######## design 1 ########
### Clock wiring as the flow saved it, design 1

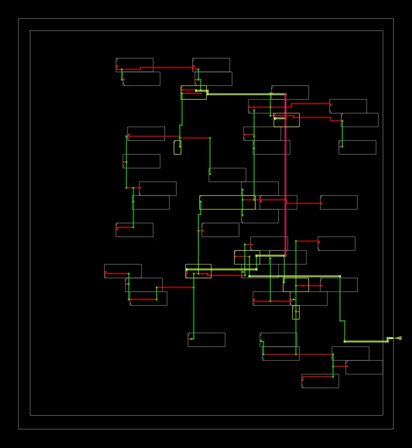

## src/rtl/pc_branch_unit_pkg.sv

```systemverilog
// Shared definitions for the fetch PC / redirect stage.
// Holds the FSM state encodings and the state width. The encodings are also
// driven out on the pc_branch_unit state port, so they must not change.
package pc_branch_unit_pkg;

  localparam int PC_STATE_W = 2;

  typedef enum logic [PC_STATE_W-1:0] {
    PC_RUN   = 2'd0,
    PC_FLUSH = 2'd1,
    PC_HALT  = 2'd2
  } pc_state_e;

endpackage

```

## src/rtl/pc_target_adder.sv

```systemverilog
// Purpose : PC-relative branch/jump target, br_pc + signed offset, modulo 2^PC_W.
// Latency : combinational, no registers.
// Backpressure: none, pure function of its inputs.
// Ports   : i_br_pc    - PC of the resolving branch/jump
//           i_br_offset - two's-complement offset
//           o_target   - wrapped target PC
module pc_target_adder #(
  parameter int PC_W = 16
) (
  input  logic [PC_W-1:0] i_br_pc,
  input  logic [PC_W-1:0] i_br_offset,
  output logic [PC_W-1:0] o_target
);

  // Unsigned addition of a two's-complement offset gives the signed result,
  // and dropping the carry gives the modulo-2^PC_W wrap.
  assign o_target = i_br_pc + i_br_offset;

endmodule

```

## src/rtl/pc_branch_unit.sv

```systemverilog
// Purpose : fetch PC register with branch/jump redirect, wrong-path flush and HALT.
// Latency : all outputs registered; a redirect shows on pc/redirect one cycle after resolve.
// Backpressure: stall holds pc; a redirect overrides stall; the flush window length ignores stall.
// Ports   : clk, rst (sync, active high); stall, halt, br_valid, cond_true,
//           jmp_valid, br_pc, br_offset in; pc, fetch_en, flush, redirect,
//           state, taken_cnt out.
module pc_branch_unit
  import pc_branch_unit_pkg::*;
#(
  parameter int            PC_W         = 16,
  parameter logic [PC_W-1:0] RESET_PC   = '0,
  parameter int            FLUSH_CYCLES = 2,
  parameter int            CNT_W        = 16
) (
  input  logic                  clk,
  input  logic                  rst,
  input  logic                  stall,
  input  logic                  halt,
  input  logic                  br_valid,
  input  logic                  cond_true,
  input  logic                  jmp_valid,
  input  logic [PC_W-1:0]       br_pc,
  input  logic [PC_W-1:0]       br_offset,
  output logic [PC_W-1:0]       pc,
  output logic                  fetch_en,
  output logic                  flush,
  output logic                  redirect,
  output logic [PC_STATE_W-1:0] state,
  output logic [CNT_W-1:0]      taken_cnt
);

  generate
    if (FLUSH_CYCLES < 1) begin : g_bad_flush
      $error("pc_branch_unit: FLUSH_CYCLES must be >= 1");
    end
  endgenerate

  // The flush counter only has to hold FLUSH_CYCLES-1.
  localparam int FC_W = (FLUSH_CYCLES > 1) ? $clog2(FLUSH_CYCLES) : 1;
  localparam logic [FC_W-1:0] FC_LOAD = FC_W'(FLUSH_CYCLES - 1);

  pc_state_e         r_state,    w_nxt_state;
  logic [PC_W-1:0]   r_pc,       w_nxt_pc;
  logic              r_fetch_en, w_nxt_fetch_en;
  logic              r_flush,    w_nxt_flush;
  logic              r_redirect, w_nxt_redirect;
  logic [FC_W-1:0]   r_cnt,      w_nxt_cnt;
  logic [CNT_W-1:0]  r_taken,    w_nxt_taken;

  logic [PC_W-1:0]   w_target;
  logic              w_req;
  logic              w_br_taken;

  pc_target_adder #(.PC_W(PC_W)) u_target (
    .i_br_pc     (br_pc),
    .i_br_offset (br_offset),
    .o_target    (w_target)
  );

  assign w_br_taken = br_valid & cond_true;
  assign w_req      = w_br_taken | jmp_valid;

  always_comb begin
    w_nxt_state    = r_state;
    w_nxt_pc       = r_pc;
    w_nxt_fetch_en = r_fetch_en;
    w_nxt_flush    = 1'b0;
    w_nxt_redirect = 1'b0;
    w_nxt_cnt      = r_cnt;
    w_nxt_taken    = r_taken;

    case (r_state)
      PC_RUN: begin
        w_nxt_fetch_en = 1'b1;
        if (halt) begin
          // halt beats a same-cycle branch; the branch is dropped.
          w_nxt_state    = PC_HALT;
          w_nxt_fetch_en = 1'b0;
        end else if (w_req) begin
          w_nxt_pc       = w_target;
          w_nxt_redirect = 1'b1;
          w_nxt_flush    = 1'b1;
          w_nxt_cnt      = FC_LOAD;
          w_nxt_state    = PC_FLUSH;
        end else if (!stall) begin
          w_nxt_pc = r_pc + PC_W'(1);
        end
        if (w_br_taken && !halt && (r_taken != {CNT_W{1'b1}})) begin
          w_nxt_taken = r_taken + CNT_W'(1);
        end
      end
      PC_FLUSH: begin
        // Resolves arriving now are wrong-path and deliberately ignored.
        w_nxt_fetch_en = 1'b1;
        if (!stall) begin
          w_nxt_pc = r_pc + PC_W'(1);
        end
        if (r_cnt == '0) begin
          w_nxt_state = PC_RUN;
        end else begin
          w_nxt_cnt   = r_cnt - FC_W'(1);
          w_nxt_flush = 1'b1;
        end
      end
      PC_HALT: begin
        w_nxt_fetch_en = 1'b0;
      end
      default: begin
        // Unused encoding: fall back to RUN without touching pc.
        w_nxt_state    = PC_RUN;
        w_nxt_fetch_en = 1'b1;
      end
    endcase
  end

  always_ff @(posedge clk) begin
    if (rst) begin
      r_state    <= PC_RUN;
      r_pc       <= RESET_PC;
      r_fetch_en <= 1'b1;
      r_flush    <= 1'b0;
      r_redirect <= 1'b0;
      r_cnt      <= '0;
      r_taken    <= '0;
    end else begin
      r_state    <= w_nxt_state;
      r_pc       <= w_nxt_pc;
      r_fetch_en <= w_nxt_fetch_en;
      r_flush    <= w_nxt_flush;
      r_redirect <= w_nxt_redirect;
      r_cnt      <= w_nxt_cnt;
      r_taken    <= w_nxt_taken;
    end
  end

  assign pc        = r_pc;
  assign fetch_en  = r_fetch_en;
  assign flush     = r_flush;
  assign redirect  = r_redirect;
  assign state     = r_state;
  assign taken_cnt = r_taken;

endmodule

```

## config.mk

```make
export PLATFORM = sky130hd
export DESIGN_NAME = pc_branch_unit
export DESIGN_NICKNAME = d
export VERILOG_FILES = /design/src/rtl/pc_branch_unit_pkg.sv /design/src/rtl/pc_target_adder.sv /design/src/rtl/pc_branch_unit.sv
export SDC_FILE = /design/constraint.sdc
export NUM_CORES = 1
export LEC_CHECK = 0
export CAP_MARGIN = 40
export CORE_ASPECT_RATIO = 1.1
export CORE_MARGIN = 2
export CORE_UTILIZATION = 48
export CTS_CLUSTER_SIZE = 8
export DETAILED_ROUTE_END_ITERATION = 8
export PLACE_DENSITY = 0.81
export SKIP_CTS_REPAIR_TIMING = 1
export SYNTH_ARGS = -nofsm -noshare
export SYNTH_HDL_FRONTEND = slang
export SYNTH_SLANG_ARGS = --single-unit
export TNS_END_PERCENT = 100
```

## constraint.sdc

```tcl
create_clock -name clk -period 3.5 [get_ports clk]
set_clock_uncertainty 0.05 [all_clocks]
set_input_delay 0.7 -clock clk [delete_from_list [all_inputs] [get_ports clk]]
set_output_delay 0.7 -clock clk [all_outputs]
set_load 0.01 [all_outputs]
```

######## design 2 ########
File: config.mk
export PLATFORM = sky130hd
export DESIGN_NAME = move_key_pulser
export DESIGN_NICKNAME = d
export VERILOG_FILES = /design/src/rtl/move_key_pulser.sv
export SDC_FILE = /design/constraint.sdc
export NUM_CORES = 1
export LEC_CHECK = 0
export CORE_UTILIZATION = 29
export CTS_BUF_LIST = sky130_fd_sc_hd__clkbuf_8
export DETAILED_ROUTE_END_ITERATION = 10
export PLACE_DENSITY = 0.48
export SETUP_SLACK_MARGIN = 0.1
export SYNTH_ARGS = -nofsm -noshare
export SYNTH_HDL_FRONTEND = slang
export SYNTH_SLANG_ARGS = --single-unit
File: constraint.sdc
create_clock -name clk -period 1.7 [get_ports clk]
set_clock_uncertainty 0.05 [all_clocks]
set_input_delay 0.17 -clock clk [delete_from_list [all_inputs] [get_ports clk]]
set_output_delay 0.17 -clock clk [all_outputs]
set_load 0.02 [all_outputs]
File: src/rtl/move_key_pulser.sv
// Left/right push-button front end: 2-flop sync, per-button debounce, arbitration,
// pause gating and single-cycle step strobes. `MOVE_AUTOREPEAT_EN adds hold-to-repeat.
module move_key_pulser #(
  parameter int unsigned CNT_W           = 20,
  parameter int unsigned DEBOUNCE_CYCLES = 500000,
  parameter int unsigned REPEAT_DELAY    = 12500000,
  parameter int unsigned REPEAT_RATE     = 2500000
) (
  input  logic       clk,
  input  logic       rst,
  input  logic       btn_left,
  input  logic       btn_right,
  input  logic       pause,
  output logic       left_shift,
  output logic       right_shift,
  output logic       face_rl,
  output logic [1:0] key_state
);

  // Load values are clamped to the counter range so oversize settings saturate.
  localparam longint unsigned CNT_TOP = (64'd1 << CNT_W) - 64'd1;
  localparam logic [CNT_W-1:0] DEB_LIM =
    CNT_W'((64'(DEBOUNCE_CYCLES) > CNT_TOP) ? CNT_TOP : 64'(DEBOUNCE_CYCLES));

  if (REPEAT_RATE < 2 || REPEAT_DELAY < 1 || DEBOUNCE_CYCLES < 1) begin : g_param_check
    $error("move_key_pulser: illegal debounce/repeat parameters");
  end

  logic [1:0]            sync1, sync2, deb;
  logic [1:0][CNT_W-1:0] deb_cnt;

  always_ff @(posedge clk or negedge rst) begin
    if (!rst) begin
      sync1   <= '0;
      sync2   <= '0;
      deb     <= '0;
      deb_cnt <= '0;
    end else begin
      sync1 <= {btn_right, btn_left};
      sync2 <= sync1;
      for (int unsigned i = 0; i < 2; i++) begin
        if (sync2[i] == deb[i]) begin
          deb_cnt[i] <= '0;
        end else if (deb_cnt[i] >= DEB_LIM) begin
          deb[i]     <= sync2[i];
          deb_cnt[i] <= '0;
        end else begin
          deb_cnt[i] <= deb_cnt[i] + 1'b1;
        end
      end
    end
  end

  assign key_state = deb;

  logic left_held, right_held, hold_ok;
  logic fire, fire_dir;
  logic dir_r, dir_nxt;

  assign left_held  = deb[0] & ~deb[1];
  assign right_held = deb[1] & ~deb[0];
  assign hold_ok    = ~pause & (dir_r ? right_held : left_held);

`ifdef MOVE_AUTOREPEAT_EN
  typedef enum logic [1:0] {IDLE = 2'd0, DELAY = 2'd1, REPEAT = 2'd2} state_t;

  localparam logic [CNT_W-1:0] DELAY_LD =
    CNT_W'((64'(REPEAT_DELAY) > CNT_TOP) ? CNT_TOP : 64'(REPEAT_DELAY));
  localparam logic [CNT_W-1:0] RATE_LD =
    CNT_W'((64'(REPEAT_RATE) > CNT_TOP) ? CNT_TOP : 64'(REPEAT_RATE));

  logic [CNT_W-1:0] rpt_cnt, rpt_nxt;
  logic             rpt_due;

  assign rpt_due = (rpt_cnt <= CNT_W'(1));
`else
  typedef enum logic {IDLE = 1'b0, HOLD = 1'b1} state_t;
`endif

  state_t state, state_nxt;

  always_ff @(posedge clk or negedge rst) begin
    if (!rst) begin
      state       <= IDLE;
      dir_r       <= 1'b0;
`ifdef MOVE_AUTOREPEAT_EN
      rpt_cnt     <= '0;
`endif
      left_shift  <= 1'b0;
      right_shift <= 1'b0;
      face_rl     <= 1'b1;
    end else begin
      state       <= state_nxt;
      dir_r       <= dir_nxt;
`ifdef MOVE_AUTOREPEAT_EN
      rpt_cnt     <= rpt_nxt;
`endif
      left_shift  <= fire & ~fire_dir;
      right_shift <= fire & fire_dir;
      if (fire) face_rl <= fire_dir;
    end
  end

  always_comb begin
    state_nxt = state;
    dir_nxt   = dir_r;
`ifdef MOVE_AUTOREPEAT_EN
    rpt_nxt   = rpt_cnt;
    case (state)
      IDLE: begin
        rpt_nxt = '0;
        if (fire) begin
          state_nxt = DELAY;
          dir_nxt   = right_held;
          rpt_nxt   = DELAY_LD;
        end
      end
      DELAY, REPEAT: begin
        if (!hold_ok) begin
          state_nxt = IDLE;
          rpt_nxt   = '0;
        end else if (rpt_due) begin
          state_nxt = REPEAT;
          rpt_nxt   = RATE_LD;
        end else begin
          rpt_nxt = rpt_cnt - 1'b1;
        end
      end
      default: begin
        state_nxt = IDLE;
        rpt_nxt   = '0;
      end
    endcase
`else
    case (state)
      IDLE: begin
        if (fire) begin
          state_nxt = HOLD;
          dir_nxt   = right_held;
        end
      end
      HOLD:    if (!hold_ok) state_nxt = IDLE;
      default: state_nxt = IDLE;
    endcase
`endif
  end

  always_comb begin
    fire     = 1'b0;
    fire_dir = dir_r;
    case (state)
      IDLE: begin
        fire     = (left_held | right_held) & ~pause;
        fire_dir = right_held;
      end
`ifdef MOVE_AUTOREPEAT_EN
      DELAY, REPEAT: fire = hold_ok & rpt_due;
`endif
      default: fire = 1'b0;
    endcase
  end

endmodule

==> screenshots <==
Metal layers overlaid.
Bar = 20 µm. Only two layers are drawn.
shot_01.png
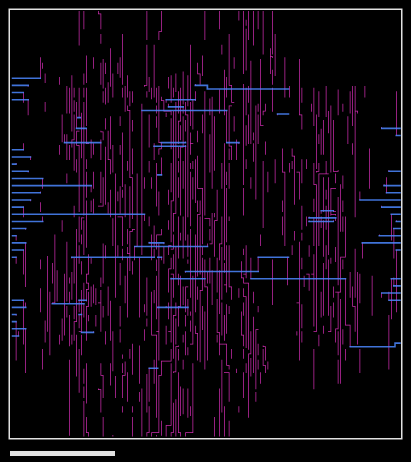
shot_02.png
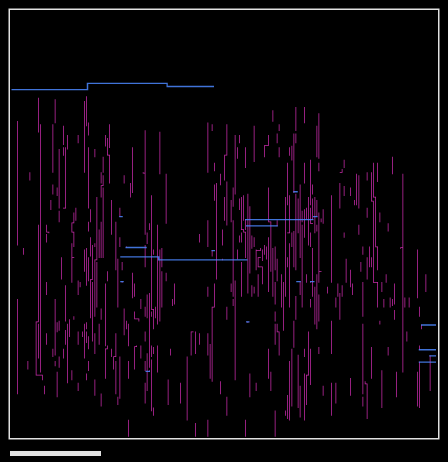
design 2: shot_02.png
design 1: shot_01.png

### Cell classes on the final placement, design 1

Fill, decap, tap and diode cells in grey.
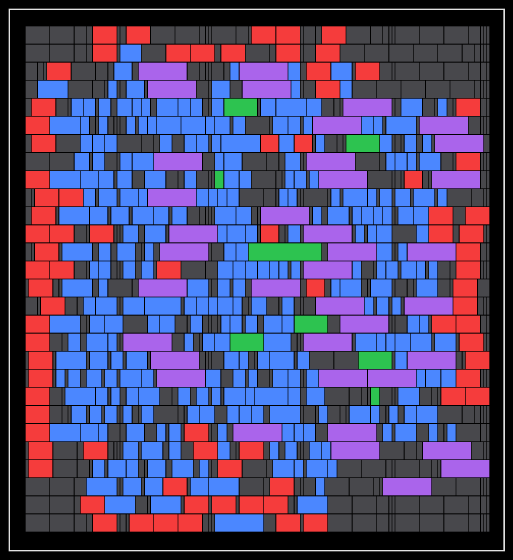
Key: purple = flops [cells 38]; green = clock drivers and dummy loads [cells 8]; blue = all other logic [cells 293]; red = other buffers and delay cells [cells 80]
flop share of the area: 21.4%
Design Area, Final: 3550 µm²
core footprint: 5330 µm²

### Register map, names as in the netlist, design 1

Bar = 20 µm. Other sequential cells in the stronger grey, the rest of the logic in the fainter grey.
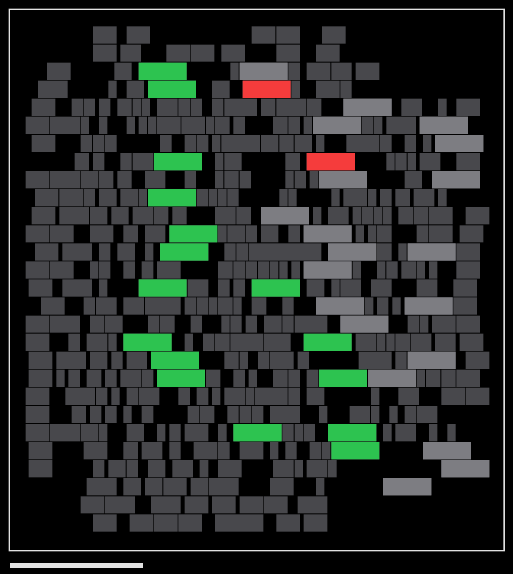
Key: green = pc [placed flops 16]; red = state [placed flops 2]
Another 20 sequential cells are not coloured.
register area: 761 µm²
Final Util: 66.6%
Seq. pwr: 487 µW

Notes on 'Clock wiring as the flow saved it' of design 1 above:
P_clk: 363 µW
CLK BUF: 7

==> out/summary.txt, design 1 <==
OpenROAD warnings -> 26
# IOs -> 76
Fin crit share -> 86.1%
Clock root buffer -> clkbuf_8
Synthesis area per yosys -> 2610 µm²
Met1 Resource Use GR -> 28.3%
Crit path launch -> br_pc[0]
Met2 Wirelength -> 3.13 mm
H-tree Lvls -> 2
FF+latch count, synth -> 38
Worst IR Drop VDD -> 0.185 mV
Worst hold endpoint -> r_cnt$_SDFFE_PP0P_
Fin crit period -> 3.01 ns
Die Y-Extent -> 81.3 µm
CTS sink cnt -> 38
Sequential share of power -> 41.4%
Status -> finished, final reports clean
## design 1: worst max-delay path, stage by stage
cell and delay (ns):
clkdlybuf4s50_1 0.41, ha_1 0.23, fa_1 0.43, a211oi_1 0.37, o21bai_1 0.14, a2111oi_0 0.43, nor3_1 0.13, xnor2_1 0.16
o22ai_1 0.10
## design 1: registers in the layout, summed over array words and instances, names as in the netlist
signal and count:
fetch_en 1, flush 1, pc 16, r_cnt 1
redirect 1, state 2, taken_cnt 16
### Cell classes on the final placement, design 2

Fill, decap, tap and diode cells in grey.
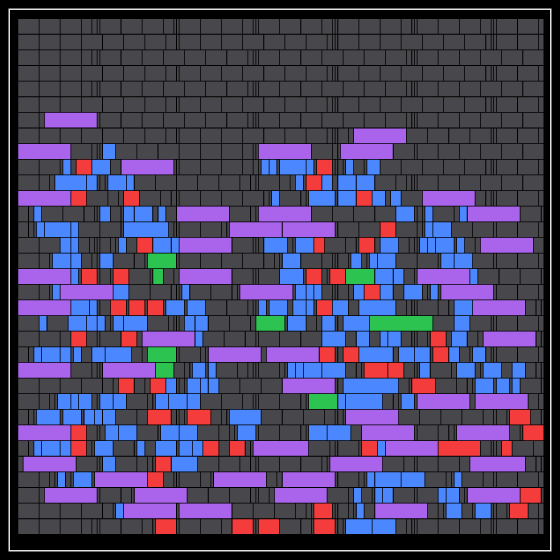
Key: blue = all other logic [cells 182]; red = other buffers and delay cells [cells 50]; purple = flops [cells 51]; green = clock drivers and dummy loads [cells 8]
core footprint: 8220 µm²
Design Area, Final: 3200 µm²
FP Rows: 33

==> out/summary.txt, design 2 <==
Status -> finished, final reports clean
# IOs -> 10
Vias in the first global route -> 1722
Worst hold start -> btn_right
CTS sink cnt -> 51
First-pass GRT wire length -> 7.78 mm
N_taps -> 105
Reg clk slew, reported paths -> 0.10 ns
Register area share after synthesis -> 52.1%
Detail Route Antenna Nets -> 0
Total power draw -> 2500 µW
Final slew viol count -> 0
Cell with the most instances after synthesis -> dfrtp_1
R2R Path End -> deb_cnt[23]$_DFF_PN0_
Average wire per standard cell -> 11.8 µm
Final Util -> 39.0%
Hold Crit Class -> in -> reg
CLK BUF -> 5
Setup TNS -> 0 ns
Met3 wire len -> 115 µm
Clock-cell share -> 3.52%
Flop share of the area -> 39.9%
Largest stage delay, worst path -> 0.55 ns
Register area -> 1280 µm²
RR Startpoint -> deb_cnt[32]$_DFF_PN0_
Largest area contributor in the netlist -> dfrtp_1
==> design 2: registers in the layout, summed over array words and instances, names as in the netlist, 2 cells and up <==
register	count
key_state	2
deb_cnt	40
sync2	2
sync1	2
==> design 2: through the flow <==
stage / hold WS [ns] / std cells / worst slack [ns]
floorplan: -0.176 / 237 / 0.0317
global placement: 0.134 / 384 / 0.0320
detailed placement: 0.136 / 384 / 0.0254
CTS: 0.242 / 393 / 0.00273
global route: 0.237 / 396 / -0.0578
finish: 0.247 / 396 / 0.00643

######## design 3 ########
### Clock wiring as the flow saved it, design 3

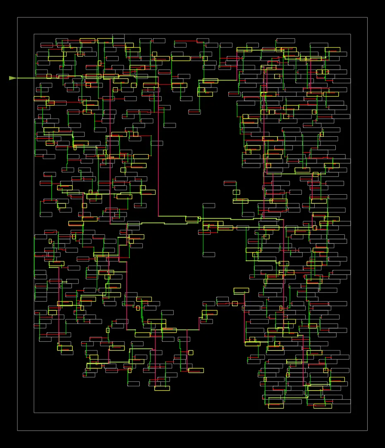

===== config.mk =====
export PLATFORM = sky130hd
export DESIGN_NAME = janus_cube_mmio
export DESIGN_NICKNAME = d
export VERILOG_FILES = /design/src/rtl/janus_cube_mmio.sv
export SDC_FILE = /design/constraint.sdc
export NUM_CORES = 1
export LEC_CHECK = 0
export CAP_MARGIN = 5
export CORE_ASPECT_RATIO = 1.2
export CORE_MARGIN = 10
export CORE_UTILIZATION = 40
export CTS_CLUSTER_DIAMETER = 30
export DETAILED_ROUTE_END_ITERATION = 8
export GPL_ROUTABILITY_DRIVEN = 0
export PLACE_DENSITY = 0.65
export SYNTH_ARGS = -nofsm -noshare
export SYNTH_HDL_FRONTEND = slang
export SYNTH_SLANG_ARGS = --single-unit

===== constraint.sdc =====
create_clock -name clk -period 8.45 [get_ports clk]
set_input_delay 0.845 -clock clk [delete_from_list [all_inputs] [get_ports clk]]
set_output_delay 0.845 -clock clk [all_outputs]
set_load 0.1 [all_outputs]

===== src/rtl/janus_cube_mmio.sv =====
// rtl/janus_cube_mmio.sv - Janus cube host MMIO responder: control, MATMUL queue, L0 element writes, status reads
module janus_cube_mmio #(
    parameter logic [63:0] BASE_ADDR  = 64'h8000_0000,
    parameter int          ARRAY_SIZE = 16,
    parameter int          QDEPTH     = 4
) (
    input  logic        clk,
    input  logic        rst,
    input  logic        mem_wvalid,
    input  logic [63:0] mem_waddr,
    input  logic [63:0] mem_wdata,
    input  logic [63:0] mem_raddr,
    output logic [63:0] mem_rdata,
    output logic        inst_valid,
    input  logic        inst_ready,
    output logic [15:0] inst_m,
    output logic [15:0] inst_k,
    output logic [15:0] inst_n,
    output logic        start_pulse,
    output logic        soft_rst,
    output logic        l0a_we,
    output logic [5:0]  l0a_entry,
    output logic [3:0]  l0a_row,
    output logic [3:0]  l0a_col,
    output logic [15:0] l0a_wdata,
    output logic        l0b_we,
    output logic [5:0]  l0b_entry,
    output logic [3:0]  l0b_row,
    output logic [3:0]  l0b_col,
    output logic [15:0] l0b_wdata,
    input  logic        core_busy,
    input  logic        core_done,
    output logic        done,
    output logic        busy,
    output logic        queue_full,
    output logic        queue_empty
);
    localparam int PW = $clog2(QDEPTH);
    localparam int CW = PW + 1;
    localparam logic [3:0] LAST_IDX = 4'(ARRAY_SIZE - 1);

    logic [63:0] woff;
    logic        win;
    logic [15:0] la;
    logic [15:0] lb;
    logic        wr_ctrl, wr_inst, wr_l0a, wr_l0b;
    logic        ctrl_rst, ctrl_start;
    logic        pop, accept;
    logic [PW-1:0] rd_ptr, wr_ptr;
    logic [CW-1:0] count;
    logic [47:0] fifo_mem [QDEPTH];
    logic [63:0] mask_a, mask_b;
    logic        ovf;
    logic [63:0] status;
    logic [63:0] rd_next;
    logic        unused_bits;

    assign woff    = mem_waddr - BASE_ADDR;
    assign win     = (mem_waddr >= BASE_ADDR) && (woff < 64'h9000);
    assign la      = woff[15:0] - 16'h1000;
    assign lb      = woff[15:0] - 16'h5000;
    assign wr_ctrl = mem_wvalid && win && (woff == 64'h0);
    assign wr_inst = mem_wvalid && win && (woff == 64'h10);
    assign wr_l0a  = mem_wvalid && win && (woff >= 64'h1000) && (woff < 64'h5000);
    assign wr_l0b  = mem_wvalid && win && (woff >= 64'h5000);

    // RESET dominates START when both bits are written together
    assign ctrl_rst   = wr_ctrl && mem_wdata[1];
    assign ctrl_start = wr_ctrl && mem_wdata[0] && !mem_wdata[1];

    assign inst_valid  = (count != '0);
    assign queue_empty = (count == '0);
    assign queue_full  = (count == CW'(QDEPTH));
    assign busy        = core_busy;
    assign pop         = inst_valid && inst_ready;
    assign accept      = wr_inst && (!queue_full || pop);
    assign {inst_n, inst_k, inst_m} = fifo_mem[rd_ptr];

    assign unused_bits = ^{mem_wdata[63:48], la[15:14], lb[15:14]};

    always_comb begin
        status       = '0;
        status[0]    = done;
        status[1]    = core_busy;
        status[2]    = queue_full;
        status[3]    = queue_empty;
        status[4]    = ovf;
        status[11:8] = 4'(count);
    end

    always_comb begin
        rd_next = '0;
        if (mem_raddr == BASE_ADDR + 64'h8)
            rd_next = status;
        else if (mem_raddr == BASE_ADDR + 64'h18)
            rd_next = mask_a;
        else if (mem_raddr == BASE_ADDR + 64'h20)
            rd_next = mask_b;
    end

    always_ff @(posedge clk) begin
        if (accept)
            fifo_mem[wr_ptr] <= mem_wdata[47:0];
    end

    always_ff @(posedge clk) begin
        if (rst) begin
            mem_rdata   <= '0;
            rd_ptr      <= '0;
            wr_ptr      <= '0;
            count       <= '0;
            mask_a      <= '0;
            mask_b      <= '0;
            ovf         <= 1'b0;
            done        <= 1'b0;
            start_pulse <= 1'b0;
            soft_rst    <= 1'b0;
            l0a_we      <= 1'b0;
            l0a_entry   <= '0;
            l0a_row     <= '0;
            l0a_col     <= '0;
            l0a_wdata   <= '0;
            l0b_we      <= 1'b0;
            l0b_entry   <= '0;
            l0b_row     <= '0;
            l0b_col     <= '0;
            l0b_wdata   <= '0;
        end else begin
            mem_rdata   <= rd_next;
            start_pulse <= ctrl_start;
            soft_rst    <= ctrl_rst;
            l0a_we      <= wr_l0a;
            l0b_we      <= wr_l0b;
            if (wr_l0a) begin
                l0a_entry <= la[13:8];
                l0a_row   <= la[7:4];
                l0a_col   <= la[3:0];
                l0a_wdata <= mem_wdata[15:0];
            end
            if (wr_l0b) begin
                l0b_entry <= lb[13:8];
                l0b_row   <= lb[7:4];
                l0b_col   <= lb[3:0];
                l0b_wdata <= mem_wdata[15:0];
            end

            if (ctrl_rst) begin
                rd_ptr <= '0;
                wr_ptr <= '0;
                count  <= '0;
                mask_a <= '0;
                mask_b <= '0;
                ovf    <= 1'b0;
                done   <= 1'b0;
            end else begin
                if (pop)
                    rd_ptr <= rd_ptr + 1'b1;
                if (accept)
                    wr_ptr <= wr_ptr + 1'b1;
                count <= count + CW'(accept) - CW'(pop);
                if (wr_inst && !accept)
                    ovf <= 1'b1;
                // An entry is complete once its last element lands
                if (wr_l0a && la[7:4] == LAST_IDX && la[3:0] == LAST_IDX)
                    mask_a[la[13:8]] <= 1'b1;
                if (wr_l0b && lb[7:4] == LAST_IDX && lb[3:0] == LAST_IDX)
                    mask_b[lb[13:8]] <= 1'b1;
                if (ctrl_start)
                    done <= 1'b0;
                else if (core_done)
                    done <= 1'b1;
            end
        end
    end
endmodule

######## design 4 ########
<file path="src/rtl/cbu_interval_timer_ctrl_if.sv">
// Host-to-timer bundle: commands and shadowed parameters in, counter state and status out.
interface cbu_interval_timer_ctrl_if #(
  parameter int unsigned WIDTH      = 16,
  parameter int unsigned PRESCALE_W = 4
);
  logic                  START;
  logic                  STOP;
  logic                  MODE;
  logic [WIDTH-1:0]      LOAD_VAL;
  logic [PRESCALE_W-1:0] PRESCALE;
  logic [WIDTH-1:0]      COUNT;
  logic                  TC;
  logic                  BUSY;
  logic                  DONE;

  modport master (
    output START, STOP, MODE, LOAD_VAL, PRESCALE,
    input  COUNT, TC, BUSY, DONE
  );

  modport slave (
    input  START, STOP, MODE, LOAD_VAL, PRESCALE,
    output COUNT, TC, BUSY, DONE
  );
endinterface

</file>
<file path="src/rtl/cbu_interval_timer_ctrl.sv">
// Interval-timer controller: sequences a cascaded 8-bit up-counter chain through
// load/run/terminal phases with a prescaled count enable, one-shot or periodic.
module cbu_interval_timer_ctrl #(
  parameter int unsigned WIDTH      = 16,
  parameter int unsigned PRESCALE_W = 4
) (
  input logic                     CLK,
  input logic                     CD,
  cbu_interval_timer_ctrl_if.slave tif
);

  localparam int unsigned NStages = WIDTH / 8;

  typedef enum logic [1:0] {StIdle, StLoad, StRun, StFin} state_e;

  state_e                state_q, state_d;
  logic [WIDTH-1:0]      count_q, count_d;
  logic [WIDTH-1:0]      load_val_q, load_val_d;
  logic [PRESCALE_W-1:0] prescale_q, prescale_d;
  logic [PRESCALE_W-1:0] prescaler_q, prescaler_d;
  logic                  mode_q, mode_d;
  logic                  tc_q, tc_d;
  logic                  busy_q, busy_d;
  logic                  done_q, done_d;

  logic                  tick;
  logic                  carry;
  logic [WIDTH-1:0]      count_inc;
  logic [NStages:0]      stage_ci;

  assign tick        = (prescaler_q == prescale_q);
  assign stage_ci[0] = tick;

  // Counter chain: each byte stage adds its carry-in and ripples its carry-out onward.
  for (genvar i = 0; i < NStages; i++) begin : g_stage
    assign {stage_ci[i+1], count_inc[i*8 +: 8]} =
        {1'b0, count_q[i*8 +: 8]} + {8'd0, stage_ci[i]};
  end

  assign carry = stage_ci[NStages];

  always_comb begin
    state_d     = state_q;
    count_d     = count_q;
    load_val_d  = load_val_q;
    prescale_d  = prescale_q;
    prescaler_d = prescaler_q;
    mode_d      = mode_q;
    tc_d        = 1'b0;
    busy_d      = busy_q;
    done_d      = done_q;

    unique case (state_q)
      StIdle: begin
        if (tif.START && !tif.STOP) begin
          state_d    = StLoad;
          mode_d     = tif.MODE;
          load_val_d = tif.LOAD_VAL;
          prescale_d = tif.PRESCALE;
          busy_d     = 1'b1;
          done_d     = 1'b0;
        end
      end

      StLoad, StRun: begin
        if (tif.STOP) begin
          // Abort: counter holds, any tick or carry this cycle is dropped.
          state_d = StIdle;
          busy_d  = 1'b0;
        end else if (tif.START) begin
          state_d    = StLoad;
          mode_d     = tif.MODE;
          load_val_d = tif.LOAD_VAL;
          prescale_d = tif.PRESCALE;
        end else if (state_q == StLoad) begin
          state_d     = StRun;
          count_d     = load_val_q;
          prescaler_d = '0;
        end else if (tick) begin
          prescaler_d = '0;
          if (carry) begin
            tc_d = 1'b1;
            if (mode_q) begin
              count_d = load_val_q;
            end else begin
              state_d = StFin;
              busy_d  = 1'b0;
              done_d  = 1'b1;
            end
          end else begin
            count_d = count_inc;
          end
        end else begin
          prescaler_d = prescaler_q + 1'b1;
        end
      end

      StFin: begin
        if (tif.STOP) begin
          state_d = StIdle;
          done_d  = 1'b0;
        end else if (tif.START) begin
          state_d    = StLoad;
          mode_d     = tif.MODE;
          load_val_d = tif.LOAD_VAL;
          prescale_d = tif.PRESCALE;
          busy_d     = 1'b1;
          done_d     = 1'b0;
        end
      end

      default: state_d = StIdle;
    endcase
  end

  always_ff @(posedge CLK or posedge CD) begin
    if (CD) begin
      state_q     <= StIdle;
      count_q     <= '0;
      load_val_q  <= '0;
      prescale_q  <= '0;
      prescaler_q <= '0;
      mode_q      <= 1'b0;
      tc_q        <= 1'b0;
      busy_q      <= 1'b0;
      done_q      <= 1'b0;
    end else begin
      state_q     <= state_d;
      count_q     <= count_d;
      load_val_q  <= load_val_d;
      prescale_q  <= prescale_d;
      prescaler_q <= prescaler_d;
      mode_q      <= mode_d;
      tc_q        <= tc_d;
      busy_q      <= busy_d;
      done_q      <= done_d;
    end
  end

  assign tif.COUNT = count_q;
  assign tif.TC    = tc_q;
  assign tif.BUSY  = busy_q;
  assign tif.DONE  = done_q;

endmodule

</file>
<file path="src/flat_wrapper.sv">
// flat-port wrapper written by rule: the top's interface ports become plain ports
module cbu_interval_timer_ctrl_flat 
#(
  parameter int unsigned WIDTH      = 16,
  parameter int unsigned PRESCALE_W = 4
)
  (CLK, CD, tif_START, tif_STOP, tif_MODE, tif_LOAD_VAL, tif_PRESCALE, tif_COUNT, tif_TC, tif_BUSY, tif_DONE);
  cbu_interval_timer_ctrl_if #(.WIDTH(WIDTH), .PRESCALE_W(PRESCALE_W)) tif_i ();
  input logic CLK;
  input logic CD;
  input wire logic [$bits(tif_i.START)-1:0] tif_START;
  input wire logic [$bits(tif_i.STOP)-1:0] tif_STOP;
  input wire logic [$bits(tif_i.MODE)-1:0] tif_MODE;
  input wire logic [$bits(tif_i.LOAD_VAL)-1:0] tif_LOAD_VAL;
  input wire logic [$bits(tif_i.PRESCALE)-1:0] tif_PRESCALE;
  output wire logic [$bits(tif_i.COUNT)-1:0] tif_COUNT;
  output wire logic [$bits(tif_i.TC)-1:0] tif_TC;
  output wire logic [$bits(tif_i.BUSY)-1:0] tif_BUSY;
  output wire logic [$bits(tif_i.DONE)-1:0] tif_DONE;
  assign tif_i.START = tif_START;
  assign tif_i.STOP = tif_STOP;
  assign tif_i.MODE = tif_MODE;
  assign tif_i.LOAD_VAL = tif_LOAD_VAL;
  assign tif_i.PRESCALE = tif_PRESCALE;
  assign tif_COUNT = tif_i.COUNT;
  assign tif_TC = tif_i.TC;
  assign tif_BUSY = tif_i.BUSY;
  assign tif_DONE = tif_i.DONE;
  cbu_interval_timer_ctrl #(.WIDTH(WIDTH), .PRESCALE_W(PRESCALE_W)) u_core (.CLK(CLK), .CD(CD), .tif(tif_i));
endmodule
</file>
<file path="config.mk">
export PLATFORM = sky130hd
export DESIGN_NAME = cbu_interval_timer_ctrl_flat
export DESIGN_NICKNAME = d
export VERILOG_FILES = /design/src/rtl/cbu_interval_timer_ctrl_if.sv /design/src/rtl/cbu_interval_timer_ctrl.sv /design/src/flat_wrapper.sv
export SDC_FILE = /design/constraint.sdc
export NUM_CORES = 1
export LEC_CHECK = 0
export ABC_CLOCK_PERIOD_IN_PS = 4100
export CAP_MARGIN = 10
export CELL_PAD_IN_SITES_DETAIL_PLACEMENT = 1
export CELL_PAD_IN_SITES_GLOBAL_PLACEMENT = 2
export CORE_UTILIZATION = 33
export CTS_CLUSTER_SIZE = 14
export DETAILED_ROUTE_END_ITERATION = 8
export GPL_ROUTABILITY_DRIVEN = 0
export PLACE_DENSITY = 0.88
export RECOVER_POWER = 100
export SLEW_MARGIN = 5
export SYNTH_ARGS = -nofsm -noshare
export SYNTH_HDL_FRONTEND = slang
export SYNTH_SLANG_ARGS = --single-unit
export TNS_END_PERCENT = 50
</file>
<file path="constraint.sdc">
create_clock -name CLK -period 4.1 [get_ports CLK]
set_clock_uncertainty 0.2 [all_clocks]
set_input_delay 0.82 -clock CLK [delete_from_list [all_inputs] [get_ports CLK]]
set_output_delay 0.82 -clock CLK [all_outputs]
set_load 0.02 [all_outputs]
</file>
######## design 5 ########
$ cat config.mk
export PLATFORM = sky130hd
export DESIGN_NAME = manch_encoder
export DESIGN_NICKNAME = d
export VERILOG_FILES = /design/src/rtl/manch_pkg.sv /design/src/rtl/manch_bit_timer.sv /design/src/rtl/manch_encoder.sv
export SDC_FILE = /design/constraint.sdc
export NUM_CORES = 1
export LEC_CHECK = 0
export CAP_MARGIN = 20
export CORE_ASPECT_RATIO = 0.7
export CORE_MARGIN = 8
export CORE_UTILIZATION = 48
export DETAILED_ROUTE_END_ITERATION = 12
export MAX_ROUTING_LAYER = met4
export PLACE_DENSITY = 0.74
export SETUP_SLACK_MARGIN = 0.3
export SYNTH_ARGS = -nofsm -noshare
export SYNTH_HDL_FRONTEND = slang
export SYNTH_SLANG_ARGS = --single-unit
$ cat constraint.sdc
create_clock -name clk -period 2.9 [get_ports clk]
set_input_delay 0.435 -clock clk [delete_from_list [all_inputs] [get_ports clk]]
set_output_delay 0.435 -clock clk [all_outputs]
set_load 0.03 [all_outputs]
$ cat src/rtl/manch_pkg.sv
// -----------------------------------------------------------------------------
// manch_pkg
// Definitions shared by the Manchester encoder and decoder:
//   manch_state_t  : frame sequencing states (IDLE, PRE, DATA, GAP)
//   ONE_FIRST_HALF : line level in the first half of a logical 1. The second
//                    half is always the inverse, so every bit has a mid-bit
//                    transition.
//   PRE_FIRST_BIT  : value of preamble bit 0. The preamble then alternates
//                    1,0,1,0,...
//   manch_level()  : line level for a bit value in a given half
// -----------------------------------------------------------------------------
package manch_pkg;

    typedef enum logic [1:0] {
        IDLE = 2'd0,
        PRE  = 2'd1,
        DATA = 2'd2,
        GAP  = 2'd3
    } manch_state_t;

    // A logical 1 is low, then high. A logical 0 is high, then low.
    localparam logic ONE_FIRST_HALF = 1'b0;

    // Preamble bit k equals PRE_FIRST_BIT xor k[0].
    localparam logic PRE_FIRST_BIT = 1'b1;

    function automatic logic manch_level(input logic bit_val, input logic second_half);
        logic first_level;
        first_level = bit_val ? ONE_FIRST_HALF : ~ONE_FIRST_HALF;
        return first_level ^ second_half;
    endfunction

endpackage

$ cat src/rtl/manch_bit_timer.sv
// -----------------------------------------------------------------------------
// manch_bit_timer
// Half-bit timebase for the Manchester encoder.
//   clk    : clock, rising edge
//   rst    : synchronous active-high reset
//   enable : run the timer. While this input is low, the counter and the half
//            flag are held at 0, so every frame starts on a clean boundary.
//   strobe : high in the last cycle of each half-bit
//   half   : 0 during the first half of a bit, 1 during the second half
// -----------------------------------------------------------------------------
module manch_bit_timer #(
    parameter int HALF_CYC = 4
) (
    input  logic clk,
    input  logic rst,
    input  logic enable,
    output logic strobe,
    output logic half
);

    // Keep at least one counter bit so that HALF_CYC = 1 stays legal.
    localparam int CNT_W = (HALF_CYC > 1) ? $clog2(HALF_CYC) : 1;
    localparam logic [CNT_W-1:0] CNT_LAST = CNT_W'(HALF_CYC - 1);

    logic [CNT_W-1:0] cnt;

    assign strobe = enable && (cnt == CNT_LAST);

    // The half-period counter wraps to 0 at HALF_CYC-1.
    // The half flag toggles on each wrap.
    always_ff @(posedge clk) begin
        if (rst || !enable) begin
            cnt  <= '0;
            half <= 1'b0;
        end else if (strobe) begin
            cnt  <= '0;
            half <= ~half;
        end else begin
            cnt  <= cnt + CNT_W'(1);
        end
    end

endmodule

$ cat src/rtl/manch_encoder.sv
// -----------------------------------------------------------------------------
// manch_encoder
// Serialising Manchester encoder. It accepts one word through a valid/ready
// handshake, then sends a frame on the line:
//   - an alternating preamble,
//   - the word, MSB first,
//   - one bit time of low line (the gap).
// The line is held low between frames.
//   clk       : clock, rising edge
//   rst       : synchronous active-high reset; abandons any frame in progress
//   databin   : payload word, sampled only on the handshake
//   datavalid : upstream has a word
//   dataready : encoder is idle and can accept a word (state decode)
//   datamout  : Manchester line output, driven from a flop
//   busy      : a frame is in progress (preamble, data or gap)
// -----------------------------------------------------------------------------
module manch_encoder
    import manch_pkg::*;
#(
    parameter int DATA_W   = 8,
    parameter int HALF_CYC = 4,
    parameter int PRE_BITS = 8
) (
    input  logic              clk,
    input  logic              rst,
    input  logic [DATA_W-1:0] databin,
    input  logic              datavalid,
    output logic              dataready,
    output logic              datamout,
    output logic              busy
);

    localparam int MAX_BITS = (PRE_BITS > DATA_W) ? PRE_BITS : DATA_W;
    localparam int BIT_W    = $clog2(MAX_BITS + 1);
    localparam logic [BIT_W-1:0] PRE_LAST  = BIT_W'(PRE_BITS - 1);
    localparam logic [BIT_W-1:0] DATA_LAST = BIT_W'(DATA_W - 1);

    manch_state_t      state, state_n;
    logic [BIT_W-1:0]  bit_cnt, bit_cnt_n;
    logic [DATA_W-1:0] shreg, shreg_n;
    logic              half_n;
    logic              line_n;
    logic              strobe;
    logic              half;
    logic              bit_done;

    manch_bit_timer #(
        .HALF_CYC (HALF_CYC)
    ) u_timer (
        .clk    (clk),
        .rst    (rst),
        .enable (state != IDLE),
        .strobe (strobe),
        .half   (half)
    );

    // A bit is complete at the end of its second half.
    assign bit_done = strobe && half;

    assign dataready = (state == IDLE);
    assign busy      = (state != IDLE);

    // Next-state logic.
    // The line value is computed from the next state and next counters, so
    // the registered datamout stays aligned with the state it describes.
    // As a result, the first preamble half appears in the cycle right after
    // the handshake.
    always_comb begin
        state_n   = state;
        bit_cnt_n = bit_cnt;
        shreg_n   = shreg;
        half_n    = 1'b0;
        line_n    = 1'b0;

        case (state)
            IDLE: begin
                if (datavalid) begin
                    state_n   = PRE;
                    bit_cnt_n = '0;
                    shreg_n   = databin;
                end
            end
            PRE: begin
                if (bit_done) begin
                    if (bit_cnt == PRE_LAST) begin
                        state_n   = DATA;
                        bit_cnt_n = '0;
                    end else begin
                        bit_cnt_n = bit_cnt + BIT_W'(1);
                    end
                end
            end
            DATA: begin
                if (bit_done) begin
                    shreg_n = shreg << 1;
                    if (bit_cnt == DATA_LAST) begin
                        state_n   = GAP;
                        bit_cnt_n = '0;
                    end else begin
                        bit_cnt_n = bit_cnt + BIT_W'(1);
                    end
                end
            end
            GAP: begin
                if (bit_done) begin
                    state_n = IDLE;
                end
            end
            default: state_n = IDLE;
        endcase

        // The timer holds half at 0 while idle, so this also yields a
        // first half at the start of every frame.
        if (state_n != IDLE) begin
            half_n = half ^ strobe;
        end

        case (state_n)
            PRE:     line_n = manch_level(PRE_FIRST_BIT ^ bit_cnt_n[0], half_n);
            DATA:    line_n = manch_level(shreg_n[DATA_W-1], half_n);
            default: line_n = 1'b0;
        endcase
    end

    // State, counter, shift register and line flops.
    always_ff @(posedge clk) begin
        if (rst) begin
            state    <= IDLE;
            bit_cnt  <= '0;
            shreg    <= '0;
            datamout <= 1'b0;
        end else begin
            state    <= state_n;
            bit_cnt  <= bit_cnt_n;
            shreg    <= shreg_n;
            datamout <= line_n;
        end
    end

endmodule

### Register map, names as in the netlist, design 3

Bar = 50 µm. Other sequential cells in the stronger grey, the rest of the logic in the fainter grey.
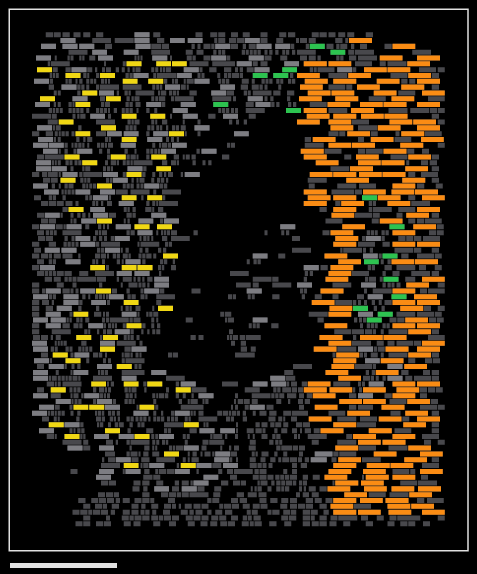
Key: yellow = mask_a [placed flops 64, where a vertical strip on the left]; green = l0a_wdata [placed flops 16]; orange = fifo_mem [placed flops 192, where a vertical strip on the right]
Final Util: 55.8%
Seq. pwr: 2340 µW
register area: 11100 µm²

### Metal layers overlaid, design 3

Bar = 50 µm. Only two layers are drawn.
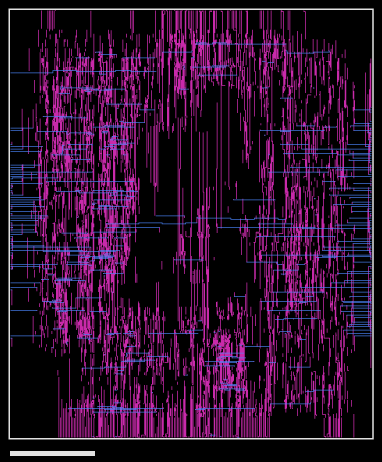
Key: blue = met3 [wire length 4220 µm]; magenta = met2 [wire length 27.6 mm]
total wire length: 55.6 mm
average wire per standard cell: 21.4 µm
via count: 14251
Tot GR Track Use: 20.1%

## Picture notes: 'Clock wiring as the flow saved it' of design 3
CTS sink cnt: 459
clk ins delay skew pair: 0.63 ns

==> out/summary.txt, design 3 <==
Status -> finished, final reports clean
Gr busiest metal -> met2
Dominant combinational family -> simple AND/OR/NAND/NOR gates
Clock-cell share -> 11.7%
Logic share of the area -> 23.3%
Fin crit share -> 65.8%
N_taps -> 565
Iteration-0 DRC Markers -> 1018
Comb_multi_in -> 881
FP Rows -> 85
Commonest Layout Cell -> clkdlybuf4s50_1
Reg2Reg Depth -> 6
Worst hold endpoint -> mask_b[56]$_SDFFE_PP0P_
Post-synthesis simple-gate area fraction -> 13.3%
Detail Route Antenna Nets -> 0
Fin crit period -> 5.56 ns
WS Path Type -> in -> reg
Met2 Wirelength -> 27.6 mm
Unrepaired setup endpoints after global routing -> false
P_clk -> 3320 µW
Grt total ovfl -> 0
Core Util at FP -> 40.3%
# IOs -> 379
Total power draw -> 7020 µW
Met1 Resource Use GR -> 25.1%
OpenROAD warnings -> 51
Area fraction in compound gates -> 11.4%
Switching pwr -> 2200 µW
==> design 3: stage by stage <==
step	instance area [µm²]	std cells	util [%]	hold WS [ns]	setup slack [ns]
global route	24900	2595	55.8	0.460	2.65
finish	24900	2595	55.8	0.443	2.89
detailed placement	22000	2431	49.2	0.437	2.30
floorplan	18000	1618	-	0.424	3.70
global placement	22000	2431	49.2	0.432	2.38
CTS	24900	2593	55.7	0.445	2.95
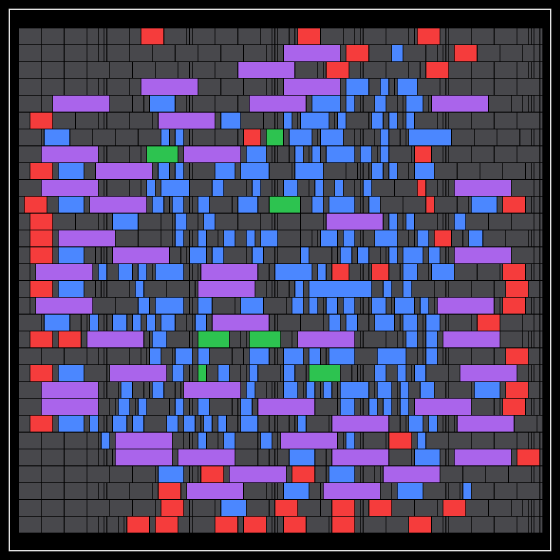
*Cell classes on the final placement, design 4*
Fill, decap, tap and diode cells in grey.
Key: blue = all other logic [cells 184]; green = clock drivers and dummy loads [cells 7]; red = other buffers and delay cells [cells 50]; purple = flops [cells 46]
Final Util: 43.9%
FP Rows: 30
Design Area, Final: 3040 µm²
flop share of the area: 37.9%

### Clock wiring as the flow saved it, design 4

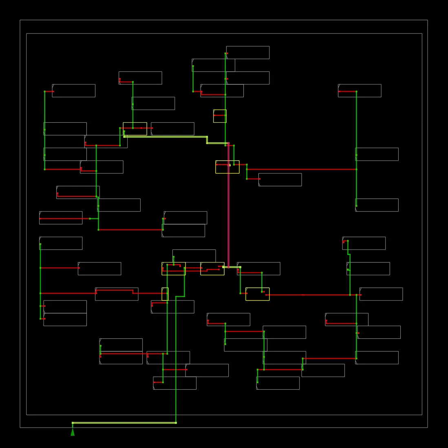
CTS Buf Count: 5
flop count: 46
P_clk: 269 µW

==> out/summary.txt, design 4 <==
Status -> finished with violations
Violated checks -> capacitance limit, slew limit
Worst hold endpoint -> u_core.tif.DONE$_DFFE_PP0P_
Average wire per standard cell -> 15.1 µm
Diode count -> 0
Cell with the most instances after synthesis -> dfrtp_1
Hold path cells -> 1
MaxCap Viol Count -> 1
PD cells -> 636 nW/µm²
Final slew viol count -> 47
Clock power frac -> 13.9%
Commonest flop -> dfrtp_1
Iteration-0 DRC Markers -> 74
Ys cells -> 238
Clock root buffer -> clkbuf_8
Post-synth top cells -> 46 x dfrtp_1, 34 x nand2_1, 21 x a21oi_1, 21 x mux2_2, 13 x nor2_1
P_leak -> 0.00129 µW
Invs w/o clock -> 11
Async set-or-reset flop fraction in the synthesized netlist -> 100%
Hold Fails Final Rpt -> 0
Clock tree buffer depth -> 2
CP Launch Type -> register
R2R Path End -> u_core.tif.COUNT[10]$_DFFE_PP0P_
DR DRC count -> 0
==> design 4: cell families (layout without fill, tap and decap cells) <==
family / Yosys count / count (layout) / synth area share [%]
DFF: 46 / 46 / 48.0
and+or+nand+nor: 78 / 78 / 15.6
muxes: 22 / 22 / 10.3
xor gates and xnor gates: 4 / 4 / 1.46
AOI/OAI and AO/OA: 59 / 60 / 16.3
buffers and inverters: 20 / 68 / 3.60
adders and majority gates: 9 / 9 / 4.70
==> design 4: per-layer routing <==
layer	global-route usage, %	routed length (µm)
met1	23.0	2800
met4	4.02	26
met5	0	0
met2	27.5	2840
met3	2.84	124
### Metal layers overlaid, design 5

Bar = 20 µm. Only two layers are drawn.
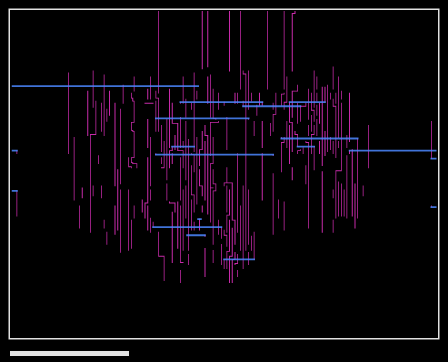
Key: magenta = met2 [wire length 1160 µm]; blue = met3 [wire length 153 µm]
via count: 955
average wire per standard cell: 15.3 µm
Tot GR Track Use: 13.4%
total wire length: 2.55 mm

==> out/summary.txt, design 5 <==
Clock power frac -> 29.2%
Post-synthesis simple-gate area fraction -> 23.3%
Largest net degree at the start of global routing -> 21
R2R Path End -> datamout$_SDFF_PP0_
Adder-Cell Fraction of Synth Area -> 11.8%
Flop count -> 18
Most Frequent Cell on Critical Path -> ha_4
Status -> finished, final reports clean
Inst Count DP -> 161
FP Rows -> 14
Register area -> 363 µm²
Reg clk slew, reported paths -> 0.11 ns
CTS Buf Count -> 3
Critical Path Sink Type -> register
Worst Setup EP -> datamout$_SDFF_PP0_
Drt pass-1 iters -> 4
Power Internal -> 393 µW
Seq. pwr -> 269 µW
Commonest Layout Cell -> dfxtp_1
Post-DP HPWL -> 1.85 mm
design 5: sequential cells by signal, indices dropped and copies added, names as in the netlist:
signal,count
u_timer.cnt,2
u_timer.half,1
datamout,1
state,2
bit_cnt,4
shreg,8
design 5: metal layers:
layer | routed length, µm | share of wire [%] | vias to the layer above
met5 | 0 | 0 | -
met4 | 36 | 1.4 | 0
met3 | 152 | 6.0 | 4
met2 | 1160 | 46 | 29
met1 | 1200 | 47 | 451
li1 | - | - | 471

==> screenshots <==
Routed clock nets over the placement.
panel A
Bar = 20 µm.
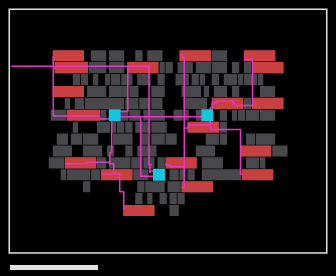
panel B
Bar = 20 µm.
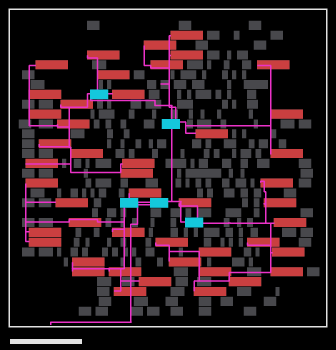
panel C
Bar = 50 µm.
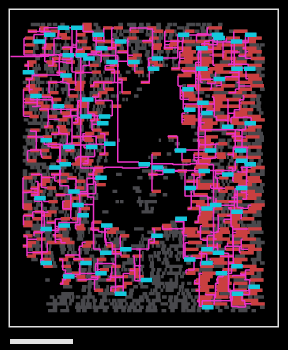
- design 3 = panel C
- design 5 = panel A
- design 4 = panel B
Of these, fewest sequential cells: panel A


######## design 6 ########
==> config.mk <==
export PLATFORM = sky130hd
export DESIGN_NAME = unary_add_multi
export DESIGN_NICKNAME = d
export VERILOG_FILES = /design/src/rtl/unary_add_pkg.sv /design/src/rtl/unary_popcount.sv /design/src/rtl/unary_add_multi.sv
export SDC_FILE = /design/constraint.sdc
export NUM_CORES = 1
export LEC_CHECK = 0
export CAP_MARGIN = 30
export CORE_MARGIN = 2
export CORE_UTILIZATION = 35
export DETAILED_ROUTE_END_ITERATION = 6
export DONT_BUFFER_PORTS = 1
export PLACE_DENSITY = 0.5
export SYNTH_ARGS = -nofsm -noshare
export SYNTH_HDL_FRONTEND = slang
export SYNTH_HIERARCHICAL = 1
export SYNTH_SLANG_ARGS = --single-unit
==> constraint.sdc <==
create_clock -name clk -period 1.8 [get_ports clk]
set_clock_uncertainty 0.1 [all_clocks]
set_input_delay 0.54 -clock clk [delete_from_list [all_inputs] [get_ports clk]]
set_output_delay 0.54 -clock clk [all_outputs]
set_load 0.03 [all_outputs]
==> src/rtl/unary_add_pkg.sv <==
// Shared types and sizing helpers for the multi-lane serial unary adder.
package unary_add_pkg;

  typedef enum logic [1:0] {
    IDLE  = 2'd0,
    ACCUM = 2'd1,
    EMIT  = 2'd2,
    DONE  = 2'd3
  } state_t;

  // Emit position counter width; a one-bit stream still needs a one-bit counter.
  function automatic int pos_width(input int stream_len);
    return (stream_len <= 1) ? 1 : $clog2(stream_len);
  endfunction

  localparam int POS_W_DEFAULT = pos_width(15);

endpackage

==> src/rtl/unary_popcount.sv <==
// Combinational count of set bits across the parallel unary input lanes.
module unary_popcount #(
  parameter int N_IN = 2,
  parameter int PW   = $clog2(N_IN + 1)
) (
  input  logic [N_IN-1:0] din,
  output logic [PW-1:0]   ones
);

  logic [PW-1:0] ones_s;

  // Sum one bit per lane.
  always_comb begin
    ones_s = {PW{1'b0}};
    for (int i = 0; i < N_IN; i++) begin
      ones_s = ones_s + PW'(din[i]);
    end
  end

  assign ones = ones_s;

endmodule

==> src/rtl/unary_add_multi.sv <==
// Multi-lane saturating unary accumulator that replays its count as a
// thermometer-coded stream of STREAM_LEN bits.
module unary_add_multi
  import unary_add_pkg::*;
#(
  parameter int N_IN       = 2,
  parameter int STREAM_LEN = 15,
  parameter int CNT_W      = 4
) (
  input  logic            clk,
  input  logic            rst_n,
  input  logic            en,
  input  logic            read_or_write,
  input  logic            clr,
  input  logic [N_IN-1:0] din,
  output logic            dout,
  output logic            C,
  output logic [CNT_W-1:0] count,
  output logic            busy,
  output logic            done
);

  localparam int PW    = $clog2(N_IN + 1);
  localparam int SUM_W = CNT_W + 1;
  localparam int POS_W = pos_width(STREAM_LEN);
  localparam int CMP_W = (POS_W > CNT_W) ? POS_W : CNT_W;

  state_t           state_r;
  logic [POS_W-1:0] pos_r;
  logic [CNT_W-1:0] count_r;
  logic             c_r;
  logic             dout_r;
  logic             busy_r;
  logic             done_r;

  logic [PW-1:0]    pop_s;
  logic [SUM_W-1:0] sum_s;
  logic [CNT_W-1:0] acc_count_s;
  logic             acc_c_s;
  logic             emit_bit_s;
  logic             last_pos_s;

  unary_popcount #(.N_IN(N_IN), .PW(PW)) u_popcount (
    .din  (din),
    .ones (pop_s)
  );

  // Saturating accumulate; overflow is sticky until cleared or emitted.
  always_comb begin
    sum_s = SUM_W'(count_r) + SUM_W'(pop_s);
    if (sum_s > SUM_W'(STREAM_LEN)) begin
      acc_count_s = CNT_W'(STREAM_LEN);
      acc_c_s     = 1'b1;
    end else begin
      acc_count_s = sum_s[CNT_W-1:0];
      acc_c_s     = c_r;
    end
  end

  // Thermometer bit for the current position and end-of-stream detect.
  always_comb begin
    emit_bit_s = (CMP_W'(pos_r) < CMP_W'(count_r));
    last_pos_s = (pos_r == POS_W'(STREAM_LEN - 1));
  end

  // Control FSM with registered outputs; en low freezes everything.
  always_ff @(posedge clk or negedge rst_n) begin
    if (!rst_n) begin
      state_r <= IDLE;
      pos_r   <= {POS_W{1'b0}};
      count_r <= {CNT_W{1'b0}};
      c_r     <= 1'b0;
      dout_r  <= 1'b0;
      busy_r  <= 1'b0;
      done_r  <= 1'b0;
    end else if (en) begin
      case (state_r)
        IDLE: begin
          done_r <= 1'b0;
          dout_r <= 1'b0;
          if (!read_or_write) begin
            state_r <= ACCUM;
            if (clr) begin
              count_r <= {CNT_W{1'b0}};
              c_r     <= 1'b0;
            end else begin
              count_r <= acc_count_s;
              c_r     <= acc_c_s;
            end
          end
        end
        ACCUM: begin
          if (clr) begin
            count_r <= {CNT_W{1'b0}};
            c_r     <= 1'b0;
          end else if (!read_or_write) begin
            count_r <= acc_count_s;
            c_r     <= acc_c_s;
          end
          if (read_or_write) begin
            state_r <= EMIT;
            pos_r   <= {POS_W{1'b0}};
            busy_r  <= 1'b1;
          end
        end
        EMIT: begin
          dout_r <= emit_bit_s;
          pos_r  <= pos_r + POS_W'(1);
          if (last_pos_s) begin
            state_r <= DONE;
          end
        end
        DONE: begin
          // Pulse lands one cycle after the final bit, together with the cleared count.
          done_r  <= 1'b1;
          dout_r  <= 1'b0;
          busy_r  <= 1'b0;
          count_r <= {CNT_W{1'b0}};
          c_r     <= 1'b0;
          pos_r   <= {POS_W{1'b0}};
          state_r <= IDLE;
        end
        default: begin
          state_r <= IDLE;
          dout_r  <= 1'b0;
          busy_r  <= 1'b0;
          done_r  <= 1'b0;
        end
      endcase
    end
  end

  assign dout  = dout_r;
  assign C     = c_r;
  assign count = count_r;
  assign busy  = busy_r;
  assign done  = done_r;

endmodule

######## design 7 ########
## config.mk

```make
export PLATFORM = sky130hd
export DESIGN_NAME = layer_sequencer_flat
export DESIGN_NICKNAME = d
export VERILOG_FILES = /design/src/rtl/layer_sequencer_if.sv /design/src/rtl/layer_sequencer.sv /design/src/flat_wrapper.sv
export SDC_FILE = /design/constraint.sdc
export NUM_CORES = 1
export LEC_CHECK = 0
export ABC_AREA = 1
export CORE_MARGIN = 2
export CORE_UTILIZATION = 49
export CTS_CLUSTER_SIZE = 25
export DETAILED_ROUTE_END_ITERATION = 8
export GPL_TIMING_DRIVEN = 0
export PLACE_DENSITY_LB_ADDON = 0.05
export SYNTH_ARGS = -nofsm -noshare
export SYNTH_HDL_FRONTEND = slang
export SYNTH_SLANG_ARGS = --single-unit
```

## constraint.sdc

```tcl
create_clock -name clk -period 1.77 [get_ports clk]
set_input_delay 0.4425 -clock clk [delete_from_list [all_inputs] [get_ports clk]]
set_output_delay 0.4425 -clock clk [all_outputs]
set_load 0.01 [all_outputs]
```

## src/rtl/layer_sequencer_if.sv

```systemverilog
// layer_sequencer_if: control, layer and result signals between network control, sequencer and layer.
interface layer_sequencer_if #(
  parameter int NEURON_COUNT = 2,
  parameter int COUNT_WIDTH  = 9
);
  logic                            start;
  logic                            abort;
  logic [NEURON_COUNT-1:0]         layer_output;
  logic                            layer_n_rst;
  logic                            busy;
  logic                            done;
  logic                            result_valid;
  logic [NEURON_COUNT*COUNT_WIDTH-1:0] counts;
  modport master (
    output start, abort, layer_output,
    input  layer_n_rst, busy, done, result_valid, counts
  );
  modport slave (
    input  start, abort, layer_output,
    output layer_n_rst, busy, done, result_valid, counts
  );
endinterface

```

## src/rtl/layer_sequencer.sv

```systemverilog
// layer_sequencer: runs one clear/warm-up/accumulate window of a bitstream layer and publishes per-neuron ones-counts.
module layer_sequencer #(
  parameter int NEURON_COUNT  = 2,
  parameter int STREAM_LENGTH = 256,
  parameter int WARMUP_CYCLES = 4,
  parameter int COUNT_WIDTH   = $clog2(STREAM_LENGTH + 1)
) (
  input logic clk,
  input logic n_rst,
  layer_sequencer_if.slave bus
);
  localparam int MAX_CYC = (WARMUP_CYCLES > STREAM_LENGTH) ? WARMUP_CYCLES : STREAM_LENGTH;
  localparam int CW      = (MAX_CYC > 1) ? $clog2(MAX_CYC) : 1;
  typedef enum logic [2:0] {IDLE, CLEAR, WARMUP, ACCUM, DONE} state_t;
  state_t state, nxt;
  logic [CW-1:0] cnt, cnt_nxt;
  logic [COUNT_WIDTH-1:0] acc [NEURON_COUNT];
  assign bus.busy = state != IDLE;
  assign bus.done = state == DONE;
  always_comb begin
    nxt     = state;
    cnt_nxt = cnt;
    unique case (state)
      IDLE:   nxt = bus.start ? CLEAR : IDLE;
      CLEAR: begin
        nxt     = (WARMUP_CYCLES == 0) ? ACCUM : WARMUP;
        cnt_nxt = '0;
      end
      WARMUP: begin
        nxt     = (cnt == CW'(WARMUP_CYCLES - 1)) ? ACCUM : WARMUP;
        cnt_nxt = (cnt == CW'(WARMUP_CYCLES - 1)) ? '0 : cnt + 1'b1;
      end
      ACCUM: begin
        nxt     = (cnt == CW'(STREAM_LENGTH - 1)) ? DONE : ACCUM;
        cnt_nxt = (cnt == CW'(STREAM_LENGTH - 1)) ? '0 : cnt + 1'b1;
      end
      DONE:   nxt = IDLE;
      default: nxt = IDLE;
    endcase
    // abort overrides even the final accumulate sample
    if (bus.abort && (state == CLEAR || state == WARMUP || state == ACCUM)) nxt = IDLE;
  end
  always_ff @(posedge clk or negedge n_rst) begin
    if (!n_rst) begin
      state            <= IDLE;
      cnt              <= '0;
      bus.layer_n_rst  <= 1'b0;
      bus.result_valid <= 1'b0;
      bus.counts       <= '0;
      for (int i = 0; i < NEURON_COUNT; i++) acc[i] <= '0;
    end else begin
      state           <= nxt;
      cnt             <= cnt_nxt;
      bus.layer_n_rst <= (nxt == WARMUP) || (nxt == ACCUM);
      if (state == IDLE && bus.start) bus.result_valid <= 1'b0;
      else if (nxt == DONE) bus.result_valid <= 1'b1;
      for (int i = 0; i < NEURON_COUNT; i++) begin
        if (state == CLEAR) acc[i] <= '0;
        else if (state == ACCUM) acc[i] <= acc[i] + COUNT_WIDTH'(bus.layer_output[i]);
        // publish including the sample taken on this same edge
        if (nxt == DONE) bus.counts[i*COUNT_WIDTH +: COUNT_WIDTH] <= acc[i] + COUNT_WIDTH'(bus.layer_output[i]);
      end
    end
  end
endmodule

```

## src/flat_wrapper.sv

```systemverilog
// flat-port wrapper written by rule: the top's interface ports become plain ports
module layer_sequencer_flat 
#(
  parameter int NEURON_COUNT  = 2,
  parameter int STREAM_LENGTH = 256,
  parameter int WARMUP_CYCLES = 4,
  parameter int COUNT_WIDTH   = $clog2(STREAM_LENGTH + 1)
)
  (clk, n_rst, bus_start, bus_abort, bus_layer_output, bus_layer_n_rst, bus_busy, bus_done, bus_result_valid, bus_counts);
  layer_sequencer_if #(.NEURON_COUNT(NEURON_COUNT), .COUNT_WIDTH(COUNT_WIDTH)) bus_i ();
  input logic clk;
  input logic n_rst;
  input wire logic [$bits(bus_i.start)-1:0] bus_start;
  input wire logic [$bits(bus_i.abort)-1:0] bus_abort;
  input wire logic [$bits(bus_i.layer_output)-1:0] bus_layer_output;
  output wire logic [$bits(bus_i.layer_n_rst)-1:0] bus_layer_n_rst;
  output wire logic [$bits(bus_i.busy)-1:0] bus_busy;
  output wire logic [$bits(bus_i.done)-1:0] bus_done;
  output wire logic [$bits(bus_i.result_valid)-1:0] bus_result_valid;
  output wire logic [$bits(bus_i.counts)-1:0] bus_counts;
  assign bus_i.start = bus_start;
  assign bus_i.abort = bus_abort;
  assign bus_i.layer_output = bus_layer_output;
  assign bus_layer_n_rst = bus_i.layer_n_rst;
  assign bus_busy = bus_i.busy;
  assign bus_done = bus_i.done;
  assign bus_result_valid = bus_i.result_valid;
  assign bus_counts = bus_i.counts;
  layer_sequencer #(.NEURON_COUNT(NEURON_COUNT), .STREAM_LENGTH(STREAM_LENGTH), .WARMUP_CYCLES(WARMUP_CYCLES), .COUNT_WIDTH(COUNT_WIDTH)) u_core (.clk(clk), .n_rst(n_rst), .bus(bus_i));
endmodule
```

### Metal layers overlaid, design 7

Bar = 20 µm. Only two layers are drawn.
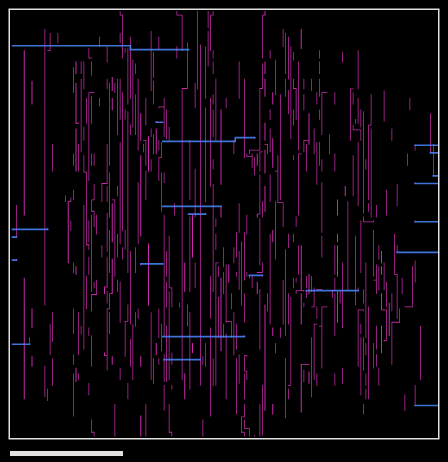
Key: blue = met3 [wire length 135 µm]; magenta = met2 [wire length 2540 µm]
average wire per standard cell: 12.2 µm
via count: 2094

==> out/summary.txt, design 7 <==
Status -> finished, final reports clean
Final slew viol count -> 0
Total power draw -> 2570 µW
Post-synth EDFFs -> 0
First-pass GRT wire length -> 9.19 mm
Post-synth top cells -> 115 x nand2_1, 49 x dfrtp_1, 36 x inv_1, 25 x nand3_1, 18 x nor2_1
Clock power frac -> 26.2%
Post-Synthesis Cells -> 320
Grt total ovfl -> 0
Max-area cell class -> sequential cells
Switching pwr -> 843 µW
Clock tree buffer depth -> 2
Drt pass-1 iters -> 4
Largest area contributor in the netlist -> dfrtp_1
FF+latch count, synth -> 49
Final worst-path setup slack -> 0.117 ns
Non-clock buffers -> 39
Total wire length -> 5.24 mm
Unique cell types -> 31
Reg2Reg Depth -> 7
CTS tree -> done
Mux share -> 0%
## design 7: metal layers
metal / wire length (µm) / GRT usage [%] / part of all wire (%)
met5: 0 / 0 / 0
met4: 67 / 6.00 / 1.3
met3: 134 / 4.38 / 2.6
met2: 2540 / 34.1 / 49
met1: 2500 / 25.0 / 48
## design 7: state kept, by name, summed over array words and instances, names as in the netlist
signal / flops
u_core.acc: 18
u_core.bus.counts: 18
u_core.bus.layer_n_rst: 1
u_core.bus.result_valid: 1
u_core.cnt: 8
u_core.state: 3
### Metal layers overlaid, design 6

Bar = 20 µm. Only two layers are drawn.
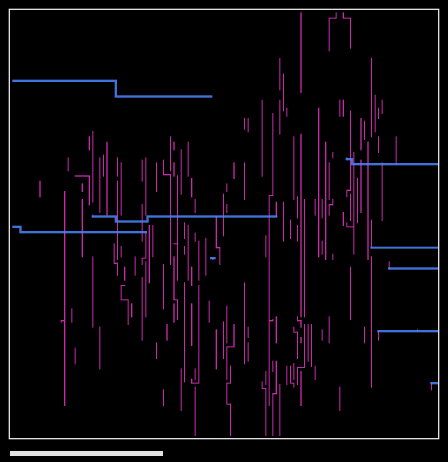
Key: magenta = met2 [wire length 809 µm]; blue = met3 [wire length 107 µm]
Tot GR Track Use: 13.5%
total wire length: 1.89 mm

==> out/summary.txt, design 6 <==
Status -> finished with violations
Violated checks -> setup timing
Clock power frac -> 13.3%
Yosys Warn Count -> 6
Fin crit share -> 104%
Vias in the first global route -> 726
# setup viols final -> 1
Share of cells above drive strength 1 -> 17.6%
Initial antenna violation count -> 0
Comb. pwr -> 847 µW
Area fraction in compound gates -> 17.8%
Mean number of vias per cell -> 5.28
Routability cong. -> 0.746
Detail Route Antenna Nets -> 0
Commonest flop -> dfrtp_1
Final worst-path setup slack -> -0.0685 ns
## design 6: metrics by stage
stage               worst slack [ns]  power [µW]  instances  hold WS [ns]
finish                       -0.0685        1730        138         0.310
global route                  -0.108        1900        138         0.293
CTS                          -0.0678        1750        138         0.299
detailed placement            -0.472        1490        133         0.145
global placement              -0.441        1490        133         0.145
floorplan                     -0.443        1270         98         0.144
## design 6: area by class of cell
cell class                 count  area share, %
inverter                       8           2.71
timing repair buffer           8           5.66
sequential                    14           31.7
tap                           30           3.39
multi-input combinational     74           53.3
clock buffer                   4           3.28

==> notes/layouts.md <==
Pictures saved along the way, in no particular order.

Clock wiring as the flow saved it.
picture 1
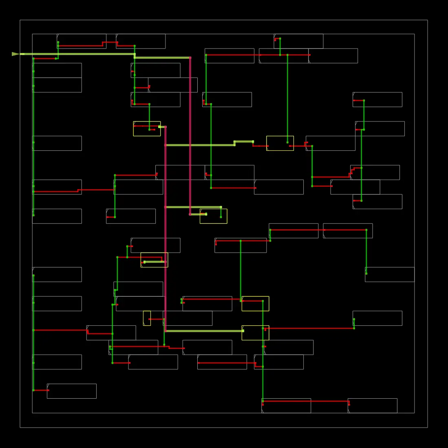
picture 2
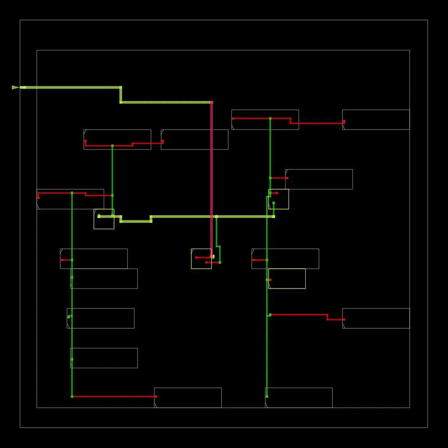
Picture 1 comes from design 7.
Picture 2 comes from design 6.
- most clock buffers: picture 1
- most sequential cells: picture 1


######## design 8 ########
$ cat config.mk
export PLATFORM = sky130hd
export DESIGN_NAME = rr_arbiter_flat
export DESIGN_NICKNAME = d
export VERILOG_FILES = /design/src/rtl/rr_arbiter_if.sv /design/src/rtl/rr_arbiter.sv /design/src/flat_wrapper.sv
export SDC_FILE = /design/constraint.sdc
export NUM_CORES = 1
export LEC_CHECK = 0
export ABC_AREA = 1
export CAP_MARGIN = 10
export CORE_MARGIN = 2
export CORE_UTILIZATION = 35
export DETAILED_ROUTE_END_ITERATION = 12
export PLACE_DENSITY = 0.69
export SETUP_SLACK_MARGIN = 0.1
export SLEW_MARGIN = 40
export SYNTH_ARGS = -nofsm -noshare
export SYNTH_HDL_FRONTEND = slang
export SYNTH_SLANG_ARGS = --single-unit
$ cat constraint.sdc
create_clock -name clock -period 4.45 [get_ports clock]
set_clock_uncertainty 0.15 [all_clocks]
set_input_delay 0.6675 -clock clock [delete_from_list [all_inputs] [get_ports clock]]
set_output_delay 0.6675 -clock clock [all_outputs]
set_load 0.1 [all_outputs]
$ cat src/rtl/rr_arbiter_if.sv
// Request/grant bundle between a group of requesters and the round-robin arbiter.
// The requesters drive request/control lines; the arbiter drives the grant side.
interface rr_arbiter_if #(
   parameter int N = 8
);
   localparam int IDX_W = $clog2(N);

   logic [N-1:0]     req;
   logic             en;
   logic             mode;
   logic             lock;
   logic [N-1:0]     gnt;
   logic             gnt_valid;
   logic [IDX_W-1:0] gnt_idx;
   logic [IDX_W-1:0] ptr;
   logic             req_up;

   modport master (
      output req, en, mode, lock,
      input  gnt, gnt_valid, gnt_idx, ptr, req_up
   );

   modport slave (
      input  req, en, mode, lock,
      output gnt, gnt_valid, gnt_idx, ptr, req_up
   );
endinterface

$ cat src/rtl/rr_arbiter.sv
// N-way registered arbiter with rotate-past-winner round-robin, fixed-priority mode
// and grant locking bounded to HOLD_MAX consecutive cycles.
module rr_arbiter #(
   parameter int  N        = 8,
   parameter int  HOLD_MAX = 4,
   localparam int IDX_W    = $clog2(N)
) (
   input logic         clock,
   input logic         reset,
   rr_arbiter_if.slave bus
);
   localparam int               HOLD_W    = (HOLD_MAX > 1) ? $clog2(HOLD_MAX) : 1;
   localparam logic [HOLD_W-1:0] HOLD_LAST = HOLD_W'(HOLD_MAX - 1);
   localparam logic [IDX_W:0]    N_WIDE    = (IDX_W + 1)'(N);
   localparam logic [IDX_W-1:0]  IDX_LAST  = IDX_W'(N - 1);

   logic [N-1:0]      gnt_r, gnt_s;
   logic              gnt_valid_r, gnt_valid_s;
   logic [IDX_W-1:0]  gnt_idx_r, gnt_idx_s;
   logic [IDX_W-1:0]  ptr_r, ptr_s;
   logic [HOLD_W-1:0] hold_cnt_r, hold_cnt_s;
   logic [IDX_W-1:0]  rr_idx_s, fix_idx_s, win_idx_s;
   logic              rr_found_s, fix_found_s, win_found_s, hold_s;

   assign bus.gnt       = gnt_r;
   assign bus.gnt_valid = gnt_valid_r;
   assign bus.gnt_idx   = gnt_idx_r;
   assign bus.ptr       = ptr_r;
   assign bus.req_up    = |bus.req;

   // Rotating search from ptr; scanning farthest-first lets the nearest requester win.
   always_comb begin
      logic [IDX_W:0]   cand;
      logic [IDX_W-1:0] idx;
      rr_found_s = 1'b0;
      rr_idx_s   = '0;
      cand       = '0;
      idx        = '0;
      for (int k = N - 1; k >= 0; k--) begin
         cand       = {1'b0, ptr_r} + (IDX_W + 1)'(k);
         cand       = (cand >= N_WIDE) ? (cand - N_WIDE) : cand;
         idx        = cand[IDX_W-1:0];
         rr_found_s = rr_found_s | bus.req[idx];
         rr_idx_s   = bus.req[idx] ? idx : rr_idx_s;
      end
   end

   // Fixed-priority search: lowest requesting index wins.
   always_comb begin
      fix_found_s = 1'b0;
      fix_idx_s   = '0;
      for (int k = N - 1; k >= 0; k--) begin
         fix_found_s = fix_found_s | bus.req[k];
         fix_idx_s   = bus.req[k] ? IDX_W'(k) : fix_idx_s;
      end
   end

   // Next-state selection: disable, then bounded hold, then fresh arbitration.
   always_comb begin
      gnt_s       = gnt_r;
      gnt_valid_s = gnt_valid_r;
      gnt_idx_s   = gnt_idx_r;
      ptr_s       = ptr_r;
      hold_cnt_s  = hold_cnt_r;
      win_idx_s   = bus.mode ? fix_idx_s : rr_idx_s;
      win_found_s = bus.mode ? fix_found_s : rr_found_s;
      hold_s      = gnt_valid_r && bus.req[gnt_idx_r] && bus.lock && (hold_cnt_r < HOLD_LAST);
      if (!bus.en) begin
         gnt_s       = '0;
         gnt_valid_s = 1'b0;
         gnt_idx_s   = '0;
         hold_cnt_s  = '0;
      end else if (hold_s) begin
         hold_cnt_s = hold_cnt_r + HOLD_W'(1);
      end else if (win_found_s) begin
         gnt_s       = N'(1) << win_idx_s;
         gnt_valid_s = 1'b1;
         gnt_idx_s   = win_idx_s;
         hold_cnt_s  = '0;
         if (!bus.mode) begin
            ptr_s = (win_idx_s == IDX_LAST) ? '0 : (win_idx_s + IDX_W'(1));
         end else begin
            ptr_s = ptr_r;
         end
      end else begin
         gnt_s       = '0;
         gnt_valid_s = 1'b0;
         gnt_idx_s   = '0;
         hold_cnt_s  = '0;
      end
   end

   // Grant, pointer and hold counter registers.
   always_ff @(posedge clock or negedge reset) begin
      if (!reset) begin
         gnt_r       <= '0;
         gnt_valid_r <= 1'b0;
         gnt_idx_r   <= '0;
         ptr_r       <= '0;
         hold_cnt_r  <= '0;
      end else begin
         gnt_r       <= gnt_s;
         gnt_valid_r <= gnt_valid_s;
         gnt_idx_r   <= gnt_idx_s;
         ptr_r       <= ptr_s;
         hold_cnt_r  <= hold_cnt_s;
      end
   end
endmodule

$ cat src/flat_wrapper.sv
// flat-port wrapper written by rule: the top's interface ports become plain ports
module rr_arbiter_flat 
#(
   parameter int  N        = 8,
   parameter int  HOLD_MAX = 4,
   localparam int IDX_W    = $clog2(N)
)
  (clock, reset, bus_req, bus_en, bus_mode, bus_lock, bus_gnt, bus_gnt_valid, bus_gnt_idx, bus_ptr, bus_req_up);
  rr_arbiter_if #(.N(N)) bus_i ();
  input logic clock;
  input logic reset;
  input wire logic [$bits(bus_i.req)-1:0] bus_req;
  input wire logic [$bits(bus_i.en)-1:0] bus_en;
  input wire logic [$bits(bus_i.mode)-1:0] bus_mode;
  input wire logic [$bits(bus_i.lock)-1:0] bus_lock;
  output wire logic [$bits(bus_i.gnt)-1:0] bus_gnt;
  output wire logic [$bits(bus_i.gnt_valid)-1:0] bus_gnt_valid;
  output wire logic [$bits(bus_i.gnt_idx)-1:0] bus_gnt_idx;
  output wire logic [$bits(bus_i.ptr)-1:0] bus_ptr;
  output wire logic [$bits(bus_i.req_up)-1:0] bus_req_up;
  assign bus_i.req = bus_req;
  assign bus_i.en = bus_en;
  assign bus_i.mode = bus_mode;
  assign bus_i.lock = bus_lock;
  assign bus_gnt = bus_i.gnt;
  assign bus_gnt_valid = bus_i.gnt_valid;
  assign bus_gnt_idx = bus_i.gnt_idx;
  assign bus_ptr = bus_i.ptr;
  assign bus_req_up = bus_i.req_up;
  rr_arbiter #(.N(N), .HOLD_MAX(HOLD_MAX)) u_core (.clock(clock), .reset(reset), .bus(bus_i));
endmodule
######## design 9 ########
## src/rtl/demux_1_2_stream_if.sv

```systemverilog
// demux_1_2_stream_if: producer stream plus the two consumer streams of the 1:2 demux
interface demux_1_2_stream_if #(
  parameter int WIDTH = 32
);
  logic [WIDTH-1:0] in_data;
  logic             in_valid;
  logic             sel;
  logic             in_ready;
  logic [WIDTH-1:0] a_data;
  logic             a_valid;
  logic             a_ready;
  logic [WIDTH-1:0] b_data;
  logic             b_valid;
  logic             b_ready;
  modport slave (
    input  in_data, in_valid, sel, a_ready, b_ready,
    output in_ready, a_data, a_valid, b_data, b_valid
  );
  modport master (
    output in_data, in_valid, sel, a_ready, b_ready,
    input  in_ready, a_data, a_valid, b_data, b_valid
  );
endinterface

```

## src/rtl/demux_1_2_stream.sv

```systemverilog
// demux_1_2_stream: registered 1:2 stream demux with a FIFO per output; DEMUX_1_2_STREAM_COUNT_EN adds push counters and full_stall
module demux_1_2_stream #(
  parameter int WIDTH = 32,
  parameter int DEPTH = 2
) (
  input logic clk,
  input logic rst,
  demux_1_2_stream_if.slave s
`ifdef DEMUX_1_2_STREAM_COUNT_EN
  ,
  output logic [15:0] a_count,
  output logic [15:0] b_count,
  output logic        full_stall
`endif
);
  localparam int AW = $clog2(DEPTH);
  localparam int CW = AW + 1;
  logic [WIDTH-1:0] mem_q [2][DEPTH];
  logic [AW-1:0]    wr_q [2];
  logic [AW-1:0]    wr_d [2];
  logic [AW-1:0]    rd_q [2];
  logic [AW-1:0]    rd_d [2];
  logic [CW-1:0]    cnt_q [2];
  logic [CW-1:0]    cnt_d [2];
  logic [1:0]       full, empty, push, pop;
  logic             acc;
  // readiness from occupancy only, then per-FIFO push/pop and next pointers
  always_comb begin
    for (int c = 0; c < 2; c++) begin
      full[c]  = cnt_q[c] == CW'(DEPTH);
      empty[c] = cnt_q[c] == '0;
    end
    acc  = s.in_valid && (s.sel ? !full[1] : !full[0]);
    push = {s.sel, !s.sel} & {2{acc}};
    pop  = ~empty & {s.b_ready, s.a_ready};
    for (int c = 0; c < 2; c++) begin
      wr_d[c]  = push[c] ? wr_q[c] + 1'b1 : wr_q[c];
      rd_d[c]  = pop[c] ? rd_q[c] + 1'b1 : rd_q[c];
      cnt_d[c] = cnt_q[c] + CW'(push[c]) - CW'(pop[c]);
    end
  end
  assign s.in_ready = s.sel ? !full[1] : !full[0];
  assign s.a_valid  = !empty[0];
  assign s.b_valid  = !empty[1];
  assign s.a_data   = mem_q[0][rd_q[0]];
  assign s.b_data   = mem_q[1][rd_q[1]];
  // FIFO storage, pointers and occupancy; reset clears everything including storage
  always_ff @(posedge clk or posedge rst) begin
    if (rst) begin
      for (int c = 0; c < 2; c++) begin
        wr_q[c]  <= '0;
        rd_q[c]  <= '0;
        cnt_q[c] <= '0;
        for (int i = 0; i < DEPTH; i++) mem_q[c][i] <= '0;
      end
    end else begin
      for (int c = 0; c < 2; c++) begin
        if (push[c]) mem_q[c][wr_q[c]] <= s.in_data;
        wr_q[c]  <= wr_d[c];
        rd_q[c]  <= rd_d[c];
        cnt_q[c] <= cnt_d[c];
      end
    end
  end
`ifdef DEMUX_1_2_STREAM_COUNT_EN
  logic [15:0] a_count_q, b_count_q;
  // accepted-word counters, wrapping naturally at 16 bits
  always_ff @(posedge clk or posedge rst) begin
    if (rst) begin
      a_count_q <= '0;
      b_count_q <= '0;
    end else begin
      a_count_q <= a_count_q + 16'(push[0]);
      b_count_q <= b_count_q + 16'(push[1]);
    end
  end
  assign a_count    = a_count_q;
  assign b_count    = b_count_q;
  assign full_stall = s.in_valid && !s.in_ready;
`endif
endmodule

```

## src/flat_wrapper.sv

```systemverilog
// flat-port wrapper written by rule: the top's interface ports become plain ports
module demux_1_2_stream_flat 
#(
  parameter int WIDTH = 32,
  parameter int DEPTH = 2
)
  (clk, rst, s_in_data, s_in_valid, s_sel, s_a_ready, s_b_ready, s_in_ready, s_a_data, s_a_valid, s_b_data, s_b_valid);
  demux_1_2_stream_if #(.WIDTH(WIDTH)) s_i ();
  input logic clk;
  input logic rst;
  input wire logic [$bits(s_i.in_data)-1:0] s_in_data;
  input wire logic [$bits(s_i.in_valid)-1:0] s_in_valid;
  input wire logic [$bits(s_i.sel)-1:0] s_sel;
  input wire logic [$bits(s_i.a_ready)-1:0] s_a_ready;
  input wire logic [$bits(s_i.b_ready)-1:0] s_b_ready;
  output wire logic [$bits(s_i.in_ready)-1:0] s_in_ready;
  output wire logic [$bits(s_i.a_data)-1:0] s_a_data;
  output wire logic [$bits(s_i.a_valid)-1:0] s_a_valid;
  output wire logic [$bits(s_i.b_data)-1:0] s_b_data;
  output wire logic [$bits(s_i.b_valid)-1:0] s_b_valid;
  assign s_i.in_data = s_in_data;
  assign s_i.in_valid = s_in_valid;
  assign s_i.sel = s_sel;
  assign s_i.a_ready = s_a_ready;
  assign s_i.b_ready = s_b_ready;
  assign s_in_ready = s_i.in_ready;
  assign s_a_data = s_i.a_data;
  assign s_a_valid = s_i.a_valid;
  assign s_b_data = s_i.b_data;
  assign s_b_valid = s_i.b_valid;
  demux_1_2_stream #(.WIDTH(WIDTH), .DEPTH(DEPTH)) u_core (.clk(clk), .rst(rst), .s(s_i));
endmodule
```

## config.mk

```make
export PLATFORM = sky130hd
export DESIGN_NAME = demux_1_2_stream_flat
export DESIGN_NICKNAME = d
export VERILOG_FILES = /design/src/rtl/demux_1_2_stream_if.sv /design/src/rtl/demux_1_2_stream.sv /design/src/flat_wrapper.sv
export SDC_FILE = /design/constraint.sdc
export NUM_CORES = 1
export LEC_CHECK = 0
export CELL_PAD_IN_SITES_DETAIL_PLACEMENT = 1
export CELL_PAD_IN_SITES_GLOBAL_PLACEMENT = 2
export CORE_MARGIN = 2
export CORE_UTILIZATION = 38
export DETAILED_ROUTE_END_ITERATION = 8
export GPL_ROUTABILITY_DRIVEN = 0
export MAX_ROUTING_LAYER = met4
export PLACE_DENSITY_LB_ADDON = 0.1
export SLEW_MARGIN = 25
export SYNTH_ARGS = -nofsm -noshare
export SYNTH_HDL_FRONTEND = slang
export SYNTH_SLANG_ARGS = --single-unit
```

## constraint.sdc

```tcl
create_clock -name clk -period 4.9 [get_ports clk]
set_input_delay 0.735 -clock clk [delete_from_list [all_inputs] [get_ports clk]]
set_output_delay 0.735 -clock clk [all_outputs]
set_load 0.01 [all_outputs]
```

######## design 10 ########
==> src/rtl/dmem_stall_ctrl.sv <==
`timescale 1ns/1ps
// -----------------------------------------------------------------------------
// dmem_stall_ctrl
//
// Multi-cycle data-memory access controller. It sits between the memory port
// of a single-cycle CPU datapath and a slow data memory that uses a req/ack
// handshake. Each load/store is captured and turned into one memory request.
// The CPU is stalled while the request is outstanding. Load data is then
// returned in a single DONE cycle. Misaligned word accesses are flagged and
// never reach memory.
//
// Optional feature (compile-time macro): DMEM_TIMEOUT_EN
//   When defined, a request that waits TIMEOUT cycles in REQ without an
//   acknowledge is aborted. The access completes with err_o=1 and
//   cpu_rdata_o=0, and a late acknowledge is ignored.
//   When undefined, REQ waits for mem_ack_i indefinitely.
//
// Parameters
//   TIMEOUT       maximum number of REQ cycles before an abort (timeout build only)
//
// Ports
//   clk_i         clock, rising edge
//   rst_n         synchronous active-low reset
//   cpu_mread_i   load request (decoder MemRead)
//   cpu_mwrite_i  store request (decoder MemWrite); wins when both are set
//   cpu_addr_i    byte address from the ALU
//   cpu_wdata_i   store data
//   cpu_rdata_o   registered load data, held until the next DONE
//   cpu_stall_o   hold PC / register-file write while 1 (combinational)
//   err_o         one-cycle pulse in DONE: misaligned or timed-out access
//   mem_req_o     memory request, held until acknowledged
//   mem_we_o      1 = write, 0 = read
//   mem_addr_o    latched word address (bits [1:0] always 0)
//   mem_wdata_o   latched store data
//   mem_ack_i     one-cycle completion from memory
//   mem_rdata_i   read data, valid together with mem_ack_i
// -----------------------------------------------------------------------------
module dmem_stall_ctrl #(
  parameter int unsigned TIMEOUT = 255
) (
  input  logic        clk_i,
  input  logic        rst_n,
  input  logic        cpu_mread_i,
  input  logic        cpu_mwrite_i,
  input  logic [31:0] cpu_addr_i,
  input  logic [31:0] cpu_wdata_i,
  output logic [31:0] cpu_rdata_o,
  output logic        cpu_stall_o,
  output logic        err_o,
  output logic        mem_req_o,
  output logic        mem_we_o,
  output logic [31:0] mem_addr_o,
  output logic [31:0] mem_wdata_o,
  input  logic        mem_ack_i,
  input  logic [31:0] mem_rdata_i
);

  typedef enum logic [1:0] {
    IDLE = 2'd0,
    REQ  = 2'd1,
    DONE = 2'd2
  } state_t;

  state_t state;
  logic   access;
  logic   aligned;
  logic   tmo_hit;

  assign access  = cpu_mread_i | cpu_mwrite_i;
  assign aligned = (cpu_addr_i[1:0] == 2'b00);

  // The CPU must not advance while an access is being started or is in
  // flight; DONE is the cycle in which it consumes the result.
  assign cpu_stall_o = ((state == IDLE) && access) || (state == REQ);

`ifdef DMEM_TIMEOUT_EN
  // Counter holds (REQ cycles elapsed - 1); TIMEOUT-1 marks the last cycle
  // the request is allowed to wait.
  localparam int unsigned TMO_W = (TIMEOUT > 1) ? $clog2(TIMEOUT) : 1;
  localparam logic [TMO_W-1:0] TMO_LAST = TMO_W'(TIMEOUT - 1);

  logic [TMO_W-1:0] tmo_cnt;

  always_ff @(posedge clk_i) begin
    if (!rst_n) begin
      tmo_cnt <= '0;
    end else if (state != REQ) begin
      // Cleared everywhere outside REQ, so it is zero on entering REQ.
      tmo_cnt <= '0;
    end else begin
      tmo_cnt <= tmo_cnt + TMO_W'(1);
    end
  end

  assign tmo_hit = (state == REQ) && (tmo_cnt == TMO_LAST);
`else
  logic timeout_unused;

  assign tmo_hit        = 1'b0;
  assign timeout_unused = (TIMEOUT != 0);
`endif

  // NOTE: rst_n is only looked at on the clock edge (synchronous reset), so
  // it sits inside the clocked block rather than in the sensitivity list.
  always_ff @(posedge clk_i) begin
    if (!rst_n) begin
      state       <= IDLE;
      cpu_rdata_o <= '0;
      err_o       <= 1'b0;
      mem_req_o   <= 1'b0;
      mem_we_o    <= 1'b0;
      mem_addr_o  <= '0;
      mem_wdata_o <= '0;
    end else begin
      // NOTE: every state register uses non-blocking assignment so all of
      // them update together from the same pre-edge values.
      case (state)
        IDLE: begin
          if (access) begin
            if (aligned) begin
              mem_req_o   <= 1'b1;
              mem_we_o    <= cpu_mwrite_i;
              mem_addr_o  <= {cpu_addr_i[31:2], 2'b00};
              mem_wdata_o <= cpu_wdata_i;
              state       <= REQ;
            end else begin
              // Misaligned: never touch memory, report through err_o.
              err_o       <= 1'b1;
              cpu_rdata_o <= '0;
              state       <= DONE;
            end
          end
        end

        REQ: begin
          if (mem_ack_i) begin
            mem_req_o   <= 1'b0;
            cpu_rdata_o <= mem_we_o ? 32'd0 : mem_rdata_i;
            state       <= DONE;
          end else if (tmo_hit) begin
            // Abandon the request; memory is expected to drop it as well.
            mem_req_o   <= 1'b0;
            cpu_rdata_o <= '0;
            err_o       <= 1'b1;
            state       <= DONE;
          end
        end

        DONE: begin
          err_o <= 1'b0;
          state <= IDLE;
        end

        default: begin
          state <= IDLE;
        end
      endcase
    end
  end

endmodule

==> config.mk <==
export PLATFORM = sky130hd
export DESIGN_NAME = dmem_stall_ctrl
export DESIGN_NICKNAME = d
export VERILOG_FILES = /design/src/rtl/dmem_stall_ctrl.sv
export SDC_FILE = /design/constraint.sdc
export NUM_CORES = 1
export LEC_CHECK = 0
export CAP_MARGIN = 0
export CORE_MARGIN = 3
export CORE_UTILIZATION = 39
export CTS_CLUSTER_SIZE = 10
export DETAILED_ROUTE_END_ITERATION = 10
export GPL_TIMING_DRIVEN = 0
export PLACE_DENSITY = 0.86
export SLEW_MARGIN = 15
export SYNTH_ARGS = -nofsm -noshare
export SYNTH_HDL_FRONTEND = slang
export SYNTH_SLANG_ARGS = --single-unit
==> constraint.sdc <==
create_clock -name clk_i -period 1.9 [get_ports clk_i]
set_input_delay 0.38 -clock clk_i [delete_from_list [all_inputs] [get_ports clk_i]]
set_output_delay 0.38 -clock clk_i [all_outputs]
set_load 0.03 [all_outputs]
######## design 11 ########
**config.mk**
```make
export PLATFORM = sky130hd
export DESIGN_NAME = execute_stage
export DESIGN_NICKNAME = d
export VERILOG_FILES = /design/src/rtl/execute_stage.sv
export SDC_FILE = /design/constraint.sdc
export NUM_CORES = 1
export LEC_CHECK = 0
export ABC_AREA = 1
export CORE_MARGIN = 3
export CORE_UTILIZATION = 51
export DETAILED_ROUTE_END_ITERATION = 16
export GPL_ROUTABILITY_DRIVEN = 0
export PLACE_DENSITY = 0.79
export SYNTH_ARGS = -nofsm -noshare
export SYNTH_HDL_FRONTEND = slang
export SYNTH_SLANG_ARGS = --single-unit
```
**constraint.sdc**
```tcl
create_clock -name clk -period 9.05 [get_ports clk]
set_input_delay 1.81 -clock clk [delete_from_list [all_inputs] [get_ports clk]]
set_output_delay 1.81 -clock clk [all_outputs]
set_load 0.02 [all_outputs]
```
**src/rtl/execute_stage.sv**
```systemverilog
// Y86-64 execute stage: E register, ALU, condition codes and branch/cmov condition.
// Optional EXC_CC_GUARD_EN: block CC writes while M or W holds an exception.
module execute_stage #(
    parameter int         WIDTH    = 64,
    parameter logic [2:0] RESET_CC = 3'b100
) (
    input  logic             clk,
    input  logic             rst_n,
    input  logic             E_stall,
    input  logic             E_bubble,
    input  logic [2:0]       d_stat,
    input  logic [3:0]       d_icode,
    input  logic [3:0]       d_ifun,
    input  logic [WIDTH-1:0] d_valC,
    input  logic [WIDTH-1:0] d_valA,
    input  logic [WIDTH-1:0] d_valB,
    input  logic [3:0]       d_dstE,
    input  logic [3:0]       d_dstM,
    input  logic [3:0]       d_srcA,
    input  logic [3:0]       d_srcB,
    input  logic             m_stat_exc,
    input  logic             W_stat_exc,
    output logic [WIDTH-1:0] e_valE,
    output logic             e_Cnd,
    output logic [3:0]       e_dstE,
    output logic [3:0]       E_icode,
    output logic [3:0]       E_dstM,
    output logic [3:0]       E_srcA,
    output logic [3:0]       E_srcB,
    output logic [WIDTH-1:0] E_valA,
    output logic [2:0]       E_stat,
    output logic [2:0]       cc_out
);

    localparam logic [3:0] I_NOP    = 4'h1;
    localparam logic [3:0] I_RRMOVQ = 4'h2;
    localparam logic [3:0] I_IRMOVQ = 4'h3;
    localparam logic [3:0] I_RMMOVQ = 4'h4;
    localparam logic [3:0] I_MRMOVQ = 4'h5;
    localparam logic [3:0] I_OPQ    = 4'h6;
    localparam logic [3:0] I_CALL   = 4'h8;
    localparam logic [3:0] I_RET    = 4'h9;
    localparam logic [3:0] I_PUSHQ  = 4'hA;
    localparam logic [3:0] I_POPQ   = 4'hB;

    localparam logic [3:0] F_ADD = 4'h0;
    localparam logic [3:0] F_SUB = 4'h1;
    localparam logic [3:0] F_AND = 4'h2;
    localparam logic [3:0] F_XOR = 4'h3;

    localparam logic [3:0] RNONE = 4'hF;
    localparam logic [2:0] S_AOK = 3'd1;

    localparam logic [WIDTH-1:0] POS8 = WIDTH'(8);
    localparam logic [WIDTH-1:0] NEG8 = ~WIDTH'(7);

    typedef struct packed {
        logic [2:0]       stat;
        logic [3:0]       icode;
        logic [3:0]       ifun;
        logic [WIDTH-1:0] valc;
        logic [WIDTH-1:0] vala;
        logic [WIDTH-1:0] valb;
        logic [3:0]       dste;
        logic [3:0]       dstm;
        logic [3:0]       srca;
        logic [3:0]       srcb;
    } e_reg_t;

    localparam e_reg_t E_NOP = '{
        stat:  S_AOK,
        icode: I_NOP,
        ifun:  4'h0,
        valc:  '0,
        vala:  '0,
        valb:  '0,
        dste:  RNONE,
        dstm:  RNONE,
        srca:  RNONE,
        srcb:  RNONE
    };

    e_reg_t e_q;
    e_reg_t e_d;

    always_comb begin
        e_d = e_q;
        if (E_bubble) begin
            e_d = E_NOP;
        end else if (!E_stall) begin
            e_d = '{
                stat:  d_stat,
                icode: d_icode,
                ifun:  d_ifun,
                valc:  d_valC,
                vala:  d_valA,
                valb:  d_valB,
                dste:  d_dstE,
                dstm:  d_dstM,
                srca:  d_srcA,
                srcb:  d_srcB
            };
        end
    end

    always_ff @(posedge clk) begin
        if (!rst_n) begin
            e_q <= E_NOP;
        end else begin
            e_q <= e_d;
        end
    end

    logic [WIDTH-1:0] alu_a;
    logic [WIDTH-1:0] alu_b;

    always_comb begin
        alu_a = '0;
        alu_b = '0;
        case (e_q.icode)
            I_RRMOVQ: begin
                alu_a = e_q.vala;
            end
            I_IRMOVQ: begin
                alu_a = e_q.valc;
            end
            I_RMMOVQ, I_MRMOVQ: begin
                alu_a = e_q.valc;
                alu_b = e_q.valb;
            end
            I_OPQ: begin
                alu_a = e_q.vala;
                alu_b = e_q.valb;
            end
            I_CALL, I_PUSHQ: begin
                alu_a = NEG8;
                alu_b = e_q.valb;
            end
            I_RET, I_POPQ: begin
                alu_a = POS8;
                alu_b = e_q.valb;
            end
            default: ;
        endcase
    end

    logic [3:0] alufun;
    logic       is_add;
    logic       is_sub;
    logic       is_and;
    logic       is_xor;

    assign alufun = (e_q.icode == I_OPQ) ? e_q.ifun : F_ADD;
    assign is_add = (alufun == F_ADD);
    assign is_sub = (alufun == F_SUB);
    assign is_and = (alufun == F_AND);
    assign is_xor = (alufun == F_XOR);

    // Split the adder at the MSB so carry-in and carry-out of the sign bit
    // are both visible for the overflow flag.
    logic [WIDTH-1:0] a_add;
    logic [WIDTH-1:0] low_sum;
    logic [1:0]       top_sum;
    logic             c_msb;
    logic             c_out;
    logic [WIDTH-1:0] arith_sum;

    assign a_add   = is_sub ? ~alu_a : alu_a;
    assign low_sum = {1'b0, alu_b[WIDTH-2:0]}
                   + {1'b0, a_add[WIDTH-2:0]}
                   + {{(WIDTH-1){1'b0}}, is_sub};
    assign c_msb   = low_sum[WIDTH-1];
    assign top_sum = 2'(alu_b[WIDTH-1]) + 2'(a_add[WIDTH-1]) + 2'(c_msb);
    assign c_out   = top_sum[1];
    assign arith_sum = {top_sum[0], low_sum[WIDTH-2:0]};

    logic [WIDTH-1:0] alu_res;
    logic             alu_of;

    always_comb begin
        alu_res = '0;
        alu_of  = 1'b0;
        unique case (1'b1)
            is_add, is_sub: begin
                alu_res = arith_sum;
                alu_of  = c_msb ^ c_out;
            end
            is_and: begin
                alu_res = alu_a & alu_b;
            end
            is_xor: begin
                alu_res = alu_a ^ alu_b;
            end
            default: ;
        endcase
    end

    logic alu_zf;
    logic alu_sf;

    assign alu_zf = (alu_res == '0);
    assign alu_sf = alu_res[WIDTH-1];

    logic set_cc;

`ifdef EXC_CC_GUARD_EN
    assign set_cc = (e_q.icode == I_OPQ) && (e_q.stat == S_AOK)
                 && !m_stat_exc && !W_stat_exc;
`else
    logic unused_exc;
    assign unused_exc = m_stat_exc | W_stat_exc;
    assign set_cc = (e_q.icode == I_OPQ) && (e_q.stat == S_AOK);
`endif

    logic [2:0] cc_q;

    always_ff @(posedge clk) begin
        if (!rst_n) begin
            cc_q <= RESET_CC;
        end else if (set_cc) begin
            cc_q <= {alu_zf, alu_sf, alu_of};
        end
    end

    logic zf;
    logic sf;
    logic of;
    logic cnd;

    assign zf = cc_q[2];
    assign sf = cc_q[1];
    assign of = cc_q[0];

    always_comb begin
        cnd = 1'b0;
        case (e_q.ifun)
            4'h0: cnd = 1'b1;
            4'h1: cnd = (sf ^ of) | zf;
            4'h2: cnd = sf ^ of;
            4'h3: cnd = zf;
            4'h4: cnd = !zf;
            4'h5: cnd = !(sf ^ of);
            4'h6: cnd = !(sf ^ of) && !zf;
            default: cnd = 1'b0;
        endcase
    end

    assign e_valE  = alu_res;
    assign e_Cnd   = cnd;
    assign e_dstE  = ((e_q.icode == I_RRMOVQ) && !cnd) ? RNONE : e_q.dste;
    assign E_icode = e_q.icode;
    assign E_dstM  = e_q.dstm;
    assign E_srcA  = e_q.srca;
    assign E_srcB  = e_q.srcb;
    assign E_valA  = e_q.vala;
    assign E_stat  = e_q.stat;
    assign cc_out  = cc_q;

endmodule

```
### Routed clock nets over the placement, design 11

Bar = 50 µm.
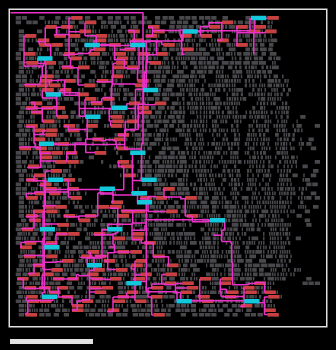
Key: magenta = clock wires [length 3080 µm]; cyan = cells driving clock nets [count 25]; red = flip-flops [count 222]
There are 26 routed clock nets.
clk ins delay skew pair: 0.53 ns

### Clock wiring as the flow saved it, design 11

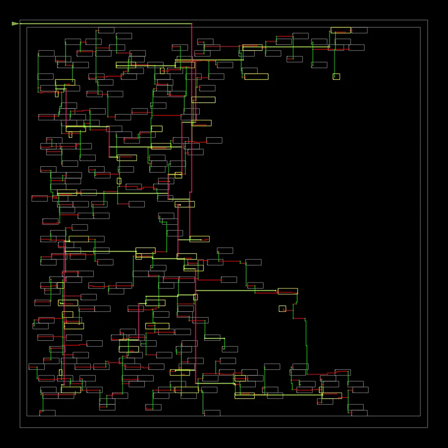
CLK BUF: 31
Setup Skew: 0.00854 ns
CTS sink cnt: 222

==> out/summary.txt, design 11 <==
Via count -> 19537
Fin cells -> 3460
Post-CTS sizing -> 0
Non-clock buffers -> 392
Clock-cell share -> 3.96%
Tot GR Track Use -> 33.5%
Area grow syn2layout -> 24.3%
Commonest flop -> dfxtp_1
Mean number of vias per cell -> 5.65
Total wire length -> 64.4 mm
Yosys Warn Count -> 0
Post-synth EDFFs -> 0
Post-CTS Hold Fix Bufs -> 0
Status -> finished, final reports clean
Max-area cell class -> multi-input combinational cells
[design 11: worst paths after layout]
path,to,slack [ns],cells after the start
worst max-delay path,e_valE[63],1.09,24
worst min-delay path,e_q[64]$_SDFFE_PP0N_,0.46,2
worst max register to register,cc_out[2]$_SDFFE_PN1P_,2.07,36
worst min register to register,e_q[64]$_SDFFE_PP0N_,0.46,2
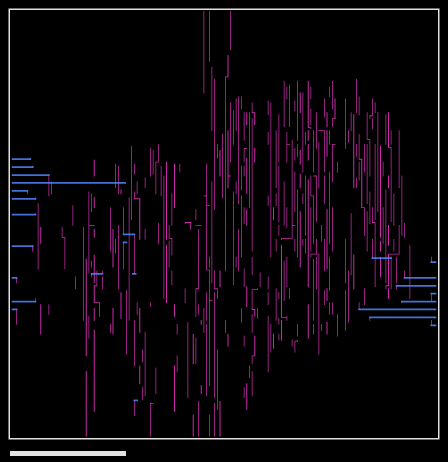
*Metal layers overlaid, design 8*
Bar = 20 µm. Only two layers are drawn.
Key: blue = met3 [wire length 103 µm]; magenta = met2 [wire length 1800 µm]
total wire length: 3.93 mm
via count: 1558
Tot GR Track Use: 16.3%

==> out/summary.txt, design 8 <==
Largest area contributor in the netlist -> dfrtp_1
Final worst-path setup slack -> 1.17 ns
Design Area, Final -> 1970 µm²
Mux share -> 0%
Worst path depth -> 20
Fin cells -> 318
Vias in the first global route -> 1566
CP Launch Type -> register
Met3 Use GR -> 1.51%
Area grow syn2layout -> 16.1%
Final slew viol count -> 0
Status -> finished, final reports clean
Non-clock buffers -> 30
Area leader share -> 25.1%
Post-synth EDFFs -> 0
Final Util -> 41.9%
Reg clk slew, reported paths -> 0.06 ns
OpenROAD warnings -> 31
Register area share after synthesis -> 25.1%
Max-area cell class -> multi-input combinational cells
Inst Count DP -> 314
design 8: flip-flops by register name (all words and copies together) (netlist names):
register              flops
u_core.hold_cnt_r         2
u_core.bus.ptr            3
u_core.bus.gnt_valid      1
u_core.bus.gnt_idx        3
u_core.bus.gnt            8
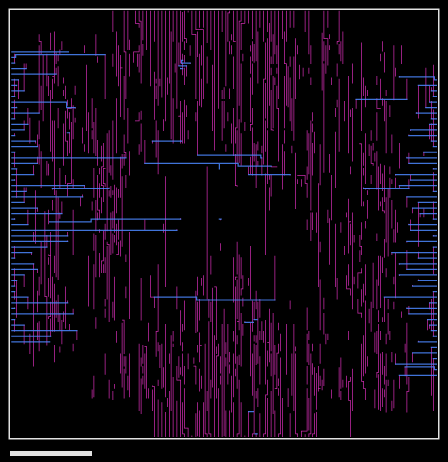
*Metal layers overlaid, design 10*
Bar = 20 µm. Only two layers are drawn.
Key: blue = met3 [wire length 810 µm]; magenta = met2 [wire length 5280 µm]
average wire per standard cell: 14.7 µm
total wire length: 10.5 mm
Tot GR Track Use: 18.7%

==> out/summary.txt, design 10 <==
Status -> finished, final reports clean
Worst Path Max Fanout -> 3
Largest net degree at the start of global routing -> 16
Area grow syn2layout -> 63.1%
Register area -> 1980 µm²
Critical Path AT -> 1.42 ns
Worst Setup EP -> mem_we_o
Fmax -> 0.555 GHz
CP Launch Type -> register
Worst path depth -> 1
Adder-Cell Fraction of Synth Area -> 0%
Total Nets Final -> 680
Setup Skew -> 0.0108 ns
Non-clock buffers -> 228
-- design 10: registers in the layout, summed over array words and instances, names as in the netlist --
signal	count
cpu_rdata_o	32
mem_wdata_o	32
mem_addr_o	30
state	2
err_o	1
mem_req_o	1
mem_we_o	1
-- design 10: timing repair --
action | CTS | global route
endpoints found under the setup margin | 1 | 1
setup buffers | 0 | 0
pin swaps | 0 | 0
resized | 1 | 2
hold buffers | 0 | 0
-- design 10: per-layer routing --
metal	vias to the layer above	global-route usage, %
li1	1653	-
met1	1583	21.3
met2	132	33.3
met3	13	6.70
met4	0	4.65
met5	-	0
### Cell classes on the final placement, design 9

Fill, decap, tap and diode cells in grey.
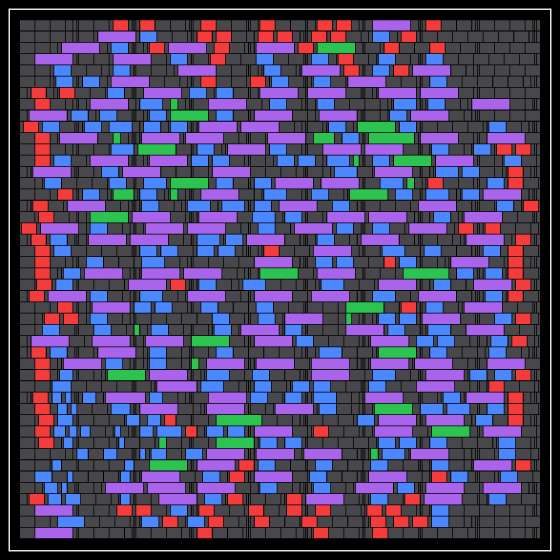
Key: purple = flops [cells 136]; red = other buffers and delay cells [cells 107]; blue = all other logic [cells 227]; green = clock drivers and dummy loads [cells 32]
core footprint: 15700 µm²
FP Rows: 46

==> out/summary.txt, design 9 <==
Fin crit period -> 3.05 ns
Critical-path cell list -> mux2_2, clkdlybuf4s50_1
OpenROAD warnings -> 28
N_taps -> 216
DP Area -> 7280 µm²
Unrepaired setup endpoints after global routing -> false
Largest area contributor in the netlist -> dfrtp_1
Reg2Reg Depth -> 3
Status -> finished, final reports clean
RR Startpoint -> u_core.cnt_q[2]$_DFF_PP0_
Met1 Resource Use GR -> 21.6%
Via count -> 3490
Register area share after synthesis -> 56.2%
Tot GR Track Use -> 17.6%
Reg clk slew, reported paths -> 0.06 ns
Logic share of the area -> 32.1%
Yosys Warn Count -> 0
Fin crit share -> 62.2%
R2R Path End -> u_core.mem_q[114]$_DFFE_PP0P_
-- design 9: stage by stage --
step | setup WS [ns] | std cells | utilization, % | hold WS [ns]
after floorplan | 0.526 | 385 | - | 0.454
after global placement | 1.84 | 686 | 46.3 | 0.463
after detailed placement | 1.78 | 686 | 46.3 | 0.476
after CTS | 1.75 | 718 | 50.1 | 0.488
after global routing | 1.71 | 718 | 50.1 | 0.513
final | 1.85 | 718 | 50.1 | 0.484

######## design 12 ########
### Routed clock nets over the placement, design 12

Bar = 20 µm.
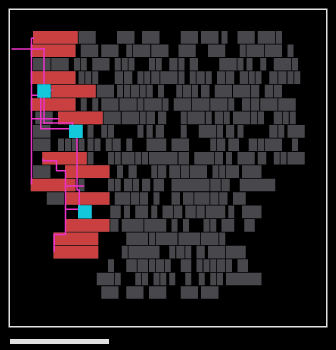

===== config.mk =====
export PLATFORM = sky130hd
export DESIGN_NAME = rr_mux_arbiter
export DESIGN_NICKNAME = d
export VERILOG_FILES = /design/src/rtl/rr_mux_pkg.sv /design/src/rtl/rr_arbiter.sv /design/src/rtl/rr_mux_arbiter.sv
export SDC_FILE = /design/constraint.sdc
export NUM_CORES = 1
export LEC_CHECK = 0
export ABC_AREA = 1
export CAP_MARGIN = 30
export CORE_MARGIN = 4
export CORE_UTILIZATION = 45
export DETAILED_ROUTE_END_ITERATION = 6
export PLACE_DENSITY = 0.88
export SLEW_MARGIN = 10
export SYNTH_ARGS = -nofsm -noshare
export SYNTH_HDL_FRONTEND = slang
export SYNTH_SLANG_ARGS = --single-unit

===== constraint.sdc =====
create_clock -name clk -period 6.35 [get_ports clk]
set_clock_uncertainty 0.2 [all_clocks]
set_input_delay 1.5875 -clock clk [delete_from_list [all_inputs] [get_ports clk]]
set_output_delay 1.5875 -clock clk [all_outputs]
set_load 0.005 [all_outputs]

===== src/rtl/rr_mux_pkg.sv =====
// Shared definitions for the round-robin mux arbiter: index-width helper and
// output-register state encoding.
package rr_mux_pkg;

    // Index width for n channels; never below 1 so a single channel still
    // yields a legal (always-zero) select field.
    function automatic int clog2(input int n);
        int w;
        w = 1;
        while ((1 << w) < n) begin
            w++;
        end
        return w;
    endfunction

    localparam logic ST_EMPTY = 1'b0;
    localparam logic ST_FULL  = 1'b1;

endpackage


===== src/rtl/rr_arbiter.sv =====
// Combinational round-robin grant: first requester at or after ptr,
// wrapping modulo N.
module rr_arbiter
    import rr_mux_pkg::*;
#(
    parameter int N  = 4,
    parameter int SW = clog2(N)
) (
    input  logic [N-1:0]  req,
    input  logic [SW-1:0] ptr,
    output logic [N-1:0]  gnt,
    output logic [SW-1:0] gnt_idx,
    output logic          any
);

    logic [SW-1:0] idx;

    always_comb begin
        gnt     = '0;
        gnt_idx = '0;
        any     = 1'b0;
        idx     = '0;
        for (int k = 0; k < N; k++) begin
            idx = SW'((int'(ptr) + k) % N);
            if (!any && req[idx]) begin
                any      = 1'b1;
                gnt[idx] = 1'b1;
                gnt_idx  = idx;
            end
        end
    end

endmodule


===== src/rtl/rr_mux_arbiter.sv =====
// N-channel round-robin mux with a registered valid/ready output stage.
// Optional packet lock (in_last port) enabled by defining RR_MUX_LOCK_EN.
module rr_mux_arbiter
    import rr_mux_pkg::*;
#(
    parameter int N  = 4,
    parameter int W  = 8,
    parameter int SW = clog2(N)
) (
    input  logic          clk,
    input  logic          rst_n,
    input  logic [N-1:0]  in_valid,
    input  logic [N*W-1:0] in_data,
    output logic [N-1:0]  in_ready,
`ifdef RR_MUX_LOCK_EN
    input  logic [N-1:0]  in_last,
`endif
    output logic          out_valid,
    output logic [W-1:0]  out_data,
    output logic [SW-1:0] out_sel,
    input  logic          out_ready
);

    logic          out_valid_d, out_valid_q;
    logic [W-1:0]  out_data_d,  out_data_q;
    logic [SW-1:0] out_sel_d,   out_sel_q;
    logic [SW-1:0] ptr_d,       ptr_q;

    logic [N-1:0]  req;
    logic [N-1:0]  gnt;
    logic [SW-1:0] gnt_idx;
    logic          any;
    logic          load;
    logic          xfer;
    logic [SW-1:0] ptr_next;

`ifdef RR_MUX_LOCK_EN
    logic lock_d, lock_q;

    // While locked only the channel held in ptr may compete.
    always_comb begin
        req = in_valid;
        if (lock_q) begin
            req = in_valid & (N'(1) << ptr_q);
        end
    end
`else
    assign req = in_valid;
`endif

    rr_arbiter #(
        .N  (N),
        .SW (SW)
    ) u_arb (
        .req     (req),
        .ptr     (ptr_q),
        .gnt     (gnt),
        .gnt_idx (gnt_idx),
        .any     (any)
    );

    assign load     = (out_valid_q == ST_EMPTY) || out_ready;
    assign xfer     = load && any;
    assign in_ready = xfer ? gnt : '0;
    assign ptr_next = (int'(gnt_idx) == N - 1) ? '0 : gnt_idx + SW'(1);

    always_comb begin
        out_valid_d = out_valid_q;
        out_data_d  = out_data_q;
        out_sel_d   = out_sel_q;
        ptr_d       = ptr_q;
`ifdef RR_MUX_LOCK_EN
        lock_d      = lock_q;
`endif
        if (xfer) begin
            for (int i = 0; i < N; i++) begin
                if (gnt[i]) begin
                    out_data_d = in_data[i*W +: W];
                end
            end
            out_sel_d   = gnt_idx;
            out_valid_d = ST_FULL;
`ifdef RR_MUX_LOCK_EN
            if ((in_last & gnt) == '0) begin
                lock_d = 1'b1;
                ptr_d  = gnt_idx;
            end else begin
                lock_d = 1'b0;
                ptr_d  = ptr_next;
            end
`else
            ptr_d       = ptr_next;
`endif
        end else if (out_ready) begin
            // Drained with nothing to refill; data/sel keep their last value.
            out_valid_d = ST_EMPTY;
        end
    end

    always_ff @(posedge clk or negedge rst_n) begin
        if (!rst_n) begin
            out_valid_q <= ST_EMPTY;
            out_data_q  <= '0;
            out_sel_q   <= '0;
            ptr_q       <= '0;
        end else begin
            out_valid_q <= out_valid_d;
            out_data_q  <= out_data_d;
            out_sel_q   <= out_sel_d;
            ptr_q       <= ptr_d;
        end
    end

`ifdef RR_MUX_LOCK_EN
    always_ff @(posedge clk or negedge rst_n) begin
        if (!rst_n) begin
            lock_q <= 1'b0;
        end else begin
            lock_q <= lock_d;
        end
    end
`endif

    assign out_valid = out_valid_q;
    assign out_data  = out_data_q;
    assign out_sel   = out_sel_q;

endmodule


######## design 13 ########
===== config.mk =====
export PLATFORM = sky130hd
export DESIGN_NAME = weight_loader
export DESIGN_NICKNAME = d
export VERILOG_FILES = /design/src/rtl/wbuf_pkg.sv /design/src/rtl/weight_loader.sv
export SDC_FILE = /design/constraint.sdc
export NUM_CORES = 1
export LEC_CHECK = 0
export ABC_AREA = 1
export CAP_MARGIN = 20
export CORE_AREA = 2 2 237 239
export DETAILED_ROUTE_END_ITERATION = 7
export DIE_AREA = 0 0 239 241
export PLACE_DENSITY_LB_ADDON = 0.15
export SYNTH_ARGS = -nofsm -noshare
export SYNTH_HDL_FRONTEND = slang
export SYNTH_SLANG_ARGS = --single-unit

===== constraint.sdc =====
create_clock -name clk -period 2.1 [get_ports clk]
set_input_delay 0.42 -clock clk [delete_from_list [all_inputs] [get_ports clk]]
set_output_delay 0.42 -clock clk [all_outputs]
set_load 0.02 [all_outputs]

===== src/rtl/wbuf_pkg.sv =====
// Shared weight-buffer constants and the weight_loader state encoding.
// Geometry: 32 x 64-bit weight BRAMs, fed 256 bits (one group of four) per DDR beat.
// Imported by weight_loader and by the weight buffer instance beside it.
package wbuf_pkg;

  localparam int ADDR_LEN     = 16;
  localparam int DATA_LEN     = 64;
  localparam int DDR_DATA_LEN = 256;
  localparam int BUFFER_NUM   = 32;
  localparam int GRP_SIZE     = DDR_DATA_LEN / DATA_LEN;  // BRAMs written per beat
  localparam int GROUPS       = BUFFER_NUM / GRP_SIZE;    // beats per buffer row
  localparam int GRP_W        = $clog2(GROUPS);

  typedef enum logic [1:0] {
    IDLE  = 2'd0,
    LOAD  = 2'd1,
    DRAIN = 2'd2,
    DONE  = 2'd3
  } wl_state_t;

endpackage


===== src/rtl/weight_loader.sv =====
// Purpose: scatter a 256-bit DDR beat stream into weight BRAM groups, row by row.
// Latency: beat accepted at t -> wr_en/data_wr/wr_addr at t+1; done at t+2 after the final beat.
// Backpressure: s_ready = (state==LOAD), independent of s_valid; cfg_ready = (state==IDLE), no queueing.
//
// Ports:
//   clk, rst_n             clock, synchronous active-low reset
//   cfg_valid/cfg_ready    load command handshake; cfg_base_addr = first row, cfg_rows = row count (0..2^ADDR_LEN)
//   s_data/s_valid/s_ready weight beat stream
//   data_wr, wr_addr,      registered write port to the weight buffer; wr_en enables one group
//   wr_en                  of GRP_SIZE BRAMs per accepted beat, zero otherwise
//   busy, done             busy while a load is in flight; done pulses once after the last write
module weight_loader
  import wbuf_pkg::*;
(
  input  logic                      clk,
  input  logic                      rst_n,
  input  logic                      cfg_valid,
  output logic                      cfg_ready,
  input  logic [ADDR_LEN-1:0]       cfg_base_addr,
  input  logic [ADDR_LEN:0]         cfg_rows,
  input  logic [DDR_DATA_LEN-1:0]   s_data,
  input  logic                      s_valid,
  output logic                      s_ready,
  output logic [DDR_DATA_LEN-1:0]   data_wr,
  output logic [ADDR_LEN-1:0]       wr_addr,
  output logic [BUFFER_NUM-1:0]     wr_en,
  output logic                      busy,
  output logic                      done
);

  localparam logic [GRP_W-1:0]      LAST_GRP = GRP_W'(GROUPS - 1);
  localparam logic [ADDR_LEN:0]     ONE_ROW  = (ADDR_LEN + 1)'(1);
  localparam logic [BUFFER_NUM-1:0] GRP_MASK = BUFFER_NUM'({GRP_SIZE{1'b1}});

  wl_state_t            state;
  logic [GRP_W-1:0]     grp;
  logic [ADDR_LEN-1:0]  addr_q;
  logic [ADDR_LEN:0]    rows_left;  // rows still to fill, including the one in progress

  always_ff @(posedge clk) begin
    if (!rst_n) begin
      state     <= IDLE;
      grp       <= '0;
      addr_q    <= '0;
      rows_left <= '0;
      wr_en     <= '0;
      data_wr   <= '0;
      wr_addr   <= '0;
    end else begin
      // Enables are a single-cycle strobe; data and address hold between beats.
      wr_en <= '0;
      case (state)
        IDLE: begin
          if (cfg_valid) begin
            addr_q    <= cfg_base_addr;
            rows_left <= cfg_rows;
            grp       <= '0;
            // A zero-row command completes without ever opening the beat stream.
            state     <= (cfg_rows == '0) ? DONE : LOAD;
          end
        end
        LOAD: begin
          if (s_valid) begin
            wr_en   <= GRP_MASK << (grp * GRP_SIZE);
            data_wr <= s_data;  // buffer replicates across groups; no lane shift here
            wr_addr <= addr_q;
            if (grp == LAST_GRP) begin
              grp       <= '0;
              addr_q    <= addr_q + 1'b1;  // wraps at 2^ADDR_LEN
              rows_left <= rows_left - 1'b1;
              if (rows_left == ONE_ROW) state <= DRAIN;
            end else begin
              grp <= grp + 1'b1;
            end
          end
        end
        // The final write is on the bus during DRAIN; done follows once it has committed.
        DRAIN:   state <= DONE;
        DONE:    state <= IDLE;
        default: state <= IDLE;
      endcase
    end
  end

  assign cfg_ready = (state == IDLE);
  assign s_ready   = (state == LOAD);
  assign busy      = (state != IDLE);
  assign done      = (state == DONE);

endmodule


######## design 14 ########
<file path="src/rtl/vga_pkg.sv">
// Frame-buffer geometry and state encoding shared by the VRAM drawing engine.
package vga_pkg;
  localparam int FB_W    = 160;
  localparam int FB_H    = 120;
  localparam int X_W     = 8;
  localparam int Y_W     = 7;
  localparam int COLOR_W = 3;
  localparam int ADDR_W  = X_W + Y_W;

  typedef enum logic [1:0] {
    ST_IDLE   = 2'd0,
    ST_CLIP   = 2'd1,
    ST_FILL   = 2'd2,
    ST_FINISH = 2'd3
  } fill_state_t;
endpackage

</file>
<file path="src/rtl/vram_rect_fill_clip.sv">
// Clips the bottom-right corner of a rectangle to the frame buffer and flags empty results.
module rect_clip #(
  parameter int FB_W = vga_pkg::FB_W,
  parameter int FB_H = vga_pkg::FB_H,
  parameter int X_W  = vga_pkg::X_W,
  parameter int Y_W  = vga_pkg::Y_W
) (
  input  logic [X_W-1:0] x0,
  input  logic [Y_W-1:0] y0,
  input  logic [X_W-1:0] x1,
  input  logic [Y_W-1:0] y1,
  output logic [X_W-1:0] x1_clip,
  output logic [Y_W-1:0] y1_clip,
  output logic           reject
);
  import vga_pkg::*;

  localparam logic [X_W-1:0] X_MAX = X_W'(FB_W - 1);
  localparam logic [Y_W-1:0] Y_MAX = Y_W'(FB_H - 1);

  // Rejection is judged against the clipped corner, so an off-screen
  // origin and an inverted rectangle fall out the same way.
  always_comb begin
    x1_clip = (x1 > X_MAX) ? X_MAX : x1;
    y1_clip = (y1 > Y_MAX) ? Y_MAX : y1;
    reject  = (x0 > X_MAX) || (y0 > Y_MAX) || (x0 > x1_clip) || (y0 > y1_clip);
  end
endmodule

</file>
<file path="src/rtl/vram_rect_fill.sv">
// Filled-rectangle engine: writes one pixel per accepted VRAM cycle in raster order.
module vram_rect_fill #(
  parameter int FB_W        = vga_pkg::FB_W,
  parameter int FB_H        = vga_pkg::FB_H,
  parameter int X_W         = vga_pkg::X_W,
  parameter int Y_W         = vga_pkg::Y_W,
  parameter int COLOR_W     = vga_pkg::COLOR_W,
  parameter bit VBLANK_ONLY = 1'b0
) (
  input  logic                 clk,
  input  logic                 reset,
  input  logic                 cmd_valid,
  output logic                 cmd_ready,
  input  logic [X_W-1:0]       cmd_x0,
  input  logic [Y_W-1:0]       cmd_y0,
  input  logic [X_W-1:0]       cmd_x1,
  input  logic [Y_W-1:0]       cmd_y1,
  input  logic [COLOR_W-1:0]   cmd_color,
  input  logic                 abort,
  input  logic                 vblank,
  output logic                 wr_en,
  output logic [X_W+Y_W-1:0]   wr_addr,
  output logic [COLOR_W-1:0]   wr_data,
  input  logic                 wr_ready,
  output logic                 busy,
  output logic                 done,
  output logic                 err
);
  import vga_pkg::*;

  fill_state_t state, state_nxt;

  logic [X_W-1:0]     x0_r, x1_r, cur_x, x1_clip;
  logic [Y_W-1:0]     y0_r, y1_r, cur_y, y1_clip;
  logic [COLOR_W-1:0] color_r;
  logic               reject, wr_pend, accept, row_end, last_px;
  logic               wr_pend_nxt, busy_nxt, done_nxt, err_nxt;

  rect_clip #(
    .FB_W (FB_W),
    .FB_H (FB_H),
    .X_W  (X_W),
    .Y_W  (Y_W)
  ) u_clip (
    .x0      (x0_r),
    .y0      (y0_r),
    .x1      (x1_r),
    .y1      (y1_r),
    .x1_clip (x1_clip),
    .y1_clip (y1_clip),
    .reject  (reject)
  );

  // vblank gates the registered strobe directly so that no write can leak
  // into active video in the cycle vblank falls.
  assign wr_en     = wr_pend & (~VBLANK_ONLY | vblank);
  assign accept    = wr_en & wr_ready;
  assign row_end   = (cur_x == x1_r);
  assign last_px   = row_end && (cur_y == y1_r);
  assign cmd_ready = (state == ST_IDLE);
  assign wr_addr   = {cur_y, cur_x};
  assign wr_data   = color_r;

  always_ff @(posedge clk or negedge reset) begin
    if (!reset) begin
      state   <= ST_IDLE;
      wr_pend <= 1'b0;
      busy    <= 1'b0;
      done    <= 1'b0;
      err     <= 1'b0;
    end else begin
      state   <= state_nxt;
      wr_pend <= wr_pend_nxt;
      busy    <= busy_nxt;
      done    <= done_nxt;
      err     <= err_nxt;
    end
  end

  always_comb begin
    state_nxt   = state;
    wr_pend_nxt = 1'b0;
    busy_nxt    = 1'b0;
    done_nxt    = 1'b0;
    err_nxt     = 1'b0;
    case (state)
      ST_IDLE: begin
        if (cmd_valid) begin
          state_nxt = ST_CLIP;
          busy_nxt  = 1'b1;
        end
      end
      ST_CLIP: begin
        if (abort || reject) begin
          state_nxt = ST_FINISH;
          done_nxt  = 1'b1;
          err_nxt   = 1'b1;
        end else begin
          state_nxt   = ST_FILL;
          busy_nxt    = 1'b1;
          wr_pend_nxt = 1'b1;
        end
      end
      ST_FILL: begin
        if (abort) begin
          state_nxt = ST_FINISH;
          done_nxt  = 1'b1;
          err_nxt   = 1'b1;
        end else if (accept && last_px) begin
          state_nxt = ST_FINISH;
          done_nxt  = 1'b1;
        end else begin
          busy_nxt    = 1'b1;
          wr_pend_nxt = 1'b1;
        end
      end
      ST_FINISH: state_nxt = ST_IDLE;
      default:   state_nxt = ST_IDLE;
    endcase
  end

  // Command latch, clip write-back and raster stepping.
  always_ff @(posedge clk or negedge reset) begin
    if (!reset) begin
      x0_r    <= '0;
      y0_r    <= '0;
      x1_r    <= '0;
      y1_r    <= '0;
      color_r <= '0;
      cur_x   <= '0;
      cur_y   <= '0;
    end else begin
      case (state)
        ST_IDLE: begin
          if (cmd_valid) begin
            x0_r    <= cmd_x0;
            y0_r    <= cmd_y0;
            x1_r    <= cmd_x1;
            y1_r    <= cmd_y1;
            color_r <= cmd_color;
          end
        end
        ST_CLIP: begin
          x1_r  <= x1_clip;
          y1_r  <= y1_clip;
          cur_x <= x0_r;
          cur_y <= y0_r;
        end
        ST_FILL: begin
          if (accept && !last_px) begin
            if (row_end) begin
              cur_x <= x0_r;
              cur_y <= cur_y + Y_W'(1);
            end else begin
              cur_x <= cur_x + X_W'(1);
            end
          end
        end
        default: ;
      endcase
    end
  end
endmodule

</file>
<file path="config.mk">
export PLATFORM = sky130hd
export DESIGN_NAME = vram_rect_fill
export DESIGN_NICKNAME = d
export VERILOG_FILES = /design/src/rtl/vga_pkg.sv /design/src/rtl/vram_rect_fill_clip.sv /design/src/rtl/vram_rect_fill.sv
export SDC_FILE = /design/constraint.sdc
export NUM_CORES = 1
export LEC_CHECK = 0
export CORE_UTILIZATION = 57
export CTS_CLUSTER_DIAMETER = 30
export DETAILED_ROUTE_END_ITERATION = 8
export PLACE_DENSITY = 0.82
export SLEW_MARGIN = 20
export SYNTH_ARGS = -nofsm -noshare
export SYNTH_HDL_FRONTEND = slang
export SYNTH_HIERARCHICAL = 1
export SYNTH_SLANG_ARGS = --single-unit
</file>
<file path="constraint.sdc">
create_clock -name clk -period 5.1 [get_ports clk]
set_clock_uncertainty 0.2 [all_clocks]
set_input_delay 0.51 -clock clk [delete_from_list [all_inputs] [get_ports clk]]
set_output_delay 0.51 -clock clk [all_outputs]
set_load 0.005 [all_outputs]
</file>
### Metal layers overlaid, design 13

Bar = 50 µm. Only two layers are drawn.
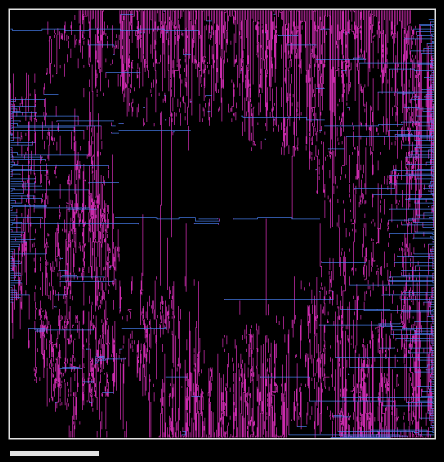
Key: magenta = met2 [wire length 25.8 mm]; blue = met3 [wire length 4090 µm]
average wire per standard cell: 18.0 µm
via count: 12697
total wire length: 52.8 mm
Tot GR Track Use: 17.4%

==> out/summary.txt, design 13 <==
Status -> finished, final reports clean
Routability cong. -> 0.812
Critical Path AT -> 1.62 ns
Buffers on Ports -> 600
Fin crit share -> 97.3%
Mapped Avg Cell Area -> 7.46 µm²
Area fraction in compound gates -> 14.0%
Adder-Cell Fraction of Synth Area -> 1.32%
FF+latch count, synth -> 318
DP Area -> 19100 µm²
Hold Fails Final Rpt -> 0
Fill cells -> 5753
Hold path cells -> 3
Synthesized Nets -> 1959
Vias in the first global route -> 12167
Diode count -> 5
Dominant combinational family -> simple AND/OR/NAND/NOR gates
Worst hold endpoint -> data_wr[88]$_SDFFE_PN0P_
Mux share -> 0.0812%
Share of cells above drive strength 1 -> 5.68%
Logic share of the area -> 25.1%
H-tree Lvls -> 2
Area grow syn2layout -> 65.3%
design 13: worst reg2reg max path: stages (launching register included):
cell and delay [ns]:
dfxtp_1 0.33, inv_1 0.14, ha_2 0.24, inv_1 0.10, buf_4 0.17, o21ai_4 0.13
nand2_4 0.09, clkinv_4 0.07, nand3_4 0.10, buf_12 0.20, nor2_1 0.13, o21ai_0 0.09
o21ai_0 0.07
design 13: flip-flops by register name, indices dropped and copies added, names as in the netlist:
signal,cells
wr_addr,16
rows_left,17
grp,3
data_wr,256
addr_q,16
wr_en,8
state,2
### Register map, names as in the netlist, design 14

Bar = 20 µm. Other sequential cells in the stronger grey, the rest of the logic in the fainter grey.
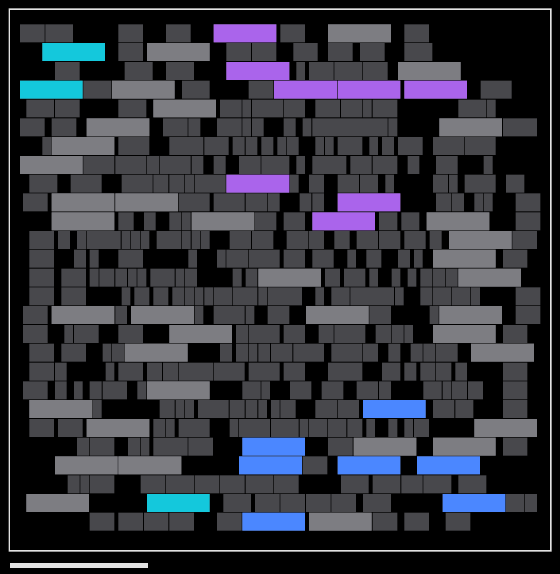
Key: blue = y0_r [placed flops 7]; purple = cur_x [placed flops 8, where north]; cyan = wr_data [placed flops 3]
Another 36 sequential cells are not coloured.
Seq. pwr: 934 µW
register area: 1350 µm²
flop share of the area: 33.2%
Final Util: 73.4%

==> out/summary.txt, design 14 <==
RR Startpoint -> x1_r[7]$_DFFE_PN0P_
Critical-path top delay cell -> dfrtp_1
Logic gate share of total power -> 53.7%
Area leader share -> 40.8%
Pre-CTS WS -> 2.21 ns
Reg-to-reg setup timing slack -> 2.17 ns
Most Frequent Cell on Critical Path -> nor2_1
Async set-or-reset flop fraction in the synthesized netlist -> 100%
Synthesized Nets -> 397
CTS tree -> done
Biggest consumer -> combinational cells
Hold Crit Class -> in -> async
Met2 usage -> 45.9%
Fin cells -> 464
Critical path's top delay family -> AND-OR/OR-AND gates
Hold Fails Final Rpt -> 0
Worst IR Drop VDD -> 0.377 mV
Status -> finished, final reports clean
Critical Path AT -> 2.93 ns
CTS Buf Count -> 5
DIE AREA -> 6110 µm²
Tot GR Track Use -> 27.4%
Buffers on Ports -> 60
Initial antenna violation count -> 0
Detail Route Antenna Nets -> 0
Share of cells above drive strength 1 -> 10.5%
Final worst-path setup slack -> 2.17 ns
==> design 14: state kept, by name (all words and copies together) (netlist names) <==
register and cells:
done 1, cur_x 8, busy 1, wr_data 3, wr_en 1, x0_r 8
state 2, y1_r 7, cur_y 7, x1_r 8, y0_r 7, err 1
==> design 14: cell type report <==
cell class	instances	area, µm²	share of cell area [%]
repair buffers	63	618	15.2
inverters	20	75.1	1.85
clock inverters	1	30.0	0.738
flip-flops and latches	54	1350	33.2
multi-input cells	248	1820	44.8
well taps	72	90.1	2.21
clock buffers	6	82.6	2.03
### Clock wiring as the flow saved it, design 12

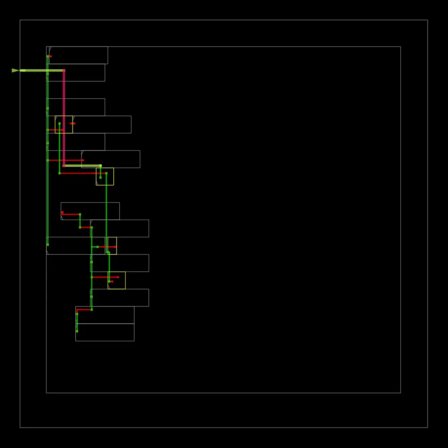
CLK BUF: 4
CTS sink cnt: 13
flop count: 13

## Picture notes: 'Routed clock nets over the placement' of design 12
Key: magenta = clock wires [length 134 µm]; red = flip-flops [count 13]; cyan = cells driving clock nets [count 3]
There are 4 routed clock nets.
P_clk: 46.7 µW
clk ins delay skew pair: 0.26 ns

==> out/summary.txt, design 12 <==
Invs w/o clock -> 42
Met3 wire len -> 200 µm
Largest register FFs -> 8
Final slew viol count -> 0
DIE AREA -> 4100 µm²
MaxCap Viol Count -> 0
Status -> finished, final reports clean
Met3 Use GR -> 3.34%
Core Util at FP -> 46.7%
Hold Crit Class -> reg -> reg
Most Frequent Cell on Critical Path -> nand2_1
H-tree Lvls -> 1
Design Area, Final -> 2010 µm²
Hold Fails Final Rpt -> 0
Final worst-path setup slack -> 0.895 ns
Max_slew headroom -> 64.5%
Area grow syn2layout -> 42.2%
Initial antenna violation count -> 0
P_leak -> 0.00105 µW
Worst hold start -> out_data[0]$_DFFE_PN0P_
PD cells -> 638 nW/µm²
Worst hold endpoint -> out_data[0]$_DFFE_PN0P_
Tightest Pin Transition -> 0.531 ns
Via count -> 1528
design 12: cell usage in the layout, fill, tap and decap left out, types with 5 or more instances in the layout:
cell type        Yosys  layout
nand2_1             73      73
ha_1                 5       5
clkdlybuf4s50_1      0      53
a21oi_1             11      11
nand2_2              5       5
nand3_1             35      35
inv_1               36      36
dfrtp_1             13      13
design 12: critical path: cells and delay by family:
| kind | cells | cell delay, ns |
|---|---|---|
| buffers and inverters | 6 | 1.38 |
| and+or+nand+nor | 6 | 0.69 |
design 12: report_power, final:
group          internal (µW)  total (µW)  switching (µW)
registers                134         172            38.0
clock network           24.3        46.7            22.4
logic                    406        1060             656

######## design 15 ########
### Metal layers overlaid, design 15

Bar = 20 µm. Only two layers are drawn.
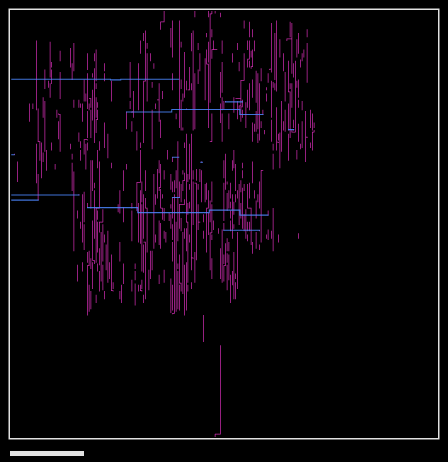

==> config.mk <==
export PLATFORM = sky130hd
export DESIGN_NAME = random_cmd_gen_flat
export DESIGN_NICKNAME = d
export VERILOG_FILES = /design/src/rtl/random_ctrl_pkg.sv /design/src/rtl/random_cmd_gen_if.sv /design/src/rtl/galois_lfsr.sv /design/src/rtl/random_cmd_gen.sv /design/src/flat_wrapper.sv
export SDC_FILE = /design/constraint.sdc
export NUM_CORES = 1
export LEC_CHECK = 0
export CAP_MARGIN = 20
export CORE_UTILIZATION = 23
export DETAILED_ROUTE_END_ITERATION = 12
export RECOVER_POWER = 100
export SLEW_MARGIN = 20
export SYNTH_ARGS = -nofsm -noshare
export SYNTH_HDL_FRONTEND = slang
export SYNTH_SLANG_ARGS = --single-unit
export TNS_END_PERCENT = 50
==> constraint.sdc <==
create_clock -name clk -period 2.1 [get_ports clk]
set_input_delay 0.21 -clock clk [delete_from_list [all_inputs] [get_ports clk]]
set_output_delay 0.21 -clock clk [all_outputs]
set_load 0.02 [all_outputs]
==> src/rtl/random_ctrl_pkg.sv <==
// random_ctrl_pkg: shared state type and LFSR constants for random_cmd_gen
package random_ctrl_pkg;
  typedef enum logic {IDLE, RUN} rcg_state_t;
  localparam logic [15:0] LFSR_TAPS = 16'hB400;
  localparam int LFSR_W = 16;
endpackage

==> src/rtl/random_cmd_gen_if.sv <==
// random_cmd_gen_if: button input and command outputs toward the motor control stage
interface random_cmd_gen_if;
  logic btn;
  logic [3:0] rand_num;
  logic start;
  logic busy;
  logic cmd_done;
  modport master (input btn, output rand_num, start, busy, cmd_done);
  modport slave (output btn, input rand_num, start, busy, cmd_done);
endinterface

==> src/rtl/galois_lfsr.sv <==
// galois_lfsr: free-running Galois LFSR with an all-zero lock-up guard
module galois_lfsr #(
  parameter int W = 16,
  parameter logic [W-1:0] TAPS = '1,
  parameter logic [W-1:0] SEED = '1
) (
  input  logic         clk,
  input  logic         rst_n,
  output logic [W-1:0] state
);
  localparam logic [W-1:0] INIT = (SEED == '0) ? W'(1) : SEED;
  logic [W-1:0] state_q, state_d;
  always_comb state_d = (state_q == '0) ? W'(1) : (state_q >> 1) ^ (state_q[0] ? TAPS : '0);
  always_ff @(posedge clk) state_q <= !rst_n ? INIT : state_d;
  assign state = state_q;
endmodule

==> src/rtl/random_cmd_gen.sv <==
// random_cmd_gen: debounced button press latches a random nibble and runs a fixed start window
module random_cmd_gen
  import random_ctrl_pkg::*;
#(
  parameter logic [15:0] SEED = 16'hACE1,
  parameter int DEBOUNCE_CYCLES = 500000,
  parameter int RUN_CYCLES = 100000000
) (
  input logic clk,
  input logic rst_n,
  random_cmd_gen_if.master bus
);
  localparam int DBW = $clog2(DEBOUNCE_CYCLES + 1);
  localparam int RW = $clog2(RUN_CYCLES + 1);
  localparam logic [DBW-1:0] DB_LAST = DBW'(DEBOUNCE_CYCLES - 1);
  localparam logic [RW-1:0] RUN_LAST = RW'(RUN_CYCLES - 1);
  logic [LFSR_W-1:0] lfsr;
  logic lfsr_unused;
  logic [1:0] sync_q, sync_d;
  logic db_q, db_d, db_prev_q;
  logic [DBW-1:0] cnt_q, cnt_d;
  logic [RW-1:0] run_q, run_d;
  rcg_state_t state_q, state_d;
  logic [3:0] rand_q, rand_d;
  logic done_q, done_d;
  logic press, last;
  galois_lfsr #(.W(LFSR_W), .TAPS(LFSR_TAPS), .SEED(SEED)) u_lfsr (
    .clk(clk), .rst_n(rst_n), .state(lfsr)
  );
  assign lfsr_unused = ^lfsr[LFSR_W-1:4];
  always_comb begin
    sync_d = {sync_q[0], bus.btn};
    cnt_d = (sync_q[1] == db_q || cnt_q == DB_LAST) ? '0 : cnt_q + 1'b1;
    db_d = (sync_q[1] != db_q && cnt_q == DB_LAST) ? sync_q[1] : db_q;
    press = db_q & ~db_prev_q;
    last = state_q == RUN && run_q == RUN_LAST;
    state_d = (state_q == IDLE) ? (press ? RUN : IDLE) : (last ? IDLE : RUN);
    run_d = (state_q == RUN && !last) ? run_q + 1'b1 : '0;
    rand_d = (state_q == IDLE && press) ? lfsr[3:0] : rand_q;
    done_d = last;
  end
  // reset mid-run drops straight to idle with no done pulse
  always_ff @(posedge clk) begin
    if (!rst_n) begin
      sync_q <= '0;
      db_q <= 1'b0;
      db_prev_q <= 1'b0;
      cnt_q <= '0;
      run_q <= '0;
      state_q <= IDLE;
      rand_q <= '0;
      done_q <= 1'b0;
    end else begin
      sync_q <= sync_d;
      db_q <= db_d;
      db_prev_q <= db_q;
      cnt_q <= cnt_d;
      run_q <= run_d;
      state_q <= state_d;
      rand_q <= rand_d;
      done_q <= done_d;
    end
  end
  assign bus.rand_num = rand_q;
  assign bus.start = state_q == RUN;
  assign bus.busy = state_q == RUN;
  assign bus.cmd_done = done_q;
endmodule

==> src/flat_wrapper.sv <==
// flat-port wrapper written by rule: the top's interface ports become plain ports
module random_cmd_gen_flat import random_ctrl_pkg::*;
#(
  parameter logic [15:0] SEED = 16'hACE1,
  parameter int DEBOUNCE_CYCLES = 500000,
  parameter int RUN_CYCLES = 100000000
)
  (clk, rst_n, bus_btn, bus_rand_num, bus_start, bus_busy, bus_cmd_done);
  random_cmd_gen_if bus_i ();
  input logic clk;
  input logic rst_n;
  input wire logic [$bits(bus_i.btn)-1:0] bus_btn;
  output wire logic [$bits(bus_i.rand_num)-1:0] bus_rand_num;
  output wire logic [$bits(bus_i.start)-1:0] bus_start;
  output wire logic [$bits(bus_i.busy)-1:0] bus_busy;
  output wire logic [$bits(bus_i.cmd_done)-1:0] bus_cmd_done;
  assign bus_i.btn = bus_btn;
  assign bus_rand_num = bus_i.rand_num;
  assign bus_start = bus_i.start;
  assign bus_busy = bus_i.busy;
  assign bus_cmd_done = bus_i.cmd_done;
  random_cmd_gen #(.SEED(SEED), .DEBOUNCE_CYCLES(DEBOUNCE_CYCLES), .RUN_CYCLES(RUN_CYCLES)) u_core (.clk(clk), .rst_n(rst_n), .bus(bus_i));
endmodule
######## design 16 ########
### src/rtl/mini_cpu_pkg.sv
// Shared mini-CPU definitions: arbiter FSM states, port indices, default RAM latency.
package mini_cpu_pkg;

  typedef enum logic [1:0] {
    ST_IDLE   = 2'd0,
    ST_ACCESS = 2'd1,
    ST_WAIT   = 2'd2,
    ST_DONE   = 2'd3
  } arb_state_t;

  localparam logic PORT_CPU = 1'b0;
  localparam logic PORT_DMA = 1'b1;

  localparam int unsigned MEM_LAT_DEFAULT = 2;

endpackage

### src/rtl/mem_arb_wait_ctr.sv
// 3-bit loadable down-counter used to time out the RAM read latency.
// Ports: clk, rst (async, active-high), load/load_val, en (decrement), at_one (count == 1).
module mem_arb_wait_ctr (
  input  logic       clk,
  input  logic       rst,
  input  logic       load,
  input  logic       en,
  input  logic [2:0] load_val,
  output logic       at_one
);

  logic [2:0] count;

  always_ff @(posedge clk or posedge rst) begin
    if (rst) begin
      count <= '0;
    end else if (load) begin
      count <= load_val;
    end else if (en && (count != '0)) begin
      count <= count - 3'd1;
    end
  end

  assign at_one = (count == 3'd1);

endmodule

### src/rtl/mem_arbiter.sv
// Two-port arbiter/sequencer for the single-port RAM (port 0 = CPU, port 1 = DMA).
// Ports: clk, rst (async, active-high); per port req/we/addr/wdata in, gnt/done out;
// rdata (registered read data); mem_addr/mem_wdata/mem_re/mem_we/mem_rdata to the RAM.
// Option: define MEM_ARB_FIXED_PRIO_EN for fixed priority (port 0 wins ties).
module mem_arbiter
  import mini_cpu_pkg::*;
#(
  parameter int unsigned ADDR_W  = 9,
  parameter int unsigned DATA_W  = 32,
  parameter int unsigned MEM_LAT = MEM_LAT_DEFAULT
) (
  input  logic              clk,
  input  logic              rst,
  input  logic              req0,
  input  logic              req1,
  input  logic              we0,
  input  logic              we1,
  input  logic [ADDR_W-1:0] addr0,
  input  logic [ADDR_W-1:0] addr1,
  input  logic [DATA_W-1:0] wdata0,
  input  logic [DATA_W-1:0] wdata1,
  output logic              gnt0,
  output logic              gnt1,
  output logic              done0,
  output logic              done1,
  output logic [DATA_W-1:0] rdata,
  output logic [ADDR_W-1:0] mem_addr,
  output logic [DATA_W-1:0] mem_wdata,
  output logic              mem_re,
  output logic              mem_we,
  input  logic [DATA_W-1:0] mem_rdata
);

  localparam logic [2:0] LAT_M1   = 3'(MEM_LAT - 1);
  localparam logic       SHORT_RD = (MEM_LAT == 1);

  arb_state_t          state_q, state_d;
  logic                port_q;
  logic                we_q;
  logic [ADDR_W-1:0]   addr_q;
  logic [DATA_W-1:0]   wdata_q;
  logic                req_any;
  logic                win;
  logic                ctr_load;
  logic                ctr_en;
  logic                ctr_at_one;

  assign req_any = req0 | req1;

`ifdef MEM_ARB_FIXED_PRIO_EN
  always_comb begin
    win = req0 ? PORT_CPU : PORT_DMA;
  end
`else
  logic last_q;

  // On a tie the port that was not served last wins.
  always_comb begin
    if (req0 && req1) begin
      win = ~last_q;
    end else if (req1) begin
      win = PORT_DMA;
    end else begin
      win = PORT_CPU;
    end
  end

  always_ff @(posedge clk or posedge rst) begin
    if (rst) begin
      last_q <= 1'b1;
    end else if ((state_q == ST_IDLE) && req_any) begin
      last_q <= win;
    end
  end
`endif

  mem_arb_wait_ctr u_wait_ctr (
    .clk      (clk),
    .rst      (rst),
    .load     (ctr_load),
    .en       (ctr_en),
    .load_val (LAT_M1),
    .at_one   (ctr_at_one)
  );

  // State register
  always_ff @(posedge clk or posedge rst) begin
    if (rst) begin
      state_q <= ST_IDLE;
    end else begin
      state_q <= state_d;
    end
  end

  // Next-state logic
  always_comb begin
    state_d  = state_q;
    ctr_load = 1'b0;
    ctr_en   = 1'b0;
    case (state_q)
      ST_IDLE: begin
        if (req_any) begin
          state_d = ST_ACCESS;
        end
      end
      ST_ACCESS: begin
        if (we_q || SHORT_RD) begin
          state_d = ST_DONE;
        end else begin
          state_d  = ST_WAIT;
          ctr_load = 1'b1;
        end
      end
      ST_WAIT: begin
        ctr_en = 1'b1;
        if (ctr_at_one) begin
          state_d = ST_DONE;
        end
      end
      ST_DONE: begin
        state_d = ST_IDLE;
      end
      default: begin
        state_d = ST_IDLE;
      end
    endcase
  end

  // Transaction latches and read-data capture; rdata keys on state_d so the
  // sample lands on the edge that enters DONE.
  always_ff @(posedge clk or posedge rst) begin
    if (rst) begin
      port_q  <= PORT_CPU;
      we_q    <= 1'b0;
      addr_q  <= '0;
      wdata_q <= '0;
      rdata   <= '0;
    end else begin
      if ((state_q == ST_IDLE) && req_any) begin
        port_q  <= win;
        we_q    <= win ? we1 : we0;
        addr_q  <= win ? addr1 : addr0;
        wdata_q <= win ? wdata1 : wdata0;
      end
      if ((state_q != ST_DONE) && (state_d == ST_DONE) && !we_q) begin
        rdata <= mem_rdata;
      end
    end
  end

  // Output logic
  always_comb begin
    gnt0      = 1'b0;
    gnt1      = 1'b0;
    done0     = 1'b0;
    done1     = 1'b0;
    mem_re    = 1'b0;
    mem_we    = 1'b0;
    mem_addr  = '0;
    mem_wdata = '0;
    if (state_q != ST_IDLE) begin
      gnt0 = (port_q == PORT_CPU);
      gnt1 = (port_q == PORT_DMA);
    end
    if (state_q == ST_ACCESS) begin
      mem_addr  = addr_q;
      mem_wdata = wdata_q;
      mem_re    = ~we_q;
      mem_we    = we_q;
    end
    if (state_q == ST_DONE) begin
      done0 = (port_q == PORT_CPU);
      done1 = (port_q == PORT_DMA);
    end
  end

endmodule
### config.mk
export PLATFORM = sky130hd
export DESIGN_NAME = mem_arbiter
export DESIGN_NICKNAME = d
export VERILOG_FILES = /design/src/rtl/mini_cpu_pkg.sv /design/src/rtl/mem_arb_wait_ctr.sv /design/src/rtl/mem_arbiter.sv
export SDC_FILE = /design/constraint.sdc
export NUM_CORES = 1
export LEC_CHECK = 0
export ABC_AREA = 1
export CAP_MARGIN = 5
export CORE_MARGIN = 5
export CORE_UTILIZATION = 42
export CTS_BUF_LIST = sky130_fd_sc_hd__clkbuf_2 sky130_fd_sc_hd__clkbuf_4 sky130_fd_sc_hd__clkbuf_8
export CTS_CLUSTER_DIAMETER = 120
export DETAILED_ROUTE_END_ITERATION = 16
export MAX_ROUTING_LAYER = met4
export PLACE_DENSITY = 0.88
export SLEW_MARGIN = 20
export SYNTH_ARGS = -nofsm -noshare
export SYNTH_HDL_FRONTEND = slang
export SYNTH_SLANG_ARGS = --single-unit
### constraint.sdc
create_clock -name clk -period 3.7 [get_ports clk]
set_input_delay 0.74 -clock clk [delete_from_list [all_inputs] [get_ports clk]]
set_output_delay 0.74 -clock clk [all_outputs]
set_load 0.01 [all_outputs]
######## design 17 ########
$ cat src/rtl/serial_sub_pkg.sv
// Shared types for the bit-serial subtractor: FSM state encoding.
package serial_sub_pkg;

   typedef enum logic [1:0] {
      ST_IDLE = 2'd0,
      ST_RUN  = 2'd1,
      ST_DONE = 2'd2
   } state_t;

endpackage

$ cat src/rtl/full_subtractor.sv
// One-bit full subtractor cell: d = a - b - bin, with borrow out.
module full_subtractor (
   input  logic a,
   input  logic b,
   input  logic bin,
   output logic d,
   output logic bout
);

   assign d    = a ^ b ^ bin;
   assign bout = (~a & b) | (~(a ^ b) & bin);

endmodule

$ cat src/rtl/serial_subtractor.sv
// Bit-serial a - b, LSB first, one full-subtractor cell and a registered borrow.
module serial_subtractor
   import serial_sub_pkg::*;
#(
   parameter int unsigned WIDTH = 4
) (
   input  logic             clk,
   input  logic             rst_n,
   input  logic             start,
   input  logic [WIDTH-1:0] a,
   input  logic [WIDTH-1:0] b,
   output logic             busy,
   output logic             done,
   output logic [WIDTH-1:0] diff,
   output logic             borrow_out,
   output logic             overflow
);

   localparam int unsigned CW = $clog2(WIDTH);

   state_t           state, state_nxt;
   logic [WIDTH-1:0] sh_a, sh_b, sh_d;
   logic [CW-1:0]    cnt;
   logic             bin, a_msb, b_msb;
   logic             d, bout, last, load;

   full_subtractor u_fs (
      .a    (sh_a[0]),
      .b    (sh_b[0]),
      .bin  (bin),
      .d    (d),
      .bout (bout)
   );

   assign last = (cnt == CW'(WIDTH - 1));
   assign busy = (state == ST_RUN);
   assign done = (state == ST_DONE);

   always_ff @(posedge clk or negedge rst_n) begin
      if (!rst_n) state <= ST_IDLE;
      else        state <= state_nxt;
   end

   always_comb begin
      state_nxt = state;
      load      = 1'b0;
      case (state)
         ST_IDLE: if (start) begin
            state_nxt = ST_RUN;
            load      = 1'b1;
         end
         ST_RUN:  if (last) state_nxt = ST_DONE;
         ST_DONE: if (start) begin
            state_nxt = ST_RUN;
            load      = 1'b1;
         end else begin
            state_nxt = ST_IDLE;
         end
         default: state_nxt = ST_IDLE;
      endcase
   end

   // Results are captured on the final RUN edge using the live cell outputs,
   // so they are already valid in the cycle where done is high.
   always_ff @(posedge clk or negedge rst_n) begin
      if (!rst_n) begin
         sh_a       <= '0;
         sh_b       <= '0;
         sh_d       <= '0;
         cnt        <= '0;
         bin        <= 1'b0;
         a_msb      <= 1'b0;
         b_msb      <= 1'b0;
         diff       <= '0;
         borrow_out <= 1'b0;
         overflow   <= 1'b0;
      end else if (load) begin
         sh_a  <= a;
         sh_b  <= b;
         sh_d  <= '0;
         cnt   <= '0;
         bin   <= 1'b0;
         a_msb <= a[WIDTH-1];
         b_msb <= b[WIDTH-1];
      end else if (state == ST_RUN) begin
         sh_a <= {1'b0, sh_a[WIDTH-1:1]};
         sh_b <= {1'b0, sh_b[WIDTH-1:1]};
         sh_d <= {d, sh_d[WIDTH-1:1]};
         bin  <= bout;
         cnt  <= cnt + CW'(1);
         if (last) begin
            diff       <= {d, sh_d[WIDTH-1:1]};
            borrow_out <= bout;
            overflow   <= (a_msb ^ b_msb) & (d ^ a_msb);
         end
      end
   end

endmodule

$ cat config.mk
export PLATFORM = sky130hd
export DESIGN_NAME = serial_subtractor
export DESIGN_NICKNAME = d
export VERILOG_FILES = /design/src/rtl/serial_sub_pkg.sv /design/src/rtl/full_subtractor.sv /design/src/rtl/serial_subtractor.sv
export SDC_FILE = /design/constraint.sdc
export NUM_CORES = 1
export LEC_CHECK = 0
export CELL_PAD_IN_SITES_DETAIL_PLACEMENT = 1
export CELL_PAD_IN_SITES_GLOBAL_PLACEMENT = 2
export CORE_ASPECT_RATIO = 0.7
export CORE_UTILIZATION = 34
export DETAILED_ROUTE_END_ITERATION = 16
export HOLD_SLACK_MARGIN = 0.05
export PLACE_DENSITY_LB_ADDON = 0.1
export SLEW_MARGIN = 25
export SYNTH_ARGS = -nofsm -noshare
export SYNTH_HDL_FRONTEND = slang
export SYNTH_SLANG_ARGS = --single-unit
$ cat constraint.sdc
create_clock -name clk -period 1.76 [get_ports clk]
set_input_delay 0.352 -clock clk [delete_from_list [all_inputs] [get_ports clk]]
set_output_delay 0.352 -clock clk [all_outputs]
set_load 0.01 [all_outputs]
######## design 18 ########
### src/rtl/sync_fifo_param.sv
// sync_fifo_param: single-clock parametrised FIFO with fill count,
// almost-full / almost-empty thresholds, sticky overflow / underflow flags
// and a selectable standard or first-word-fall-through read port.

module sync_fifo_param #(
   parameter int DATA_WIDTH    = 8,
   parameter int ADDR_WIDTH    = 4,
   parameter int AFULL_THRESH  = 12,
   parameter int AEMPTY_THRESH = 4,
   parameter bit FWFT          = 1'b0
) (
   input  logic                  clk,
   input  logic                  rst,
   input  logic                  wr_en,
   input  logic [DATA_WIDTH-1:0] data_in,
   input  logic                  rd_en,
   output logic [DATA_WIDTH-1:0] data_out,
   output logic                  full,
   output logic                  empty,
   output logic                  almost_full,
   output logic                  almost_empty,
   output logic [ADDR_WIDTH:0]   count,
   output logic                  overflow,
   output logic                  underflow,
   input  logic                  clr_err
);

   localparam int DEPTH = 1 << ADDR_WIDTH;

   localparam logic [ADDR_WIDTH:0] DEPTH_CNT  = DEPTH[ADDR_WIDTH:0];
   localparam logic [ADDR_WIDTH:0] AFULL_CNT  = AFULL_THRESH[ADDR_WIDTH:0];
   localparam logic [ADDR_WIDTH:0] AEMPTY_CNT = AEMPTY_THRESH[ADDR_WIDTH:0];

   logic [DATA_WIDTH-1:0] mem [DEPTH];

   logic [ADDR_WIDTH:0] wr_ptr;
   logic [ADDR_WIDTH:0] rd_ptr;
   logic [ADDR_WIDTH:0] count_q;

   logic wr_accept;
   logic rd_accept;

   // The pointer MSBs only carry wrap parity; the fill level comes from
   // count_q, so they are collected here to keep them visible without use.
   logic unused_ptr_msb;

   assign unused_ptr_msb = wr_ptr[ADDR_WIDTH] ^ rd_ptr[ADDR_WIDTH];

   // Acceptance looks only at the registered flags, so a write while full
   // is refused even if a read drains a slot on the same edge (and vice
   // versa for a read while empty).
   assign wr_accept = wr_en && !full;
   assign rd_accept = rd_en && !empty;

   // Status flags decode straight from the registered count.
   assign count        = count_q;
   assign full         = (count_q == DEPTH_CNT);
   assign empty        = (count_q == '0);
   assign almost_full  = (count_q >= AFULL_CNT);
   assign almost_empty = (count_q <= AEMPTY_CNT);

   // Storage array: written on every accepted write, never reset.
   always_ff @(posedge clk) begin
      if (wr_accept) begin
         mem[wr_ptr[ADDR_WIDTH-1:0]] <= data_in;
      end
   end

   // Write and read pointers advance on acceptance and wrap mod 2*DEPTH.
   always_ff @(posedge clk or posedge rst) begin
      if (rst) begin
         wr_ptr <= '0;
         rd_ptr <= '0;
      end else begin
         if (wr_accept) begin
            wr_ptr <= wr_ptr + 1'b1;
         end
         if (rd_accept) begin
            rd_ptr <= rd_ptr + 1'b1;
         end
      end
   end

   // Fill count: up on a lone write, down on a lone read, else unchanged.
   always_ff @(posedge clk or posedge rst) begin
      if (rst) begin
         count_q <= '0;
      end else begin
         case ({wr_accept, rd_accept})
            2'b10:   count_q <= count_q + 1'b1;
            2'b01:   count_q <= count_q - 1'b1;
            default: count_q <= count_q;
         endcase
      end
   end

   // Sticky error flags; a set condition on the same edge as clr_err wins.
   always_ff @(posedge clk or posedge rst) begin
      if (rst) begin
         overflow  <= 1'b0;
         underflow <= 1'b0;
      end else begin
         if (clr_err) begin
            overflow  <= 1'b0;
            underflow <= 1'b0;
         end
         if (wr_en && full) begin
            overflow <= 1'b1;
         end
         if (rd_en && empty) begin
            underflow <= 1'b1;
         end
      end
   end

   generate
      if (FWFT) begin : g_fwft
         // Head word is presented combinationally from the registered
         // read pointer; rd_en merely acknowledges it.
         assign data_out = mem[rd_ptr[ADDR_WIDTH-1:0]];
      end else begin : g_std
         // Registered read port: loads the head word on an accepted read
         // and holds through idle cycles and rejected reads.
         always_ff @(posedge clk or posedge rst) begin
            if (rst) begin
               data_out <= '0;
            end else if (rd_accept) begin
               data_out <= mem[rd_ptr[ADDR_WIDTH-1:0]];
            end
         end
      end
   endgenerate

endmodule

### config.mk
export PLATFORM = sky130hd
export DESIGN_NAME = sync_fifo_param
export DESIGN_NICKNAME = d
export VERILOG_FILES = /design/src/rtl/sync_fifo_param.sv
export SDC_FILE = /design/constraint.sdc
export NUM_CORES = 1
export LEC_CHECK = 0
export CAP_MARGIN = 25
export CORE_MARGIN = 2
export CORE_UTILIZATION = 50
export DETAILED_ROUTE_END_ITERATION = 12
export GPL_TIMING_DRIVEN = 0
export HOLD_SLACK_MARGIN = 0.02
export PLACE_DENSITY = 0.68
export SYNTH_ARGS = -nofsm -noshare
export SYNTH_HDL_FRONTEND = slang
export SYNTH_SLANG_ARGS = --single-unit
export TNS_END_PERCENT = 1
### constraint.sdc
create_clock -name clk -period 5.9 [get_ports clk]
set_clock_uncertainty 0.2 [all_clocks]
set_input_delay 1.475 -clock clk [delete_from_list [all_inputs] [get_ports clk]]
set_output_delay 1.475 -clock clk [all_outputs]
set_load 0.005 [all_outputs]
### Register map, names as in the netlist, design 17

Bar = 20 µm. Other sequential cells in the stronger grey, the rest of the logic in the fainter grey.
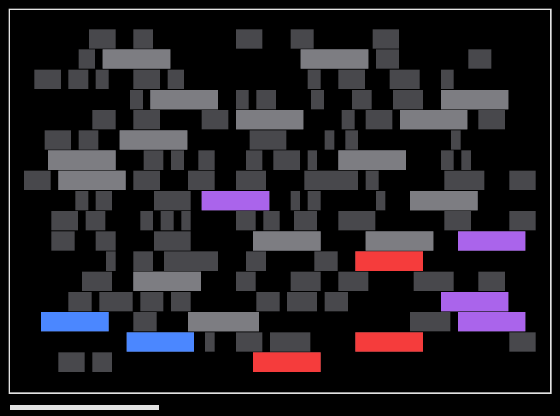
Key: purple = diff [placed flops 4]; red = sh_d [placed flops 3]; blue = cnt [placed flops 2]
register area: 602 µm²
Final Util: 46.2%
flop share of the area: 40.3%

### Cell classes on the final placement, design 17

Fill, decap, tap and diode cells in grey.
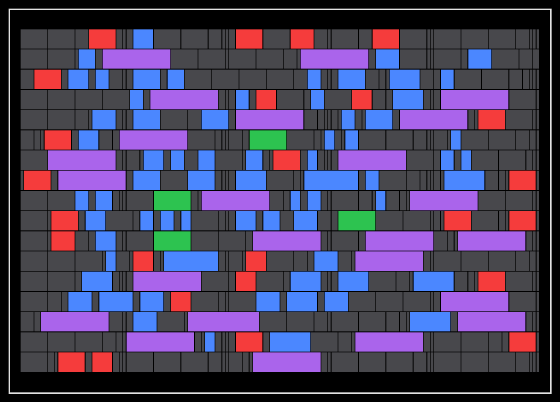
Key: green = clock drivers and dummy loads [cells 4]; red = other buffers and delay cells [cells 25]; blue = all other logic [cells 68]; purple = flops [cells 24]
FP Rows: 17
core footprint: 3230 µm²

==> out/summary.txt, design 17 <==
Status -> finished, final reports clean
Critical Path Sink Type -> register
Inst Count DP -> 163
Post-DP HPWL -> 1.83 mm
CTS tree -> done
Total Nets Final -> 135
Drt pass-1 iters -> 3
Detail Route Antenna Nets -> 0
Register area share after synthesis -> 50.5%
N_taps -> 47
# Post-CTS Setup Buffers -> 1
Die width -> 72.7 µm
Dominant combinational family -> multiplexers
Max_slew headroom -> 78.2%
Reg-to-reg setup timing slack -> 0.19 ns
Mapped Avg Cell Area -> 12.1 µm²
Post-Synthesis Cells -> 98
Setup Skew -> 0.00219 ns
NonClk Buf Share -> 15.4%
# IOs -> 19
[design 17: report_power, final]
part	switching [µW]	internal (µW)
registers	198	802
logic	528	654
clock network	183	200
total	909	1660
[design 17: flip-flops by register name, summed over array words and instances, names as in the netlist, 2 cells and up]
| name | cells |
|---|---|
| diff | 4 |
| sh_a | 4 |
| sh_b | 4 |
| sh_d | 3 |
| cnt | 2 |
| state | 2 |
[design 17: per-layer routing]
metal	up-vias	global-route usage (%)	part of all wire (%)
met5	-	0	0
met4	0	2.94	0.27
met3	2	4.84	3.8
met2	19	26.0	45
met1	410	23.8	51
li1	391	-	-
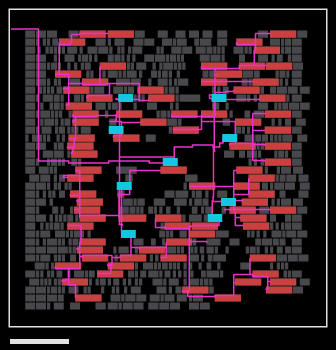
*Routed clock nets over the placement, design 16*
Bar = 20 µm.
Key: red = flip-flops [count 81]; cyan = cells driving clock nets [count 9]; magenta = clock wires [length 980 µm]
There are 10 routed clock nets.
Setup Skew: 0.0140 ns
Clock power frac: 12.5%
P_clk: 599 µW

==> out/summary.txt, design 16 <==
Max_slew headroom -> 52.0%
NonClk Buf Share -> 33.1%
Biggest consumer -> combinational cells
Routability cong. -> 0.875
Flop count -> 81
Cell with the most instances after synthesis -> nand2_1
Post-synthesis simple-gate area fraction -> 29.5%
Mapped Avg Cell Area -> 7.76 µm²
Reg-to-reg setup timing slack -> 0.95 ns
DR DRC count -> 0
Total wire length -> 12.0 mm
OpenROAD warnings -> 31
Commonest Layout Cell -> nand2_1
Largest net degree at the start of global routing -> 82
Dominant combinational family -> simple AND/OR/NAND/NOR gates
Unique cell types -> 23
Non-clock buffers -> 205
Mean number of vias per cell -> 4.97
Status -> finished, final reports clean
Core footprint -> 9240 µm²
Diode count -> 0
Average wire per standard cell -> 14.4 µm
Top cells by area -> dfrtp_1 50%, nand2_1 19%, a31oi_1 6.4%
Critical-path top delay cell -> clkdlybuf4s50_1
MaxCap Viol Count -> 0
WS Path Type -> reg -> out
-- design 16: final timing paths --
path | startpoint | end | cells past startpoint
max reg2reg | state_q[1]$_DFF_PP0_ | rdata[29]$_DFFE_PP0P_ | 9
min reg2reg | rdata[18]$_DFFE_PP0P_ | rdata[18]$_DFFE_PP0P_ | 2
max in group asynchronous | rst | state_q[1]$_DFF_PP0_ | 3
max | state_q[1]$_DFF_PP0_ | mem_re | 6
min in group asynchronous | rst | rdata[2]$_DFFE_PP0P_ | 3
min | rdata[18]$_DFFE_PP0P_ | rdata[18]$_DFFE_PP0P_ | 2
### Register map, names as in the netlist, design 15

Bar = 20 µm. Other sequential cells in the stronger grey, the rest of the logic in the fainter grey.
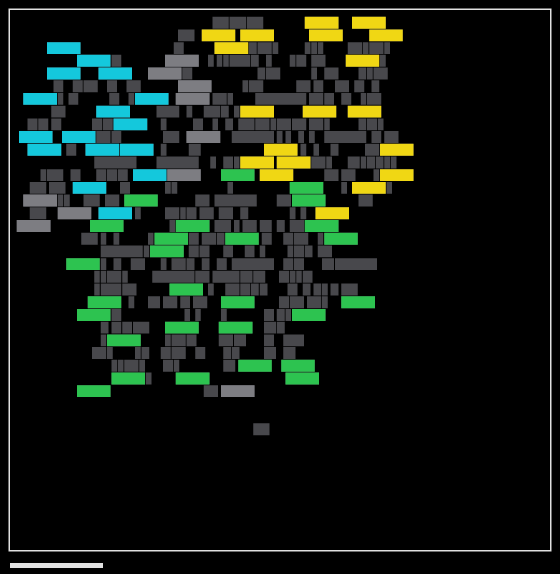
Key: green = u_core.run_q [placed flops 27]; yellow = u_core.cnt_q [placed flops 19, where north]; cyan = u_core.u_lfsr.state [placed flops 16, where north-west]
Another 10 sequential cells are not coloured.
Seq. pwr: 1410 µW
register area: 1440 µm²
Final Util: 28.0%

Notes on 'Metal layers overlaid' of design 15 above:
Key: blue = met3 [wire length 182 µm]; magenta = met2 [wire length 2640 µm]
Tot GR Track Use: 9.33%
via count: 2201

==> out/summary.txt, design 15 <==
Status -> finished, final reports clean
Met1 Resource Use GR -> 11.6%
Min Hold Slack -> 0.434 ns
Mux share -> 2.02%
Gr busiest metal -> met2
Fin crit share -> 92.8%
Flop count -> 72
Met2 usage -> 15.2%
Diode count -> 0
Reg2Reg Depth -> 5
P_leak -> 0.00120 µW
Worst path depth -> 5
Post-Synthesis Cells -> 321
Pre-CTS WS -> 0.192 ns
Tightest Pin Transition -> 0.854 ns
Share of cells above drive strength 1 -> 6.16%
Met3 Use GR -> 3.45%
XOR/XNOR share of the synthesized area -> 10.9%
N_taps -> 172
Final worst-path setup slack -> 0.151 ns
Largest area contributor in the netlist -> dfxtp_1
Largest net degree at the start of global routing -> 18
-- design 15: power breakdown --
part | internal [µW] | switching, µW | leakage [µW]
Clock | 954 | 552 | 0.000139
Combinational | 19.9 | 18.6 | 0.000471
Sequential | 1390 | 14.8 | 0.000585
Total | 2360 | 586 | 0.00120
-- design 15: flip-flops by register name (all words and copies together), names as in the netlist --
register             flops
u_core.run_q            27
u_core.cnt_q            19
u_core.u_lfsr.state     16
u_core.bus.rand_num      4
u_core.sync_q            2
u_core.bus.busy          1
u_core.bus.cmd_done      1
u_core.db_prev_q         1
u_core.db_q              1
### Register map, names as in the netlist, design 18

Bar = 20 µm. Other sequential cells in the stronger grey, the rest of the logic in the fainter grey.
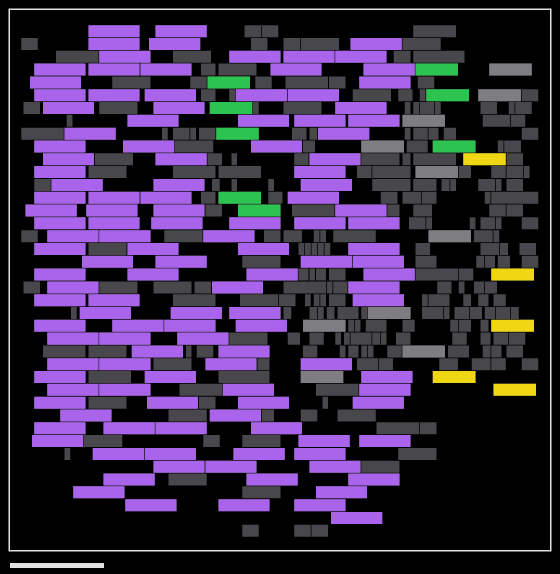
Key: green = data_out [placed flops 8]; yellow = count [placed flops 5]; purple = mem [placed flops 128]
Final Util: 60.5%
flop share of the area: 61.1%
register area: 4420 µm²
Seq. pwr: 1400 µW

==> out/summary.txt, design 18 <==
CTS Buf Count -> 17
Core footprint -> 12000 µm²
R2R Path End -> count[4]$_DFFE_PP0P_
Met3 Use GR -> 6.03%
Post-synthesis simple-gate area fraction -> 4.48%
Tightest Pin Transition -> 1.03 ns
Area leader share -> 62.8%
Post-synth EDFFs -> 128
Detail Route Antenna Nets -> 0
Unique cell types -> 42
Critical-path top delay cell -> or4_4
FF+latch count, synth -> 151
# setup viols final -> 0
Max_slew headroom -> 31.2%
Die Y-Extent -> 115 µm
Synthesized cell area -> 6120 µm²
Post-synth top cells -> 128 x edfxtp_1, 32 x mux4_2, 23 x dfrtp_1, 20 x nand2_1, 16 x mux2i_1
Clock tree buffer depth -> 2
Status -> finished, final reports clean
Area fraction in compound gates -> 2.92%
Mapped Avg Cell Area -> 19.0 µm²
Final worst-path setup slack -> 2.06 ns
Final slew viol count -> 0
-- design 18: worst max-delay path: cells and delay by family (launching register included) --
kind                   cells  cell delay (ns)
and+or+nand+nor            2             0.75
buffers and inverters      1             0.52
DFF                        1             0.47
-- design 18: sequential cells by signal (all words and copies together) (netlist names) --
| register | flops |
|---|---|
| mem | 128 |
| data_out | 8 |
| count | 5 |
| rd_ptr | 4 |
| wr_ptr | 4 |
| overflow | 1 |
| underflow | 1 |

==> layout pictures side by side <==
Clock wiring as the flow saved it.
(a)
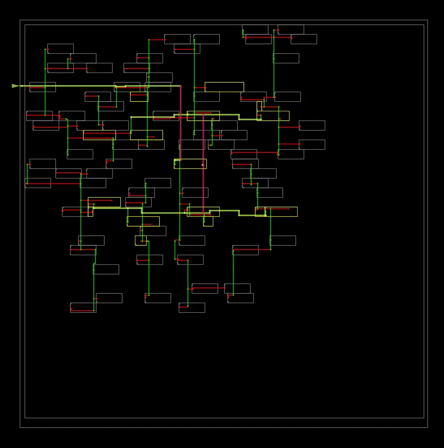
(b)
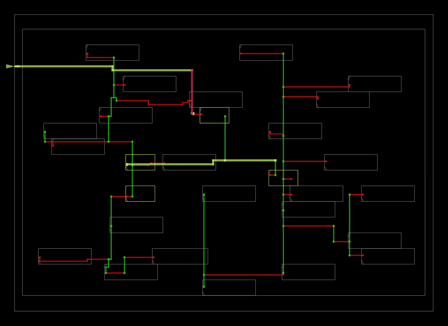
(c)
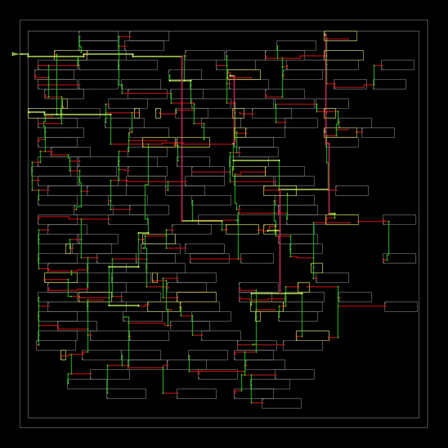
(d)
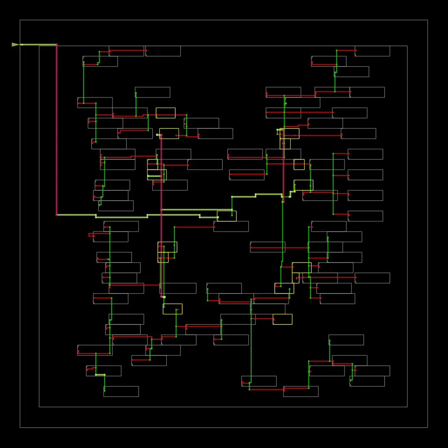
Of these, most clock buffers: (c)
Of these, fewest sequential cells: (b)
design 17: (b)
design 16: (d)
design 15: (a)
design 18: (c)


######## design 19 ########
**src/rtl/cache_pkg.sv**
```systemverilog
// rtl/cache_pkg.sv - shared cache-side state types
package cache_pkg;

    typedef enum logic [1:0] {
        CACHE_IDLE,
        CACHE_COMPARE,
        CACHE_WRITEBACK,
        CACHE_ALLOCATE
    } cache_state_t;

    // Memory-side responder sequencing for one line transfer.
    typedef enum logic [2:0] {
        LR_IDLE,
        LR_READ,
        LR_DRAIN,
        LR_WRITE,
        LR_ACK
    } line_resp_state_t;

endpackage

```
**src/rtl/cache_mem_responder_if.sv**
```systemverilog
// rtl/cache_mem_responder_if.sv - cache line request/ack bus
interface cache_mem_responder_if #(
    parameter int BYTE_NUM  = 8,
    parameter int ADDR_SIZE = 32
) ();
    logic                  rd_en;
    logic                  wr_en;
    logic [BYTE_NUM-1:0]   sel;
    logic [ADDR_SIZE-1:0]  addr;
    logic [8*BYTE_NUM-1:0] wr_data;
    logic [8*BYTE_NUM-1:0] rd_data;
    logic                  ack;

    modport master (
        output rd_en, wr_en, sel, addr, wr_data,
        input  rd_data, ack
    );

    modport slave (
        input  rd_en, wr_en, sel, addr, wr_data,
        output rd_data, ack
    );
endinterface

```
**src/rtl/cache_mem_responder.sv**
```systemverilog
// rtl/cache_mem_responder.sv - serves cache line refills/write-backs over a narrow SRAM
module cache_mem_responder
    import cache_pkg::*;
#(
    parameter int BYTE_NUM      = 8,
    parameter int BEAT_BYTES    = 2,
    parameter int ADDR_SIZE     = 32,
    parameter int RAM_ADDR_SIZE = 16
) (
    input  logic                      clock,
    input  logic                      reset_n,
    cache_mem_responder_if.slave      line,
    output logic                      ram_en,
    output logic                      ram_we,
    output logic [RAM_ADDR_SIZE-1:0]  ram_addr,
    output logic [8*BEAT_BYTES-1:0]   ram_wdata,
    output logic [BEAT_BYTES-1:0]     ram_wmask,
    input  logic [8*BEAT_BYTES-1:0]   ram_rdata
);
    localparam int BEATS   = BYTE_NUM / BEAT_BYTES;
    localparam int OFF_W   = $clog2(BYTE_NUM);
    localparam int BEAT_SH = $clog2(BEATS);
    localparam int CNT_W   = (BEATS > 1) ? BEAT_SH : 1;
    localparam int WW      = 8 * BEAT_BYTES;
    localparam logic [CNT_W-1:0] LAST_BEAT = CNT_W'(BEATS - 1);

    line_resp_state_t          state_q, state_d;
    logic [CNT_W-1:0]          cnt_q, cnt_d;
    logic [8*BYTE_NUM-1:0]     line_q, line_d;
    logic [BYTE_NUM-1:0]       sel_q, sel_d;
    logic [8*BYTE_NUM-1:0]     rd_data_q, rd_data_d;
    logic                      ack_q, ack_d;
    logic                      ram_en_q, ram_en_d;
    logic                      ram_we_q, ram_we_d;
    logic [RAM_ADDR_SIZE-1:0]  ram_addr_q, ram_addr_d;
    logic [WW-1:0]             ram_wdata_q, ram_wdata_d;
    logic [BEAT_BYTES-1:0]     ram_wmask_q, ram_wmask_d;

    logic [RAM_ADDR_SIZE-1:0]  base;
    logic [CNT_W-1:0]          nxt;
    logic [CNT_W-1:0]          slot;
    logic [BEAT_BYTES-1:0]     nxt_mask;

    // Line index times BEATS; BEATS is a power of two so a shift suffices.
    assign base = RAM_ADDR_SIZE'((line.addr >> OFF_W) << BEAT_SH);

    always_comb begin
        state_d     = state_q;
        cnt_d       = cnt_q;
        line_d      = line_q;
        sel_d       = sel_q;
        rd_data_d   = rd_data_q;
        ack_d       = 1'b0;
        ram_en_d    = 1'b0;
        ram_we_d    = 1'b0;
        ram_addr_d  = ram_addr_q;
        ram_wdata_d = ram_wdata_q;
        ram_wmask_d = ram_wmask_q;
        nxt         = cnt_q + CNT_W'(1);
        slot        = (state_q == LR_DRAIN) ? LAST_BEAT : cnt_q - CNT_W'(1);
        nxt_mask    = sel_q[nxt*BEAT_BYTES +: BEAT_BYTES];

        case (state_q)
            LR_IDLE: begin
                if (line.wr_en || line.rd_en) begin
                    cnt_d      = '0;
                    line_d     = line.wr_data;
                    sel_d      = line.sel;
                    ram_addr_d = base;
                end
                // Write wins a conflict; a still-held rd_en is picked up after ack.
                if (line.wr_en) begin
                    state_d     = LR_WRITE;
                    ram_wdata_d = line.wr_data[WW-1:0];
                    ram_wmask_d = line.sel[BEAT_BYTES-1:0];
                    ram_en_d    = |line.sel[BEAT_BYTES-1:0];
                    ram_we_d    = |line.sel[BEAT_BYTES-1:0];
                end else if (line.rd_en) begin
                    state_d  = LR_READ;
                    ram_en_d = 1'b1;
                end
            end
            LR_READ: begin
                // Data for the strobe issued last cycle arrives now.
                if (cnt_q != '0) begin
                    rd_data_d[slot*WW +: WW] = ram_rdata;
                end
                if (cnt_q == LAST_BEAT) begin
                    state_d = LR_DRAIN;
                end else begin
                    cnt_d      = nxt;
                    ram_en_d   = 1'b1;
                    ram_addr_d = ram_addr_q + RAM_ADDR_SIZE'(1);
                end
            end
            LR_DRAIN: begin
                rd_data_d[slot*WW +: WW] = ram_rdata;
                state_d = LR_ACK;
                ack_d   = 1'b1;
            end
            LR_WRITE: begin
                if (cnt_q == LAST_BEAT) begin
                    state_d = LR_ACK;
                    ack_d   = 1'b1;
                end else begin
                    cnt_d       = nxt;
                    ram_addr_d  = ram_addr_q + RAM_ADDR_SIZE'(1);
                    ram_wdata_d = line_q[nxt*WW +: WW];
                    ram_wmask_d = nxt_mask;
                    ram_en_d    = |nxt_mask;
                    ram_we_d    = |nxt_mask;
                end
            end
            LR_ACK: begin
                state_d = LR_IDLE;
            end
            default: begin
                state_d = LR_IDLE;
            end
        endcase
    end

    always_ff @(posedge clock or negedge reset_n) begin
        if (!reset_n) begin
            state_q     <= LR_IDLE;
            cnt_q       <= '0;
            line_q      <= '0;
            sel_q       <= '0;
            rd_data_q   <= '0;
            ack_q       <= 1'b0;
            ram_en_q    <= 1'b0;
            ram_we_q    <= 1'b0;
            ram_addr_q  <= '0;
            ram_wdata_q <= '0;
            ram_wmask_q <= '0;
        end else begin
            state_q     <= state_d;
            cnt_q       <= cnt_d;
            line_q      <= line_d;
            sel_q       <= sel_d;
            rd_data_q   <= rd_data_d;
            ack_q       <= ack_d;
            ram_en_q    <= ram_en_d;
            ram_we_q    <= ram_we_d;
            ram_addr_q  <= ram_addr_d;
            ram_wdata_q <= ram_wdata_d;
            ram_wmask_q <= ram_wmask_d;
        end
    end

    assign line.rd_data = rd_data_q;
    assign line.ack     = ack_q;
    assign ram_en       = ram_en_q;
    assign ram_we       = ram_we_q;
    assign ram_addr     = ram_addr_q;
    assign ram_wdata    = ram_wdata_q;
    assign ram_wmask    = ram_wmask_q;

endmodule

```
**src/flat_wrapper.sv**
```systemverilog
// flat-port wrapper written by rule: the top's interface ports become plain ports
module cache_mem_responder_flat import cache_pkg::*;
#(
    parameter int BYTE_NUM      = 8,
    parameter int BEAT_BYTES    = 2,
    parameter int ADDR_SIZE     = 32,
    parameter int RAM_ADDR_SIZE = 16
)
  (clock, reset_n, ram_en, ram_we, ram_addr, ram_wdata, ram_wmask, ram_rdata, line_rd_en, line_wr_en, line_sel, line_addr, line_wr_data, line_rd_data, line_ack);
  cache_mem_responder_if #(.BYTE_NUM(BYTE_NUM), .ADDR_SIZE(ADDR_SIZE)) line_i ();
  input  logic clock;
  input  logic reset_n;
  output logic ram_en;
  output logic ram_we;
  output logic [RAM_ADDR_SIZE-1:0] ram_addr;
  output logic [8*BEAT_BYTES-1:0] ram_wdata;
  output logic [BEAT_BYTES-1:0] ram_wmask;
  input  logic [8*BEAT_BYTES-1:0] ram_rdata;
  input wire logic [$bits(line_i.rd_en)-1:0] line_rd_en;
  input wire logic [$bits(line_i.wr_en)-1:0] line_wr_en;
  input wire logic [$bits(line_i.sel)-1:0] line_sel;
  input wire logic [$bits(line_i.addr)-1:0] line_addr;
  input wire logic [$bits(line_i.wr_data)-1:0] line_wr_data;
  output wire logic [$bits(line_i.rd_data)-1:0] line_rd_data;
  output wire logic [$bits(line_i.ack)-1:0] line_ack;
  assign line_i.rd_en = line_rd_en;
  assign line_i.wr_en = line_wr_en;
  assign line_i.sel = line_sel;
  assign line_i.addr = line_addr;
  assign line_i.wr_data = line_wr_data;
  assign line_rd_data = line_i.rd_data;
  assign line_ack = line_i.ack;
  cache_mem_responder #(.BYTE_NUM(BYTE_NUM), .BEAT_BYTES(BEAT_BYTES), .ADDR_SIZE(ADDR_SIZE), .RAM_ADDR_SIZE(RAM_ADDR_SIZE)) u_core (.clock(clock), .reset_n(reset_n), .line(line_i), .ram_en(ram_en), .ram_we(ram_we), .ram_addr(ram_addr), .ram_wdata(ram_wdata), .ram_wmask(ram_wmask), .ram_rdata(ram_rdata));
endmodule
```
**config.mk**
```make
export PLATFORM = sky130hd
export DESIGN_NAME = cache_mem_responder_flat
export DESIGN_NICKNAME = d
export VERILOG_FILES = /design/src/rtl/cache_pkg.sv /design/src/rtl/cache_mem_responder_if.sv /design/src/rtl/cache_mem_responder.sv /design/src/flat_wrapper.sv
export SDC_FILE = /design/constraint.sdc
export NUM_CORES = 1
export LEC_CHECK = 0
export ABC_CLOCK_PERIOD_IN_PS = 3100
export CAP_MARGIN = 20
export CORE_MARGIN = 5
export CORE_UTILIZATION = 35
export DETAILED_ROUTE_END_ITERATION = 10
export PLACE_DENSITY_LB_ADDON = 0.12
export SETUP_SLACK_MARGIN = 0.3
export SYNTH_ARGS = -nofsm -noshare
export SYNTH_HDL_FRONTEND = slang
export SYNTH_SLANG_ARGS = --single-unit
```
**constraint.sdc**
```tcl
create_clock -name clock -period 3.1 [get_ports clock]
set_clock_uncertainty 0.1 [all_clocks]
set_input_delay 0.465 -clock clock [delete_from_list [all_inputs] [get_ports clock]]
set_output_delay 0.465 -clock clock [all_outputs]
set_load 0.02 [all_outputs]
```
######## design 20 ########
**config.mk**
```make
export PLATFORM = sky130hd
export DESIGN_NAME = ad7476a_sample_scheduler
export DESIGN_NICKNAME = d
export VERILOG_FILES = /design/src/rtl/ad7476a_sample_scheduler_pkg.sv /design/src/rtl/ad7476a_sample_scheduler_channel_averager.sv /design/src/rtl/ad7476a_sample_scheduler.sv
export SDC_FILE = /design/constraint.sdc
export NUM_CORES = 1
export LEC_CHECK = 0
export CAP_MARGIN = 20
export CORE_UTILIZATION = 33
export DETAILED_ROUTE_END_ITERATION = 12
export PLACE_DENSITY = 0.64
export SLEW_MARGIN = 20
export SYNTH_ARGS = -nofsm -noshare
export SYNTH_HDL_FRONTEND = slang
export SYNTH_SLANG_ARGS = --single-unit
```
**constraint.sdc**
```tcl
create_clock -name clk_i -period 2.9 [get_ports clk_i]
set_input_delay 0.58 -clock clk_i [delete_from_list [all_inputs] [get_ports clk_i]]
set_output_delay 0.58 -clock clk_i [all_outputs]
set_load 0.02 [all_outputs]
```
**src/rtl/ad7476a_sample_scheduler_pkg.sv**
```systemverilog
// Shared definitions for the AD7476A sample scheduler: sample width, FSM
// state encoding and the sample-period helper.
package ad7476a_sample_scheduler_pkg;

  localparam int unsigned SAMPLE_WIDTH = 12;
  localparam int unsigned MAX_AVG_LOG2 = 8;

  // Conversion sequencer states (2-bit encoding)
  typedef enum logic [1:0] {
    ST_IDLE      = 2'd0,
    ST_REQUEST   = 2'd1,
    ST_WAIT_DATA = 2'd2,
    ST_ACCUM     = 2'd3
  } state_e;

  // Clocks per conversion request; 0 flags an unusable rate
  function automatic int unsigned period_cycles(input int unsigned clk_hz,
                                                input int unsigned rate_hz);
    if (rate_hz == 0) begin
      return 0;
    end
    return clk_hz / rate_hz;
  endfunction

endpackage

```
**src/rtl/ad7476a_sample_scheduler_channel_averager.sv**
```systemverilog
// Per-channel accumulator for the sample scheduler.
// Ports:
//   clk_i, rst_ni : clock, synchronous active-low reset
//   clr_i         : clear accumulator (wins over add_i)
//   add_i         : add sample_i into the accumulator
//   sample_i      : 12-bit unsigned conversion result
//   result_o      : truncated average, acc[AVG_LOG2 +: 12] of the registered sum
module ad7476a_sample_scheduler_channel_averager
  import ad7476a_sample_scheduler_pkg::*;
#(
  parameter int unsigned AVG_LOG2 = 2
) (
  input  logic                    clk_i,
  input  logic                    rst_ni,
  input  logic                    clr_i,
  input  logic                    add_i,
  input  logic [SAMPLE_WIDTH-1:0] sample_i,
  output logic [SAMPLE_WIDTH-1:0] result_o
);

  // Wide enough for 2^AVG_LOG2 full-scale samples, so no saturation needed
  localparam int unsigned ACC_W = SAMPLE_WIDTH + AVG_LOG2;

  logic [ACC_W-1:0] acc_q;
  logic [ACC_W-1:0] acc_d;

  // Next accumulator value
  always_comb begin
    acc_d = acc_q;
    if (clr_i) begin
      acc_d = '0;
    end else if (add_i) begin
      acc_d = acc_q + ACC_W'(sample_i);
    end
  end

  // Accumulator register
  always_ff @(posedge clk_i) begin
    if (!rst_ni) begin
      acc_q <= '0;
    end else begin
      acc_q <= acc_d;
    end
  end

  assign result_o = acc_q[AVG_LOG2 +: SAMPLE_WIDTH];

endmodule

```
**src/rtl/ad7476a_sample_scheduler.sv**
```systemverilog
// Fixed-rate conversion scheduler for the AD7476A SPI front end. Issues a
// periodic one-cycle request, collects 2^AVG_LOG2 samples per channel and
// presents the truncated average on a valid/ready stream. Missed request
// slots, dropped results and hung conversions raise sticky flags.
// Ports:
//   clk_i, rst_ni     : clock, synchronous active-low reset
//   enable_i          : run the period counter
//   clear_flags_i     : clear overrun_o and timeout_o
//   adc_request_o     : one-cycle conversion request
//   adc_data_i        : samples, channel i at [12*i +: 12]
//   adc_data_valid_i  : one-cycle sample strobe
//   m_data_o          : averaged samples, channel i at [12*i +: 12]
//   m_valid_o         : output word valid
//   m_ready_i         : downstream accept
//   busy_o            : conversion in flight
//   overrun_o         : sticky, tick missed or result dropped
//   timeout_o         : sticky, conversion timed out
module ad7476a_sample_scheduler
  import ad7476a_sample_scheduler_pkg::*;
#(
  parameter int unsigned CLK_FREQ_HZ    = 100000000,
  parameter int unsigned SAMPLE_RATE_HZ = 1000000,
  parameter int unsigned NUM_DEVICES    = 1,
  parameter int unsigned AVG_LOG2       = 2,
  parameter int unsigned TIMEOUT_CYCLES = 256
) (
  input  logic                                clk_i,
  input  logic                                rst_ni,
  input  logic                                enable_i,
  input  logic                                clear_flags_i,
  output logic                                adc_request_o,
  input  logic [SAMPLE_WIDTH*NUM_DEVICES-1:0] adc_data_i,
  input  logic                                adc_data_valid_i,
  output logic [SAMPLE_WIDTH*NUM_DEVICES-1:0] m_data_o,
  output logic                                m_valid_o,
  input  logic                                m_ready_i,
  output logic                                busy_o,
  output logic                                overrun_o,
  output logic                                timeout_o
);

  localparam int unsigned PERIOD = period_cycles(CLK_FREQ_HZ, SAMPLE_RATE_HZ);
  localparam int unsigned PER_W  = (PERIOD > 1) ? $clog2(PERIOD) : 1;
  localparam int unsigned TMO_W  = (TIMEOUT_CYCLES > 1) ? $clog2(TIMEOUT_CYCLES) : 1;
  localparam int unsigned AVG_N  = 1 << AVG_LOG2;
  localparam int unsigned CNT_W  = AVG_LOG2 + 1;
  localparam int unsigned DATA_W = SAMPLE_WIDTH * NUM_DEVICES;

  // Reject configurations the datapath cannot honour
  if (PERIOD < 2 || AVG_LOG2 > MAX_AVG_LOG2 || TIMEOUT_CYCLES < 1 ||
      NUM_DEVICES < 1) begin : g_bad_cfg
    $error("ad7476a_sample_scheduler: unsupported parameter set");
  end

  state_e              state_q, state_d;
  logic [PER_W-1:0]    per_cnt_q, per_cnt_d;
  logic [TMO_W-1:0]    tmo_q, tmo_d;
  logic [CNT_W-1:0]    smp_cnt_q, smp_cnt_d;
  logic                last_q, last_d;
  logic                enable_q;
  logic                req_q, req_d;
  logic                busy_q, busy_d;
  logic [DATA_W-1:0]   m_data_q, m_data_d;
  logic                m_valid_q, m_valid_d;
  logic                overrun_q, overrun_d;
  logic                timeout_q, timeout_d;

  logic                tick_c;
  logic                en_rise_c;
  logic                strobe_acc_c;
  logic                tmo_evt_c;
  logic                load_c;
  logic                drop_tick_c;
  logic                drop_result_c;
  logic                avg_clr_c;
  logic [DATA_W-1:0]   avg_result;

  assign tick_c    = enable_i && (per_cnt_q == PER_W'(PERIOD - 1));
  assign en_rise_c = enable_i && !enable_q;

  // Sequencer next state and registered request/busy
  always_comb begin
    state_d      = state_q;
    tmo_d        = tmo_q;
    strobe_acc_c = 1'b0;
    tmo_evt_c    = 1'b0;
    req_d        = 1'b0;
    busy_d       = 1'b0;
    unique case (state_q)
      ST_IDLE: begin
        if (tick_c) begin
          state_d = ST_REQUEST;
        end
      end
      ST_REQUEST: begin
        state_d = ST_WAIT_DATA;
        tmo_d   = '0;
      end
      ST_WAIT_DATA: begin
        // A strobe on the last allowed cycle still counts as on time
        if (adc_data_valid_i) begin
          strobe_acc_c = 1'b1;
          state_d      = ST_ACCUM;
        end else if (tmo_q == TMO_W'(TIMEOUT_CYCLES - 1)) begin
          tmo_evt_c = 1'b1;
          state_d   = ST_IDLE;
        end else begin
          tmo_d = tmo_q + TMO_W'(1);
        end
      end
      ST_ACCUM: begin
        state_d = ST_IDLE;
      end
      default: begin
        state_d = ST_IDLE;
      end
    endcase
    req_d  = (state_d == ST_REQUEST);
    busy_d = (state_d != ST_IDLE);
  end

  // The averaged word is ready in the ACCUM cycle following the final strobe
  assign load_c        = (state_q == ST_ACCUM) && last_q;
  assign drop_tick_c   = tick_c && (state_q != ST_IDLE);
  assign drop_result_c = load_c && m_valid_q && !m_ready_i;
  assign avg_clr_c     = en_rise_c || load_c;

  // Period counter, sample count, output register and flags
  always_comb begin
    per_cnt_d = '0;
    smp_cnt_d = smp_cnt_q;
    last_d    = last_q;
    m_data_d  = m_data_q;
    m_valid_d = m_valid_q;
    overrun_d = overrun_q;
    timeout_d = timeout_q;

    if (enable_i && !tick_c) begin
      per_cnt_d = per_cnt_q + PER_W'(1);
    end

    // Re-enable discards any partial average, including a same-cycle strobe
    if (en_rise_c || load_c) begin
      smp_cnt_d = '0;
      last_d    = 1'b0;
    end else if (strobe_acc_c) begin
      smp_cnt_d = smp_cnt_q + CNT_W'(1);
      last_d    = (smp_cnt_q == CNT_W'(AVG_N - 1));
    end

    if (load_c && !drop_result_c) begin
      m_data_d  = avg_result;
      m_valid_d = 1'b1;
    end else if (m_valid_q && m_ready_i) begin
      m_valid_d = 1'b0;
    end

    // Set events beat a simultaneous clear
    if (drop_tick_c || drop_result_c) begin
      overrun_d = 1'b1;
    end else if (clear_flags_i) begin
      overrun_d = 1'b0;
    end

    if (tmo_evt_c) begin
      timeout_d = 1'b1;
    end else if (clear_flags_i) begin
      timeout_d = 1'b0;
    end
  end

  // State and datapath registers
  always_ff @(posedge clk_i) begin
    if (!rst_ni) begin
      state_q   <= ST_IDLE;
      per_cnt_q <= '0;
      tmo_q     <= '0;
      smp_cnt_q <= '0;
      last_q    <= 1'b0;
      enable_q  <= 1'b0;
      req_q     <= 1'b0;
      busy_q    <= 1'b0;
      m_data_q  <= '0;
      m_valid_q <= 1'b0;
      overrun_q <= 1'b0;
      timeout_q <= 1'b0;
    end else begin
      state_q   <= state_d;
      per_cnt_q <= per_cnt_d;
      tmo_q     <= tmo_d;
      smp_cnt_q <= smp_cnt_d;
      last_q    <= last_d;
      enable_q  <= enable_i;
      req_q     <= req_d;
      busy_q    <= busy_d;
      m_data_q  <= m_data_d;
      m_valid_q <= m_valid_d;
      overrun_q <= overrun_d;
      timeout_q <= timeout_d;
    end
  end

  // One accumulator per ADC channel
  for (genvar g = 0; g < NUM_DEVICES; g++) begin : g_chan
    ad7476a_sample_scheduler_channel_averager #(
      .AVG_LOG2 (AVG_LOG2)
    ) u_avg (
      .clk_i    (clk_i),
      .rst_ni   (rst_ni),
      .clr_i    (avg_clr_c),
      .add_i    (strobe_acc_c),
      .sample_i (adc_data_i[SAMPLE_WIDTH*g +: SAMPLE_WIDTH]),
      .result_o (avg_result[SAMPLE_WIDTH*g +: SAMPLE_WIDTH])
    );
  end

  assign adc_request_o = req_q;
  assign busy_o        = busy_q;
  assign m_data_o      = m_data_q;
  assign m_valid_o     = m_valid_q;
  assign overrun_o     = overrun_q;
  assign timeout_o     = timeout_q;

endmodule

```
######## design 21 ########
## src/rtl/wb_arbiter_2m.sv

```systemverilog
// Two-master Wishbone classic arbiter with round-robin, registered grant.
// Optional slave-hang watchdog enabled by defining WB_ARB_TIMEOUT_EN.
`default_nettype none

module wb_arbiter_2m #(
   parameter int AW             = 32,
   parameter int DW             = 32,
   parameter int TIMEOUT_CYCLES = 255
) (
   input  logic            clock,
   input  logic            reset,
   input  logic [AW-1:0]   m0_adr_i,
   input  logic [DW-1:0]   m0_dat_i,
   input  logic [DW/8-1:0] m0_sel_i,
   input  logic            m0_we_i,
   input  logic            m0_cyc_i,
   input  logic            m0_stb_i,
   output logic [DW-1:0]   m0_dat_o,
   output logic            m0_ack_o,
   output logic            m0_err_o,
   input  logic [AW-1:0]   m1_adr_i,
   input  logic [DW-1:0]   m1_dat_i,
   input  logic [DW/8-1:0] m1_sel_i,
   input  logic            m1_we_i,
   input  logic            m1_cyc_i,
   input  logic            m1_stb_i,
   output logic [DW-1:0]   m1_dat_o,
   output logic            m1_ack_o,
   output logic            m1_err_o,
   output logic [AW-1:0]   s_adr_o,
   output logic [DW-1:0]   s_dat_o,
   output logic [DW/8-1:0] s_sel_o,
   output logic            s_we_o,
   output logic            s_cyc_o,
   output logic            s_stb_o,
   input  logic [DW-1:0]   s_dat_i,
   input  logic            s_ack_i,
   input  logic            s_err_i,
   output logic [1:0]      grant_o
);

   typedef enum logic [1:0] {
      IDLE = 2'd0,
      GNT0 = 2'd1,
      GNT1 = 2'd2
   } state_t;

   state_t state_q, state_d;
   logic   lru_q, lru_d;
   logic   abort_s;
   logic   to_err_s;

   always_ff @(posedge clock) begin
      if (reset) begin
         state_q <= IDLE;
         lru_q   <= 1'b1;
      end else begin
         state_q <= state_d;
         lru_q   <= lru_d;
      end
   end

   // On a tie the master that was not served last wins.
   always_comb begin
      state_d = state_q;
      lru_d   = lru_q;
      case (state_q)
         IDLE: begin
            if (m0_cyc_i && m1_cyc_i) state_d = lru_q ? GNT0 : GNT1;
            else if (m0_cyc_i)        state_d = GNT0;
            else if (m1_cyc_i)        state_d = GNT1;
         end
         GNT0: begin
            if (!m0_cyc_i) begin
               state_d = IDLE;
               lru_d   = 1'b0;
            end
         end
         GNT1: begin
            if (!m1_cyc_i) begin
               state_d = IDLE;
               lru_d   = 1'b1;
            end
         end
         default: state_d = IDLE;
      endcase
   end

   always_comb begin
      s_adr_o  = '0;
      s_dat_o  = '0;
      s_sel_o  = '0;
      s_we_o   = 1'b0;
      s_cyc_o  = 1'b0;
      s_stb_o  = 1'b0;
      m0_ack_o = 1'b0;
      m0_err_o = 1'b0;
      m1_ack_o = 1'b0;
      m1_err_o = 1'b0;
      grant_o  = 2'b00;
      case (state_q)
         GNT0: begin
            s_adr_o  = m0_adr_i;
            s_dat_o  = m0_dat_i;
            s_sel_o  = m0_sel_i;
            s_we_o   = m0_we_i;
            s_cyc_o  = m0_cyc_i & ~abort_s;
            s_stb_o  = m0_stb_i & ~abort_s;
            m0_ack_o = s_ack_i & ~abort_s & ~reset;
            m0_err_o = ((s_err_i & ~abort_s) | to_err_s) & ~reset;
            grant_o  = 2'b01;
         end
         GNT1: begin
            s_adr_o  = m1_adr_i;
            s_dat_o  = m1_dat_i;
            s_sel_o  = m1_sel_i;
            s_we_o   = m1_we_i;
            s_cyc_o  = m1_cyc_i & ~abort_s;
            s_stb_o  = m1_stb_i & ~abort_s;
            m1_ack_o = s_ack_i & ~abort_s & ~reset;
            m1_err_o = ((s_err_i & ~abort_s) | to_err_s) & ~reset;
            grant_o  = 2'b10;
         end
         default: ;
      endcase
   end

   assign m0_dat_o = s_dat_i;
   assign m1_dat_o = s_dat_i;

`ifdef WB_ARB_TIMEOUT_EN
   localparam int CW = $clog2(TIMEOUT_CYCLES);
   localparam logic [CW-1:0] LAST = CW'(TIMEOUT_CYCLES - 1);

   logic [CW-1:0] cnt_q, cnt_d;
   logic          abort_q, abort_d;
   logic          to_err_q, to_err_d;

   always_ff @(posedge clock) begin
      if (reset) begin
         cnt_q    <= '0;
         abort_q  <= 1'b0;
         to_err_q <= 1'b0;
      end else begin
         cnt_q    <= cnt_d;
         abort_q  <= abort_d;
         to_err_q <= to_err_d;
      end
   end

   // Abort drops s_stb_o, which clears the counter, so the error pulse fires once.
   always_comb begin
      cnt_d    = cnt_q;
      to_err_d = 1'b0;
      if (!s_stb_o || s_ack_i || s_err_i || (state_d != state_q)) begin
         cnt_d = '0;
      end else if (cnt_q == LAST) begin
         cnt_d    = '0;
         to_err_d = 1'b1;
      end else begin
         cnt_d = cnt_q + 1'b1;
      end
      abort_d = (abort_q | to_err_d) & (state_d != IDLE);
   end

   assign abort_s  = abort_q;
   assign to_err_s = to_err_q;
`else
   assign abort_s  = 1'b0;
   assign to_err_s = 1'b0;
`endif

endmodule

`default_nettype wire

```

## config.mk

```make
export PLATFORM = sky130hd
export DESIGN_NAME = wb_arbiter_2m
export DESIGN_NICKNAME = d
export VERILOG_FILES = /design/src/rtl/wb_arbiter_2m.sv
export SDC_FILE = /design/constraint.sdc
export NUM_CORES = 1
export LEC_CHECK = 0
export ABC_AREA = 1
export CORE_AREA = 2 2 124 126
export DETAILED_ROUTE_END_ITERATION = 8
export DIE_AREA = 0 0 126 128
export HOLD_SLACK_MARGIN = 0.06
export SLEW_MARGIN = 10
export SYNTH_ARGS = -nofsm -noshare
export SYNTH_HDL_FRONTEND = slang
export SYNTH_SLANG_ARGS = --single-unit
```

## constraint.sdc

```tcl
create_clock -name clock -period 3.92 [get_ports clock]
set_input_delay 0.784 -clock clock [delete_from_list [all_inputs] [get_ports clock]]
set_output_delay 0.784 -clock clock [all_outputs]
set_load 0.1 [all_outputs]
```

######## design 22 ########
**src/rtl/rkold_prev_writer_if.sv**
```systemverilog
// -----------------------------------------------------------------------------
// rkold_prev_writer_if
// Bundles the control, input-stream and memory-write signals of the
// rKold_prev packing writer.
//   start / base_address / element_count : transfer request
//   in_data / in_valid / in_ready        : residual element stream
//   mem_data / mem_address / mem_write_enable : packed memory write port
//   busy / done                          : transfer status
// master : the side that requests transfers and supplies elements.
// slave  : the writer itself.
// -----------------------------------------------------------------------------
interface rkold_prev_writer_if #(
   parameter int element_width = 32,
   parameter int no_of_units   = 8,
   parameter int address_width = 20
);
   logic                                   start;
   logic [address_width-1:0]               base_address;
   logic [address_width-1:0]               element_count;
   logic [element_width-1:0]               in_data;
   logic                                   in_valid;
   logic                                   in_ready;
   logic [element_width*no_of_units-1:0]   mem_data;
   logic [address_width-1:0]               mem_address;
   logic                                   mem_write_enable;
   logic                                   busy;
   logic                                   done;

   modport master (
      output start, base_address, element_count, in_data, in_valid,
      input  in_ready, mem_data, mem_address, mem_write_enable, busy, done
   );

   modport slave (
      input  start, base_address, element_count, in_data, in_valid,
      output in_ready, mem_data, mem_address, mem_write_enable, busy, done
   );
endinterface

```
**src/rtl/rkold_prev_writer.sv**
```systemverilog
// -----------------------------------------------------------------------------
// rkold_prev_writer
// Accepts residual elements one per cycle and packs no_of_units of them into
// one wide word, writing each word to consecutive addresses from a
// programmable base. A partial final word is zero-padded; done pulses once at
// the end of the transfer.
// Ports:
//   clk   : rising-edge clock
//   rst_n : asynchronous active-low reset
//   bus   : rkold_prev_writer_if.slave (request, element stream, memory write,
//           status)
// All outputs come from registers or from the state register alone, so there
// is no combinational path from in_valid to in_ready.
// -----------------------------------------------------------------------------
module rkold_prev_writer #(
   parameter int element_width = 32,
   parameter int no_of_units   = 8,
   parameter int address_width = 20
) (
   input  logic                 clk,
   input  logic                 rst_n,
   rkold_prev_writer_if.slave   bus
);

   localparam int lane_width = $clog2(no_of_units);
   localparam logic [lane_width-1:0] last_lane = lane_width'(no_of_units - 1);

   typedef enum logic [1:0] {
      IDLE  = 2'd0,
      FILL  = 2'd1,
      WRITE = 2'd2,
      DONE  = 2'd3
   } state_t;

   state_t                                        state_q, state_d;
   logic [address_width-1:0]                      ptr_q, ptr_d;
   logic [address_width-1:0]                      remaining_q, remaining_d;
   logic [lane_width-1:0]                         lane_q, lane_d;
   logic [no_of_units-1:0][element_width-1:0]     pack_q, pack_d;

   // Next-state and datapath update.
   // NOTE: every signal written here gets a default first, so no path leaves
   // one unassigned and no latch is inferred.
   always_comb begin
      state_d     = state_q;
      ptr_d       = ptr_q;
      remaining_d = remaining_q;
      lane_d      = lane_q;
      pack_d      = pack_q;

      unique case (state_q)
         IDLE: begin
            if (bus.start) begin
               ptr_d       = bus.base_address;
               remaining_d = bus.element_count;
               lane_d      = '0;
               pack_d      = '0;
               state_d     = (bus.element_count != '0) ? FILL : DONE;
            end
         end

         FILL: begin
            // in_ready is high for the whole of FILL, so in_valid alone
            // marks a handshake.
            if (bus.in_valid) begin
               pack_d[lane_q] = bus.in_data;
               lane_d         = lane_q + 1'b1;
               remaining_d    = remaining_q - 1'b1;
               // Word complete when the top lane is filled or the last
               // element of the transfer has arrived.
               if (lane_q == last_lane || remaining_q == address_width'(1)) begin
                  state_d = WRITE;
               end
            end
         end

         WRITE: begin
            // The word is on the bus this cycle; prepare for the next one.
            // The pointer wraps modulo 2^address_width by plain overflow.
            ptr_d   = ptr_q + 1'b1;
            lane_d  = '0;
            pack_d  = '0;
            state_d = (remaining_q != '0) ? FILL : DONE;
         end

         DONE: begin
            state_d = IDLE;
         end

         default: begin
            state_d = IDLE;
         end
      endcase
   end

   // NOTE: state is updated with non-blocking assignments so every flop
   // samples the pre-edge value of every other flop.
   // NOTE: the pack buffer is reset along with the control state; it drives
   // mem_data directly, which must read zero out of reset and a partial word
   // in flight must be discarded.
   always_ff @(posedge clk or negedge rst_n) begin
      if (!rst_n) begin
         state_q     <= IDLE;
         ptr_q       <= '0;
         remaining_q <= '0;
         lane_q      <= '0;
         pack_q      <= '0;
      end else begin
         state_q     <= state_d;
         ptr_q       <= ptr_d;
         remaining_q <= remaining_d;
         lane_q      <= lane_d;
         pack_q      <= pack_d;
      end
   end

   // Outputs: registered data/address, strobes decoded from state.
   assign bus.in_ready         = (state_q == FILL);
   assign bus.mem_write_enable = (state_q == WRITE);
   assign bus.busy             = (state_q != IDLE);
   assign bus.done             = (state_q == DONE);
   assign bus.mem_data         = pack_q;
   assign bus.mem_address      = ptr_q;

endmodule
```
**src/flat_wrapper.sv**
```systemverilog
// flat-port wrapper written by rule: the top's interface ports become plain ports
module rkold_prev_writer_flat 
#(
   parameter int element_width = 32,
   parameter int no_of_units   = 8,
   parameter int address_width = 20
)
  (clk, rst_n, bus_start, bus_base_address, bus_element_count, bus_in_data, bus_in_valid, bus_in_ready, bus_mem_data, bus_mem_address, bus_mem_write_enable, bus_busy, bus_done);
  rkold_prev_writer_if #(.element_width(element_width), .no_of_units(no_of_units), .address_width(address_width)) bus_i ();
  input  logic clk;
  input  logic rst_n;
  input wire logic [$bits(bus_i.start)-1:0] bus_start;
  input wire logic [$bits(bus_i.base_address)-1:0] bus_base_address;
  input wire logic [$bits(bus_i.element_count)-1:0] bus_element_count;
  input wire logic [$bits(bus_i.in_data)-1:0] bus_in_data;
  input wire logic [$bits(bus_i.in_valid)-1:0] bus_in_valid;
  output wire logic [$bits(bus_i.in_ready)-1:0] bus_in_ready;
  output wire logic [$bits(bus_i.mem_data)-1:0] bus_mem_data;
  output wire logic [$bits(bus_i.mem_address)-1:0] bus_mem_address;
  output wire logic [$bits(bus_i.mem_write_enable)-1:0] bus_mem_write_enable;
  output wire logic [$bits(bus_i.busy)-1:0] bus_busy;
  output wire logic [$bits(bus_i.done)-1:0] bus_done;
  assign bus_i.start = bus_start;
  assign bus_i.base_address = bus_base_address;
  assign bus_i.element_count = bus_element_count;
  assign bus_i.in_data = bus_in_data;
  assign bus_i.in_valid = bus_in_valid;
  assign bus_in_ready = bus_i.in_ready;
  assign bus_mem_data = bus_i.mem_data;
  assign bus_mem_address = bus_i.mem_address;
  assign bus_mem_write_enable = bus_i.mem_write_enable;
  assign bus_busy = bus_i.busy;
  assign bus_done = bus_i.done;
  rkold_prev_writer #(.element_width(element_width), .no_of_units(no_of_units), .address_width(address_width)) u_core (.clk(clk), .rst_n(rst_n), .bus(bus_i));
endmodule
```
**config.mk**
```make
export PLATFORM = sky130hd
export DESIGN_NAME = rkold_prev_writer_flat
export DESIGN_NICKNAME = d
export VERILOG_FILES = /design/src/rtl/rkold_prev_writer_if.sv /design/src/rtl/rkold_prev_writer.sv /design/src/flat_wrapper.sv
export SDC_FILE = /design/constraint.sdc
export NUM_CORES = 1
export LEC_CHECK = 0
export ABC_AREA = 1
export CAP_MARGIN = 20
export CORE_ASPECT_RATIO = 1.2
export CORE_UTILIZATION = 52
export DETAILED_ROUTE_END_ITERATION = 6
export PLACE_DENSITY = 0.88
export SLEW_MARGIN = 15
export SYNTH_ARGS = -nofsm -noshare
export SYNTH_HDL_FRONTEND = slang
export SYNTH_SLANG_ARGS = --single-unit
```
**constraint.sdc**
```tcl
create_clock -name clk -period 2.2 [get_ports clk]
set_input_delay 0.22 -clock clk [delete_from_list [all_inputs] [get_ports clk]]
set_output_delay 0.22 -clock clk [all_outputs]
set_load 0.01 [all_outputs]
```
### Metal layers overlaid, design 22

Bar = 50 µm. Only two layers are drawn.
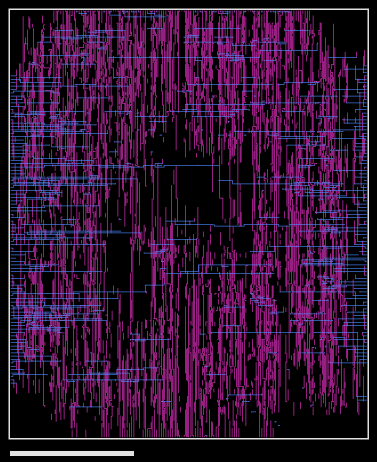
Key: magenta = met2 [wire length 20.8 mm]; blue = met3 [wire length 4100 µm]
via count: 11827
average wire per standard cell: 20.6 µm
Tot GR Track Use: 34.3%
total wire length: 43.1 mm

### Register map, names as in the netlist, design 22

Bar = 50 µm. Other sequential cells in the stronger grey, the rest of the logic in the fainter grey.
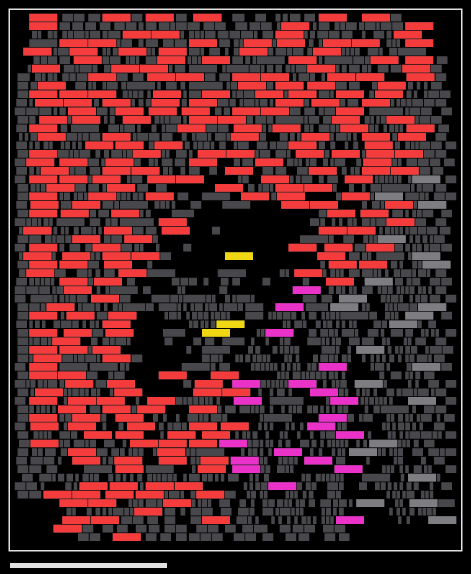
Key: yellow = u_core.lane_q [placed flops 3]; magenta = u_core.remaining_q [placed flops 20]; red = u_core.bus.mem_data [placed flops 256, where widely spread]
flop share of the area: 42.6%
Final Util: 74.2%
Seq. pwr: 7520 µW

==> out/summary.txt, design 22 <==
N_taps -> 320
Crit path launch -> u_core.state_q[0]$_DFFE_PN0P_
Post-Synthesis Cells -> 1383
Post-synth EDFFs -> 0
Share of cells above drive strength 1 -> 7.63%
DR top layer -> met4
Clk ins delay skew pair -> 0.57 ns
DIE AREA -> 24800 µm²
Initial antenna violation count -> 0
Drt pass-1 iters -> 5
OpenROAD warnings -> 29
Setup Skew -> 0.0355 ns
Flop count -> 301
Critical Path AT -> 2.61 ns
Status -> finished, final reports clean
MaxCap Viol Count -> 0
Area fraction in compound gates -> 13.8%
Final worst-path setup slack -> 0.0478 ns
Mapped Avg Cell Area -> 9.10 µm²
Vias in the first global route -> 11552
Number of buffer and inverter stages on the critical path -> 4
Area grow syn2layout -> 40.4%
RR Startpoint -> u_core.state_q[0]$_DFFE_PN0P_
Unrepaired setup endpoints after global routing -> true
Non-clock buffers -> 401
Met1 Resource Use GR -> 39.7%
Final slew viol count -> 0
Largest net degree at the start of global routing -> 84
Adder-Cell Fraction of Synth Area -> 0.597%
Clock tree buffer depth -> 3
[design 22: cell usage in the layout (no fill, tap or decap), types with 7 or more instances in the layout]
cell type and instances:
a21oi_1 15, buf_12 8, buf_4 37, clkbuf_16 29, clkdlybuf4s50_1 353, clkinvlp_4 8
dfrtp_1 301, inv_1 120, nand2_1 369, nand2_4 21, nand3_1 49, nor2_1 91
nor3_1 7, o21ai_0 223, o21ai_1 7, o22ai_1 66
[design 22: report_power, final]
group | internal (µW) | switching (µW)
clock network | 2900 | 2250
logic | 3480 | 5770
registers | 6580 | 939
total | 13000 | 8960
### Routed clock nets over the placement, design 20

Bar = 20 µm.
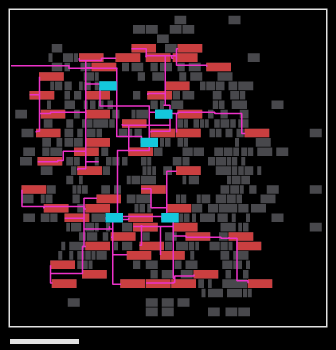
Key: red = flip-flops [count 53]; magenta = clock wires [length 611 µm]; cyan = cells driving clock nets [count 5]
There are 6 routed clock nets.
Clock power frac: 32.8%
Setup Skew: 0.00481 ns
P_clk: 393 µW

==> out/summary.txt, design 20 <==
CTS Buf Count -> 5
# setup viols final -> 0
Sw Share -> 21.5%
Critical Path Sink Type -> register
Worst Setup EP -> g_chan[0].u_avg.acc_q[8]$_SDFFE_PP0P_
OpenROAD warnings -> 26
Die Y-Extent -> 91.3 µm
Synthesized Nets -> 326
Total Nets Final -> 365
Largest net degree at the start of global routing -> 24
Post-CTS Hold Fix Bufs -> 0
Core Util at FP -> 34.0%
RR Startpoint -> g_chan[0].u_avg.acc_q[0]$_SDFFE_PP0P_
Via count -> 2060
Mux share -> 4.95%
Final Util -> 41.0%
Register area -> 1060 µm²
WS Path Type -> in -> reg
Status -> finished, final reports clean
Async set-or-reset flop fraction in the synthesized netlist -> 0%
Area leader share -> 40.3%
Ys cells -> 291
Max_slew headroom -> 75.7%
Initial antenna violation count -> 0
Most frequent logic cells in the routed design -> 53 x dfxtp_1, 34 x clkdlybuf4s50_1, 29 x nand2_1
[design 20: power groups by stage]
| stage | registers (µW) | logic, µW | clock network [µW] |
|---|---|---|---|
| after global routing | 731 | 84.1 | 444 |
| after floorplan | 747 | 38.8 | 0 |
| after detailed placement | 747 | 75.8 | 0 |
| after global placement | 747 | 75.5 | 0 |
| final | 730 | 75.3 | 393 |
| after CTS | 730 | 76.1 | 409 |
[design 20: routing by layer]
layer	track usage, %	vias to the layer above
met5	0	-
met4	3.17	0
met1	18.8	930
li1	-	1100
met3	2.68	2
met2	22.0	28
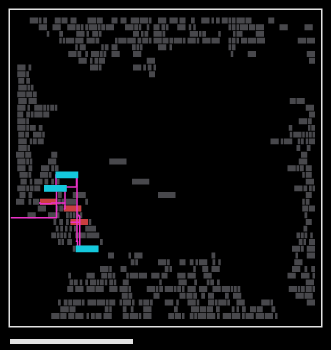
*Routed clock nets over the placement, design 21*
Bar = 50 µm.
Key: magenta = clock wires [length 127 µm]; red = flip-flops [count 3]; cyan = cells driving clock nets [count 3]
There are 4 routed clock nets.
P_clk: 164 µW
Setup Skew: 0.000175 ns
clk ins delay skew pair: 0.23 ns
Clock power frac: 7.2%

==> out/summary.txt, design 21 <==
Hold Crit Class -> reg -> reg
Logic gate share of total power -> 90.8%
CTS Buf Count -> 3
Comb. pwr -> 2070 µW
Tightest Pin Transition -> 0.972 ns
Commonest Layout Cell -> nand2_1
Post-synthesis simple-gate area fraction -> 34.3%
Critical-path cell list -> inv_1, ha_2, buf_12, nand2_1, a21oi_1, buf_4
Min Hold Slack -> 0.477 ns
Most frequent logic cells in the routed design -> 151 x nand2_1, 146 x clkdlybuf4s50_1, 76 x buf_4
Clock-cell share -> 2.21%
Inst Count DP -> 669
Mux share -> 0%
Post-CTS Hold Fix Bufs -> 0
Status -> finished, final reports clean
design 21: metrics by stage:
step | TNS, ns | power, µW | setup slack (ns)
4_1_cts | 0 | 2300 | 0.833
6_report | 0 | 2280 | 0.905
3_5_place_dp | 0 | 2130 | 1.11
3_3_place_gp | 0 | 2130 | 1.11
5_1_grt | 0 | 2400 | 0.713
2_1_floorplan | -0.711 | 1990 | -0.355
design 21: per-layer routing:
metal  global-route usage, %  vias to the layer above
met2                    15.4                      133
met4                    3.75                        0
met1                    10.3                     1054
met5                       0                        -
met3                    2.00                       43
li1                        -                     1294
### Routed clock nets over the placement, design 19

Bar = 50 µm.
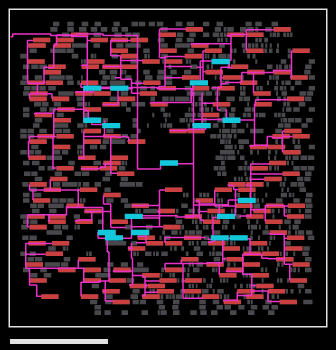
Key: red = flip-flops [count 178]; magenta = clock wires [length 2320 µm]; cyan = cells driving clock nets [count 17]
Position of the flops: widely spread. There are 18 routed clock nets.
clk ins delay skew pair: 0.42 ns
P_clk: 2160 µW
Clock power frac: 17.6%

### Register map, names as in the netlist, design 19

Bar = 50 µm. Other sequential cells in the stronger grey, the rest of the logic in the fainter grey.
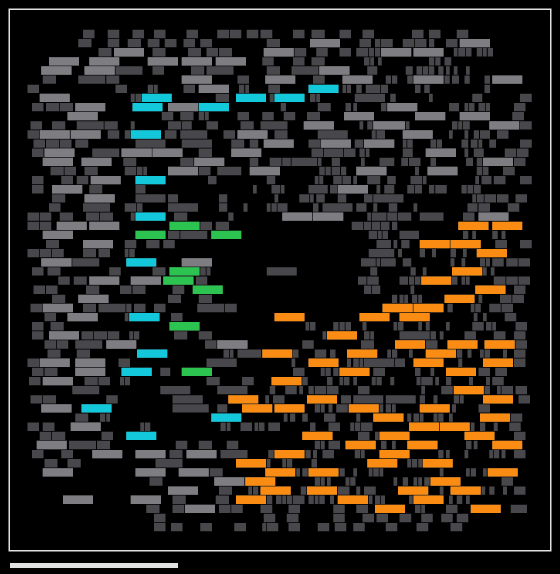
Key: green = u_core.sel_q [placed flops 8]; cyan = u_core.ram_wdata [placed flops 16]; orange = u_core.line.rd_data [placed flops 64]
Another 90 sequential cells are not coloured.
Final Util: 48.7%
Seq. pwr: 4140 µW
flop share of the area: 40.7%
register area: 4460 µm²

==> out/summary.txt, design 19 <==
Dominant combinational family -> multiplexers
Req. time, crit path -> 3.33 ns
Grt total ovfl -> 0
Min Hold Slack -> -0.0207 ns
Hold Fails Final Rpt -> 7
Vias in the first global route -> 5720
Synthesized Nets -> 842
FP Rows -> 55
Status -> finished with violations
Setup TNS -> 0 ns
Violated checks -> hold timing
Total Nets Final -> 1042
Unrepaired setup endpoints after global routing -> false
Async set-or-reset flop fraction in the synthesized netlist -> 100%
Tot GR Track Use -> 15.7%
Mapped Avg Cell Area -> 11.2 µm²
==> design 19: area by class of cell <==
type                            count  area [µm²]
Clock inverter                     14         160
Sequential cell                   178        4460
Inverter                           23        86.3
Timing Repair Buffer              228        2270
Clock buffer                       17         425
Multi-Input combinational cell    464        3200
Fill cell                        2093       11500
Tap cell                          285         357
==> design 19: stage by stage <==
step / cell area (µm²) / std cells
2_1_floorplan: 7960 / 712
3_3_place_gp: 10400 / 1178
3_5_place_dp: 10400 / 1178
4_1_cts: 11000 / 1209
5_1_grt: 11000 / 1209
6_report: 11000 / 1209

## Gallery

Cell classes on the final placement.
Fill, decap, tap and diode cells in grey.
image #1
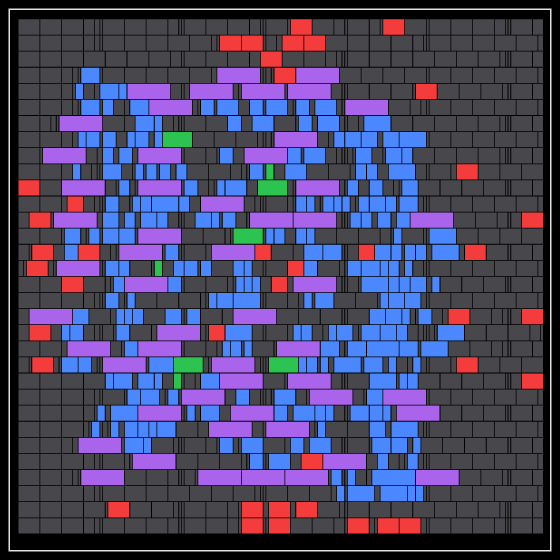
image #2
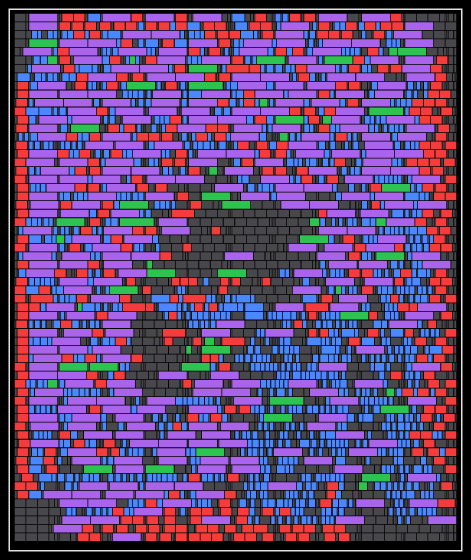
image #3
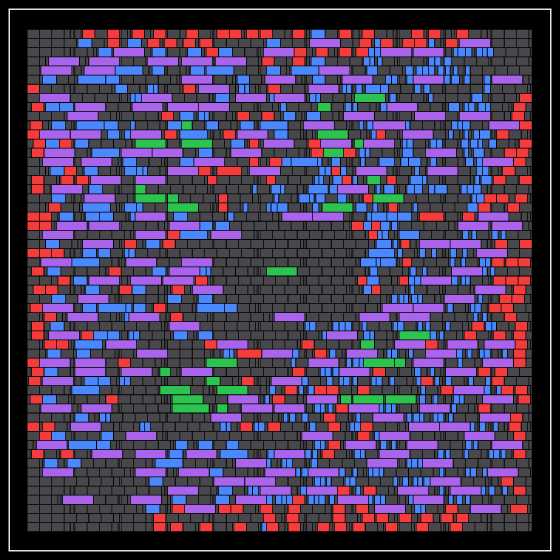
image #4
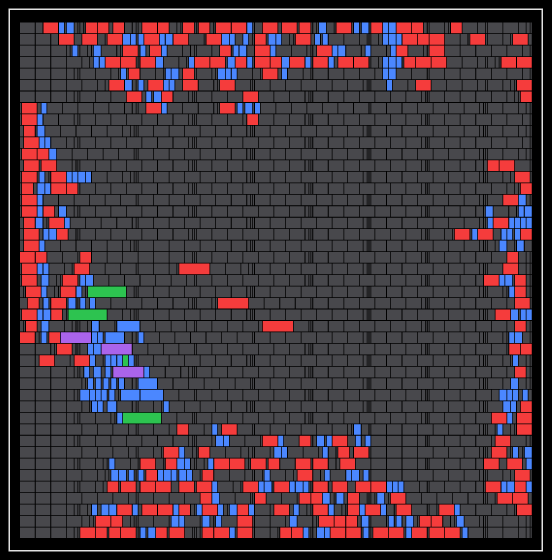
Design 21 is image #4.
Design 19 is image #3.
Design 20 is image #1.
Design 22 is image #2.
Of these, fewest cells: image #1



==> layout pictures side by side <==
Clock wiring as the flow saved it.
Plate I
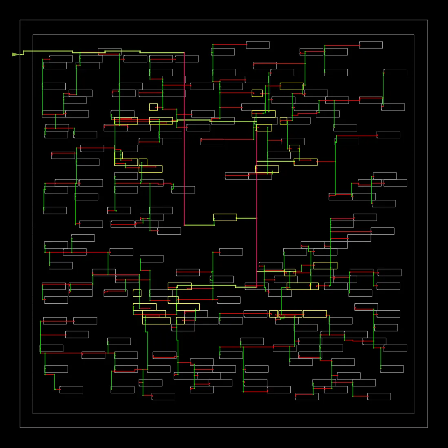
Plate II
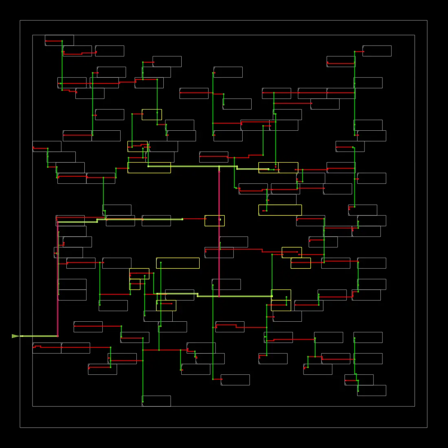
Plate III
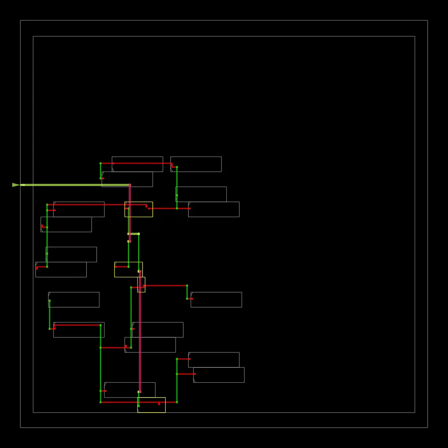
Plate IV
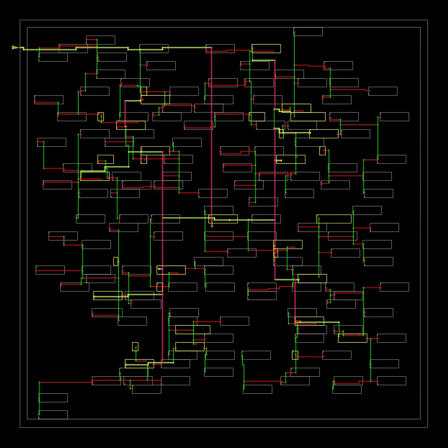
Plate V
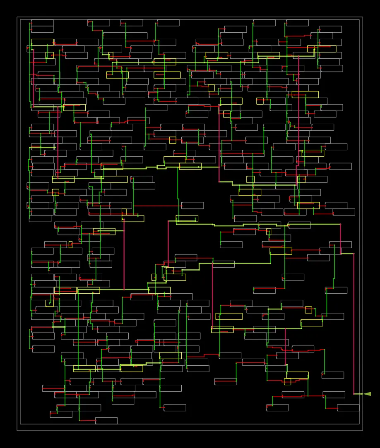
Plate VI
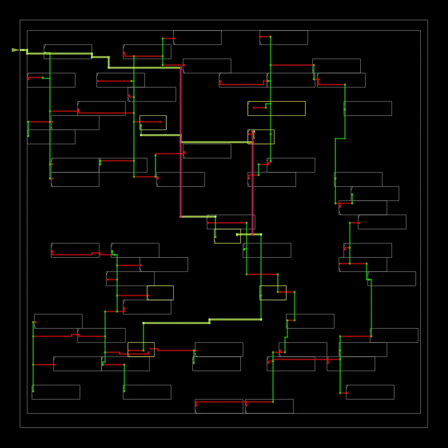
- design 10 = Plate II
- design 8 = Plate III
- design 14 = Plate VI
- design 22 = Plate V
- design 19 = Plate I
- design 9 = Plate IV


==> screenshots <==
Cell classes on the final placement.
Fill, decap, tap and diode cells in grey.
image #1
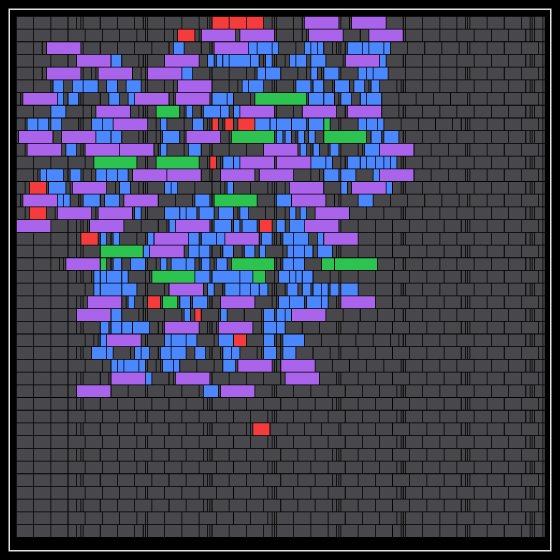
image #2
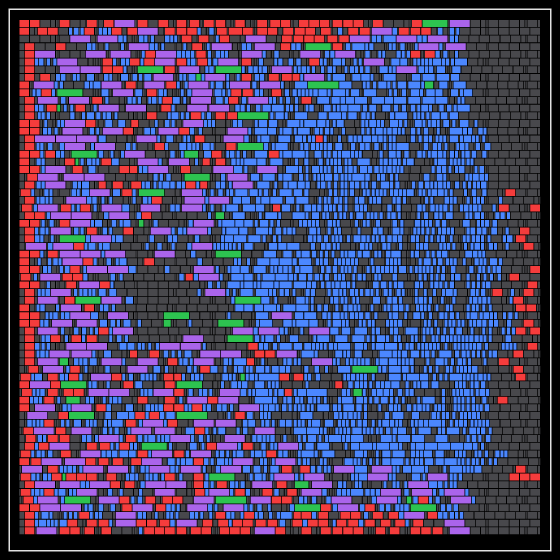
image #3
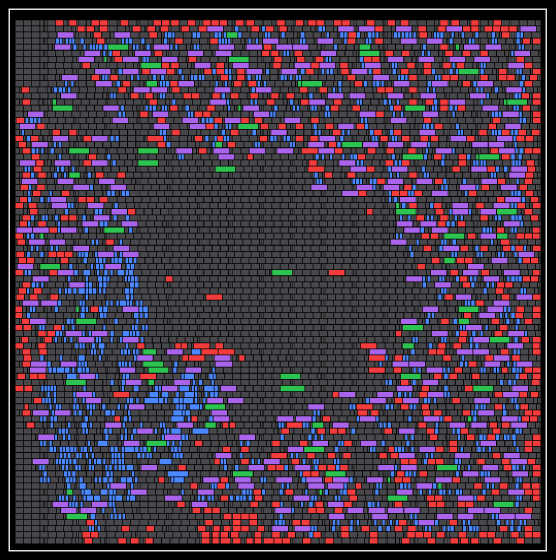
image #4
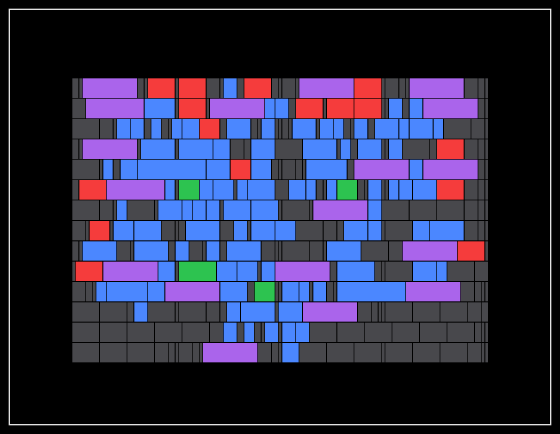
image #5
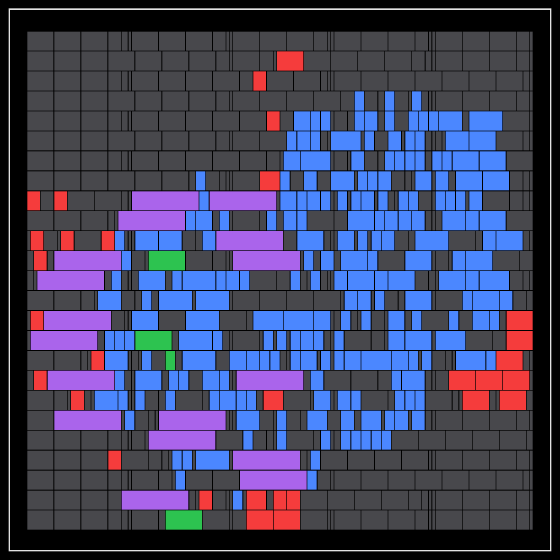
image #6
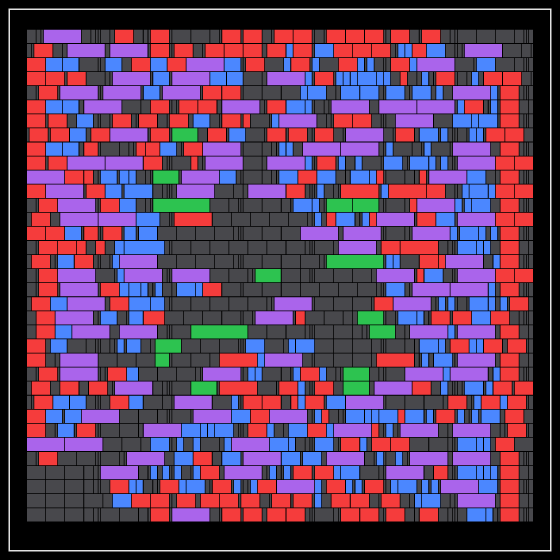
image #5: design 8
image #1: design 15
image #2: design 11
image #3: design 13
image #4: design 5
image #6: design 10
The one with the fewest cells is image #4.
The one with the most sequential cells is image #3.

No activity file was given, so power comes from the tool's default toggle rates.
